# ---- game_tick_scheduler ----
game_tick_scheduler, wire density map:
Scale bar: 20 um. 18 x 26 tiles, from black (low) to pale yellow (high), scaled to the fullest tile. Values are wire area over tile area, all layers added.
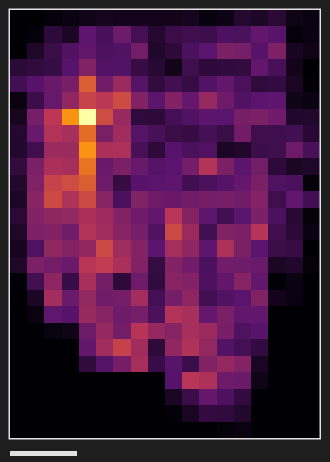

`src/rtl/game_pkg.sv`:
```
// Shared definitions for the snake game: flow states, default timing and the
// direction encoding used by the input logic.
package game_pkg;

    typedef enum logic [1:0] {
        IDLE  = 2'b00,
        PLAY  = 2'b01,
        PAUSE = 2'b10,
        OVER  = 2'b11
    } game_state_t;

    typedef enum logic [1:0] {
        DIR_UP    = 2'b00,
        DIR_RIGHT = 2'b01,
        DIR_DOWN  = 2'b10,
        DIR_LEFT  = 2'b11
    } dir_t;

    // 4 Hz at level 0 from the 25 MHz pixel clock
    localparam int DEF_BASE_PERIOD    = 6_250_000;
    localparam int DEF_MIN_PERIOD     = 1_562_500;
    localparam int DEF_STEP           = 312_500;
    localparam int DEF_FOOD_PER_LEVEL = 5;
    localparam int DEF_MAX_LEVEL      = 15;
    localparam int DEF_CNT_W          = 23;

endpackage

```
`src/rtl/game_tick_scheduler_timer.sv`:
```
// Loadable down-counter; expired is raised on the edge the count reaches zero
// and stays up until the next load.
module tick_timer #(
    parameter int CNT_W = 23
) (
    input  logic             vga_clk,
    input  logic             rst,
    input  logic             en,
    input  logic             load,
    input  logic [CNT_W-1:0] load_val,
    output logic             expired
);

    logic [CNT_W-1:0] count;

    always_ff @(posedge vga_clk or posedge rst) begin
        if (rst) begin
            count   <= '0;
            expired <= 1'b0;
        end else if (load) begin
            count   <= load_val;
            expired <= (load_val == '0);
        end else if (en && count != '0) begin
            count <= count - CNT_W'(1);
            if (count == CNT_W'(1))
                expired <= 1'b1;
        end
    end

endmodule

```
`src/rtl/game_tick_scheduler.sv`:
```
// Game-flow sequencer: issues game_tick, handshakes with the snake datapath,
// and tracks score and speed level.
module game_tick_scheduler
    import game_pkg::*;
#(
    parameter int BASE_PERIOD    = DEF_BASE_PERIOD,
    parameter int MIN_PERIOD     = DEF_MIN_PERIOD,
    parameter int STEP           = DEF_STEP,
    parameter int FOOD_PER_LEVEL = DEF_FOOD_PER_LEVEL,
    parameter int MAX_LEVEL      = DEF_MAX_LEVEL,
    parameter int CNT_W          = DEF_CNT_W
) (
    input  logic       vga_clk,
    input  logic       rst,
    input  logic       start_pulse,
    input  logic       pause_pulse,
    input  logic       update_done,
    input  logic       collision,
    input  logic       food_eaten,
    output logic       game_tick,
    output logic       game_reset,
    output logic [1:0] state,
    output logic [3:0] level,
    output logic [7:0] score
);

    localparam int PW = CNT_W + 4;

    game_state_t      st, st_nxt;
    logic             busy, expired, ack, start_go, run, fire;
    logic [7:0]       food_cnt;
    logic [PW-1:0]    dec, period;
    logic [CNT_W-1:0] load_val;

    assign ack      = update_done && busy;
    assign start_go = (st == IDLE || st == OVER) && start_pulse;
    assign state    = st;

    // wide intermediate so a large level*STEP cannot wrap before the clamp
    assign dec      = PW'(level) * PW'(STEP);
    assign period   = (dec > PW'(BASE_PERIOD - MIN_PERIOD)) ? PW'(MIN_PERIOD)
                                                            : PW'(BASE_PERIOD) - dec;
    assign load_val = start_go ? CNT_W'(BASE_PERIOD - 1) : CNT_W'(period - PW'(1));

    always_ff @(posedge vga_clk or posedge rst) begin
        if (rst)
            st <= IDLE;
        else
            st <= st_nxt;
    end

    always_comb begin
        st_nxt = st;
        run    = 1'b0;
        fire   = 1'b0;
        case (st)
            IDLE, OVER: if (start_pulse) st_nxt = PLAY;
            PLAY: begin
                if (ack && collision) st_nxt = OVER;
                else if (pause_pulse) st_nxt = PAUSE;
            end
            PAUSE: begin
                if (ack && collision) st_nxt = OVER;
                else if (pause_pulse) st_nxt = PLAY;
            end
            default: st_nxt = IDLE;
        endcase
        // the timer only runs on cycles that stay in (or resume into) PLAY
        run  = (st_nxt == PLAY) && (st == PLAY || st == PAUSE);
        fire = run && expired && (!busy || update_done);
    end

    tick_timer #(.CNT_W(CNT_W)) u_timer (
        .vga_clk (vga_clk),
        .rst     (rst),
        .en      (run),
        .load    (start_go || fire),
        .load_val(load_val),
        .expired (expired)
    );

    always_ff @(posedge vga_clk or posedge rst) begin
        if (rst) begin
            game_tick  <= 1'b0;
            game_reset <= 1'b0;
            busy       <= 1'b0;
            score      <= '0;
            level      <= '0;
            food_cnt   <= '0;
        end else begin
            game_tick  <= fire;
            game_reset <= start_go;
            if (start_go) begin
                busy     <= 1'b0;
                score    <= '0;
                level    <= '0;
                food_cnt <= '0;
            end else begin
                if (fire)
                    busy <= 1'b1;
                else if (ack)
                    busy <= 1'b0;
                if (ack && !collision && food_eaten) begin
                    if (score != 8'hFF)
                        score <= score + 8'd1;
                    if (food_cnt == 8'(FOOD_PER_LEVEL - 1)) begin
                        food_cnt <= '0;
                        if (level != 4'(MAX_LEVEL))
                            level <= level + 4'd1;
                    end else begin
                        food_cnt <= food_cnt + 8'd1;
                    end
                end
            end
        end
    end

endmodule
```
`config.mk`:
```
export PLATFORM = sky130hd
export DESIGN_NAME = game_tick_scheduler
export DESIGN_NICKNAME = d
export VERILOG_FILES = /design/src/rtl/game_pkg.sv /design/src/rtl/game_tick_scheduler_timer.sv /design/src/rtl/game_tick_scheduler.sv
export SDC_FILE = /design/constraint.sdc
export NUM_CORES = 1
export LEC_CHECK = 0
export CAP_MARGIN = 20
export CORE_ASPECT_RATIO = 1.4
export CORE_MARGIN = 2
export CORE_UTILIZATION = 45
export DETAILED_ROUTE_END_ITERATION = 8
export PLACE_DENSITY_LB_ADDON = 0.2
export SYNTH_ARGS = -nofsm -noshare
export SYNTH_HDL_FRONTEND = slang
export SYNTH_SLANG_ARGS = --single-unit
```
`constraint.sdc`:
```
create_clock -name vga_clk -period 6 [get_ports vga_clk]
set_input_delay 1.2 -clock vga_clk [delete_from_list [all_inputs] [get_ports vga_clk]]
set_output_delay 1.2 -clock vga_clk [all_outputs]
set_load 0.01 [all_outputs]
```
# ---- mine_board_probe_flat ----
[config.mk]
export PLATFORM = sky130hd
export DESIGN_NAME = mine_board_probe_flat
export DESIGN_NICKNAME = d
export VERILOG_FILES = /design/src/rtl/mine_board_probe_if.sv /design/src/rtl/mine_board_probe.sv /design/src/flat_wrapper.sv
export SDC_FILE = /design/constraint.sdc
export NUM_CORES = 1
export LEC_CHECK = 0
export CORE_MARGIN = 2
export CORE_UTILIZATION = 46
export CTS_CLUSTER_SIZE = 16
export DETAILED_ROUTE_END_ITERATION = 16
export PLACE_DENSITY_LB_ADDON = 0.3
export SETUP_SLACK_MARGIN = 0.5
export SLEW_MARGIN = 20
export SYNTH_ARGS = -nofsm -noshare
export SYNTH_HDL_FRONTEND = slang
export SYNTH_SLANG_ARGS = --single-unit
[constraint.sdc]
create_clock -name clk -period 17.8 [get_ports clk]
set_input_delay 3.56 -clock clk [delete_from_list [all_inputs] [get_ports clk]]
set_output_delay 3.56 -clock clk [all_outputs]
set_load 0.02 [all_outputs]
[src/rtl/mine_board_probe_if.sv]
// Reveal request / response channel between the cursor logic and the minefield probe.
// The master issues requests; the slave (the probe) answers with a one-cycle response pulse.
interface mine_board_probe_if #(
  parameter int CW = 4
);
  logic          req_valid;
  logic          req_ready;
  logic [CW-1:0] req_x;
  logic [CW-1:0] req_y;
  logic          rsp_valid;
  logic          rsp_bomb;
  logic [3:0]    rsp_count;
  logic          rsp_already;
  logic          rsp_oob;

  modport master (
    output req_valid, req_x, req_y,
    input  req_ready, rsp_valid, rsp_bomb, rsp_count, rsp_already, rsp_oob
  );

  modport slave (
    input  req_valid, req_x, req_y,
    output req_ready, rsp_valid, rsp_bomb, rsp_count, rsp_already, rsp_oob
  );
endinterface

[src/rtl/mine_board_probe.sv]
// Minefield storage plus reveal engine: checks a target cell, scans its 8 neighbours
// one per cycle, stores the adjacent-bomb count and tracks win/lose bookkeeping.
module mine_board_probe #(
  parameter int COLS   = 8,
  parameter int ROWS   = 8,
  parameter int CELL_W = 9,
  parameter int CW     = 4
) (
  input  logic                clk,
  input  logic                rst,
  input  logic                clear,
  input  logic                ld_en,
  input  logic [CW-1:0]       ld_x,
  input  logic [CW-1:0]       ld_y,
  input  logic                ld_bomb,
  mine_board_probe_if.slave   bus,
  input  logic [CW-1:0]       rd_x,
  input  logic [CW-1:0]       rd_y,
  output logic [CELL_W-1:0]   rd_cell,
  output logic [7:0]          bomb_cnt,
  output logic [7:0]          revealed_cnt,
  output logic                game_over,
  output logic                game_win
);

  localparam int unsigned NCELL = ROWS * COLS;
  localparam int          IW    = $clog2(NCELL);

  typedef enum logic [2:0] {
    S_IDLE,
    S_CHECK,
    S_SCAN,
    S_WRITE,
    S_RESP
  } state_t;

  state_t state, state_nxt;

  logic [CELL_W-1:0] cells [NCELL];

  logic [CW-1:0] tx, ty;
  logic [2:0]    nb_idx;
  logic [3:0]    acc;
  logic          r_oob, r_already, r_bomb;

  logic          rsp_valid_q, rsp_bomb_q, rsp_already_q, rsp_oob_q;
  logic [3:0]    rsp_count_q;

  logic          req_ready, accept, load_ok;

  function automatic logic in_bounds(input logic [CW-1:0] x, input logic [CW-1:0] y);
    return ({1'b0, x} < (CW+1)'(COLS)) && ({1'b0, y} < (CW+1)'(ROWS));
  endfunction

  function automatic logic [IW-1:0] cell_idx(input logic [CW-1:0] x, input logic [CW-1:0] y);
    return IW'({{CW{1'b0}}, y} * (2*CW)'(COLS) + {{CW{1'b0}}, x});
  endfunction

  // Target cell classification, valid while tx/ty hold the latched request
  logic          t_oob, t_rev, t_bomb;
  logic [IW-1:0] t_idx;

  always_comb begin
    t_oob  = !in_bounds(tx, ty);
    t_idx  = cell_idx(tx, ty);
    t_rev  = !t_oob && cells[t_idx][1];
    t_bomb = !t_oob && !t_rev && cells[t_idx][0];
  end

  // Neighbour walk: offset codes 0/1/2 stand for -1/0/+1
  logic [1:0]    dx, dy;
  logic [CW-1:0] nx, ny;
  logic          ok_x, ok_y, nb_bomb;

  always_comb begin
    case (nb_idx)
      3'd0, 3'd3, 3'd5: dx = 2'd0;
      3'd1, 3'd6:       dx = 2'd1;
      default:          dx = 2'd2;
    endcase
    case (nb_idx)
      3'd0, 3'd1, 3'd2: dy = 2'd0;
      3'd3, 3'd4:       dy = 2'd1;
      default:          dy = 2'd2;
    endcase
    nx   = tx;
    ny   = ty;
    ok_x = 1'b1;
    ok_y = 1'b1;
    if (dx == 2'd0) begin
      ok_x = (tx != '0);
      nx   = tx - CW'(1);
    end else if (dx == 2'd2) begin
      ok_x = ({1'b0, tx} + (CW+1)'(1)) < (CW+1)'(COLS);
      nx   = tx + CW'(1);
    end
    if (dy == 2'd0) begin
      ok_y = (ty != '0);
      ny   = ty - CW'(1);
    end else if (dy == 2'd2) begin
      ok_y = ({1'b0, ty} + (CW+1)'(1)) < (CW+1)'(ROWS);
      ny   = ty + CW'(1);
    end
    nb_bomb = ok_x && ok_y && cells[cell_idx(nx, ny)][0];
  end

  logic [IW-1:0] ld_idx;
  logic [8:0]    rev_next9, safe_total9;

  always_comb begin
    ld_idx      = cell_idx(ld_x, ld_y);
    rev_next9   = {1'b0, revealed_cnt} + 9'd1;
    safe_total9 = 9'(NCELL) - {1'b0, bomb_cnt};
  end

  always_ff @(posedge clk or posedge rst) begin
    if (rst)        state <= S_IDLE;
    else if (clear) state <= S_IDLE;
    else            state <= state_nxt;
  end

  always_comb begin
    state_nxt = state;
    case (state)
      S_IDLE:  if (accept) state_nxt = S_CHECK;
      S_CHECK: state_nxt = (t_oob || t_rev || t_bomb) ? S_RESP : S_SCAN;
      S_SCAN:  if (nb_idx == 3'd7) state_nxt = S_WRITE;
      S_WRITE: state_nxt = S_RESP;
      S_RESP:  state_nxt = S_IDLE;
      default: state_nxt = S_IDLE;
    endcase
  end

  always_comb begin
    req_ready = (state == S_IDLE) && !ld_en && !game_over && !game_win;
    accept    = req_ready && bus.req_valid;
    load_ok   = (state == S_IDLE) && ld_en && (revealed_cnt == '0) && in_bounds(ld_x, ld_y);
  end

  always_ff @(posedge clk or posedge rst) begin
    if (rst) begin
      for (int unsigned i = 0; i < NCELL; i++) cells[i] <= '0;
      tx <= '0; ty <= '0; nb_idx <= '0; acc <= '0;
      r_oob <= 1'b0; r_already <= 1'b0; r_bomb <= 1'b0;
      rsp_valid_q <= 1'b0; rsp_bomb_q <= 1'b0; rsp_already_q <= 1'b0;
      rsp_oob_q <= 1'b0; rsp_count_q <= '0;
      bomb_cnt <= '0; revealed_cnt <= '0; game_over <= 1'b0; game_win <= 1'b0;
    end else if (clear) begin
      for (int unsigned i = 0; i < NCELL; i++) cells[i] <= '0;
      tx <= '0; ty <= '0; nb_idx <= '0; acc <= '0;
      r_oob <= 1'b0; r_already <= 1'b0; r_bomb <= 1'b0;
      rsp_valid_q <= 1'b0; rsp_bomb_q <= 1'b0; rsp_already_q <= 1'b0;
      rsp_oob_q <= 1'b0; rsp_count_q <= '0;
      bomb_cnt <= '0; revealed_cnt <= '0; game_over <= 1'b0; game_win <= 1'b0;
    end else begin
      rsp_valid_q   <= 1'b0;
      rsp_bomb_q    <= 1'b0;
      rsp_already_q <= 1'b0;
      rsp_oob_q     <= 1'b0;
      rsp_count_q   <= '0;
      case (state)
        S_IDLE: begin
          if (load_ok) begin
            cells[ld_idx][0] <= ld_bomb;
            if (ld_bomb && !cells[ld_idx][0])      bomb_cnt <= bomb_cnt + 8'd1;
            else if (!ld_bomb && cells[ld_idx][0]) bomb_cnt <= bomb_cnt - 8'd1;
          end else if (accept) begin
            tx     <= bus.req_x;
            ty     <= bus.req_y;
            nb_idx <= '0;
            acc    <= '0;
          end
        end
        S_CHECK: begin
          r_oob     <= t_oob;
          r_already <= t_rev;
          r_bomb    <= t_bomb;
          if (t_bomb && !game_win) game_over <= 1'b1;
        end
        S_SCAN: begin
          acc    <= acc + {3'b000, nb_bomb};
          nb_idx <= nb_idx + 3'd1;
        end
        S_WRITE: begin
          cells[t_idx][5:1] <= {acc, 1'b1};
          revealed_cnt      <= revealed_cnt + 8'd1;
          if (!game_over && (rev_next9 == safe_total9)) game_win <= 1'b1;
        end
        S_RESP: begin
          rsp_valid_q   <= 1'b1;
          rsp_bomb_q    <= r_bomb;
          rsp_already_q <= r_already;
          rsp_oob_q     <= r_oob;
          rsp_count_q   <= (r_oob || r_already || r_bomb) ? 4'd0 : acc;
        end
        default: ;
      endcase
    end
  end

  always_comb begin
    rd_cell = in_bounds(rd_x, rd_y) ? cells[cell_idx(rd_x, rd_y)] : '0;
  end

  assign bus.req_ready   = req_ready;
  assign bus.rsp_valid   = rsp_valid_q;
  assign bus.rsp_bomb    = rsp_bomb_q;
  assign bus.rsp_count   = rsp_count_q;
  assign bus.rsp_already = rsp_already_q;
  assign bus.rsp_oob     = rsp_oob_q;

endmodule

[src/flat_wrapper.sv]
// flat-port wrapper written by rule: the top's interface ports become plain ports
module mine_board_probe_flat 
#(
  parameter int COLS   = 8,
  parameter int ROWS   = 8,
  parameter int CELL_W = 9,
  parameter int CW     = 4
)
  (clk, rst, clear, ld_en, ld_x, ld_y, ld_bomb, rd_x, rd_y, rd_cell, bomb_cnt, revealed_cnt, game_over, game_win, bus_req_valid, bus_req_x, bus_req_y, bus_req_ready, bus_rsp_valid, bus_rsp_bomb, bus_rsp_count, bus_rsp_already, bus_rsp_oob);
  mine_board_probe_if #(.CW(CW)) bus_i ();
  input  logic clk;
  input  logic rst;
  input  logic clear;
  input  logic ld_en;
  input  logic [CW-1:0] ld_x;
  input  logic [CW-1:0] ld_y;
  input  logic ld_bomb;
  input  logic [CW-1:0] rd_x;
  input  logic [CW-1:0] rd_y;
  output logic [CELL_W-1:0] rd_cell;
  output logic [7:0] bomb_cnt;
  output logic [7:0] revealed_cnt;
  output logic game_over;
  output logic game_win;
  input wire logic [$bits(bus_i.req_valid)-1:0] bus_req_valid;
  input wire logic [$bits(bus_i.req_x)-1:0] bus_req_x;
  input wire logic [$bits(bus_i.req_y)-1:0] bus_req_y;
  output wire logic [$bits(bus_i.req_ready)-1:0] bus_req_ready;
  output wire logic [$bits(bus_i.rsp_valid)-1:0] bus_rsp_valid;
  output wire logic [$bits(bus_i.rsp_bomb)-1:0] bus_rsp_bomb;
  output wire logic [$bits(bus_i.rsp_count)-1:0] bus_rsp_count;
  output wire logic [$bits(bus_i.rsp_already)-1:0] bus_rsp_already;
  output wire logic [$bits(bus_i.rsp_oob)-1:0] bus_rsp_oob;
  assign bus_i.req_valid = bus_req_valid;
  assign bus_i.req_x = bus_req_x;
  assign bus_i.req_y = bus_req_y;
  assign bus_req_ready = bus_i.req_ready;
  assign bus_rsp_valid = bus_i.rsp_valid;
  assign bus_rsp_bomb = bus_i.rsp_bomb;
  assign bus_rsp_count = bus_i.rsp_count;
  assign bus_rsp_already = bus_i.rsp_already;
  assign bus_rsp_oob = bus_i.rsp_oob;
  mine_board_probe #(.COLS(COLS), .ROWS(ROWS), .CELL_W(CELL_W), .CW(CW)) u_core (.clk(clk), .rst(rst), .clear(clear), .ld_en(ld_en), .ld_x(ld_x), .ld_y(ld_y), .ld_bomb(ld_bomb), .bus(bus_i), .rd_x(rd_x), .rd_y(rd_y), .rd_cell(rd_cell), .bomb_cnt(bomb_cnt), .revealed_cnt(revealed_cnt), .game_over(game_over), .game_win(game_win));
endmodule
# ---- flash_reader ----
--- config.mk ---
export PLATFORM = sky130hd
export DESIGN_NAME = flash_reader
export DESIGN_NICKNAME = d
export VERILOG_FILES = /design/src/rtl/flash_reader_pkg.sv /design/src/rtl/flash_reader_ctl.sv /design/src/rtl/flash_reader.sv
export SDC_FILE = /design/constraint.sdc
export NUM_CORES = 1
export LEC_CHECK = 0
export ABC_CLOCK_PERIOD_IN_PS = 2800
export CORE_MARGIN = 10
export CORE_UTILIZATION = 40
export CTS_BUF_LIST = sky130_fd_sc_hd__clkbuf_8
export DETAILED_ROUTE_END_ITERATION = 10
export PLACE_DENSITY = 0.69
export RECOVER_POWER = 25
export REMOVE_ABC_BUFFERS = 1
export SYNTH_ARGS = -nofsm -noshare
export SYNTH_HDL_FRONTEND = slang
export SYNTH_SLANG_ARGS = --single-unit
--- constraint.sdc ---
create_clock -name clk -period 2.8 [get_ports clk]
set_input_delay 0.56 -clock clk [delete_from_list [all_inputs] [get_ports clk]]
set_output_delay 0.56 -clock clk [all_outputs]
set_load 0.1 [all_outputs]
--- src/rtl/flash_reader_pkg.sv ---
// Shared definitions for the serial-flash fast-read sequencer.
// Latency: n/a (types and constants only).
// Backpressure: n/a.
package flash_reader_pkg;

    typedef enum logic [3:0] {
        ST_IDLE,
        ST_CMD,
        ST_A2,
        ST_A1,
        ST_A0,
        ST_DUMMY,
        ST_RD,
        ST_CAP,
        ST_HOLD,
        ST_END,
        ST_FIN
    } state_t;

    localparam logic [7:0] OPC_FAST_READ = 8'h0B;
    localparam logic [2:0] FMT_OFF       = 3'b000;
    localparam logic [2:0] FMT_SDR       = 3'b001;
    localparam logic [7:0] FILL_00       = 8'h00;
    localparam logic [7:0] FILL_FF       = 8'hFF;

    // Byte-count decrement that sticks at zero instead of wrapping.
    function automatic logic [15:0] dec_sat(input logic [15:0] v);
        return (v == 16'd0) ? 16'd0 : v - 16'd1;
    endfunction

endpackage

--- src/rtl/flash_reader_ctl.sv ---
// Sequencer FSM: issues opcode/address/dummy/read strobes to the flash port and tracks the byte count.
// Latency: first flash strobe one clock after request accept when the port is ready.
// Backpressure: waits on f_ready (ignored for one cycle after each strobe) and on out_ready in HOLD.
module flash_reader_ctl
    import flash_reader_pkg::*;
#(
    parameter logic [2:0] FMT = FMT_SDR
) (
    input  logic        clk,
    input  logic        arstn,
    input  logic        req_valid,
    output logic        req_ready,
    input  logic [23:0] req_addr,
    input  logic [15:0] req_len,
    input  logic        abort,
    input  logic        out_ready,
    input  logic        f_ready,
    output logic        f_wr,
    output logic [7:0]  f_dout,
    output logic [2:0]  f_format,
    output logic        done,
    output logic        cap_en,
    output logic        cap_last,
    output logic        rel_en
);

    state_t      state;
    logic [23:0] addr;
    logic [15:0] count;
    logic        flash_go;

    // A strobe was issued last cycle while f_wr is high, so f_ready is not trusted until it drops.
    always_comb begin
        flash_go = f_ready && !f_wr;
        cap_en   = (state == ST_CAP) && flash_go && !abort;
        cap_last = (count == 16'd1);
        rel_en   = (state == ST_HOLD) && (out_ready || abort);
    end

    // Main sequencer with registered flash-side outputs; CS# is active whenever f_format is non-zero.
    always_ff @(posedge clk or negedge arstn) begin
        if (!arstn) begin
            state     <= ST_IDLE;
            req_ready <= 1'b0;
            f_wr      <= 1'b0;
            f_dout    <= FILL_00;
            f_format  <= FMT_OFF;
            done      <= 1'b0;
            count     <= 16'd0;
            addr      <= 24'd0;
        end else begin
            f_wr <= 1'b0;
            done <= 1'b0;
            case (state)
                ST_IDLE: begin
                    req_ready <= 1'b1;
                    if (req_valid && req_ready) begin
                        req_ready <= 1'b0;
                        addr      <= req_addr;
                        count     <= req_len;
                        if (req_len == 16'd0) begin
                            state <= ST_FIN;
                        end else begin
                            state    <= ST_CMD;
                            f_format <= FMT;
                        end
                    end
                end
                ST_CMD: begin
                    if (abort) state <= ST_END;
                    else if (flash_go) begin
                        f_wr   <= 1'b1;
                        f_dout <= OPC_FAST_READ;
                        state  <= ST_A2;
                    end
                end
                ST_A2: begin
                    if (abort) state <= ST_END;
                    else if (flash_go) begin
                        f_wr   <= 1'b1;
                        f_dout <= addr[23:16];
                        state  <= ST_A1;
                    end
                end
                ST_A1: begin
                    if (abort) state <= ST_END;
                    else if (flash_go) begin
                        f_wr   <= 1'b1;
                        f_dout <= addr[15:8];
                        state  <= ST_A0;
                    end
                end
                ST_A0: begin
                    if (abort) state <= ST_END;
                    else if (flash_go) begin
                        f_wr   <= 1'b1;
                        f_dout <= addr[7:0];
                        state  <= ST_DUMMY;
                    end
                end
                ST_DUMMY: begin
                    if (abort) state <= ST_END;
                    else if (flash_go) begin
                        f_wr   <= 1'b1;
                        f_dout <= FILL_00;
                        state  <= ST_RD;
                    end
                end
                ST_RD: begin
                    if (abort) state <= ST_END;
                    else if (flash_go) begin
                        f_wr   <= 1'b1;
                        f_dout <= FILL_FF;
                        state  <= ST_CAP;
                    end
                end
                ST_CAP: begin
                    if (abort) state <= ST_END;
                    else if (flash_go) state <= ST_HOLD;
                end
                ST_HOLD: begin
                    // A byte taken in the same cycle as abort still counts as consumed.
                    if (out_ready) count <= dec_sat(count);
                    if (abort) state <= ST_END;
                    else if (out_ready) state <= (dec_sat(count) != 16'd0) ? ST_RD : ST_END;
                end
                ST_END: begin
                    if (flash_go) begin
                        f_wr     <= 1'b1;
                        f_dout   <= FILL_FF;
                        f_format <= FMT_OFF;
                        state    <= ST_FIN;
                    end
                end
                ST_FIN: begin
                    done  <= 1'b1;
                    state <= ST_IDLE;
                end
                default: state <= ST_IDLE;
            endcase
        end
    end

endmodule

--- src/rtl/flash_reader.sv ---
// Serial-flash fast-read engine: turns {addr,len} requests into a byte stream on a valid/ready port.
// Latency: first flash strobe one clock after accept; each byte appears one clock after the flash returns it.
// Backpressure: out_ready low holds the byte and stalls the sequencer; f_ready low stalls flash strobes.
module flash_reader
    import flash_reader_pkg::*;
#(
    parameter logic [2:0] FMT    = FMT_SDR,
    parameter logic [3:0] PRESC  = 4'd2,
    parameter logic       WHO_ID = 1'b0
) (
    input  logic        clk,
    input  logic        arstn,
    input  logic        req_valid,
    output logic        req_ready,
    input  logic [23:0] req_addr,
    input  logic [15:0] req_len,
    input  logic        abort,
    output logic        out_valid,
    input  logic        out_ready,
    output logic [7:0]  out_data,
    output logic        out_last,
    output logic        done,
    input  logic        f_ready,
    output logic        f_wr,
    output logic        f_who,
    output logic [7:0]  f_dout,
    output logic [2:0]  f_format,
    output logic [3:0]  f_prescale,
    input  logic [7:0]  f_din
);

    logic cap_en;
    logic cap_last;
    logic rel_en;

    flash_reader_ctl #(
        .FMT(FMT)
    ) u_ctl (
        .clk       (clk),
        .arstn     (arstn),
        .req_valid (req_valid),
        .req_ready (req_ready),
        .req_addr  (req_addr),
        .req_len   (req_len),
        .abort     (abort),
        .out_ready (out_ready),
        .f_ready   (f_ready),
        .f_wr      (f_wr),
        .f_dout    (f_dout),
        .f_format  (f_format),
        .done      (done),
        .cap_en    (cap_en),
        .cap_last  (cap_last),
        .rel_en    (rel_en)
    );

    assign f_who      = WHO_ID;
    assign f_prescale = PRESC;

    // Read-byte holding register: loaded on capture, held untouched until consumed or aborted.
    always_ff @(posedge clk or negedge arstn) begin
        if (!arstn) begin
            out_valid <= 1'b0;
            out_data  <= FILL_00;
            out_last  <= 1'b0;
        end else if (cap_en) begin
            out_valid <= 1'b1;
            out_data  <= f_din;
            out_last  <= cap_last;
        end else if (rel_en) begin
            out_valid <= 1'b0;
        end
    end

endmodule

# ---- ifetch_queue ----
==> src/rtl/ifetch_queue_pkg.sv <==
// Shared definitions for the instruction prefetch queue.
//   NOP_INSTR   : instruction presented to decode when the queue head is empty
//   ifq_entry_t : one queue slot {pc, data, filled}
package ifetch_queue_pkg;

    localparam logic [31:0] NOP_INSTR = 32'h00000013;

    typedef struct packed {
        logic [31:0] pc;
        logic [31:0] data;
        logic        filled;
    } ifq_entry_t;

endpackage

==> src/rtl/ifetch_queue.sv <==
// Instruction prefetch queue between instruction memory and the IF->ID register.
// Issues sequential word-aligned fetches, buffers in-order responses tagged with
// their PCs and hands them to decode over a valid/ready handshake. A redirect
// from EX flushes the queue, restarts fetch at the target and discards every
// response still in flight for the old stream before any new request goes out.
//
// Ports
//   clk          in   rising-edge clock
//   reset        in   asynchronous active-low reset
//   req_valid    out  fetch request valid
//   req_ready    in   imem accepts the request this cycle
//   req_addr     out  fetch address (word aligned)
//   resp_valid   in   imem response valid, in request order
//   resp_data    in   fetched instruction word
//   instr_valid  out  head entry holds a fetched instruction
//   instr_ready  in   decode consumes the head this cycle
//   instr        out  head instruction, NOP when !instr_valid
//   instr_pc     out  head PC, 0 when !instr_valid
//   redirect     in   taken branch/jump: flush and restart
//   redirect_pc  in   restart address, low two bits ignored
module ifetch_queue
    import ifetch_queue_pkg::*;
#(
    parameter int          DEPTH    = 4,
    parameter logic [31:0] RESET_PC = 32'h00000000
) (
    input  logic        clk,
    input  logic        reset,
    output logic        req_valid,
    input  logic        req_ready,
    output logic [31:0] req_addr,
    input  logic        resp_valid,
    input  logic [31:0] resp_data,
    output logic        instr_valid,
    input  logic        instr_ready,
    output logic [31:0] instr,
    output logic [31:0] instr_pc,
    input  logic        redirect,
    input  logic [31:0] redirect_pc
);

    localparam int PTR_W = $clog2(DEPTH);
    localparam int CNT_W = $clog2(DEPTH + 1);

    ifq_entry_t       entries [DEPTH];
    ifq_entry_t       head_entry;
    logic [PTR_W-1:0] head;
    logic [PTR_W-1:0] fill;
    logic [PTR_W-1:0] tail;
    logic [CNT_W-1:0] occ;       // allocated entries, filled or not
    logic [CNT_W-1:0] pend;      // allocated entries still waiting for data
    logic [CNT_W-1:0] drop_cnt;  // stale responses still to be discarded
    logic [31:0]      fetch_pc;

    logic alloc;
    logic fill_en;
    logic drop_en;
    logic pop;

    assign head_entry = entries[head];

    // Requests are held off while reset is asserted so the port reads idle
    // immediately, without waiting for a clock edge.
    assign req_valid = reset && !redirect && (occ < CNT_W'(DEPTH)) && (drop_cnt == '0);
    assign req_addr  = fetch_pc;

    assign instr_valid = head_entry.filled;
    assign instr       = head_entry.filled ? head_entry.data : NOP_INSTR;
    assign instr_pc    = head_entry.filled ? head_entry.pc   : 32'h0;

    // req_valid already excludes redirect cycles.
    assign alloc   = req_valid && req_ready;
    assign drop_en = resp_valid && (drop_cnt != '0);
    assign fill_en = resp_valid && (drop_cnt == '0) && !redirect;
    assign pop     = instr_valid && instr_ready && !redirect;

    // Alloc targets a free slot, fill an allocated-unfilled slot and pop a
    // filled slot, so the three writes never collide on one entry.
    always_ff @(posedge clk or negedge reset) begin
        if (!reset) begin
            for (int i = 0; i < DEPTH; i++) begin
                entries[i] <= '0;
            end
            head     <= '0;
            fill     <= '0;
            tail     <= '0;
            occ      <= '0;
            pend     <= '0;
            drop_cnt <= '0;
            fetch_pc <= RESET_PC;
        end else if (redirect) begin
            for (int i = 0; i < DEPTH; i++) begin
                entries[i].filled <= 1'b0;
            end
            head     <= '0;
            fill     <= '0;
            tail     <= '0;
            occ      <= '0;
            pend     <= '0;
            fetch_pc <= redirect_pc & ~32'h3;
            // Everything still in flight is stale; a response arriving right
            // now is discarded as well, so it no longer needs dropping later.
            drop_cnt <= drop_cnt + pend - CNT_W'(resp_valid);
        end else begin
            if (alloc) begin
                entries[tail] <= '{pc: fetch_pc, data: 32'h0, filled: 1'b0};
                tail          <= tail + PTR_W'(1);
                fetch_pc      <= fetch_pc + 32'd4;
            end
            if (fill_en) begin
                entries[fill].data   <= resp_data;
                entries[fill].filled <= 1'b1;
                fill                 <= fill + PTR_W'(1);
            end
            if (pop) begin
                entries[head].filled <= 1'b0;
                head                 <= head + PTR_W'(1);
            end
            if (drop_en) begin
                drop_cnt <= drop_cnt - CNT_W'(1);
            end
            occ  <= occ + CNT_W'(alloc) - CNT_W'(pop);
            pend <= pend + CNT_W'(alloc) - CNT_W'(fill_en);
        end
    end

    // imem must never answer a request that was not made.
    resp_has_request: assert property (@(posedge clk) disable iff (!reset)
        resp_valid |-> ((pend != '0) || (drop_cnt != '0)));

endmodule
==> config.mk <==
export PLATFORM = sky130hd
export DESIGN_NAME = ifetch_queue
export DESIGN_NICKNAME = d
export VERILOG_FILES = /design/src/rtl/ifetch_queue_pkg.sv /design/src/rtl/ifetch_queue.sv
export SDC_FILE = /design/constraint.sdc
export NUM_CORES = 1
export LEC_CHECK = 0
export CORE_ASPECT_RATIO = 0.9
export CORE_MARGIN = 3
export CORE_UTILIZATION = 50
export CTS_CLUSTER_DIAMETER = 60
export DETAILED_ROUTE_END_ITERATION = 16
export PLACE_DENSITY = 0.81
export SLEW_MARGIN = 15
export SYNTH_ARGS = -nofsm -noshare
export SYNTH_HDL_FRONTEND = slang
export SYNTH_SLANG_ARGS = --single-unit
==> constraint.sdc <==
create_clock -name clk -period 4.3 [get_ports clk]
set_input_delay 0.645 -clock clk [delete_from_list [all_inputs] [get_ports clk]]
set_output_delay 0.645 -clock clk [all_outputs]
set_load 0.02 [all_outputs]

==> notes/layouts.md <==
Pictures saved along the way, in no particular order.

Wire density map.
image #1
Scale bar: 50 um. 36 x 33 tiles, from black (low) to pale yellow (high), scaled to the fullest tile. Values are wire area over tile area, all layers added.
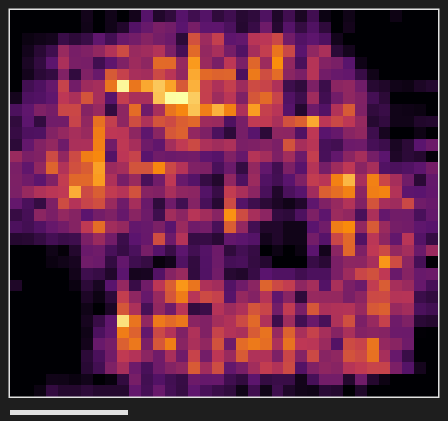
image #2
Scale bar: 20 um. 23 x 23 tiles, from black (low) to pale yellow (high), scaled to the fullest tile. Values are wire area over tile area, all layers added.
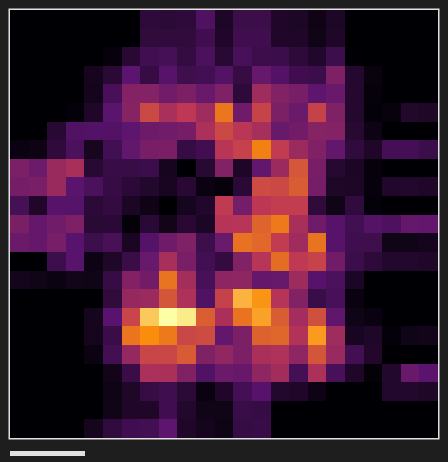
image #3
Scale bar: 50 um. 23 x 23 tiles, from black (low) to pale yellow (high), scaled to the fullest tile. Values are wire area over tile area, all layers added.
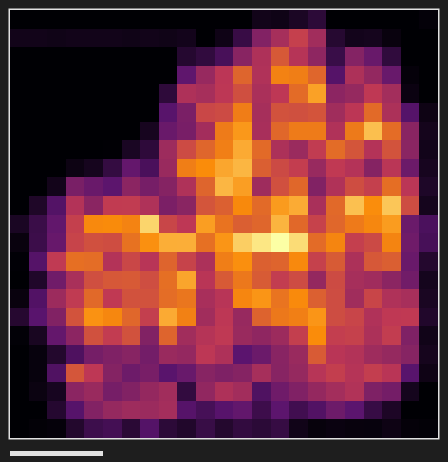
| picture | from |
|---|---|
| image #2 | flash_reader |
| image #3 | mine_board_probe_flat |
| image #1 | ifetch_queue |

Key to image #2:
28% of the tiles are nearly empty. The fullest tile reaches 0.64. The emptiest ninth of the die: top left.

mine_board_probe_flat, local utilization:
Scale bar: 50 um. 23 x 23 tiles, from black (low) to pale yellow (high), 0 to 100% covered.
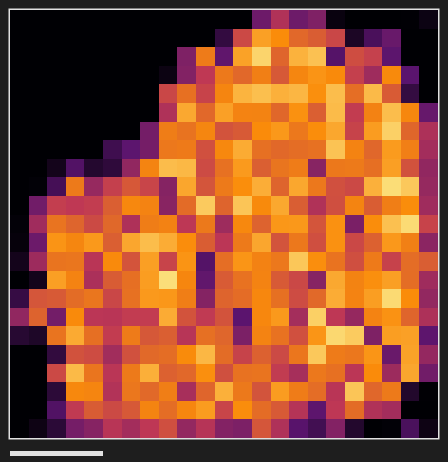
19% of the tiles are nearly empty. The fullest tile reaches 93%. 18% of the tiles are over 75% full. The emptiest ninth of the die: top left. The mean over all tiles is 48%.

==> Slide: Implementation Results, mine_board_probe_flat <==
Implementation Results

Run status
  • Outcome: finished clean

Die
  • Tap Cells: roughly 670
  • FP Util: about 47%
  • Vertical die size: roughly 230 um

Pwr
  • Static leakage: between 0.01 and 0.015 uW
  • Highest-power group: the clock network
  • Internal power of the cells: 1660 uW

Critical path
  • Top delay family on crit path: buffers and inverters
  • Data arrival time at the worst-slack endpoint: between 7 and 8 ns
  • Critical Setup Path Class: in -> out
  • Max FO, Critical Path: between 70 and 80
  • Most common cell type on the critical path: sky130_fd_sc_hd__mux4_2
  • Start point of the critical path: rd_x[1]
  • Worst path required time: approximately 14 ns
  • Cell with the largest stage delay on the worst path: sky130_fd_sc_hd__buf_4

Global route
  • Global Route met1 Usage: around two fifths
  • Global-route wire length before repair: ~110000 um
  • Via count of the first global-routing pass: between 15000 and 20000

STA
  • Smallest hold slack: ~0.50 ns
  • Shortest clock period the worst path allows after layout: approximately 11 ns
  • Final Slew Violations: 0

Detailed routing
  • Routed Wire Length: approximately 73000 um
  • Post-DR wirelength/cell: 26.5 um
  • Routed met2 length: around 33000 um
  • Top Metal Used: met5

Place
  • I/O Buffers: roughly 62
  • Routability Congestion: between 0.9 and 1
  • Placed Cells incl. Taps: about 2700

Clock network
  • Depth of the CTS H-tree: 2
  • Post-cts gate resize count: 0
  • Cts bufs inserted: about 48
  • Maximum buffer depth of the clock tree: 3

Run
  • Tool Warnings: 35

Layout
  • Final cell count without fillers: about 2800
  • Cell area after layout: between 20000 and 30000 um^2
  • Storage cell area: about 11000 um^2
  • Layout overhead on the synthesized area: 12.0%
  • Clock Buffer Count: about 70
  • Antenna Diode Count: 1
  • Inverter tally of the final layout excluding the clock network: 31
  • Number of nets in the layout: roughly 2100

Synthesis
  • Count leader, synth: sky130_fd_sc_hd__dfrtp_1
  • Flops out of synthesis: 431
  • Multiplexer area fraction after synthesis: about a fifth
  • Chip area estimate from yosys synthesis: approximately 23000 um^2
  • Area share of the leading cell type in the synthesized netlist: between 40% and 50%
  • Most instantiated flip-flop cell in the synthesis netlist: sky130_fd_sc_hd__dfrtp_1
  • Synthesized-area fraction occupied by adder cells: 1.63%

Worst hold path
  • Hold wc startpoint: u_core.cells[273]
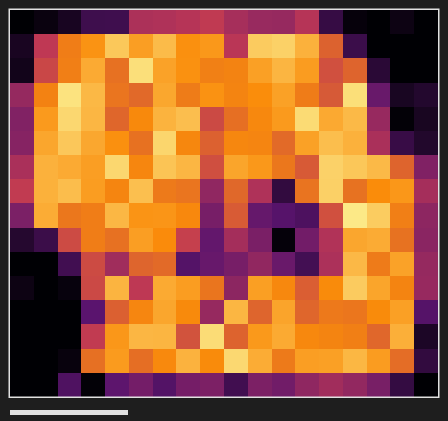
ifetch_queue: local utilization
Scale bar: 50 um. 18 x 16 tiles, from black (low) to pale yellow (high), 0 to 100% covered.
The fullest tile reaches 95%. 33% of the tiles are over 75% full. The densest ninth of the die: top middle. 9.0% of the tiles are nearly empty. The mean over all tiles is 55%. The emptiest ninth of the die: bottom left.

==> Slide: Implementation Results, ifetch_queue <==
Implementation Results

STA
  • Clock skew: roughly 0.010 ns
  • Final Cycle Share: between 80% and 90%
  • Setup slack after layout: 0.640 ns
  • Setup repair after global routing missed its margin: false
  • Shortest clock period the worst path allows after layout: 3.66 ns
  • Headroom to the max-slew limit: around a third
  • Final count of negative-setup-slack endpoints: 0

Synthesis
  • Post-synthesis cell count: between 1000 and 1500
  • Mapped Avg Cell Area: 13.3 um^2
  • Compound Share, Synth: 12.3%
  • Number of warnings issued by yosys: 0
  • Chip area estimate from yosys synthesis: about 14000 um^2
  • Flops out of synthesis: 297
  • Most instantiated flip-flop cell in the synthesis netlist: sky130_fd_sc_hd__dfrtp_1

Place
  • HPWL Detailed: 20700 um
  • Setup slack at placement: just over 1 ns
  • Routability Congestion: about 0.76
  • Total placed instance area: between 15000 and 20000 um^2

Global route
  • Overall global routing resource usage: a little under a quarter
  • Via count of the first global-routing pass: 9971
  • Final global-route overflow total: 0
  • Global Route met1 Usage: between 30% and 40%

Clock network
  • Sinks on the clock net: 297
  • Clock transition at the registers of the reported paths: 0.06 ns
  • Maximum buffer depth of the clock tree: 3
  • Post-CTS setup repair buffer count: 0
  • Post-cts gate resize count: 0
  • Depth of the CTS H-tree: 1

Critical path
  • Crit-path max cell delay: 0.61 ns
  • Data arrival time at the worst-slack endpoint: just over 3 ns
  • Cell with the largest stage delay on the worst path: sky130_fd_sc_hd__dfrtp_4
  • Logic depth of the worst setup path including buffers: 6
  • CP endpoint: instr[28]
  • Logic depth of the worst register-to-register path: 14
  • Register-to-register setup slack: roughly 1.4 ns
  • Endpoint kind of the worst setup timing path: primary output

Die
  • Tap Cells: roughly 350
  • FP Util: roughly half
  • Die Size: around 30000 um^2
  • Area of the core: between 20000 and 30000 um^2

Pwr
  • Switching part of the total: 26.6%
  • Power per cell area: 457 nW/um^2
  • Clk network pwr share: 33.2%
  • Switching power: ~2000 uW
  • Sequential power: between 3000 and 4000 uW
  • Total power of the final layout: around 7700 uW
  • Power in the clock group: approximately 2500 uW
  • Combinational Power Share: between 20% and 30%
  • Internal power of the cells: about 5600 uW
  • Highest-power group: sequential cells

Detailed routing
  • Amount of wire on met3 after detailed routing: roughly 2100 um
  • Total via count after detailed routing: approximately 9500
  • Number of antenna-violating nets in the routed design: 0
  • Routed Wire Length: 33900 um
  • Routed met2 length: 16600 um
  • Residual DRC: 0

Layout
  • Multi-input gates: between 600 and 700
  • Most area-hungry cell class in the final design: flip-flops and latches
  • Inverter tally of the final layout excluding the clock network: 26
  • FFs & Latches: between 200 and 300
  • Sequential share of cell area: between 40 and 50%
  • Data-path buffer share of cell area in the final layout: roughly 11%
  • Antenna Diode Count: 0

Run status
  • Outcome: finished clean
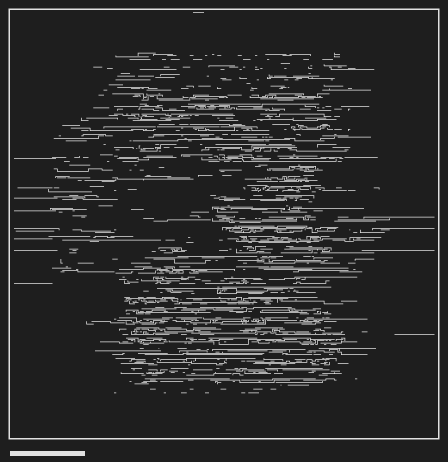
flash_reader: met1 routing
Scale bar: 20 um.
464 nets have wire on it. The layer carries 4500 um of wire. The layer holds 45% of the routed length.

==> Slide: Implementation Results, flash_reader <==
Implementation Results

Detailed routing
  • Post-DR wirelength/cell: roughly 18 um
  • Top Metal Used: met4
  • Residual DRC: 0
  • Vias per cell: ~5.6

STA
  • Slew at the pin with the worst max-slew slack: 1.49 ns
  • Headroom to the max-slew limit: 0.977%
  • Final count of negative-setup-slack endpoints: 0
  • Shortest clock period the worst path allows after layout: roughly 2.5 ns

Layout
  • Final cell count without fillers: approximately 560
  • Most frequent logic cell in the layout: sky130_fd_sc_hd__dfrtp_1
  • Share of cells above drive strength 1: between 10% and 20%
  • Fill count: around 820
  • Final clock-cell share: around 4.9%
  • Final cell utilization of the core: a little over half
  • Multi-input gate share of total cell area: roughly two fifths
  • Register bank with the most flops: u_ctl.addr
  • Clock Buffer Count: 9

Run status
  • Outcome: finished clean

Clock network
  • Root cell of the clock tree: sky130_fd_sc_hd__clkbuf_8
  • Post-CTS setup repair buffer count: 0
  • Cts bufs inserted: 9
  • Depth of the CTS H-tree: 3

Critical path
  • Logic depth of the worst setup path including buffers: 10
  • Logic depth of the worst register-to-register path: 10

Synthesis
  • Post-synthesis cell count: between 300 and 400
  • Top logic family: AND-OR/OR-AND gates
  • Mapped Avg Cell Area: around 9.6 um^2
  • Area leader, netlist: sky130_fd_sc_hd__dfrtp_1
  • Mapped Area: about 3600 um^2

Worst hold path
  • HP Class: reg -> reg
  • Hold path endpoint: u_ctl.f_dout[7]

Pwr
  • Clk network pwr share: 16.0%
  • Switching part of the total: approximately 49%

Global route
  • Largest net degree at the start of global routing: between 40 and 50
  • Global Route met1 Usage: 20.8%
  • Met3 capacity usage during global routing: 3.30%

Die
  • Floorplan die width: approximately 110 um
  • Die Size: between 10000 and 15000 um^2
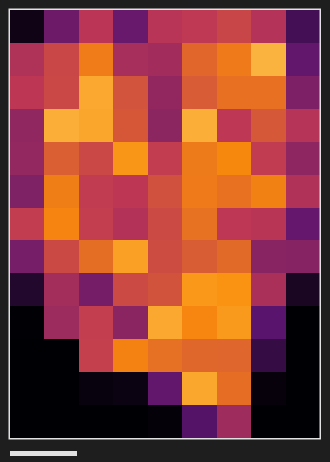
game_tick_scheduler: local utilization
Scale bar: 20 um. 9 x 13 tiles, from black (low) to pale yellow (high), 0 to 100% covered.
The densest ninth of the die: middle. 14% of the tiles are nearly empty. 10% of the tiles are over 75% full. The fullest tile reaches 84%. The emptiest ninth of the die: bottom left.

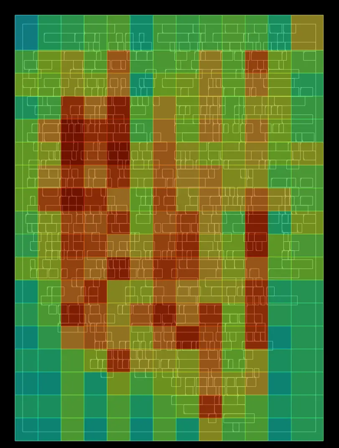
game_tick_scheduler: routing congestion
final cell utilization of the core: 51.0%
met2 global-route usage: 41.9%
post-DR wirelength/cell: 17.8 um
overall global routing resource usage: 23.1%
Global Route met1 Usage: 27.0%

## Picture notes: 'wire density map' of game_tick_scheduler
21% of the tiles are nearly empty. The emptiest ninth of the die: bottom left. 3.8% of the tiles are over half the peak. The mean over all tiles is 0.18. The densest ninth of the die: left middle. The fullest tile reaches 0.86.

==> Slide: Implementation Results, game_tick_scheduler <==
Implementation Results

Run status
  • Outcome: finished clean

Critical path
  • Logic depth of the worst register-to-register path: 22
  • Critical Setup Path Class: reg -> reg
  • Cells along the critical path: ha_1, ha_1, ha_1, inv_1, fa_1, and2b_4, o21ai_0, a32oi_2, nand2_1, a2111oi_1, or4_4, nand2_2, nor2_1, ha_1, nand2_1, a211oi_1, buf_4, nand3_1, nand4bb_4, nor4b_4, nor4b_2, o22ai_1

Clock network
  • Depth of the CTS H-tree: 2
  • Skew-Pair Late Insertion Delay: 0.30 ns

Die
  • Die Size: around 12000 um^2
  • Tap Cells: ~140

Pwr
  • Highest-power group: combinational cells

STA
  • Slew at the pin with the worst max-slew slack: 0.938 ns
  • Fmax: approximately 0.18 GHz
  • Final Slew Violations: 0
  • Setup slack after layout: 0.444 ns

Synthesis
  • Post-Synth Simple-Gate Area: about a quarter
  • Area share of the leading cell type in the synthesized netlist: roughly 25%
  • Number of warnings issued by yosys: 0

Place
  • Total placed instance area: approximately 5300 um^2

Layout
  • Inverter tally of the final layout excluding the clock network: 25
  • Number of nets in the layout: about 650

Detailed routing
  • Routed met2 length: 6960 um
  • Routed Wire Length: about 13000 um

# ---- route_lookup_client ----
route_lookup_client, wire density map:
Scale bar: 100 um. 34 x 34 tiles, from black (low) to pale yellow (high), scaled to the fullest tile. Values are wire area over tile area, all layers added.
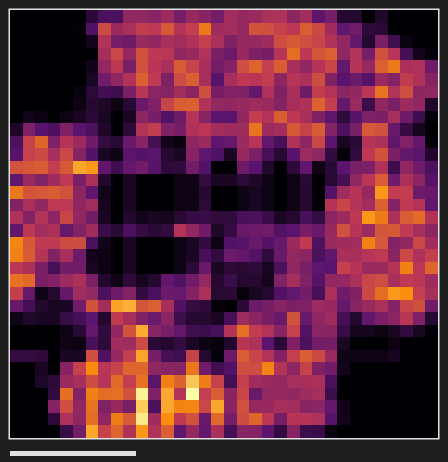

**src/rtl/route_lookup_pkg.sv**
```systemverilog
// +----------------------------------------------------------------------+
// | route_lookup_pkg                                                     |
// | Shared widths, flag positions and slot-entry type for the lookup     |
// | client.                                                              |
// | Revision: 1.0                                                        |
// +----------------------------------------------------------------------+
`default_nettype none

package route_lookup_pkg;

    localparam int FLAG_DIRECT  = 0;
    localparam int FLAG_BCAST   = 1;
    localparam int FLAG_DEFAULT = 2;
    localparam int FLAG_W       = 3;

    localparam int PORT_W = 16;
    localparam int QP_W   = 16;
    localparam int MAC_W  = 48;
    localparam int IP_W   = 32;

    localparam int LOOKUP_LATENCY_DEFAULT = 3;

    // Response half of a slot; the tag lives beside it because its width is a module parameter.
    typedef struct packed {
        logic              found;
        logic [PORT_W-1:0] out_port;
        logic [QP_W-1:0]   out_qp;
        logic [MAC_W-1:0]  next_hop_mac;
        logic [FLAG_W-1:0] flags;
    } rl_slot_t;

endpackage

`default_nettype wire

```
**src/rtl/rl_slot_buf.sv**
```systemverilog
// +----------------------------------------------------------------------+
// | rl_slot_buf                                                          |
// | DEPTH-entry slot array: tag write port, response write port and an   |
// | asynchronous read port.                                              |
// | Revision: 1.0                                                        |
// +----------------------------------------------------------------------+
`default_nettype none

module rl_slot_buf
    import route_lookup_pkg::*;
#(
    parameter int DEPTH = 8,
    parameter int TAG_W = 16,
    parameter int AW    = $clog2(DEPTH)
) (
    input  logic             clk,
    input  logic             i_tag_we,
    input  logic [AW-1:0]    i_tag_addr,
    input  logic [TAG_W-1:0] i_tag_wdata,
    input  logic             i_rsp_we,
    input  logic [AW-1:0]    i_rsp_addr,
    input  rl_slot_t         i_rsp_wdata,
    input  logic [AW-1:0]    i_rd_addr,
    output logic [TAG_W-1:0] o_rd_tag,
    output rl_slot_t         o_rd_rsp
);

    logic [TAG_W-1:0] r_tag [DEPTH];
    rl_slot_t         r_rsp [DEPTH];

    always_ff @(posedge clk) begin
        if (i_tag_we) begin
            r_tag[i_tag_addr] <= i_tag_wdata;
        end
        if (i_rsp_we) begin
            r_rsp[i_rsp_addr] <= i_rsp_wdata;
        end
    end

    assign o_rd_tag = r_tag[i_rd_addr];
    assign o_rd_rsp = r_rsp[i_rd_addr];

endmodule

`default_nettype wire

```
**src/rtl/route_lookup_client.sv**
```systemverilog
// +----------------------------------------------------------------------+
// | route_lookup_client                                                  |
// | Issues router lookups for packet descriptors and returns in-order    |
// | tagged forwarding decisions; storage is reserved before each issue.  |
// | Revision: 1.0                                                        |
// +----------------------------------------------------------------------+
`default_nettype none

module route_lookup_client
    import route_lookup_pkg::*;
#(
    parameter int TAG_W          = 16,
    parameter int DEPTH          = 8,
    parameter int LOOKUP_LATENCY = LOOKUP_LATENCY_DEFAULT,
    parameter int CNT_W          = 32
) (
    input  logic              clk,
    input  logic              rst_n,
    input  logic              router_init_done,
    input  logic              pkt_valid,
    output logic              pkt_ready,
    input  logic [IP_W-1:0]   pkt_dst_ip,
    input  logic [TAG_W-1:0]  pkt_tag,
    output logic              lookup_valid,
    output logic [IP_W-1:0]   lookup_dst_ip,
    input  logic              resp_valid,
    input  logic              resp_found,
    input  logic [PORT_W-1:0] resp_out_port,
    input  logic [QP_W-1:0]   resp_out_qp,
    input  logic [MAC_W-1:0]  resp_next_hop_mac,
    input  logic              resp_is_direct_host,
    input  logic              resp_is_broadcast,
    input  logic              resp_is_default_route,
    output logic              fwd_valid,
    input  logic              fwd_ready,
    output logic [TAG_W-1:0]  fwd_tag,
    output logic              fwd_found,
    output logic [PORT_W-1:0] fwd_out_port,
    output logic [QP_W-1:0]   fwd_out_qp,
    output logic [MAC_W-1:0]  fwd_next_hop_mac,
    output logic [FLAG_W-1:0] fwd_flags,
    output logic [CNT_W-1:0]  cnt_issued,
    output logic [CNT_W-1:0]  cnt_miss,
    output logic              err_unexpected_resp
);

    localparam int c_aw           = $clog2(DEPTH);
    localparam int c_pw           = c_aw + 1;
    localparam int c_quiet_cycles = LOOKUP_LATENCY + 2;
    localparam int c_qw           = $clog2(c_quiet_cycles + 1);

    localparam logic [c_pw-1:0]  c_ptr_one    = c_pw'(1);
    localparam logic [c_pw-1:0]  c_depth      = c_pw'(DEPTH);
    localparam logic [c_qw-1:0]  c_quiet_one  = c_qw'(1);
    localparam logic [c_qw-1:0]  c_quiet_last = c_qw'(c_quiet_cycles);
    localparam logic [CNT_W-1:0] c_cnt_one    = CNT_W'(1);

    logic [c_pw-1:0]  r_iss_ptr;
    logic [c_pw-1:0]  r_rsp_ptr;
    logic [c_pw-1:0]  r_rd_ptr;
    logic             r_quiet;
    logic [c_qw-1:0]  r_quiet_cnt;
    logic             r_lookup_valid;
    logic [IP_W-1:0]  r_lookup_dst_ip;
    logic [CNT_W-1:0] r_cnt_issued;
    logic [CNT_W-1:0] r_cnt_miss;
    logic             r_err;

    logic [c_pw-1:0]  w_reserved;
    logic             w_pkt_ready;
    logic             w_accept;
    logic             w_rsp_take;
    logic             w_rsp_spurious;
    logic             w_fwd_valid;
    logic             w_pop;
    rl_slot_t         w_rsp_word;
    rl_slot_t         w_rd_rsp;
    rl_slot_t         w_fwd;
    logic [TAG_W-1:0] w_rd_tag;

    // Slots count as reserved from issue until popped, so a response always has a home.
    assign w_reserved     = r_iss_ptr - r_rd_ptr;
    assign w_pkt_ready    = rst_n & router_init_done & ~r_quiet & (w_reserved < c_depth);
    assign w_accept       = pkt_valid & w_pkt_ready;
    assign w_rsp_take     = resp_valid & (r_rsp_ptr != r_iss_ptr);
    assign w_rsp_spurious = resp_valid & (r_rsp_ptr == r_iss_ptr) & ~r_quiet;
    assign w_fwd_valid    = (r_rd_ptr != r_rsp_ptr);
    assign w_pop          = w_fwd_valid & fwd_ready;

    always_comb begin
        w_rsp_word                      = '0;
        w_rsp_word.found                = resp_found;
        w_rsp_word.out_port             = resp_out_port;
        w_rsp_word.out_qp               = resp_out_qp;
        w_rsp_word.next_hop_mac         = resp_next_hop_mac;
        w_rsp_word.flags[FLAG_DIRECT]   = resp_is_direct_host;
        w_rsp_word.flags[FLAG_BCAST]    = resp_is_broadcast;
        w_rsp_word.flags[FLAG_DEFAULT]  = resp_is_default_route;
    end

    rl_slot_buf #(
        .DEPTH (DEPTH),
        .TAG_W (TAG_W),
        .AW    (c_aw)
    ) u_slot_buf (
        .clk         (clk),
        .i_tag_we    (w_accept),
        .i_tag_addr  (r_iss_ptr[c_aw-1:0]),
        .i_tag_wdata (pkt_tag),
        .i_rsp_we    (w_rsp_take),
        .i_rsp_addr  (r_rsp_ptr[c_aw-1:0]),
        .i_rsp_wdata (w_rsp_word),
        .i_rd_addr   (r_rd_ptr[c_aw-1:0]),
        .o_rd_tag    (w_rd_tag),
        .o_rd_rsp    (w_rd_rsp)
    );

    always_ff @(posedge clk) begin
        if (!rst_n) begin
            r_iss_ptr       <= '0;
            r_rsp_ptr       <= '0;
            r_rd_ptr        <= '0;
            r_quiet         <= 1'b1;
            r_quiet_cnt     <= '0;
            r_lookup_valid  <= 1'b0;
            r_lookup_dst_ip <= '0;
            r_cnt_issued    <= '0;
            r_cnt_miss      <= '0;
            r_err           <= 1'b0;
        end else begin
            // Quiet window swallows responses to lookups abandoned by the reset.
            if (r_quiet) begin
                if (r_quiet_cnt == c_quiet_last) begin
                    r_quiet <= 1'b0;
                end else begin
                    r_quiet_cnt <= r_quiet_cnt + c_quiet_one;
                end
            end

            r_lookup_valid <= w_accept;
            if (w_accept) begin
                r_iss_ptr       <= r_iss_ptr + c_ptr_one;
                r_lookup_dst_ip <= pkt_dst_ip;
                r_cnt_issued    <= r_cnt_issued + c_cnt_one;
            end

            if (w_rsp_take) begin
                r_rsp_ptr <= r_rsp_ptr + c_ptr_one;
                if (!resp_found) begin
                    r_cnt_miss <= r_cnt_miss + c_cnt_one;
                end
            end

            if (w_rsp_spurious) begin
                r_err <= 1'b1;
            end

            if (w_pop) begin
                r_rd_ptr <= r_rd_ptr + c_ptr_one;
            end
        end
    end

    // Empty slots read as zero so stale contents never show on the output.
    assign w_fwd = w_fwd_valid ? w_rd_rsp : '0;

    assign pkt_ready           = w_pkt_ready;
    assign lookup_valid        = r_lookup_valid;
    assign lookup_dst_ip       = r_lookup_dst_ip;
    assign fwd_valid           = w_fwd_valid;
    assign fwd_tag             = w_fwd_valid ? w_rd_tag : '0;
    assign fwd_found           = w_fwd.found;
    assign fwd_out_port        = w_fwd.out_port;
    assign fwd_out_qp          = w_fwd.out_qp;
    assign fwd_next_hop_mac    = w_fwd.next_hop_mac;
    assign fwd_flags           = w_fwd.flags;
    assign cnt_issued          = r_cnt_issued;
    assign cnt_miss            = r_cnt_miss;
    assign err_unexpected_resp = r_err;

endmodule

`default_nettype wire

```
**config.mk**
```make
export PLATFORM = sky130hd
export DESIGN_NAME = route_lookup_client
export DESIGN_NICKNAME = d
export VERILOG_FILES = /design/src/rtl/route_lookup_pkg.sv /design/src/rtl/rl_slot_buf.sv /design/src/rtl/route_lookup_client.sv
export SDC_FILE = /design/constraint.sdc
export NUM_CORES = 1
export LEC_CHECK = 0
export CAP_MARGIN = 15
export CORE_MARGIN = 2
export CORE_UTILIZATION = 32
export DETAILED_ROUTE_END_ITERATION = 7
export SETUP_SLACK_MARGIN = 0.5
export SYNTH_ARGS = -nofsm -noshare
export SYNTH_HDL_FRONTEND = slang
export SYNTH_HIERARCHICAL = 1
export SYNTH_SLANG_ARGS = --single-unit
```
**constraint.sdc**
```tcl
create_clock -name clk -period 12.26 [get_ports clk]
set_clock_uncertainty 0.15 [all_clocks]
set_input_delay 2.452 -clock clk [delete_from_list [all_inputs] [get_ports clk]]
set_output_delay 2.452 -clock clk [all_outputs]
set_load 0.1 [all_outputs]
```
# ---- communication_receiver ----
`config.mk`:
```
export PLATFORM = sky130hd
export DESIGN_NAME = communication_receiver
export DESIGN_NICKNAME = d
export VERILOG_FILES = /design/src/rtl/communication_receiver.sv
export SDC_FILE = /design/constraint.sdc
export NUM_CORES = 1
export LEC_CHECK = 0
export CAP_MARGIN = 10
export CORE_MARGIN = 8
export CORE_UTILIZATION = 45
export DETAILED_ROUTE_END_ITERATION = 7
export HOLD_SLACK_MARGIN = 0.02
export PLACE_DENSITY = 0.75
export SLEW_MARGIN = 0
export SYNTH_ARGS = -nofsm -noshare
export SYNTH_HDL_FRONTEND = slang
export SYNTH_SLANG_ARGS = --single-unit
```
`constraint.sdc`:
```
create_clock -name clk2 -period 3.3 [get_ports clk2]
set_input_delay 0.825 -clock clk2 [delete_from_list [all_inputs] [get_ports clk2]]
set_output_delay 0.825 -clock clk2 [all_outputs]
set_load 0.01 [all_outputs]
```
`src/rtl/communication_receiver.sv`:
```
// Serial receive front end: samples rec_data on rising edges of the
// transmitter bit clock freq, assembles start/8 data/stop frames (LSB first)
// and holds the last correctly framed byte on out_data.
//
// state | meaning
// IDLE  | waiting for a start bit; en = rec_en
// DATA  | shifting in payload bits, timeout counter running
// STOP  | waiting for the stop bit, timeout counter running
module communication_receiver #(
    parameter int DATA_W  = 8,
    parameter int TIMEOUT = 65535
) (
    input  logic              clk2,
    input  logic              rst,
    input  logic              rec_data,
    input  logic              freq,
    input  logic              rec_en,
    output logic [DATA_W-1:0] out_data,
    output logic              en
);

    localparam int BIT_W = $clog2(DATA_W + 1);
    localparam int CNT_W = $clog2(TIMEOUT + 1);

    typedef enum logic [1:0] {
        IDLE = 2'd0,
        DATA = 2'd1,
        STOP = 2'd2
    } state_t;

    state_t            state;
    logic              data_m;
    logic              data_s;
    logic              freq_m;
    logic              freq_s;
    logic              freq_d;
    logic [DATA_W-1:0] shift_reg;
    logic [BIT_W-1:0]  bit_cnt;
    logic [CNT_W-1:0]  tmo_cnt;
    logic              edge_evt;
    logic              tmo_hit;

    // Two-flop synchronisers for both serial inputs plus a delay flop on freq
    // for rising-edge detection; data and clock see identical latency.
    always_ff @(posedge clk2 or posedge rst) begin
        if (rst) begin
            data_m <= 1'b1;
            data_s <= 1'b1;
            freq_m <= 1'b0;
            freq_s <= 1'b0;
            freq_d <= 1'b0;
        end else begin
            data_m <= rec_data;
            data_s <= data_m;
            freq_m <= freq;
            freq_s <= freq_m;
            freq_d <= freq_s;
        end
    end

    assign edge_evt = freq_s & ~freq_d;
    assign tmo_hit  = (tmo_cnt == CNT_W'(TIMEOUT));

    // Frame FSM with registered out_data and en; en tracks the next state so
    // it changes in the same cycle as the state register.
    always_ff @(posedge clk2 or posedge rst) begin
        if (rst) begin
            state     <= IDLE;
            shift_reg <= '0;
            bit_cnt   <= '0;
            tmo_cnt   <= '0;
            out_data  <= '0;
            en        <= 1'b0;
        end else if (!rec_en) begin
            state   <= IDLE;
            bit_cnt <= '0;
            tmo_cnt <= '0;
            en      <= 1'b0;
        end else begin
            case (state)
                IDLE: begin
                    tmo_cnt <= '0;
                    bit_cnt <= '0;
                    if (edge_evt && !data_s) begin
                        state <= DATA;
                        en    <= 1'b0;
                    end else begin
                        en <= 1'b1;
                    end
                end
                DATA: begin
                    if (edge_evt) begin
                        shift_reg <= {data_s, shift_reg[DATA_W-1:1]};
                        tmo_cnt   <= '0;
                        if (bit_cnt == BIT_W'(DATA_W - 1)) begin
                            bit_cnt <= '0;
                            state   <= STOP;
                        end else begin
                            bit_cnt <= bit_cnt + BIT_W'(1);
                        end
                        en <= 1'b0;
                    end else if (tmo_hit) begin
                        state   <= IDLE;
                        bit_cnt <= '0;
                        tmo_cnt <= '0;
                        en      <= 1'b1;
                    end else begin
                        tmo_cnt <= tmo_cnt + CNT_W'(1);
                        en      <= 1'b0;
                    end
                end
                STOP: begin
                    if (edge_evt) begin
                        if (data_s) begin
                            out_data <= shift_reg;
                        end
                        state   <= IDLE;
                        bit_cnt <= '0;
                        tmo_cnt <= '0;
                        en      <= 1'b1;
                    end else if (tmo_hit) begin
                        state   <= IDLE;
                        bit_cnt <= '0;
                        tmo_cnt <= '0;
                        en      <= 1'b1;
                    end else begin
                        tmo_cnt <= tmo_cnt + CNT_W'(1);
                        en      <= 1'b0;
                    end
                end
                default: begin
                    state   <= IDLE;
                    bit_cnt <= '0;
                    tmo_cnt <= '0;
                    en      <= 1'b0;
                end
            endcase
        end
    end

endmodule

```
# ---- dense_layer_seq ----
`src/rtl/dense_layer_seq.sv`:
```
// Time-multiplexed fully-connected layer: one signed MAC walks every (neuron, input) pair
// against a runtime-writable weight/bias store, with valid/ready handshakes on both sides.
module dense_layer_seq #(
    parameter int N_IN      = 8,
    parameter int N_OUT     = 8,
    parameter int DW        = 8,
    parameter int OW        = 16,
    parameter int ACC_W     = 24,
    parameter int OUT_SHIFT = 0,
    parameter int USE_RELU  = 1,
    parameter int AW        = $clog2(N_OUT * N_IN + N_OUT)
) (
    input  logic                  clk,
    input  logic                  reset,
    input  logic                  in_valid,
    output logic                  in_ready,
    input  logic [N_IN*DW-1:0]    in_data,
    output logic                  out_valid,
    input  logic                  out_ready,
    output logic [N_OUT*OW-1:0]   out_data,
    input  logic                  wr_en,
    input  logic [AW-1:0]         wr_addr,
    input  logic [DW-1:0]         wr_data,
    output logic                  busy
);
    localparam int NW    = N_OUT * N_IN;
    localparam int NCOEF = NW + N_OUT;
    localparam int ICW   = (N_IN > 1) ? $clog2(N_IN) : 1;
    localparam int OCW   = (N_OUT > 1) ? $clog2(N_OUT) : 1;

    localparam logic [AW-1:0]          BIAS_BASE  = AW'(NW);
    localparam logic [AW:0]            COEF_LIMIT = (AW+1)'(NCOEF);
    localparam logic signed [ACC_W-1:0] SAT_MAX   = ACC_W'((1 << (OW - 1)) - 1);
    localparam logic signed [ACC_W-1:0] SAT_MIN   = ~SAT_MAX;

    typedef enum logic [1:0] {IDLE, MAC, DONE} state_t;

    state_t                   state;
    logic signed [DW-1:0]     coef  [NCOEF];
    logic signed [DW-1:0]     x_arr [N_IN];
    logic signed [OW-1:0]     y_arr [N_OUT];
    logic [ICW-1:0]           i_cnt;
    logic [OCW-1:0]           o_cnt;
    logic [AW-1:0]            w_addr;
    logic signed [ACC_W-1:0]  acc;
    logic signed [ACC_W-1:0]  acc_next;
    logic signed [ACC_W-1:0]  shifted;
    logic signed [2*DW-1:0]   prod;
    logic signed [OW-1:0]     y_new;
    logic                     wr_ok;

    // A write is honoured only while idle and not colliding with an input accept.
    assign wr_ok = wr_en && (state == IDLE) && !in_valid && ({1'b0, wr_addr} < COEF_LIMIT);

    // NOTE: the coefficient store is deliberately left out of reset so loaded weights survive it.
    always_ff @(posedge clk) begin
        if (wr_ok) coef[wr_addr] <= wr_data;
    end

    // NOTE: every always_comb output is assigned a default first so no latch is inferred.
    always_comb begin
        prod     = x_arr[i_cnt] * coef[w_addr];
        acc_next = acc + ACC_W'(prod);
        shifted  = acc_next >>> OUT_SHIFT;
        y_new    = OW'(shifted);
        if (shifted > SAT_MAX)      y_new = OW'(SAT_MAX);
        else if (shifted < SAT_MIN) y_new = OW'(SAT_MIN);
        if (USE_RELU != 0 && y_new[OW-1]) y_new = '0;
    end

    always_comb begin
        out_data = '0;
        for (int g = 0; g < N_OUT; g++) out_data[g*OW +: OW] = y_arr[g];
    end

    // NOTE: state updates use non-blocking assignments so every branch sees pre-edge values.
    always_ff @(posedge clk) begin
        if (reset) begin
            state     <= IDLE;
            in_ready  <= 1'b1;
            out_valid <= 1'b0;
            busy      <= 1'b0;
            i_cnt     <= '0;
            o_cnt     <= '0;
            w_addr    <= '0;
            acc       <= '0;
            for (int k = 0; k < N_IN; k++)  x_arr[k] <= '0;
            for (int k = 0; k < N_OUT; k++) y_arr[k] <= '0;
        end else begin
            case (state)
                IDLE: begin
                    if (in_valid) begin
                        for (int k = 0; k < N_IN; k++) x_arr[k] <= in_data[k*DW +: DW];
                        i_cnt    <= '0;
                        o_cnt    <= '0;
                        w_addr   <= '0;
                        acc      <= ACC_W'(coef[BIAS_BASE]);
                        state    <= MAC;
                        in_ready <= 1'b0;
                        busy     <= 1'b1;
                    end
                end
                MAC: begin
                    // Weights are stored neuron-major, so the flat address simply advances.
                    w_addr <= w_addr + AW'(1);
                    if (i_cnt == ICW'(N_IN - 1)) begin
                        y_arr[o_cnt] <= y_new;
                        i_cnt        <= '0;
                        if (o_cnt == OCW'(N_OUT - 1)) begin
                            state     <= DONE;
                            out_valid <= 1'b1;
                        end else begin
                            o_cnt <= o_cnt + OCW'(1);
                            acc   <= ACC_W'(coef[BIAS_BASE + AW'(o_cnt) + AW'(1)]);
                        end
                    end else begin
                        acc   <= acc_next;
                        i_cnt <= i_cnt + ICW'(1);
                    end
                end
                DONE: begin
                    if (out_ready) begin
                        state     <= IDLE;
                        out_valid <= 1'b0;
                        busy      <= 1'b0;
                        in_ready  <= 1'b1;
                    end
                end
                default: state <= IDLE;
            endcase
        end
    end
endmodule

```
`config.mk`:
```
export PLATFORM = sky130hd
export DESIGN_NAME = dense_layer_seq
export DESIGN_NICKNAME = d
export VERILOG_FILES = /design/src/rtl/dense_layer_seq.sv
export SDC_FILE = /design/constraint.sdc
export NUM_CORES = 1
export LEC_CHECK = 0
export CAP_MARGIN = 20
export CORE_MARGIN = 8
export CORE_UTILIZATION = 25
export DETAILED_ROUTE_END_ITERATION = 8
export PLACE_DENSITY = 0.47
export SETUP_SLACK_MARGIN = 0.5
export SLEW_MARGIN = 20
export SYNTH_ARGS = -nofsm -noshare
export SYNTH_HDL_FRONTEND = slang
export SYNTH_SLANG_ARGS = --single-unit
```
`constraint.sdc`:
```
create_clock -name clk -period 12.6 [get_ports clk]
set_input_delay 2.52 -clock clk [delete_from_list [all_inputs] [get_ports clk]]
set_output_delay 2.52 -clock clk [all_outputs]
set_load 0.02 [all_outputs]
```
# ---- alu_pipe ----
==> src/rtl/alu_pipe.sv <==
// alu_pipe: handshaked WIDTH-bit ALU with registered result/flags and an iterative shift-add multiplier.
// Ports: clk, rst_n (async active-low); in_valid/in_ready with a, b, sel (operation in);
//        out_valid/out_ready with result, carry, overflow, zero, negative, illegal (registered out).
module alu_pipe #(
    parameter int WIDTH = 32,
    localparam int SHW = $clog2(WIDTH)
) (
    input  logic             clk,
    input  logic             rst_n,
    input  logic             in_valid,
    output logic             in_ready,
    input  logic [WIDTH-1:0] a,
    input  logic [WIDTH-1:0] b,
    input  logic [3:0]       sel,
    output logic             out_valid,
    input  logic             out_ready,
    output logic [WIDTH-1:0] result,
    output logic             carry,
    output logic             overflow,
    output logic             zero,
    output logic             negative,
    output logic             illegal
);
    typedef enum logic {S_IDLE, S_MUL} state_t;
    state_t state, state_d;
    logic [2*WIDTH-1:0] mcand, acc, prod;
    logic [WIDTH-1:0] mplier, alu_res, res_d;
    logic [SHW-1:0] count;
    logic [WIDTH:0] add_s, sub_s;
    logic alu_c, alu_v, alu_ill, last, out_free, accept, mul_done, load;
    always_comb begin
        add_s = {1'b0, a} + {1'b0, b};
        sub_s = {1'b0, a} + {1'b0, ~b} + (WIDTH+1)'(1);
        alu_res = '0;
        alu_c = 1'b0;
        alu_v = 1'b0;
        alu_ill = 1'b0;
        case (sel)
            4'd0: alu_res = a & b;
            4'd1: alu_res = a | b;
            4'd2: alu_res = a ^ b;
            4'd3: begin
                alu_res = add_s[WIDTH-1:0];
                alu_c = add_s[WIDTH];
                alu_v = (a[WIDTH-1] == b[WIDTH-1]) && (alu_res[WIDTH-1] != a[WIDTH-1]);
            end
            4'd4: begin
                alu_res = sub_s[WIDTH-1:0];
                alu_c = sub_s[WIDTH];
                alu_v = (a[WIDTH-1] != b[WIDTH-1]) && (alu_res[WIDTH-1] != a[WIDTH-1]);
            end
            4'd5: alu_res = a << b[SHW-1:0];
            4'd6: alu_res = a >> b[SHW-1:0];
            4'd7: alu_res = $signed(a) >>> b[SHW-1:0];
            4'd8: alu_res = {{(WIDTH-1){1'b0}}, $signed(a) < $signed(b)};
            4'd9: alu_res = {{(WIDTH-1){1'b0}}, a < b};
            4'd10: alu_res = '0;
            default: alu_ill = 1'b1;
        endcase
        // multiplicand is pre-shifted each step, so the accumulator adds it when the current multiplier LSB is set
        prod = acc + (mplier[0] ? mcand : '0);
        last = count == SHW'(WIDTH-1);
        out_free = !out_valid || out_ready;
        in_ready = (state == S_IDLE) && out_free;
        accept = in_valid && in_ready;
        mul_done = (state == S_MUL) && last && out_free;
        load = (accept && sel != 4'd10) || mul_done;
        res_d = mul_done ? prod[WIDTH-1:0] : alu_res;
        state_d = (state == S_IDLE) ? ((accept && sel == 4'd10) ? S_MUL : S_IDLE)
                                    : (mul_done ? S_IDLE : S_MUL);
    end
    always_ff @(posedge clk or negedge rst_n) begin
        if (!rst_n) begin
            state <= S_IDLE;
            mcand <= '0;
            mplier <= '0;
            acc <= '0;
            count <= '0;
            out_valid <= 1'b0;
            result <= '0;
            carry <= 1'b0;
            overflow <= 1'b0;
            zero <= 1'b0;
            negative <= 1'b0;
            illegal <= 1'b0;
        end else begin
            state <= state_d;
            if (accept && sel == 4'd10) begin
                mcand <= {{WIDTH{1'b0}}, a};
                mplier <= b;
                acc <= '0;
                count <= '0;
            end else if (state == S_MUL && (!last || out_free)) begin
                // on the last bit with a full output register everything holds so the final add is retried
                acc <= prod;
                mcand <= mcand << 1;
                mplier <= mplier >> 1;
                count <= last ? count : count + 1'b1;
            end
            if (load) begin
                result <= res_d;
                carry <= mul_done ? 1'b0 : alu_c;
                overflow <= mul_done ? |prod[2*WIDTH-1:WIDTH] : alu_v;
                zero <= res_d == '0;
                negative <= res_d[WIDTH-1];
                illegal <= mul_done ? 1'b0 : alu_ill;
            end
            out_valid <= load ? 1'b1 : (out_ready ? 1'b0 : out_valid);
        end
    end
endmodule
==> config.mk <==
export PLATFORM = sky130hd
export DESIGN_NAME = alu_pipe
export DESIGN_NICKNAME = d
export VERILOG_FILES = /design/src/rtl/alu_pipe.sv
export SDC_FILE = /design/constraint.sdc
export NUM_CORES = 1
export LEC_CHECK = 0
export CAP_MARGIN = 20
export CORE_ASPECT_RATIO = 0.6
export CORE_MARGIN = 2
export CORE_UTILIZATION = 50
export CTS_CLUSTER_SIZE = 25
export DETAILED_ROUTE_END_ITERATION = 16
export GPL_TIMING_DRIVEN = 0
export PLACE_DENSITY = 0.78
export SYNTH_ARGS = -nofsm -noshare
export SYNTH_HDL_FRONTEND = slang
export SYNTH_SLANG_ARGS = --single-unit
==> constraint.sdc <==
create_clock -name clk -period 6.7 [get_ports clk]
set_input_delay 0.67 -clock clk [delete_from_list [all_inputs] [get_ports clk]]
set_output_delay 0.67 -clock clk [all_outputs]
set_load 0.01 [all_outputs]
# ---- conv_weight_loader ----
<file path="config.mk">
export PLATFORM = sky130hd
export DESIGN_NAME = conv_weight_loader
export DESIGN_NICKNAME = d
export VERILOG_FILES = /design/src/rtl/conv_weight_loader.sv
export SDC_FILE = /design/constraint.sdc
export NUM_CORES = 1
export LEC_CHECK = 0
export CAP_MARGIN = 20
export CORE_UTILIZATION = 38
export CTS_CLUSTER_DIAMETER = 150
export DETAILED_ROUTE_END_ITERATION = 8
export HOLD_SLACK_MARGIN = 0.02
export PLACE_DENSITY = 0.81
export SLEW_MARGIN = 15
export SYNTH_ARGS = -nofsm -noshare
export SYNTH_HDL_FRONTEND = slang
export SYNTH_SLANG_ARGS = --single-unit
</file>
<file path="constraint.sdc">
create_clock -name clk -period 2.1 [get_ports clk]
set_clock_uncertainty 0.2 [all_clocks]
set_input_delay 0.21 -clock clk [delete_from_list [all_inputs] [get_ports clk]]
set_output_delay 0.21 -clock clk [all_outputs]
set_load 0.03 [all_outputs]
</file>
<file path="src/rtl/conv_weight_loader.sv">
// Streams one conv layer's parameter set (kernel, biases, MACC coeff, scale) from a
// valid/ready source into the conv weight write port, then enables the layer datapath.
module conv_weight_loader #(
  parameter int          KERNEL_0         = 3,
  parameter int          KERNEL_1         = 3,
  parameter int          IN_CHANNEL       = 2,
  parameter int          OUT_CHANNEL      = 4,
  parameter int unsigned KERNEL_BASE_ADDR = 0,
  localparam int NUM_KERNEL  = KERNEL_0 * KERNEL_1 * IN_CHANNEL * OUT_CHANNEL,
  localparam int TOTAL_WORDS = NUM_KERNEL + OUT_CHANNEL + 2,
  localparam int CNT_W       = $clog2(TOTAL_WORDS + 1)
) (
  input  logic             clk,
  input  logic             rst,
  input  logic             start,
  input  logic             abort,
  input  logic [31:0]      s_data,
  input  logic             s_valid,
  output logic             s_ready,
  output logic [31:0]      weight_wr_data,
  output logic [31:0]      weight_wr_addr,
  output logic             weight_wr_en,
  output logic             busy,
  output logic             done,
  output logic             layer_en,
  output logic [CNT_W-1:0] word_cnt
);

  typedef enum logic [1:0] {IDLE, LOAD, DRAIN, DONE} state_t;

  state_t state, state_nxt;
  logic   accept;
  logic   load_start;
  logic   last_word;

  // abort masks the accept so a word offered in the abort cycle is never written
  assign accept     = s_ready && s_valid && !abort;
  assign load_start = start && !abort && (state == IDLE || state == DONE);
  assign last_word  = (word_cnt == CNT_W'(TOTAL_WORDS - 1));

  always_ff @(posedge clk) begin
    if (rst) state <= IDLE;
    else     state <= state_nxt;
  end

  always_comb begin
    state_nxt = state;
    if (abort) begin
      state_nxt = IDLE;
    end else begin
      unique case (state)
        IDLE:    if (start) state_nxt = LOAD;
        LOAD:    if (accept && last_word) state_nxt = DRAIN;
        DRAIN:   state_nxt = DONE;
        DONE:    if (start) state_nxt = LOAD;
        default: state_nxt = IDLE;
      endcase
    end
  end

  always_comb begin
    s_ready  = (state == LOAD);
    busy     = (state == LOAD) || (state == DRAIN);
    done     = (state == DONE);
    layer_en = (state == DONE);
  end

  always_ff @(posedge clk) begin
    if (rst)             word_cnt <= '0;
    else if (load_start) word_cnt <= '0;
    else if (accept)     word_cnt <= word_cnt + 1'b1;
  end

  always_ff @(posedge clk) begin
    if (rst) begin
      weight_wr_en   <= 1'b0;
      weight_wr_data <= '0;
      weight_wr_addr <= '0;
    end else begin
      weight_wr_en <= accept;
      if (accept) begin
        weight_wr_data <= s_data;
        weight_wr_addr <= KERNEL_BASE_ADDR + 32'(word_cnt);
      end
    end
  end

endmodule
</file>
conv_weight_loader, wire density map:
Scale bar: 20 um. 15 x 15 tiles, from black (low) to pale yellow (high), scaled to the fullest tile. Values are wire area over tile area, all layers added.
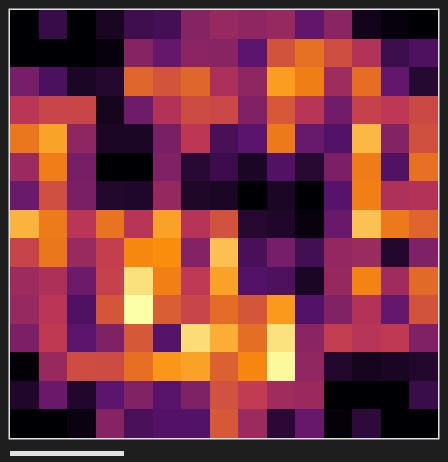
33% of the tiles are over half the peak. 9.3% of the tiles are nearly empty. The fullest tile reaches 0.36.

==> Slide: Implementation Results, conv_weight_loader <==
Implementation Results

Place
  • Routability Congestion: 0.825
  • I/O Buffers: 87
  • HPWL Detailed: 3450 um
  • Setup slack at placement: 0.175 ns
  • Placed Cells incl. Taps: approximately 400

Synthesis
  • Top logic family: simple AND/OR/NAND/NOR gates
  • Count of instantiated cells in the yosys netlist: 251
  • Post-synth seq share: roughly 48%
  • Post-synthesis cell count: between 200 and 300
  • Async set-reset flop share out of synthesis: 0%
  • Ranking of synthesized cells by instance count: sky130_fd_sc_hd__nand2_1, sky130_fd_sc_hd__dfxtp_1, sky130_fd_sc_hd__a21oi_1
  • Number of warnings issued by yosys: 0
  • Chip area estimate from yosys synthesis: between 2000 and 2500 um^2

Critical path
  • Worst path required time: about 1.7 ns
  • Worst r2r dst: weight_wr_data[11]
  • Endpoint kind of the worst setup timing path: primary output
  • Category of the worst setup path launch point: register
  • Reg2Reg Launch Point: state[1]
  • Top delay family on crit path: buffers and inverters
  • Logic depth of the worst register-to-register path: 6
  • Start point of the critical path: state[1]
  • Critical Setup Path Class: reg -> out
  • Most common cell type on the critical path: sky130_fd_sc_hd__inv_1

Die
  • Die Size: around 5700 um^2
  • Floorplan die width: ~75 um

Clock network
  • CTS tree: yes
  • Maximum buffer depth of the clock tree: 2
  • Sinks on the clock net: between 40 and 50

Run
  • Tool Warnings: 28

Layout
  • Register bank with the most flops: weight_wr_data
  • Area used by multi-input combinational logic: ~860 um^2
  • Storage cell area: 981 um^2
  • Share of cells above drive strength 1: under 10%
  • Count of non-CTS buffers in the layout: approximately 95
  • Final clock-cell share: under 10%
  • Final cell count without fillers: 408
  • Cell area after layout: around 3000 um^2
  • Antenna Diode Count: 0
  • Clock Buffer Count: 7
  • Data-path buffer share of cell area in the final layout: a little under a third
  • Multi-input gate share of total cell area: 28.6%
  • Number of nets in the layout: about 380
  • Final cell utilization of the core: 58.5%

Global route
  • Met2 global-route usage: roughly a third
  • Overall global routing resource usage: between 15 and 20%
  • Largest net degree at the start of global routing: ~40
  • Via count of the first global-routing pass: 1672
  • Final global-route overflow total: 0
  • Layer with the highest usage: met2

Detailed routing
  • Routed Wire Length: roughly 4800 um
  • Vias per cell: approximately 4.6
  • Number of design-rule violations left by the first detailed-router iteration: ~75
  • Number of antenna-violating nets in the routed design: 0
  • Amount of wire on met3 after detailed routing: between 200 and 300 um
  • Routed met2 length: around 2500 um

Pwr
  • Share of power burned in registers: 50.0%
  • Total power of the final layout: about 1900 uW
  • Power in the clock group: between 600 and 700 uW
  • IR drop worst, VDD: around 0.35 mV
  • Combinational Power Share: ~14%

STA
  • Smallest hold slack: 0.255 ns
  • Final Cycle Share: between 90% and 100%

Worst hold path
  • Worst hold stages: 2

Run status
  • Outcome: finished clean
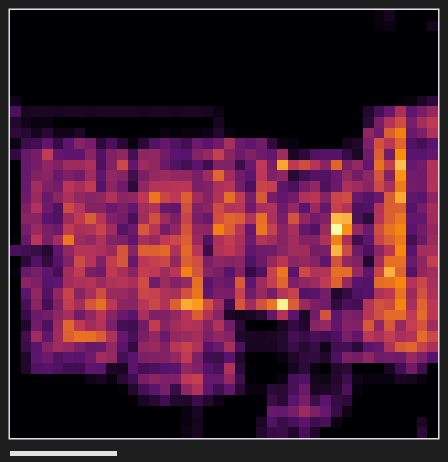
dense_layer_seq: wire density map
Scale bar: 100 um. 40 x 40 tiles, from black (low) to pale yellow (high), scaled to the fullest tile. Values are wire area over tile area, all layers added.
11% of the tiles are over half the peak. 37% of the tiles are nearly empty. The mean over all tiles is 0.099. The fullest tile reaches 0.46.

==> Slide: Implementation Results, dense_layer_seq <==
Implementation Results

Global route
  • Met3 capacity usage during global routing: 2.50%
  • Overall global routing resource usage: 12.3%
  • Met2 global-route usage: about a fifth

Pwr
  • Switching part of the total: 41.8%
  • Clk network pwr share: roughly 26%
  • Comb group: roughly 4400 uW
  • IR drop worst, VDD: between 0.3 and 0.4 mV
  • Total power of the final layout: around 10000 uW
  • Share of power burned in registers: 30.5%
  • Highest-power group: combinational cells

Layout
  • Layout overhead on the synthesized area: 19.5%
  • Final cell count without fillers: roughly 4300
  • Cell area after layout: 43700 um^2
  • Antenna Diode Count: 3
  • Most frequent logic cell in the layout: sky130_fd_sc_hd__edfxtp_1
  • Fill count: 14300
  • Count of non-CTS buffers in the layout: ~240

Run
  • Number of max-capacitance violations reported: 0
  • Tool Warnings: 29

Detailed routing
  • Routed Wire Length: 99300 um
  • Number of iterations in the first detailed-routing pass: 5
  • Post-DR wirelength/cell: between 20 and 25 um

Clock network
  • Skew-Pair Late Insertion Delay: 0.70 ns
  • Root cell of the clock tree: sky130_fd_sc_hd__clkbuf_16
  • Maximum buffer depth of the clock tree: 3
  • Sinks on the clock net: roughly 800

Critical path
  • Data arrival time at the worst-slack endpoint: ~10 ns
  • Crit-path max cell delay: ~0.93 ns
  • Worst r2r dst: y_arr[0][0]
  • Category of the worst setup path launch point: register

STA
  • Clock skew: between 0.04 and 0.05 ns
  • Final hold viol count: 0
  • Slew at the pin with the worst max-slew slack: between 1 and 1.5 ns
  • Smallest hold slack: 0.452 ns
  • Final Cycle Share: ~79%

Run status
  • Outcome: finished clean

Synthesis
  • Count of library flops with an enable pin: 760
  • Compound Share, Synth: under 10%
  • Most instantiated flip-flop cell in the synthesis netlist: sky130_fd_sc_hd__edfxtp_1

Place
  • Total placed instance area: around 41000 um^2
  • Setup slack at placement: approximately 2.4 ns
  • Placed Cells incl. Taps: 4177
  • HPWL Detailed: 67300 um
  • I/O Buffers: between 200 and 250

Worst hold path
  • Worst hold stages: 2
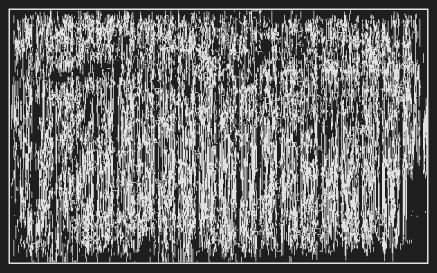
alu_pipe: the metal 2 layer
The wires run mostly vertical. The layer carries 43.5 mm of wire. The layer holds 35% of the routed length. 2833 nets have wire on it.

==> Slide: Implementation Results, alu_pipe <==
Implementation Results

Run status
  • Outcome: complete, but fails checks
  • Violated checks: setup timing

Synthesis
  • Flops out of synthesis: 203
  • Compound Share, Synth: approximately 28%
  • Count of instantiated cells in the yosys netlist: about 2900
  • Net count after synthesis: roughly 3200
  • XOR Share, Synth: under 10%
  • Mapped Area: 22400 um^2
  • Number of distinct library cells after synthesis: 89

Pwr
  • Power in the clock group: about 1300 uW
  • Clk network pwr share: about a fifth
  • Share of power burned in registers: about 28%
  • Power per cell area: between 200 and 300 nW/um^2

Critical path
  • Logic depth of the worst register-to-register path: 17
  • Worst path required time: a little over 7 ns
  • Buf+Inv Stages, Crit Path: 4
  • Cell with the largest stage delay on the worst path: sky130_fd_sc_hd__clkdlybuf4s50_1
  • Endpoint kind of the worst setup timing path: register
  • Data arrival time at the worst-slack endpoint: ~7.4 ns
  • Start point of the critical path: a[11]
  • Logic depth of the worst setup path including buffers: 17
  • Max FO, Critical Path: 9
  • Crit-path max cell delay: roughly 1.2 ns
  • Cells along the critical path: clkdlybuf4s50_1, inv_1, ha_1, clkbuf_1, nand2b_1, a21oi_1, o31ai_1, o32ai_1, a2111oi_0, o311ai_0, a2111oi_2, buf_2, o2111ai_1, nor4_1, nand4_1, nor4_2, a32o_1

Layout
  • Sequential share of cell area: roughly a fifth
  • Number of nets in the layout: 3335
  • Multi-input gate share of total cell area: a little under two thirds
  • Storage cell area: 5080 um^2
  • Multi-input gates: about 2400
  • Data-path buffer share of cell area in the final layout: 8.49%

Clock network
  • Post-CTS setup repair buffer count: 2
  • Sinks on the clock net: 203
  • Maximum buffer depth of the clock tree: 3
  • Cts bufs inserted: 23
  • Depth of the CTS H-tree: 1

STA
  • Clock skew: ~0.019 ns
  • Final count of negative-setup-slack endpoints: 1
  • Setup slack after layout: -0.186 ns
  • Shortest clock period the worst path allows after layout: between 6 and 7 ns
  • Headroom to the max-slew limit: between 10% and 20%

Detailed routing
  • Routed met2 length: around 43000 um
  • WL met1: 50900 um
  • Post-DR wirelength/cell: approximately 33 um
  • Number of design-rule violations left by the first detailed-router iteration: between 5000 and 6000

Die
  • Tap Cells: just under 600
  • Floorplan die width: roughly 280 um

Run
  • Number of max-capacitance violations reported: 0

Place
  • Routability Congestion: roughly 1.2
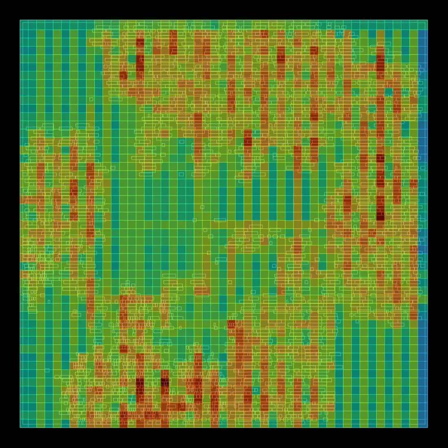
route_lookup_client: routing congestion
Global Route met1 Usage: 17.8%
overall global routing resource usage: 14.5%
met2 global-route usage: 25.6%
final cell utilization of the core: 39.6%
layer with the highest usage: met2

About 'wire density map' of route_lookup_client:
The mean over all tiles is 0.12. The emptiest ninth of the die: middle. 18% of the tiles are over half the peak. The fullest tile reaches 0.40. 17% of the tiles are nearly empty.

==> Slide: Implementation Results, route_lookup_client <==
Implementation Results

Run status
  • Outcome: finished clean

Critical path
  • CP endpoint: fwd_next_hop_mac[10]
  • Max FO, Critical Path: a little under 50
  • Logic depth of the worst register-to-register path: 9
  • Crit-path max cell delay: between 0.9 and 1 ns
  • Register-to-register setup slack: between 7 and 8 ns
  • Reg2Reg Launch Point: r_rd_ptr[1]
  • Cell with the largest stage delay on the worst path: sky130_fd_sc_hd__clkdlybuf4s50_1

Die
  • Tap Cells: ~1500
  • Floorplan die width: around 340 um
  • Area of the core: between 100000 and 150000 um^2
  • FP Util: 32.1%

Pwr
  • Share of power burned in registers: between 50% and 60%
  • Power in the clock group: about 3000 uW
  • IR drop worst, VDD: 0.105 mV
  • Highest-power group: sequential cells
  • Combinational Power Share: about 2.3%
  • Total power of the final layout: 6520 uW
  • Static leakage: roughly 0.013 uW

STA
  • Setup slack after layout: around 4.5 ns
  • Smallest hold slack: approximately 0.31 ns
  • Final Slew Violations: 0
  • Setup repair after global routing missed its margin: false
  • Shortest clock period the worst path allows after layout: approximately 7.8 ns
  • TNS Setup: 0 ns
  • Slew at the pin with the worst max-slew slack: approximately 1.2 ns

Global route
  • Via count of the first global-routing pass: around 20000

Synthesis
  • Ranking of synthesized cells by instance count: sky130_fd_sc_hd__edfxtp_1, sky130_fd_sc_hd__mux4_2, sky130_fd_sc_hd__dfxtp_1
  • Post-Synth Simple-Gate Area: 5.82%
  • Count leader, synth: sky130_fd_sc_hd__edfxtp_1
  • Synthesized-area fraction occupied by adder cells: less than 1%
  • Top cells, area: sky130_fd_sc_hd__edfxtp_1, sky130_fd_sc_hd__mux4_2, sky130_fd_sc_hd__dfxtp_1, sky130_fd_sc_hd__mux2_2, sky130_fd_sc_hd__and2_1
  • Most instantiated flip-flop cell in the synthesis netlist: sky130_fd_sc_hd__edfxtp_1
  • Mapped Avg Cell Area: 18.8 um^2
  • Top logic family: multiplexers
  • Number of warnings issued by yosys: 6

Place
  • I/O Buffers: ~340
  • Setup slack at placement: about 4.5 ns
  • Placed Cells incl. Taps: 3684

Layout
  • Final clock-cell share: around 7.5%
  • Cell area after layout: around 44000 um^2
  • Max reg flops: between 600 and 700
  • Most common logic cells in the final layout: sky130_fd_sc_hd__edfxtp_1, sky130_fd_sc_hd__clkdlybuf4s50_1, sky130_fd_sc_hd__mux4_2
  • Fill count: between 10000 and 15000
  • Share of cells above drive strength 1: 21.3%
  • FFs & Latches: 914
  • Antenna Diode Count: 5
  • Most area-hungry cell class in the final design: flip-flops and latches

Detailed routing
  • Number of antenna-violating nets in the routed design: 0
  • Top Metal Used: met5
  • Routed Wire Length: about 85000 um
  • Vias per cell: 4.83
  • Number of design-rule violations left by the first detailed-router iteration: 1334

Clock network
  • Post-CTS setup repair buffer count: 0
  • Clock transition at the registers of the reported paths: ~0.06 ns
  • Sinks on the clock net: 914
  • # hold bufs at CTS: 0
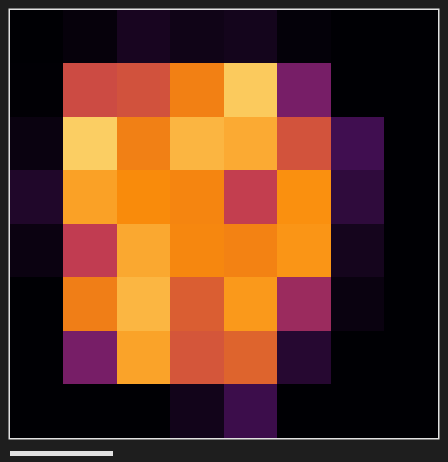
communication_receiver: local utilization
Scale bar: 20 um. 8 x 8 tiles, from black (low) to pale yellow (high), 0 to 100% covered.
17% of the tiles are over 75% full. The fullest tile reaches 89%. 34% of the tiles are nearly empty. The mean over all tiles is 33%.

==> Slide: Implementation Results, communication_receiver <==
Implementation Results

Critical path
  • Category of the worst setup path launch point: register
  • Start point of the critical path: tmo_cnt[0]
  • Cells along the critical path: ha_1, nand4_1, nor4_1, or3_1, nor2_1
  • Register-to-register setup slack: 1.03 ns
  • Cell with the largest stage delay on the worst path: sky130_fd_sc_hd__nor4_1
  • Worst r2r dst: tmo_cnt[5]

Pwr
  • Highest-power group: sequential cells
  • Internal power of the cells: 878 uW
  • Share of power burned in registers: 50.4%

STA
  • Final hold viol count: 0
  • Final count of negative-setup-slack endpoints: 0
  • Slew at the pin with the worst max-slew slack: 0.530 ns
  • TNS Setup: 0 ns

Clock network
  • Clock transition at the registers of the reported paths: 0.08 ns
  • Skew-Pair Late Insertion Delay: about 0.29 ns
  • # hold bufs at CTS: 0

Place
  • Placed Cells incl. Taps: 238
  • Setup slack at placement: about 0.76 ns

Layout
  • Count of non-CTS buffers in the layout: 14
  • Fill count: about 340
  • Sequential share of cell area: roughly 48%
  • Layout overhead on the synthesized area: 13.8%
  • Final cell utilization of the core: 53.0%
  • Clock Buffer Count: 5
  • Multi-input gate share of total cell area: 37.1%
  • Data-path buffer share of cell area in the final layout: just under 6%
  • Multi-input gates: ~120
  • Share of cells above drive strength 1: between 15 and 20%

Detailed routing
  • Residual DRC: 0
  • Top Metal Used: met4
  • WL met1: 1610 um

Die
  • Count of pins on the block boundary: 14
  • Area of the core: approximately 4400 um^2
  • Die Size: ~6900 um^2

Global route
  • Overall global routing resource usage: slightly above 10%
  • Met3 capacity usage during global routing: between 2 and 3%

Worst hold path
  • HP Class: reg -> reg
  • Hold path endpoint: freq_s

Synthesis
  • Post-Synth Simple-Gate Area: 18.5%
  • Multiplexer area fraction after synthesis: under 10%
  • Flops out of synthesis: approximately 44
  • Top logic family: simple AND/OR/NAND/NOR gates

Run status
  • Outcome: finished clean

# ---- divider_nonrestoring_serial_flat ----
$ cat src/rtl/divider_nonrestoring_serial_if.sv
// Operand/result bus for the serial non-restoring divider.
// Both directions use valid/ready: a transfer happens on a rising clock edge where valid and
// ready are both high; the sender holds its payload stable while valid is high and ready is low.
interface divider_nonrestoring_serial_if #(
   parameter int WORD_WIDTH = 36
);
   logic                  in_valid;
   logic                  in_ready;
   logic [WORD_WIDTH-1:0] dividend;
   logic [WORD_WIDTH-1:0] divisor;
   logic                  signed_op;
   logic                  out_valid;
   logic                  out_ready;
   logic [WORD_WIDTH-1:0] quotient;
   logic [WORD_WIDTH-1:0] remainder;
   logic                  divide_by_zero;

   modport master (
      output in_valid, dividend, divisor, signed_op, out_ready,
      input  in_ready, out_valid, quotient, remainder, divide_by_zero
   );

   modport slave (
      input  in_valid, dividend, divisor, signed_op, out_ready,
      output in_ready, out_valid, quotient, remainder, divide_by_zero
   );
endinterface

$ cat src/rtl/divider_nonrestoring_serial.sv
// Serial non-restoring signed/unsigned divider: one quotient bit per cycle, IDLE->CALC->FIXUP->DONE.
// Define DIVIDER_DIVZERO_BYPASS_EN to send a zero divisor straight from IDLE to DONE.
module divider_nonrestoring_serial #(
   parameter int WORD_WIDTH = 36
) (
   input  logic                             clock,
   input  logic                             reset_n,
   divider_nonrestoring_serial_if.slave     if_bus,
   output logic [1:0]                       o_dbg_state
);
   localparam int W  = WORD_WIDTH;
   localparam int CW = $clog2(W);

   typedef enum logic [1:0] {
      S_IDLE  = 2'd0,
      S_CALC  = 2'd1,
      S_FIXUP = 2'd2,
      S_DONE  = 2'd3
   } state_t;

   state_t          r_state;
   logic [CW-1:0]   r_cnt;
   logic [W:0]      r_p;
   logic [W-1:0]    r_q;
   logic [W-1:0]    r_d;
   logic [W-1:0]    r_dividend;
   logic            r_neg_q;
   logic            r_neg_r;
   logic            r_zero;
   logic [W-1:0]    r_quotient;
   logic [W-1:0]    r_remainder;
   logic            r_dbz;
   logic            r_in_ready;
   logic            r_out_valid;

   // Conditional two's-complement negate: (x ^ {W{n}}) + n
   function automatic logic [W-1:0] cond_neg(input logic [W-1:0] x, input logic n);
      return (x ^ {W{n}}) + {{(W-1){1'b0}}, n};
   endfunction

   logic            w_accept;
   logic            w_div_zero;
   logic            w_neg_a;
   logic            w_neg_b;
   logic [W-1:0]    w_mag_a;
   logic [W-1:0]    w_mag_b;

   assign w_accept   = if_bus.in_valid & r_in_ready;
   assign w_div_zero = (if_bus.divisor == '0);
   assign w_neg_a    = if_bus.signed_op & if_bus.dividend[W-1];
   assign w_neg_b    = if_bus.signed_op & if_bus.divisor[W-1];
   assign w_mag_a    = cond_neg(if_bus.dividend, w_neg_a);
   assign w_mag_b    = cond_neg(if_bus.divisor, w_neg_b);

   // Single W+1 bit add/sub shared by the CALC steps and the FIXUP remainder correction
   logic            w_sub;
   logic [W:0]      w_p_in;
   logic [W:0]      w_addend;
   logic [W:0]      w_sum;

   always_comb begin
      w_sub  = ~r_p[W];
      w_p_in = {r_p[W-1:0], r_q[W-1]};
      if (r_state == S_FIXUP) begin
         w_sub  = 1'b0;
         w_p_in = r_p;
      end
   end

   assign w_addend = {1'b0, r_d} ^ {(W+1){w_sub}};
   assign w_sum    = w_p_in + w_addend + {{W{1'b0}}, w_sub};

   logic [W:0]      w_p_fixed;
   logic [W-1:0]    w_q_res;
   logic [W-1:0]    w_r_res;

   // Most-negative / -1 needs no special case: magnitude quotient 2^(W-1) with neg_q=0 is already
   // the most-negative pattern, and the remainder magnitude is 0.
   assign w_p_fixed = r_p[W] ? w_sum : r_p;
   assign w_q_res   = r_zero ? {W{1'b1}} : cond_neg(r_q, r_neg_q);
   assign w_r_res   = r_zero ? r_dividend : cond_neg(w_p_fixed[W-1:0], r_neg_r);

   always_ff @(posedge clock or negedge reset_n) begin
      if (!reset_n) begin
         r_state     <= S_IDLE;
         r_cnt       <= '0;
         r_p         <= '0;
         r_q         <= '0;
         r_d         <= '0;
         r_dividend  <= '0;
         r_neg_q     <= 1'b0;
         r_neg_r     <= 1'b0;
         r_zero      <= 1'b0;
         r_quotient  <= '0;
         r_remainder <= '0;
         r_dbz       <= 1'b0;
         r_in_ready  <= 1'b1;
         r_out_valid <= 1'b0;
      end else begin
         case (r_state)
            S_IDLE: begin
               if (w_accept) begin
                  r_in_ready <= 1'b0;
                  r_p        <= '0;
                  r_q        <= w_mag_a;
                  r_d        <= w_mag_b;
                  r_dividend <= if_bus.dividend;
                  r_neg_q    <= w_neg_a ^ w_neg_b;
                  r_neg_r    <= w_neg_a;
                  r_zero     <= w_div_zero;
                  r_cnt      <= CW'(W - 1);
`ifdef DIVIDER_DIVZERO_BYPASS_EN
                  if (w_div_zero) begin
                     r_quotient  <= {W{1'b1}};
                     r_remainder <= if_bus.dividend;
                     r_dbz       <= 1'b1;
                     r_out_valid <= 1'b1;
                     r_state     <= S_DONE;
                  end else begin
                     r_state <= S_CALC;
                  end
`else
                  r_state <= S_CALC;
`endif
               end
            end
            S_CALC: begin
               r_p <= w_sum;
               r_q <= {r_q[W-2:0], ~w_sum[W]};
               if (r_cnt == '0) begin
                  r_state <= S_FIXUP;
               end else begin
                  r_cnt <= r_cnt - CW'(1);
               end
            end
            S_FIXUP: begin
               r_p         <= w_p_fixed;
               r_quotient  <= w_q_res;
               r_remainder <= w_r_res;
               r_dbz       <= r_zero;
               r_out_valid <= 1'b1;
               r_state     <= S_DONE;
            end
            S_DONE: begin
               if (if_bus.out_ready) begin
                  r_out_valid <= 1'b0;
                  r_in_ready  <= 1'b1;
                  r_state     <= S_IDLE;
               end
            end
            default: r_state <= S_IDLE;
         endcase
      end
   end

   assign if_bus.in_ready       = r_in_ready;
   assign if_bus.out_valid      = r_out_valid;
   assign if_bus.quotient       = r_quotient;
   assign if_bus.remainder      = r_remainder;
   assign if_bus.divide_by_zero = r_dbz;
   assign o_dbg_state           = r_state;
endmodule

$ cat src/flat_wrapper.sv
// flat-port wrapper written by rule: the top's interface ports become plain ports
module divider_nonrestoring_serial_flat 
#(
   parameter int WORD_WIDTH = 36
)
  (clock, reset_n, o_dbg_state, if_bus_in_valid, if_bus_dividend, if_bus_divisor, if_bus_signed_op, if_bus_out_ready, if_bus_in_ready, if_bus_out_valid, if_bus_quotient, if_bus_remainder, if_bus_divide_by_zero);
  divider_nonrestoring_serial_if #(.WORD_WIDTH(WORD_WIDTH)) if_bus_i ();
  input  logic clock;
  input  logic reset_n;
  output logic [1:0] o_dbg_state;
  input wire logic [$bits(if_bus_i.in_valid)-1:0] if_bus_in_valid;
  input wire logic [$bits(if_bus_i.dividend)-1:0] if_bus_dividend;
  input wire logic [$bits(if_bus_i.divisor)-1:0] if_bus_divisor;
  input wire logic [$bits(if_bus_i.signed_op)-1:0] if_bus_signed_op;
  input wire logic [$bits(if_bus_i.out_ready)-1:0] if_bus_out_ready;
  output wire logic [$bits(if_bus_i.in_ready)-1:0] if_bus_in_ready;
  output wire logic [$bits(if_bus_i.out_valid)-1:0] if_bus_out_valid;
  output wire logic [$bits(if_bus_i.quotient)-1:0] if_bus_quotient;
  output wire logic [$bits(if_bus_i.remainder)-1:0] if_bus_remainder;
  output wire logic [$bits(if_bus_i.divide_by_zero)-1:0] if_bus_divide_by_zero;
  assign if_bus_i.in_valid = if_bus_in_valid;
  assign if_bus_i.dividend = if_bus_dividend;
  assign if_bus_i.divisor = if_bus_divisor;
  assign if_bus_i.signed_op = if_bus_signed_op;
  assign if_bus_i.out_ready = if_bus_out_ready;
  assign if_bus_in_ready = if_bus_i.in_ready;
  assign if_bus_out_valid = if_bus_i.out_valid;
  assign if_bus_quotient = if_bus_i.quotient;
  assign if_bus_remainder = if_bus_i.remainder;
  assign if_bus_divide_by_zero = if_bus_i.divide_by_zero;
  divider_nonrestoring_serial #(.WORD_WIDTH(WORD_WIDTH)) u_core (.clock(clock), .reset_n(reset_n), .if_bus(if_bus_i), .o_dbg_state(o_dbg_state));
endmodule
$ cat config.mk
export PLATFORM = sky130hd
export DESIGN_NAME = divider_nonrestoring_serial_flat
export DESIGN_NICKNAME = d
export VERILOG_FILES = /design/src/rtl/divider_nonrestoring_serial_if.sv /design/src/rtl/divider_nonrestoring_serial.sv /design/src/flat_wrapper.sv
export SDC_FILE = /design/constraint.sdc
export NUM_CORES = 1
export LEC_CHECK = 0
export ABC_AREA = 1
export CAP_MARGIN = 10
export CORE_MARGIN = 1
export CORE_UTILIZATION = 60
export CTS_BUF_LIST = sky130_fd_sc_hd__clkbuf_16
export DETAILED_ROUTE_END_ITERATION = 7
export DONT_BUFFER_PORTS = 1
export PLACE_DENSITY = 0.76
export SETUP_SLACK_MARGIN = 0.05
export SYNTH_ARGS = -nofsm -noshare
export SYNTH_HDL_FRONTEND = slang
export SYNTH_SLANG_ARGS = --single-unit
$ cat constraint.sdc
create_clock -name clock -period 9.7 [get_ports clock]
set_clock_uncertainty 0.2 [all_clocks]
set_input_delay 0.97 -clock clock [delete_from_list [all_inputs] [get_ports clock]]
set_output_delay 0.97 -clock clock [all_outputs]
set_load 0.005 [all_outputs]
# ---- uart_tx_arbiter ----
`src/rtl/uart_tx_arbiter.sv`:
```
// rtl/uart_tx_arbiter.sv - round-robin byte arbiter in front of the UART transmit path
`timescale 1ns/1ps
module uart_tx_arbiter #(
  parameter int NUM_REQ     = 4,
  parameter int ACK_TIMEOUT = 15
) (
  input  logic                   i_Clk_12MHz,
  input  logic                   i_Reset_n,
  input  logic [NUM_REQ-1:0]     i_Req_Valid,
  input  logic [8*NUM_REQ-1:0]   i_Req_Data,
  input  logic [NUM_REQ-1:0]     i_Req_Last,
  output logic [NUM_REQ-1:0]     o_Req_Ready,
  output logic [NUM_REQ-1:0]     o_Grant,
  output logic [7:0]             o_Tx_Data,
  output logic                   o_Tx_Wr_En,
  input  logic                   i_Tx_Ready,
  output logic                   o_Busy,
  output logic                   o_Timeout
);

  localparam int               IDX_W       = $clog2(NUM_REQ);
  localparam logic [7:0]       TIMEOUT_CNT = 8'(ACK_TIMEOUT);
  localparam logic [IDX_W:0]   NUM_REQ_W   = (IDX_W+1)'(NUM_REQ);

  typedef enum logic [1:0] {
    S_IDLE = 2'd0,
    S_ACK  = 2'd1,
    S_DONE = 2'd2
  } state_t;

  state_t           state, state_next;
  logic             lock, lock_next;
  logic [IDX_W-1:0] lock_idx, lock_idx_next;
  logic [IDX_W-1:0] r_last, r_last_next;
  logic [IDX_W-1:0] owner, owner_next;
  logic [7:0]       cnt, cnt_next, cnt_inc;
  logic [7:0]       tx_data_next;
  logic             wr_en_next;
  logic             timeout_next;
  logic             busy_next;

  logic [IDX_W-1:0] cand;
  logic [IDX_W-1:0] scan_idx;
  logic [IDX_W:0]   scan_sum;
  logic             has_cand;
  logic [7:0]       cand_data;
  logic             cand_last;
  logic             accept;

  // A held lock pins the candidate; otherwise the lowest offset after r_last wins.
  always_comb begin
    cand     = lock_idx;
    has_cand = lock;
    scan_sum = '0;
    scan_idx = '0;
    if (!lock) begin
      for (int i = NUM_REQ; i >= 1; i--) begin
        scan_sum = {1'b0, r_last} + (IDX_W+1)'(i);
        if (scan_sum >= NUM_REQ_W) begin
          scan_sum = scan_sum - NUM_REQ_W;
        end
        scan_idx = scan_sum[IDX_W-1:0];
        if (i_Req_Valid[scan_idx]) begin
          cand     = scan_idx;
          has_cand = 1'b1;
        end
      end
    end
  end

  always_comb begin
    cand_data = 8'h00;
    cand_last = 1'b0;
    for (int k = 0; k < NUM_REQ; k++) begin
      if (cand == IDX_W'(k)) begin
        cand_data = i_Req_Data[8*k +: 8];
        cand_last = i_Req_Last[k];
      end
    end
  end

  always_comb begin
    o_Grant     = '0;
    o_Req_Ready = '0;
    if (state == S_IDLE) begin
      if (has_cand) begin
        o_Grant[cand]     = 1'b1;
        o_Req_Ready[cand] = i_Req_Valid[cand] & i_Tx_Ready;
      end
    end else begin
      o_Grant[owner] = 1'b1;
    end
  end

  assign accept  = |o_Req_Ready;
  assign cnt_inc = (cnt == 8'hFF) ? cnt : cnt + 8'd1;

  always_comb begin
    state_next    = state;
    lock_next     = lock;
    lock_idx_next = lock_idx;
    r_last_next   = r_last;
    owner_next    = owner;
    cnt_next      = cnt;
    tx_data_next  = o_Tx_Data;
    wr_en_next    = 1'b0;
    timeout_next  = 1'b0;
    case (state)
      S_IDLE: begin
        if (accept) begin
          tx_data_next = cand_data;
          wr_en_next   = 1'b1;
          cnt_next     = 8'd0;
          owner_next   = cand;
          state_next   = S_ACK;
          if (cand_last) begin
            lock_next   = 1'b0;
            r_last_next = cand;
          end else begin
            lock_next     = 1'b1;
            lock_idx_next = cand;
          end
        end
      end
      S_ACK: begin
        cnt_next = cnt_inc;
        if (!i_Tx_Ready) begin
          state_next = S_DONE;
        end else if (cnt_inc == TIMEOUT_CNT) begin
          // Transceiver never went busy: drop the byte, keep any message lock.
          timeout_next = 1'b1;
          state_next   = S_IDLE;
        end
      end
      S_DONE: begin
        if (i_Tx_Ready) begin
          state_next = S_IDLE;
        end
      end
      default: begin
        state_next = S_IDLE;
      end
    endcase
    busy_next = (state_next != S_IDLE) || lock_next;
  end

  always_ff @(posedge i_Clk_12MHz or negedge i_Reset_n) begin
    if (!i_Reset_n) begin
      state      <= S_IDLE;
      lock       <= 1'b0;
      lock_idx   <= '0;
      r_last     <= IDX_W'(NUM_REQ-1);
      owner      <= '0;
      cnt        <= 8'd0;
      o_Tx_Data  <= 8'h00;
      o_Tx_Wr_En <= 1'b0;
      o_Timeout  <= 1'b0;
      o_Busy     <= 1'b0;
    end else begin
      state      <= state_next;
      lock       <= lock_next;
      lock_idx   <= lock_idx_next;
      r_last     <= r_last_next;
      owner      <= owner_next;
      cnt        <= cnt_next;
      o_Tx_Data  <= tx_data_next;
      o_Tx_Wr_En <= wr_en_next;
      o_Timeout  <= timeout_next;
      o_Busy     <= busy_next;
    end
  end

endmodule

```
`config.mk`:
```
export PLATFORM = sky130hd
export DESIGN_NAME = uart_tx_arbiter
export DESIGN_NICKNAME = d
export VERILOG_FILES = /design/src/rtl/uart_tx_arbiter.sv
export SDC_FILE = /design/constraint.sdc
export NUM_CORES = 1
export LEC_CHECK = 0
export ABC_AREA = 1
export CAP_MARGIN = 5
export CORE_ASPECT_RATIO = 0.7
export CORE_MARGIN = 3
export CORE_UTILIZATION = 51
export DETAILED_ROUTE_END_ITERATION = 8
export PLACE_DENSITY = 0.86
export SLEW_MARGIN = 20
export SYNTH_ARGS = -nofsm -noshare
export SYNTH_HDL_FRONTEND = slang
export SYNTH_SLANG_ARGS = --single-unit
```
`constraint.sdc`:
```
create_clock -name i_Clk_12MHz -period 3.99 [get_ports i_Clk_12MHz]
set_clock_uncertainty 0.2 [all_clocks]
set_input_delay 0.798 -clock i_Clk_12MHz [delete_from_list [all_inputs] [get_ports i_Clk_12MHz]]
set_output_delay 0.798 -clock i_Clk_12MHz [all_outputs]
set_load 0.02 [all_outputs]
```
# ---- uart_rx_ctrl_flat ----
**config.mk**
```make
export PLATFORM = sky130hd
export DESIGN_NAME = uart_rx_ctrl_flat
export DESIGN_NICKNAME = d
export VERILOG_FILES = /design/src/rtl/uart_rx_ctrl_if.sv /design/src/rtl/uart_rx_ctrl.sv /design/src/flat_wrapper.sv
export SDC_FILE = /design/constraint.sdc
export NUM_CORES = 1
export LEC_CHECK = 0
export CORE_MARGIN = 2
export CORE_UTILIZATION = 29
export DETAILED_ROUTE_END_ITERATION = 10
export GPL_TIMING_DRIVEN = 0
export MAX_ROUTING_LAYER = met4
export PLACE_DENSITY = 0.55
export SYNTH_ARGS = -nofsm -noshare
export SYNTH_HDL_FRONTEND = slang
export SYNTH_SLANG_ARGS = --single-unit
```
**constraint.sdc**
```tcl
create_clock -name clk -period 11 [get_ports clk]
set_input_delay 2.75 -clock clk [delete_from_list [all_inputs] [get_ports clk]]
set_output_delay 2.75 -clock clk [all_outputs]
set_load 0.05 [all_outputs]
```
**src/rtl/uart_rx_ctrl_if.sv**
```systemverilog
// Host read port of the RX buffer: head word plus valid/ready handshake.
interface uart_rx_ctrl_if;
    logic       rd_valid;
    logic       rd_ready;
    logic [8:0] rd_data;
    logic [1:0] rd_err;

    modport master (output rd_valid, output rd_data, output rd_err, input rd_ready);
    modport slave  (input rd_valid, input rd_data, input rd_err, output rd_ready);
endinterface

```
**src/rtl/uart_rx_ctrl.sv**
```systemverilog
// UART RX controller: between-frame config apply, frame buffer (fall-through read), sticky errors, irqs.
// Head word visible the cycle after push; a push to a full buffer without a pop is dropped as overrun.
module uart_rx_ctrl #(
    parameter int DEPTH   = 16,
    parameter int AW      = 4,
    parameter int TO_BITS = 40
) (
    input  logic          clk,
    input  logic          rst,
    input  logic          cfg_wr,
    input  logic          cfg_rx_en,
    input  logic [1:0]    cfg_parity,
    input  logic [2:0]    cfg_data_bits,
    input  logic          cfg_stop_bit,
    input  logic [15:0]   cfg_divisor,
    input  logic          cfg_fifo_en,
    input  logic [AW:0]   cfg_thresh,
    output logic          cfg_busy,
    output logic          rx_en,
    output logic [1:0]    parity,
    output logic [2:0]    data_bits,
    output logic          stop_bit,
    output logic [15:0]   rx_divisor,
    output logic          fifo_en,
    output logic          fifo_full,
    output logic          rx_data_read,
    input  logic          rx_done,
    input  logic          rx_success,
    input  logic [8:0]    rx_data,
    input  logic [2:0]    rx_error,
    input  logic          rx_idle,
    uart_rx_ctrl_if.master rd,
    input  logic          flush,
    input  logic [2:0]    err_clr,
    output logic [2:0]    sts_err,
    output logic [AW:0]   level,
    output logic          irq_rx,
    output logic          irq_timeout,
    output logic          irq_err
);
    typedef struct packed {
        logic          rx_en;
        logic [1:0]    parity;
        logic [2:0]    data_bits;
        logic          stop_bit;
        logic [15:0]   divisor;
        logic          fifo_en;
        logic [AW:0]   thresh;
    } cfg_t;

    typedef enum logic [1:0] {C_IDLE, C_PEND, C_APPLY} cstate_t;

    localparam cfg_t CFG_RST = {1'b0, 2'b00, 3'b011, 1'b0, 16'd5208, 1'b1, (AW+1)'(1)};
    localparam logic [AW:0] CAP_DEPTH = (AW+1)'(DEPTH);
    localparam int TW = $clog2(TO_BITS + 1);
    localparam logic [TW-1:0] TO_MAX = TW'(TO_BITS);

    cstate_t state, state_nxt;
    cfg_t    cfg_in, shadow, active;
    logic    apply, busy_q;

    assign cfg_in = {cfg_rx_en, cfg_parity, cfg_data_bits, cfg_stop_bit,
                     cfg_divisor, cfg_fifo_en, cfg_thresh};

    always_ff @(posedge clk) begin
        if (rst) begin
            state  <= C_IDLE;
            shadow <= CFG_RST;
            active <= CFG_RST;
            busy_q <= 1'b0;
        end else begin
            state <= state_nxt;
            if (cfg_wr) begin
                shadow <= cfg_in;
                busy_q <= 1'b1;
            end else if (apply) begin
                busy_q <= 1'b0;
            end
            if (apply) active <= shadow;
        end
    end

    // A new write always restarts the wait; a disabled receiver need not reach idle.
    always_comb begin
        state_nxt = state;
        apply     = 1'b0;
        if (cfg_wr) begin
            state_nxt = C_PEND;
        end else begin
            case (state)
                C_PEND:  if (rx_idle || !shadow.rx_en) state_nxt = C_APPLY;
                C_APPLY: begin
                    apply     = 1'b1;
                    state_nxt = C_IDLE;
                end
                default: state_nxt = state;
            endcase
        end
    end

    logic [10:0]   mem [DEPTH];
    logic [10:0]   head;
    logic [AW-1:0] wr_ptr, rd_ptr;
    logic [AW:0]   count, cap, thr_eff;
    logic          full, push_req, pop, do_flush, push_ok, drop;

    assign cap      = active.fifo_en ? CAP_DEPTH : (AW+1)'(1);
    assign full     = (count == cap);
    assign push_req = rx_done & active.rx_en;
    assign pop      = (count != '0) & rd.rd_ready;
    assign do_flush = flush | (apply & (shadow.fifo_en != active.fifo_en));
    assign push_ok  = push_req & (~full | pop) & ~do_flush;
    assign drop     = push_req & full & ~pop & ~do_flush;

    always_ff @(posedge clk) begin
        if (push_ok) mem[wr_ptr] <= {rx_error[2], ~rx_success, rx_data};
    end

    always_ff @(posedge clk) begin
        if (rst || do_flush) begin
            wr_ptr <= '0;
            rd_ptr <= '0;
            count  <= '0;
        end else begin
            if (push_ok) wr_ptr <= wr_ptr + AW'(1);
            if (pop)     rd_ptr <= rd_ptr + AW'(1);
            if (push_ok && !pop)      count <= count + (AW+1)'(1);
            else if (pop && !push_ok) count <= count - (AW+1)'(1);
        end
    end

    logic [2:0] err_set;
    assign err_set = {push_req & rx_error[2],
                      push_req & (~rx_success | rx_error[1]),
                      (push_req & rx_error[0]) | drop};

    always_ff @(posedge clk) begin
        if (rst) sts_err <= '0;
        else     sts_err <= (sts_err & ~err_clr) | err_set;
    end

    logic [15:0]   presc, div_m1;
    logic [TW-1:0] to_cnt;
    logic          tick, to_clr, to_inc;

    assign div_m1  = (active.divisor == 16'd0) ? 16'd0 : active.divisor - 16'd1;
    assign tick    = (presc >= div_m1);
    assign thr_eff = (active.thresh == '0) ? (AW+1)'(1) : active.thresh;
    assign to_clr  = push_req | pop | do_flush;
    // Only a partially filled buffer that the level irq will never report can time out.
    assign to_inc  = tick & (count != '0) & (count < thr_eff) & rx_idle & (to_cnt != TO_MAX);

    always_ff @(posedge clk) begin
        if (rst) begin
            presc       <= '0;
            to_cnt      <= '0;
            irq_timeout <= 1'b0;
            irq_rx      <= 1'b0;
            irq_err     <= 1'b0;
        end else begin
            presc <= tick ? 16'd0 : presc + 16'd1;
            if (to_clr)      to_cnt <= '0;
            else if (to_inc) to_cnt <= to_cnt + TW'(1);
            if (to_clr)                irq_timeout <= 1'b0;
            else if (to_cnt == TO_MAX) irq_timeout <= 1'b1;
            irq_rx  <= (count >= thr_eff);
            irq_err <= |sts_err;
        end
    end

    assign head        = mem[rd_ptr];
    assign rd.rd_valid = (count != '0);
    assign rd.rd_data  = head[8:0];
    assign rd.rd_err   = head[10:9];

    assign cfg_busy     = busy_q;
    assign rx_en        = active.rx_en;
    assign parity       = active.parity;
    assign data_bits    = active.data_bits;
    assign stop_bit     = active.stop_bit;
    assign rx_divisor   = active.divisor;
    assign fifo_en      = active.fifo_en;
    assign fifo_full    = full;
    assign rx_data_read = (count == '0);
    assign level        = count;
endmodule
```
**src/flat_wrapper.sv**
```systemverilog
// flat-port wrapper written by rule: the top's interface ports become plain ports
module uart_rx_ctrl_flat 
#(
    parameter int DEPTH   = 16,
    parameter int AW      = 4,
    parameter int TO_BITS = 40
)
  (clk, rst, cfg_wr, cfg_rx_en, cfg_parity, cfg_data_bits, cfg_stop_bit, cfg_divisor, cfg_fifo_en, cfg_thresh, cfg_busy, rx_en, parity, data_bits, stop_bit, rx_divisor, fifo_en, fifo_full, rx_data_read, rx_done, rx_success, rx_data, rx_error, rx_idle, flush, err_clr, sts_err, level, irq_rx, irq_timeout, irq_err, rd_rd_valid, rd_rd_data, rd_rd_err, rd_rd_ready);
  uart_rx_ctrl_if rd_i ();
  input  logic clk;
  input  logic rst;
  input  logic cfg_wr;
  input  logic cfg_rx_en;
  input  logic [1:0] cfg_parity;
  input  logic [2:0] cfg_data_bits;
  input  logic cfg_stop_bit;
  input  logic [15:0] cfg_divisor;
  input  logic cfg_fifo_en;
  input  logic [AW:0] cfg_thresh;
  output logic cfg_busy;
  output logic rx_en;
  output logic [1:0] parity;
  output logic [2:0] data_bits;
  output logic stop_bit;
  output logic [15:0] rx_divisor;
  output logic fifo_en;
  output logic fifo_full;
  output logic rx_data_read;
  input  logic rx_done;
  input  logic rx_success;
  input  logic [8:0] rx_data;
  input  logic [2:0] rx_error;
  input  logic rx_idle;
  input  logic flush;
  input  logic [2:0] err_clr;
  output logic [2:0] sts_err;
  output logic [AW:0] level;
  output logic irq_rx;
  output logic irq_timeout;
  output logic irq_err;
  output wire logic [$bits(rd_i.rd_valid)-1:0] rd_rd_valid;
  output wire logic [$bits(rd_i.rd_data)-1:0] rd_rd_data;
  output wire logic [$bits(rd_i.rd_err)-1:0] rd_rd_err;
  input wire logic [$bits(rd_i.rd_ready)-1:0] rd_rd_ready;
  assign rd_rd_valid = rd_i.rd_valid;
  assign rd_rd_data = rd_i.rd_data;
  assign rd_rd_err = rd_i.rd_err;
  assign rd_i.rd_ready = rd_rd_ready;
  uart_rx_ctrl #(.DEPTH(DEPTH), .AW(AW), .TO_BITS(TO_BITS)) u_core (.clk(clk), .rst(rst), .cfg_wr(cfg_wr), .cfg_rx_en(cfg_rx_en), .cfg_parity(cfg_parity), .cfg_data_bits(cfg_data_bits), .cfg_stop_bit(cfg_stop_bit), .cfg_divisor(cfg_divisor), .cfg_fifo_en(cfg_fifo_en), .cfg_thresh(cfg_thresh), .cfg_busy(cfg_busy), .rx_en(rx_en), .parity(parity), .data_bits(data_bits), .stop_bit(stop_bit), .rx_divisor(rx_divisor), .fifo_en(fifo_en), .fifo_full(fifo_full), .rx_data_read(rx_data_read), .rx_done(rx_done), .rx_success(rx_success), .rx_data(rx_data), .rx_error(rx_error), .rx_idle(rx_idle), .rd(rd_i), .flush(flush), .err_clr(err_clr), .sts_err(sts_err), .level(level), .irq_rx(irq_rx), .irq_timeout(irq_timeout), .irq_err(irq_err));
endmodule
```
# ---- epl_col_wr_ctrl ----
### src/rtl/epl_col_wr_ctrl_pkg.sv
// Shared widths, parameter defaults and FSM encoding for the column write
// controller and its phase timer.
package epl_col_wr_ctrl_pkg;

  localparam int ADDR_WIDTH  = 8;
  localparam int TWORD_WIDTH = 8;
  localparam int ERRCNT_WIDTH = 8;
  localparam int TMR_WIDTH   = 4;
  localparam int RETRY_WIDTH = 3;

  localparam int DEF_PULSE_CYC = 3;
  localparam int DEF_RECOV_CYC = 1;
  localparam int DEF_MAX_RETRY = 2;

  typedef enum logic [2:0] {
    ST_IDLE  = 3'd0,
    ST_SETUP = 3'd1,
    ST_PULSE = 3'd2,
    ST_RECOV = 3'd3,
    ST_VRD   = 3'd4,
    ST_VCMP  = 3'd5
  } state_e;

endpackage

### src/rtl/epl_col_wr_timer.sv
// Load/decrement phase counter timing the PULSE and RECOV phases; zero_o
// flags the last cycle of the loaded phase.
module epl_col_wr_timer
  import epl_col_wr_ctrl_pkg::*;
(
  input  logic                 clk,
  input  logic                 rst_n,
  input  logic                 load_i,
  input  logic [TMR_WIDTH-1:0] load_val_i,
  input  logic                 dec_i,
  output logic                 zero_o
);

  logic [TMR_WIDTH-1:0] cnt_d, cnt_q;

  always_comb begin
    cnt_d = cnt_q;
    if (load_i)
      cnt_d = load_val_i;
    else if (dec_i && (cnt_q != '0))
      cnt_d = cnt_q - 1'b1;
  end

  // NOTE: state flops use non-blocking assignments so every flop samples
  // pre-edge values regardless of block ordering.
  always_ff @(posedge clk or negedge rst_n) begin
    if (!rst_n) cnt_q <= '0;
    else        cnt_q <= cnt_d;
  end

  assign zero_o = (cnt_q == '0);

endmodule

### src/rtl/epl_col_wr_ctrl.sv
// Column write controller: setup / pulse / recovery sequencing with optional
// read-back verify, bounded re-writes and a saturating failed-write count.
module epl_col_wr_ctrl
  import epl_col_wr_ctrl_pkg::*;
#(
  parameter int PULSE_CYC = DEF_PULSE_CYC,
  parameter int RECOV_CYC = DEF_RECOV_CYC,
  parameter int MAX_RETRY = DEF_MAX_RETRY,
  parameter int VERIFY_EN = 1
) (
  input  logic                    pCLK_i,
  input  logic                    pRSTN_i,
  input  logic                    pWRITE_i,
  input  logic [ADDR_WIDTH-1:0]   pA_i,
  input  logic [TWORD_WIDTH-1:0]  pCODEWORD_i,
  output logic                    pRDY_o,
  output logic                    pCOL_WE_o,
  output logic                    pCOL_RE_o,
  output logic [ADDR_WIDTH-1:0]   pCOL_A_o,
  output logic [TWORD_WIDTH-1:0]  pCOL_D_o,
  input  logic [TWORD_WIDTH-1:0]  pCOL_Q_i,
  output logic                    pWrDone_o,
  output logic                    pWrErr_o,
  output logic [ERRCNT_WIDTH-1:0] pErrCnt_o
);

  localparam logic [TMR_WIDTH-1:0]   PULSE_LD = TMR_WIDTH'(PULSE_CYC - 1);
  localparam logic [TMR_WIDTH-1:0]   RECOV_LD = TMR_WIDTH'(RECOV_CYC - 1);
  localparam logic [RETRY_WIDTH-1:0] RETRY_LIM = RETRY_WIDTH'(MAX_RETRY);

  state_e                  state_d, state_q;
  logic [ADDR_WIDTH-1:0]   hold_a_d, hold_a_q;
  logic [TWORD_WIDTH-1:0]  hold_d_d, hold_d_q;
  logic [RETRY_WIDTH-1:0]  retry_d, retry_q;
  logic [ERRCNT_WIDTH-1:0] err_cnt_d, err_cnt_q;
  logic [ADDR_WIDTH-1:0]   col_a_d, col_a_q;
  logic [TWORD_WIDTH-1:0]  col_d_d, col_d_q;
  logic rdy_d, rdy_q, we_d, we_q, re_d, re_q, done_d, done_q, err_d, err_q;

  logic                 tmr_load, tmr_dec, tmr_zero;
  logic [TMR_WIDTH-1:0] tmr_val;

  epl_col_wr_timer u_timer (
    .clk        (pCLK_i),
    .rst_n      (pRSTN_i),
    .load_i     (tmr_load),
    .load_val_i (tmr_val),
    .dec_i      (tmr_dec),
    .zero_o     (tmr_zero)
  );

  // NOTE: every signal gets a default before the case so no path leaves it
  // unassigned, which would otherwise infer a latch.
  always_comb begin
    state_d   = state_q;
    hold_a_d  = hold_a_q;
    hold_d_d  = hold_d_q;
    retry_d   = retry_q;
    err_cnt_d = err_cnt_q;
    col_a_d   = col_a_q;
    col_d_d   = col_d_q;
    we_d      = 1'b0;
    re_d      = 1'b0;
    done_d    = 1'b0;
    err_d     = 1'b0;
    tmr_load  = 1'b0;
    tmr_val   = '0;
    tmr_dec   = 1'b0;

    case (state_q)
      ST_IDLE: begin
        if (rdy_q && pWRITE_i) begin
          hold_a_d = pA_i;
          hold_d_d = pCODEWORD_i;
          retry_d  = '0;
          col_a_d  = pA_i;
          col_d_d  = pCODEWORD_i;
          state_d  = ST_SETUP;
        end
      end
      ST_SETUP: begin
        col_a_d  = hold_a_q;
        col_d_d  = hold_d_q;
        we_d     = 1'b1;
        tmr_load = 1'b1;
        tmr_val  = PULSE_LD;
        state_d  = ST_PULSE;
      end
      ST_PULSE: begin
        if (tmr_zero) begin
          tmr_load = 1'b1;
          tmr_val  = RECOV_LD;
          state_d  = ST_RECOV;
        end else begin
          we_d    = 1'b1;
          tmr_dec = 1'b1;
        end
      end
      ST_RECOV: begin
        if (!tmr_zero) begin
          tmr_dec = 1'b1;
        end else if (VERIFY_EN != 0) begin
          re_d    = 1'b1;
          state_d = ST_VRD;
        end else begin
          done_d  = 1'b1;
          state_d = ST_IDLE;
        end
      end
      ST_VRD: state_d = ST_VCMP;
      ST_VCMP: begin
        // Compare against the held codeword exactly as written, corruption included.
        if (pCOL_Q_i == hold_d_q) begin
          done_d  = 1'b1;
          state_d = ST_IDLE;
        end else if (retry_q < RETRY_LIM) begin
          retry_d = retry_q + 1'b1;
          state_d = ST_SETUP;
        end else begin
          done_d  = 1'b1;
          err_d   = 1'b1;
          state_d = ST_IDLE;
          if (err_cnt_q != '1) err_cnt_d = err_cnt_q + 1'b1;
        end
      end
      default: state_d = ST_IDLE;
    endcase

    rdy_d = (state_d == ST_IDLE);
  end

  // NOTE: holding registers are plain flops, so they are reset with the rest
  // of the state and never show stale data after reset.
  always_ff @(posedge pCLK_i or negedge pRSTN_i) begin
    if (!pRSTN_i) begin
      state_q   <= ST_IDLE;
      hold_a_q  <= '0;
      hold_d_q  <= '0;
      retry_q   <= '0;
      err_cnt_q <= '0;
      col_a_q   <= '0;
      col_d_q   <= '0;
      rdy_q     <= 1'b0;
      we_q      <= 1'b0;
      re_q      <= 1'b0;
      done_q    <= 1'b0;
      err_q     <= 1'b0;
    end else begin
      state_q   <= state_d;
      hold_a_q  <= hold_a_d;
      hold_d_q  <= hold_d_d;
      retry_q   <= retry_d;
      err_cnt_q <= err_cnt_d;
      col_a_q   <= col_a_d;
      col_d_q   <= col_d_d;
      rdy_q     <= rdy_d;
      we_q      <= we_d;
      re_q      <= re_d;
      done_q    <= done_d;
      err_q     <= err_d;
    end
  end

  assign pRDY_o    = rdy_q;
  assign pCOL_WE_o = we_q;
  assign pCOL_RE_o = re_q;
  assign pCOL_A_o  = col_a_q;
  assign pCOL_D_o  = col_d_q;
  assign pWrDone_o = done_q;
  assign pWrErr_o  = err_q;
  assign pErrCnt_o = err_cnt_q;

endmodule
### config.mk
export PLATFORM = sky130hd
export DESIGN_NAME = epl_col_wr_ctrl
export DESIGN_NICKNAME = d
export VERILOG_FILES = /design/src/rtl/epl_col_wr_ctrl_pkg.sv /design/src/rtl/epl_col_wr_timer.sv /design/src/rtl/epl_col_wr_ctrl.sv
export SDC_FILE = /design/constraint.sdc
export NUM_CORES = 1
export LEC_CHECK = 0
export CORE_MARGIN = 8
export CORE_UTILIZATION = 45
export CTS_BUF_LIST = sky130_fd_sc_hd__clkbuf_4 sky130_fd_sc_hd__clkbuf_8
export CTS_CLUSTER_DIAMETER = 100
export CTS_CLUSTER_SIZE = 8
export DETAILED_ROUTE_END_ITERATION = 12
export MAX_ROUTING_LAYER = met4
export PLACE_DENSITY_LB_ADDON = 0.2
export SETUP_SLACK_MARGIN = 0.4
export SYNTH_ARGS = -nofsm -noshare
export SYNTH_HDL_FRONTEND = slang
export SYNTH_SLANG_ARGS = --single-unit
### constraint.sdc
create_clock -name pCLK_i -period 2.51 [get_ports pCLK_i]
set_clock_uncertainty 0.15 [all_clocks]
set_input_delay 0.502 -clock pCLK_i [delete_from_list [all_inputs] [get_ports pCLK_i]]
set_output_delay 0.502 -clock pCLK_i [all_outputs]
set_load 0.05 [all_outputs]

==> notes/layouts.md <==
Pictures saved along the way, in no particular order.

Local utilization.
shot_01.png
Scale bar: 50 um. 21 x 21 tiles, from black (low) to pale yellow (high), 0 to 100% covered.
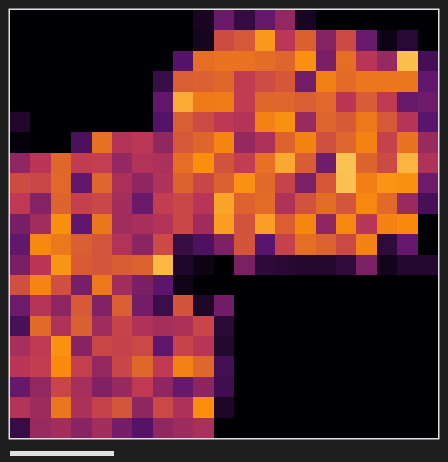
shot_02.png
Scale bar: 20 um. 8 x 6 tiles, from black (low) to pale yellow (high), 0 to 100% covered.
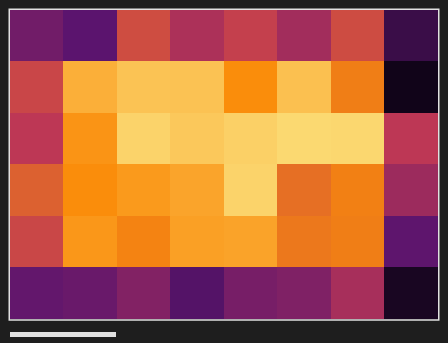
shot_03.png
Scale bar: 20 um. 9 x 9 tiles, from black (low) to pale yellow (high), 0 to 100% covered.
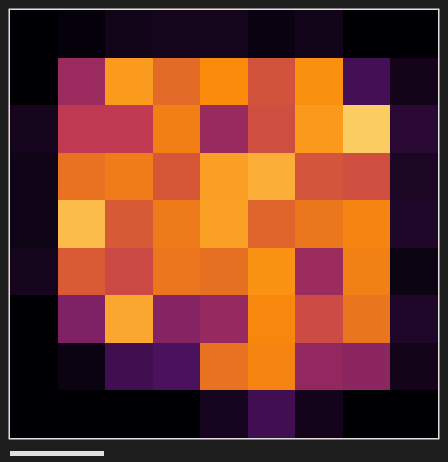
shot_04.png
Scale bar: 50 um. 18 x 18 tiles, from black (low) to pale yellow (high), 0 to 100% covered.
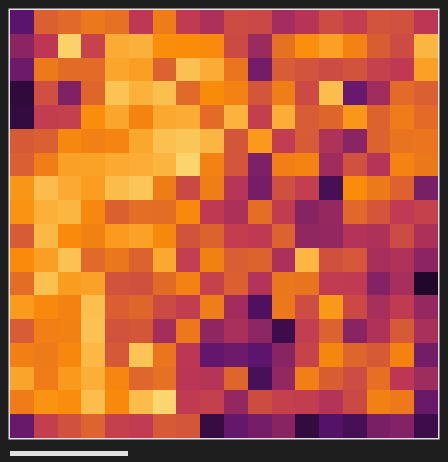
epl_col_wr_ctrl -> shot_03.png
uart_tx_arbiter -> shot_02.png
uart_rx_ctrl_flat -> shot_01.png
divider_nonrestoring_serial_flat -> shot_04.png
- smallest die: shot_02.png

Key to shot_04.png:
21% of the tiles are over 75% full. The mean over all tiles is 60%. The fullest tile reaches 91%.

epl_col_wr_ctrl, met1 routing:
Scale bar: 20 um.
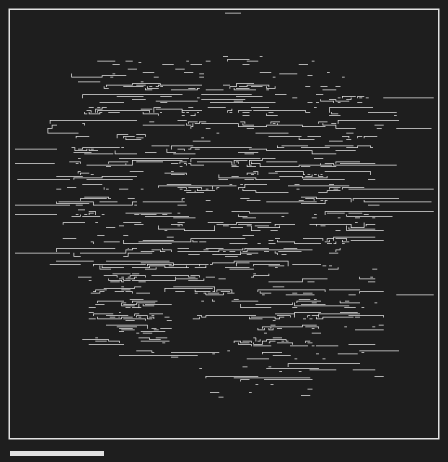
The layer holds 45% of the routed length. 314 nets have wire on it. The layer carries 2490 um of wire. The longest straight run is 23.0 um. The wires run mostly horizontal.

==> Slide: Implementation Results, epl_col_wr_ctrl <==
Implementation Results

Run status
  • Outcome: finished clean

STA
  • Setup repair after global routing missed its margin: false

Synthesis
  • Top logic family: simple AND/OR/NAND/NOR gates
  • Compound Share, Synth: under 10%
  • Count leader, synth: sky130_fd_sc_hd__nand2_1
  • XOR Share, Synth: under 10%
  • Ranking of synthesized cells by instance count: sky130_fd_sc_hd__nand2_1, sky130_fd_sc_hd__dfrtp_1, sky130_fd_sc_hd__nand3_1
  • Top cells, area: sky130_fd_sc_hd__dfrtp_1, sky130_fd_sc_hd__nand2_1, sky130_fd_sc_hd__xnor2_1, sky130_fd_sc_hd__nand3_1, sky130_fd_sc_hd__ha_1

Die
  • Tap Cells: 72
  • Count of pins on the block boundary: between 50 and 60

Detailed routing
  • WL met1: about 2500 um

Place
  • I/O Buffers: ~55
  • Placed Cells incl. Taps: approximately 380

Clock network
  • Root cell of the clock tree: sky130_fd_sc_hd__clkbuf_8
  • Sinks on the clock net: ~55
  • # hold bufs at CTS: 0
  • Skew-Pair Late Insertion Delay: approximately 0.32 ns

Critical path
  • Category of the worst setup path launch point: primary input
  • Logic depth of the worst setup path including buffers: 6

Global route
  • Global Route met1 Usage: between 10% and 20%
  • Met2 global-route usage: between 20% and 30%

Layout
  • Number of nets in the layout: roughly 350
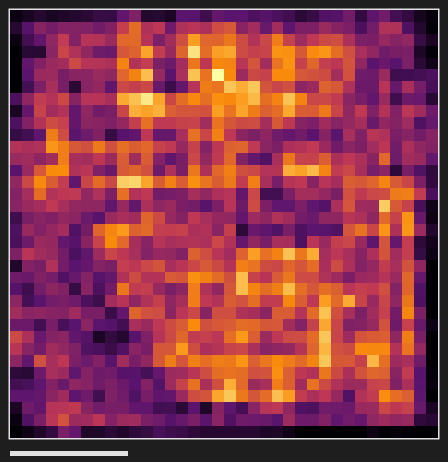
divider_nonrestoring_serial_flat: wire density map
Scale bar: 50 um. 36 x 36 tiles, from black (low) to pale yellow (high), scaled to the fullest tile. Values are wire area over tile area, all layers added.
The densest ninth of the die: top middle. 35% of the tiles are over half the peak. 2.2% of the tiles are nearly empty. The fullest tile reaches 0.80. The emptiest ninth of the die: bottom left. The mean over all tiles is 0.34.

==> Slide: Implementation Results, divider_nonrestoring_serial_flat <==
Implementation Results

Pwr
  • Highest-power group: combinational cells
  • Total power of the final layout: 7630 uW
  • Sequential power: ~1800 uW
  • Power in the clock group: just over 1000 uW
  • Power per cell area: 372 nW/um^2
  • Comb group: 4850 uW
  • Clk network pwr share: 13.3%

Detailed routing
  • WL met1: around 29000 um
  • Number of iterations in the first detailed-routing pass: 8
  • Number of design-rule violations left by the first detailed-router iteration: about 2300
  • Total via count after detailed routing: 19900
  • Routed Wire Length: 66000 um
  • Amount of wire on met3 after detailed routing: between 7000 and 8000 um
  • Vias per cell: about 6
  • Residual DRC: 0

Layout
  • Number of nets in the layout: around 3000
  • Area used by multi-input combinational logic: about 12000 um^2
  • FFs & Latches: 231
  • Multi-input gate share of total cell area: between 50% and 60%
  • Sequential share of cell area: between 20 and 30%
  • Clock Buffer Count: 27
  • Final clock-cell share: 4.18%
  • Antenna Diode Count: 1

Clock network
  • Sinks on the clock net: roughly 230
  • # hold bufs at CTS: 1
  • Cts bufs inserted: 27
  • Post-CTS setup repair buffer count: 0
  • Clock transition at the registers of the reported paths: 0.06 ns
  • Post-cts gate resize count: 0

Critical path
  • Start point of the critical path: u_core.o_dbg_state[0]
  • Endpoint kind of the worst setup timing path: register
  • Worst r2r dst: u_core.if_bus.remainder[34]
  • Critical Setup Path Class: reg -> reg
  • Logic depth of the worst register-to-register path: 24
  • Most common cell type on the critical path: sky130_fd_sc_hd__nand2_1
  • Reg2Reg Launch Point: u_core.o_dbg_state[0]
  • Data arrival time at the worst-slack endpoint: 6.15 ns

Die
  • Floorplan die width: ~180 um
  • FP Util: between 60% and 70%
  • Tap Cells: between 400 and 500
  • Die Size: ~33000 um^2

Run
  • Number of max-capacitance violations reported: 0

Worst hold path
  • HP Class: in -> async

Place
  • Routability Congestion: just over 1
  • Total placed instance area: roughly 20000 um^2

Global route
  • Met3 capacity usage during global routing: 11.1%
  • Global Route met1 Usage: a little under three fifths

Synthesis
  • Top logic family: simple AND/OR/NAND/NOR gates
  • Synthesized-area fraction occupied by adder cells: under 10%
  • Async set-reset flop share out of synthesis: 100%
  • XOR Share, Synth: between 10% and 20%
  • Post-synthesis cell count: slightly below 3000
  • Chip area estimate from yosys synthesis: ~20000 um^2
  • Flops out of synthesis: roughly 230
  • Area share of the leading cell type in the synthesized netlist: roughly 30%
  • Mapped Avg Cell Area: approximately 6.5 um^2
  • Most instantiated flip-flop cell in the synthesis netlist: sky130_fd_sc_hd__dfrtp_1

STA
  • Smallest hold slack: about 0.036 ns

Run status
  • Outcome: finished clean
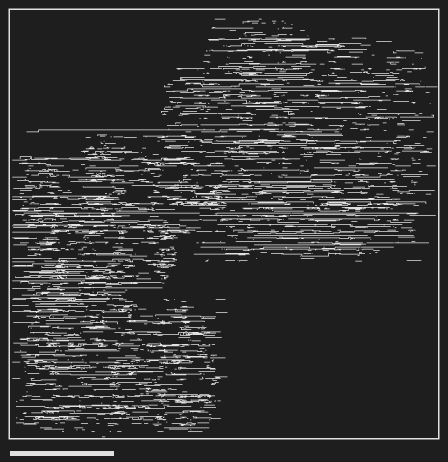
uart_rx_ctrl_flat: met1 routing
Scale bar: 50 um.
The layer carries 12900 um of wire. The layer holds 47% of the routed length. 1026 nets have wire on it. The wires run mostly horizontal. The longest straight run is 84.9 um.

==> Slide: Implementation Results, uart_rx_ctrl_flat <==
Implementation Results

Run status
  • Outcome: finished clean

Synthesis
  • XOR Share, Synth: 2.74%
  • Multiplexer area fraction after synthesis: 12.4%
  • Mapped Area: about 12000 um^2
  • Net count after synthesis: about 950
  • Post-synthesis cell count: between 800 and 900

Worst hold path
  • HP Class: reg -> reg
  • Hold wc startpoint: u_core.shadow[15]

Layout
  • Final cell count without fillers: approximately 1600
  • Clock Buffer Count: 43
  • Area used by multi-input combinational logic: approximately 4000 um^2
  • Largest registers: u_core.mem (176), u_core.shadow (29)
  • Data-path buffer share of cell area in the final layout: under 10%
  • Storage cell area: between 7000 and 8000 um^2
  • FFs & Latches: ~280

Global route
  • Final global-route overflow total: 0
  • Via count of the first global-routing pass: around 7400

Pwr
  • Internal power of the cells: 1790 uW

Die
  • Area of the core: 40600 um^2
  • Total number of placement rows: around 74

STA
  • TNS Setup: 0 ns

Critical path
  • Cells along the critical path: clkbuf_1, buf_2, mux4_2, mux4_2, clkdlybuf4s50_1
  • Reg2Reg Launch Point: u_core.rx_divisor[2]
  • Cell with the largest stage delay on the worst path: sky130_fd_sc_hd__clkdlybuf4s50_1

Detailed routing
  • Number of iterations in the first detailed-routing pass: 5

Place
  • Setup slack at placement: roughly 5.1 ns
  • HPWL Detailed: about 19000 um

Clock network
  • CTS tree: yes
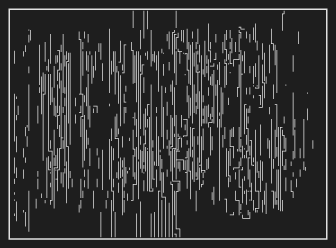
uart_tx_arbiter: the metal 2 layer
The wires run mostly vertical. The layer carries 2510 um of wire. 341 nets have wire on it. The layer holds 46% of the routed length. The longest straight run is 27.5 um.

==> Slide: Implementation Results, uart_tx_arbiter <==
Implementation Results

Synthesis
  • Ranking of synthesized cells by instance count: sky130_fd_sc_hd__nand2_1, sky130_fd_sc_hd__nand3_1, sky130_fd_sc_hd__inv_1
  • Count of instantiated cells in the yosys netlist: roughly 300
  • Synthesized-area fraction occupied by adder cells: less than 1%
  • Area leader, netlist: sky130_fd_sc_hd__dfrtp_1
  • Flops out of synthesis: 28
  • Post-synthesis cell count: between 300 and 400
  • Number of warnings issued by yosys: 0
  • Top cells, area: sky130_fd_sc_hd__dfrtp_1, sky130_fd_sc_hd__nand2_1, sky130_fd_sc_hd__nand3_1, sky130_fd_sc_hd__inv_1, sky130_fd_sc_hd__nand4_1

Critical path
  • CP endpoint: o_Req_Ready[1]
  • Max FO, Critical Path: 8
  • Start point of the critical path: i_Req_Valid[2]
  • Category of the worst setup path launch point: primary input
  • Top delay family on crit path: simple AND/OR/NAND/NOR gates
  • Critical Setup Path Class: in -> out

Layout
  • Inverter tally of the final layout excluding the clock network: 37
  • Most common logic cells in the final layout: sky130_fd_sc_hd__nand2_1, sky130_fd_sc_hd__clkdlybuf4s50_1, sky130_fd_sc_hd__nand3_1
  • Share of cells above drive strength 1: between 10% and 20%
  • Cell area after layout: between 2000 and 3000 um^2

Clock network
  • Cts bufs inserted: 3
  • Post-cts gate resize count: 8
  • Post-CTS setup repair buffer count: 0
  • Maximum buffer depth of the clock tree: 2

Pwr
  • Highest-power group: combinational cells
  • Static leakage: between 0.001 and 0.0015 uW
  • Power per cell area: 926 nW/um^2
  • IR drop worst, VDD: roughly 0.64 mV
  • Switching power: ~1400 uW
  • Power in the clock group: 169 uW

STA
  • TNS Setup: 0 ns
  • Smallest hold slack: 0.290 ns

Die
  • Floorplan die width: about 81 um
  • Total number of placement rows: 18
  • FP Util: 54.9%
  • Die Size: about 4700 um^2

Place
  • Setup slack at placement: -0.250 ns
  • Routability Congestion: about 0.93

Worst hold path
  • Hold wc startpoint: o_Tx_Data[5]
  • Hold path endpoint: o_Tx_Data[5]

Detailed routing
  • Number of design-rule violations left by the first detailed-router iteration: about 190
  • Total via count after detailed routing: 2285

Global route
  • Overall global routing resource usage: ~24%
  • Via count of the first global-routing pass: between 2000 and 2500
  • Global-route wire length before repair: 9040 um

Run
  • Number of max-capacitance violations reported: 0
  • Tool Warnings: 26

Run status
  • Outcome: finished clean


==> screenshots <==
Local utilization.
picture 1
Scale bar: 100 um. 28 x 17 tiles, from black (low) to pale yellow (high), 0 to 100% covered.
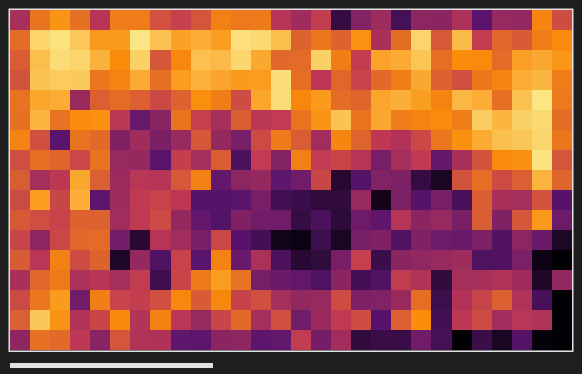
picture 2
Scale bar: 100 um. 34 x 34 tiles, from black (low) to pale yellow (high), 0 to 100% covered.
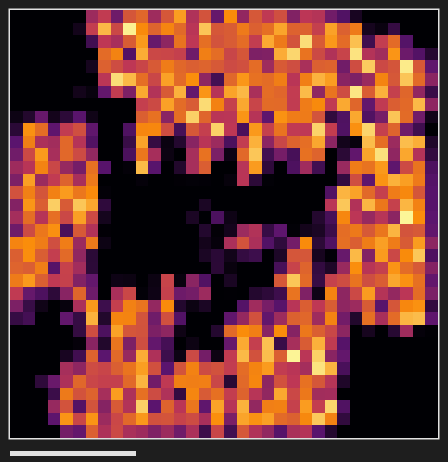
picture 3
Scale bar: 100 um. 40 x 40 tiles, from black (low) to pale yellow (high), 0 to 100% covered.
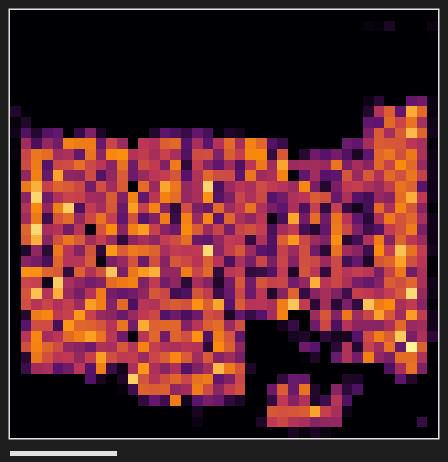
picture 4
Scale bar: 20 um. 8 x 8 tiles, from black (low) to pale yellow (high), 0 to 100% covered.
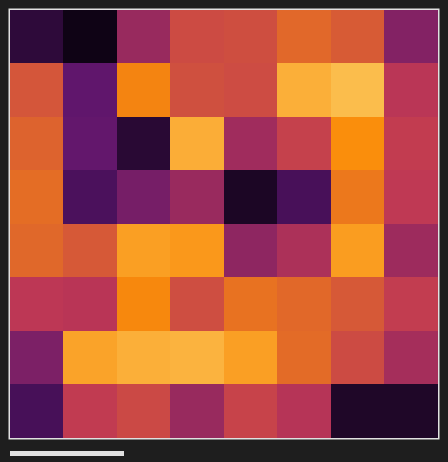
picture 5
Scale bar: 20 um. 11 x 11 tiles, from black (low) to pale yellow (high), 0 to 100% covered.
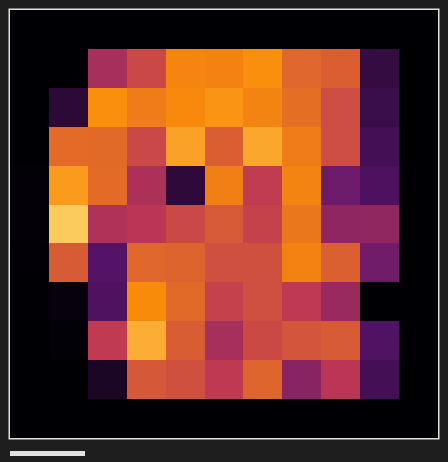
route_lookup_client is picture 2.
alu_pipe is picture 1.
dense_layer_seq is picture 3.
flash_reader is picture 5.
conv_weight_loader is picture 4.
- largest die: picture 3


==> screenshots <==
Wire density map.
(a)
Scale bar: 20 um. 17 x 17 tiles, from black (low) to pale yellow (high), scaled to the fullest tile. Values are wire area over tile area, all layers added.
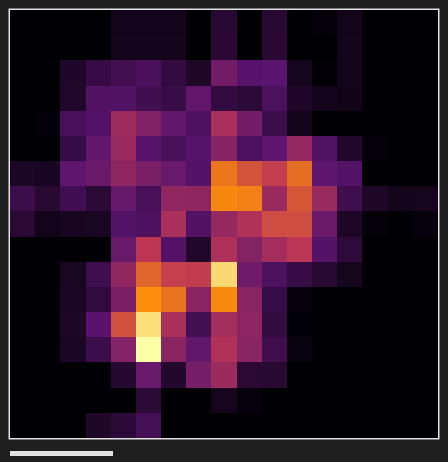
(b)
Scale bar: 100 um. 28 x 17 tiles, from black (low) to pale yellow (high), scaled to the fullest tile. Values are wire area over tile area, all layers added.
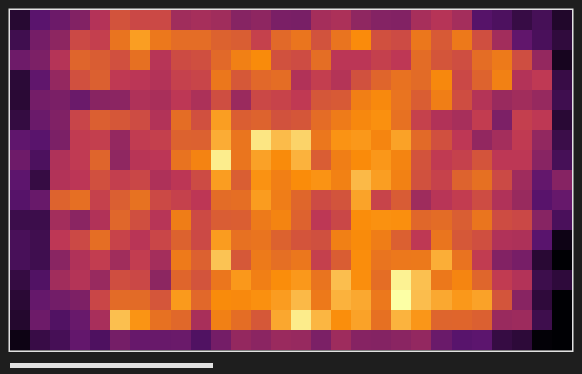
(c)
Scale bar: 50 um. 21 x 21 tiles, from black (low) to pale yellow (high), scaled to the fullest tile. Values are wire area over tile area, all layers added.
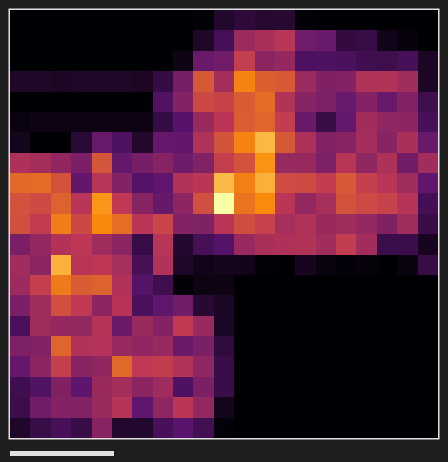
(d)
Scale bar: 20 um. 16 x 12 tiles, from black (low) to pale yellow (high), scaled to the fullest tile. Values are wire area over tile area, all layers added.
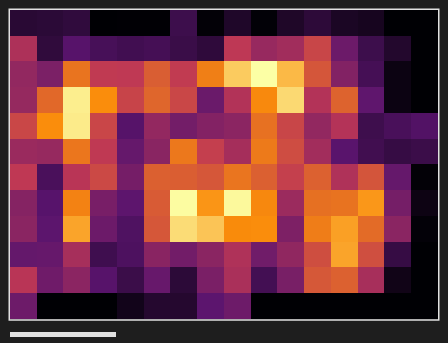
(e)
Scale bar: 20 um. 18 x 18 tiles, from black (low) to pale yellow (high), scaled to the fullest tile. Values are wire area over tile area, all layers added.
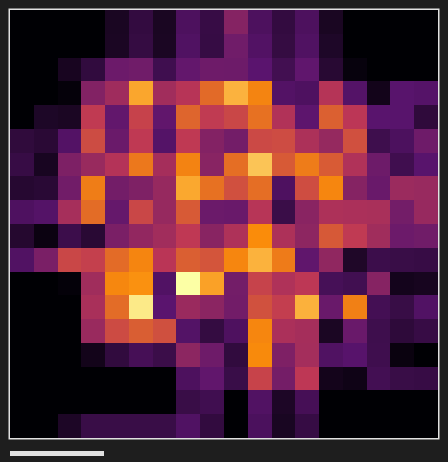
Of these, smallest die: (d)
uart_rx_ctrl_flat: (c)
communication_receiver: (a)
alu_pipe: (b)
epl_col_wr_ctrl: (e)
uart_tx_arbiter: (d)

No activity file was given, so power comes from the tool's default toggle rates.
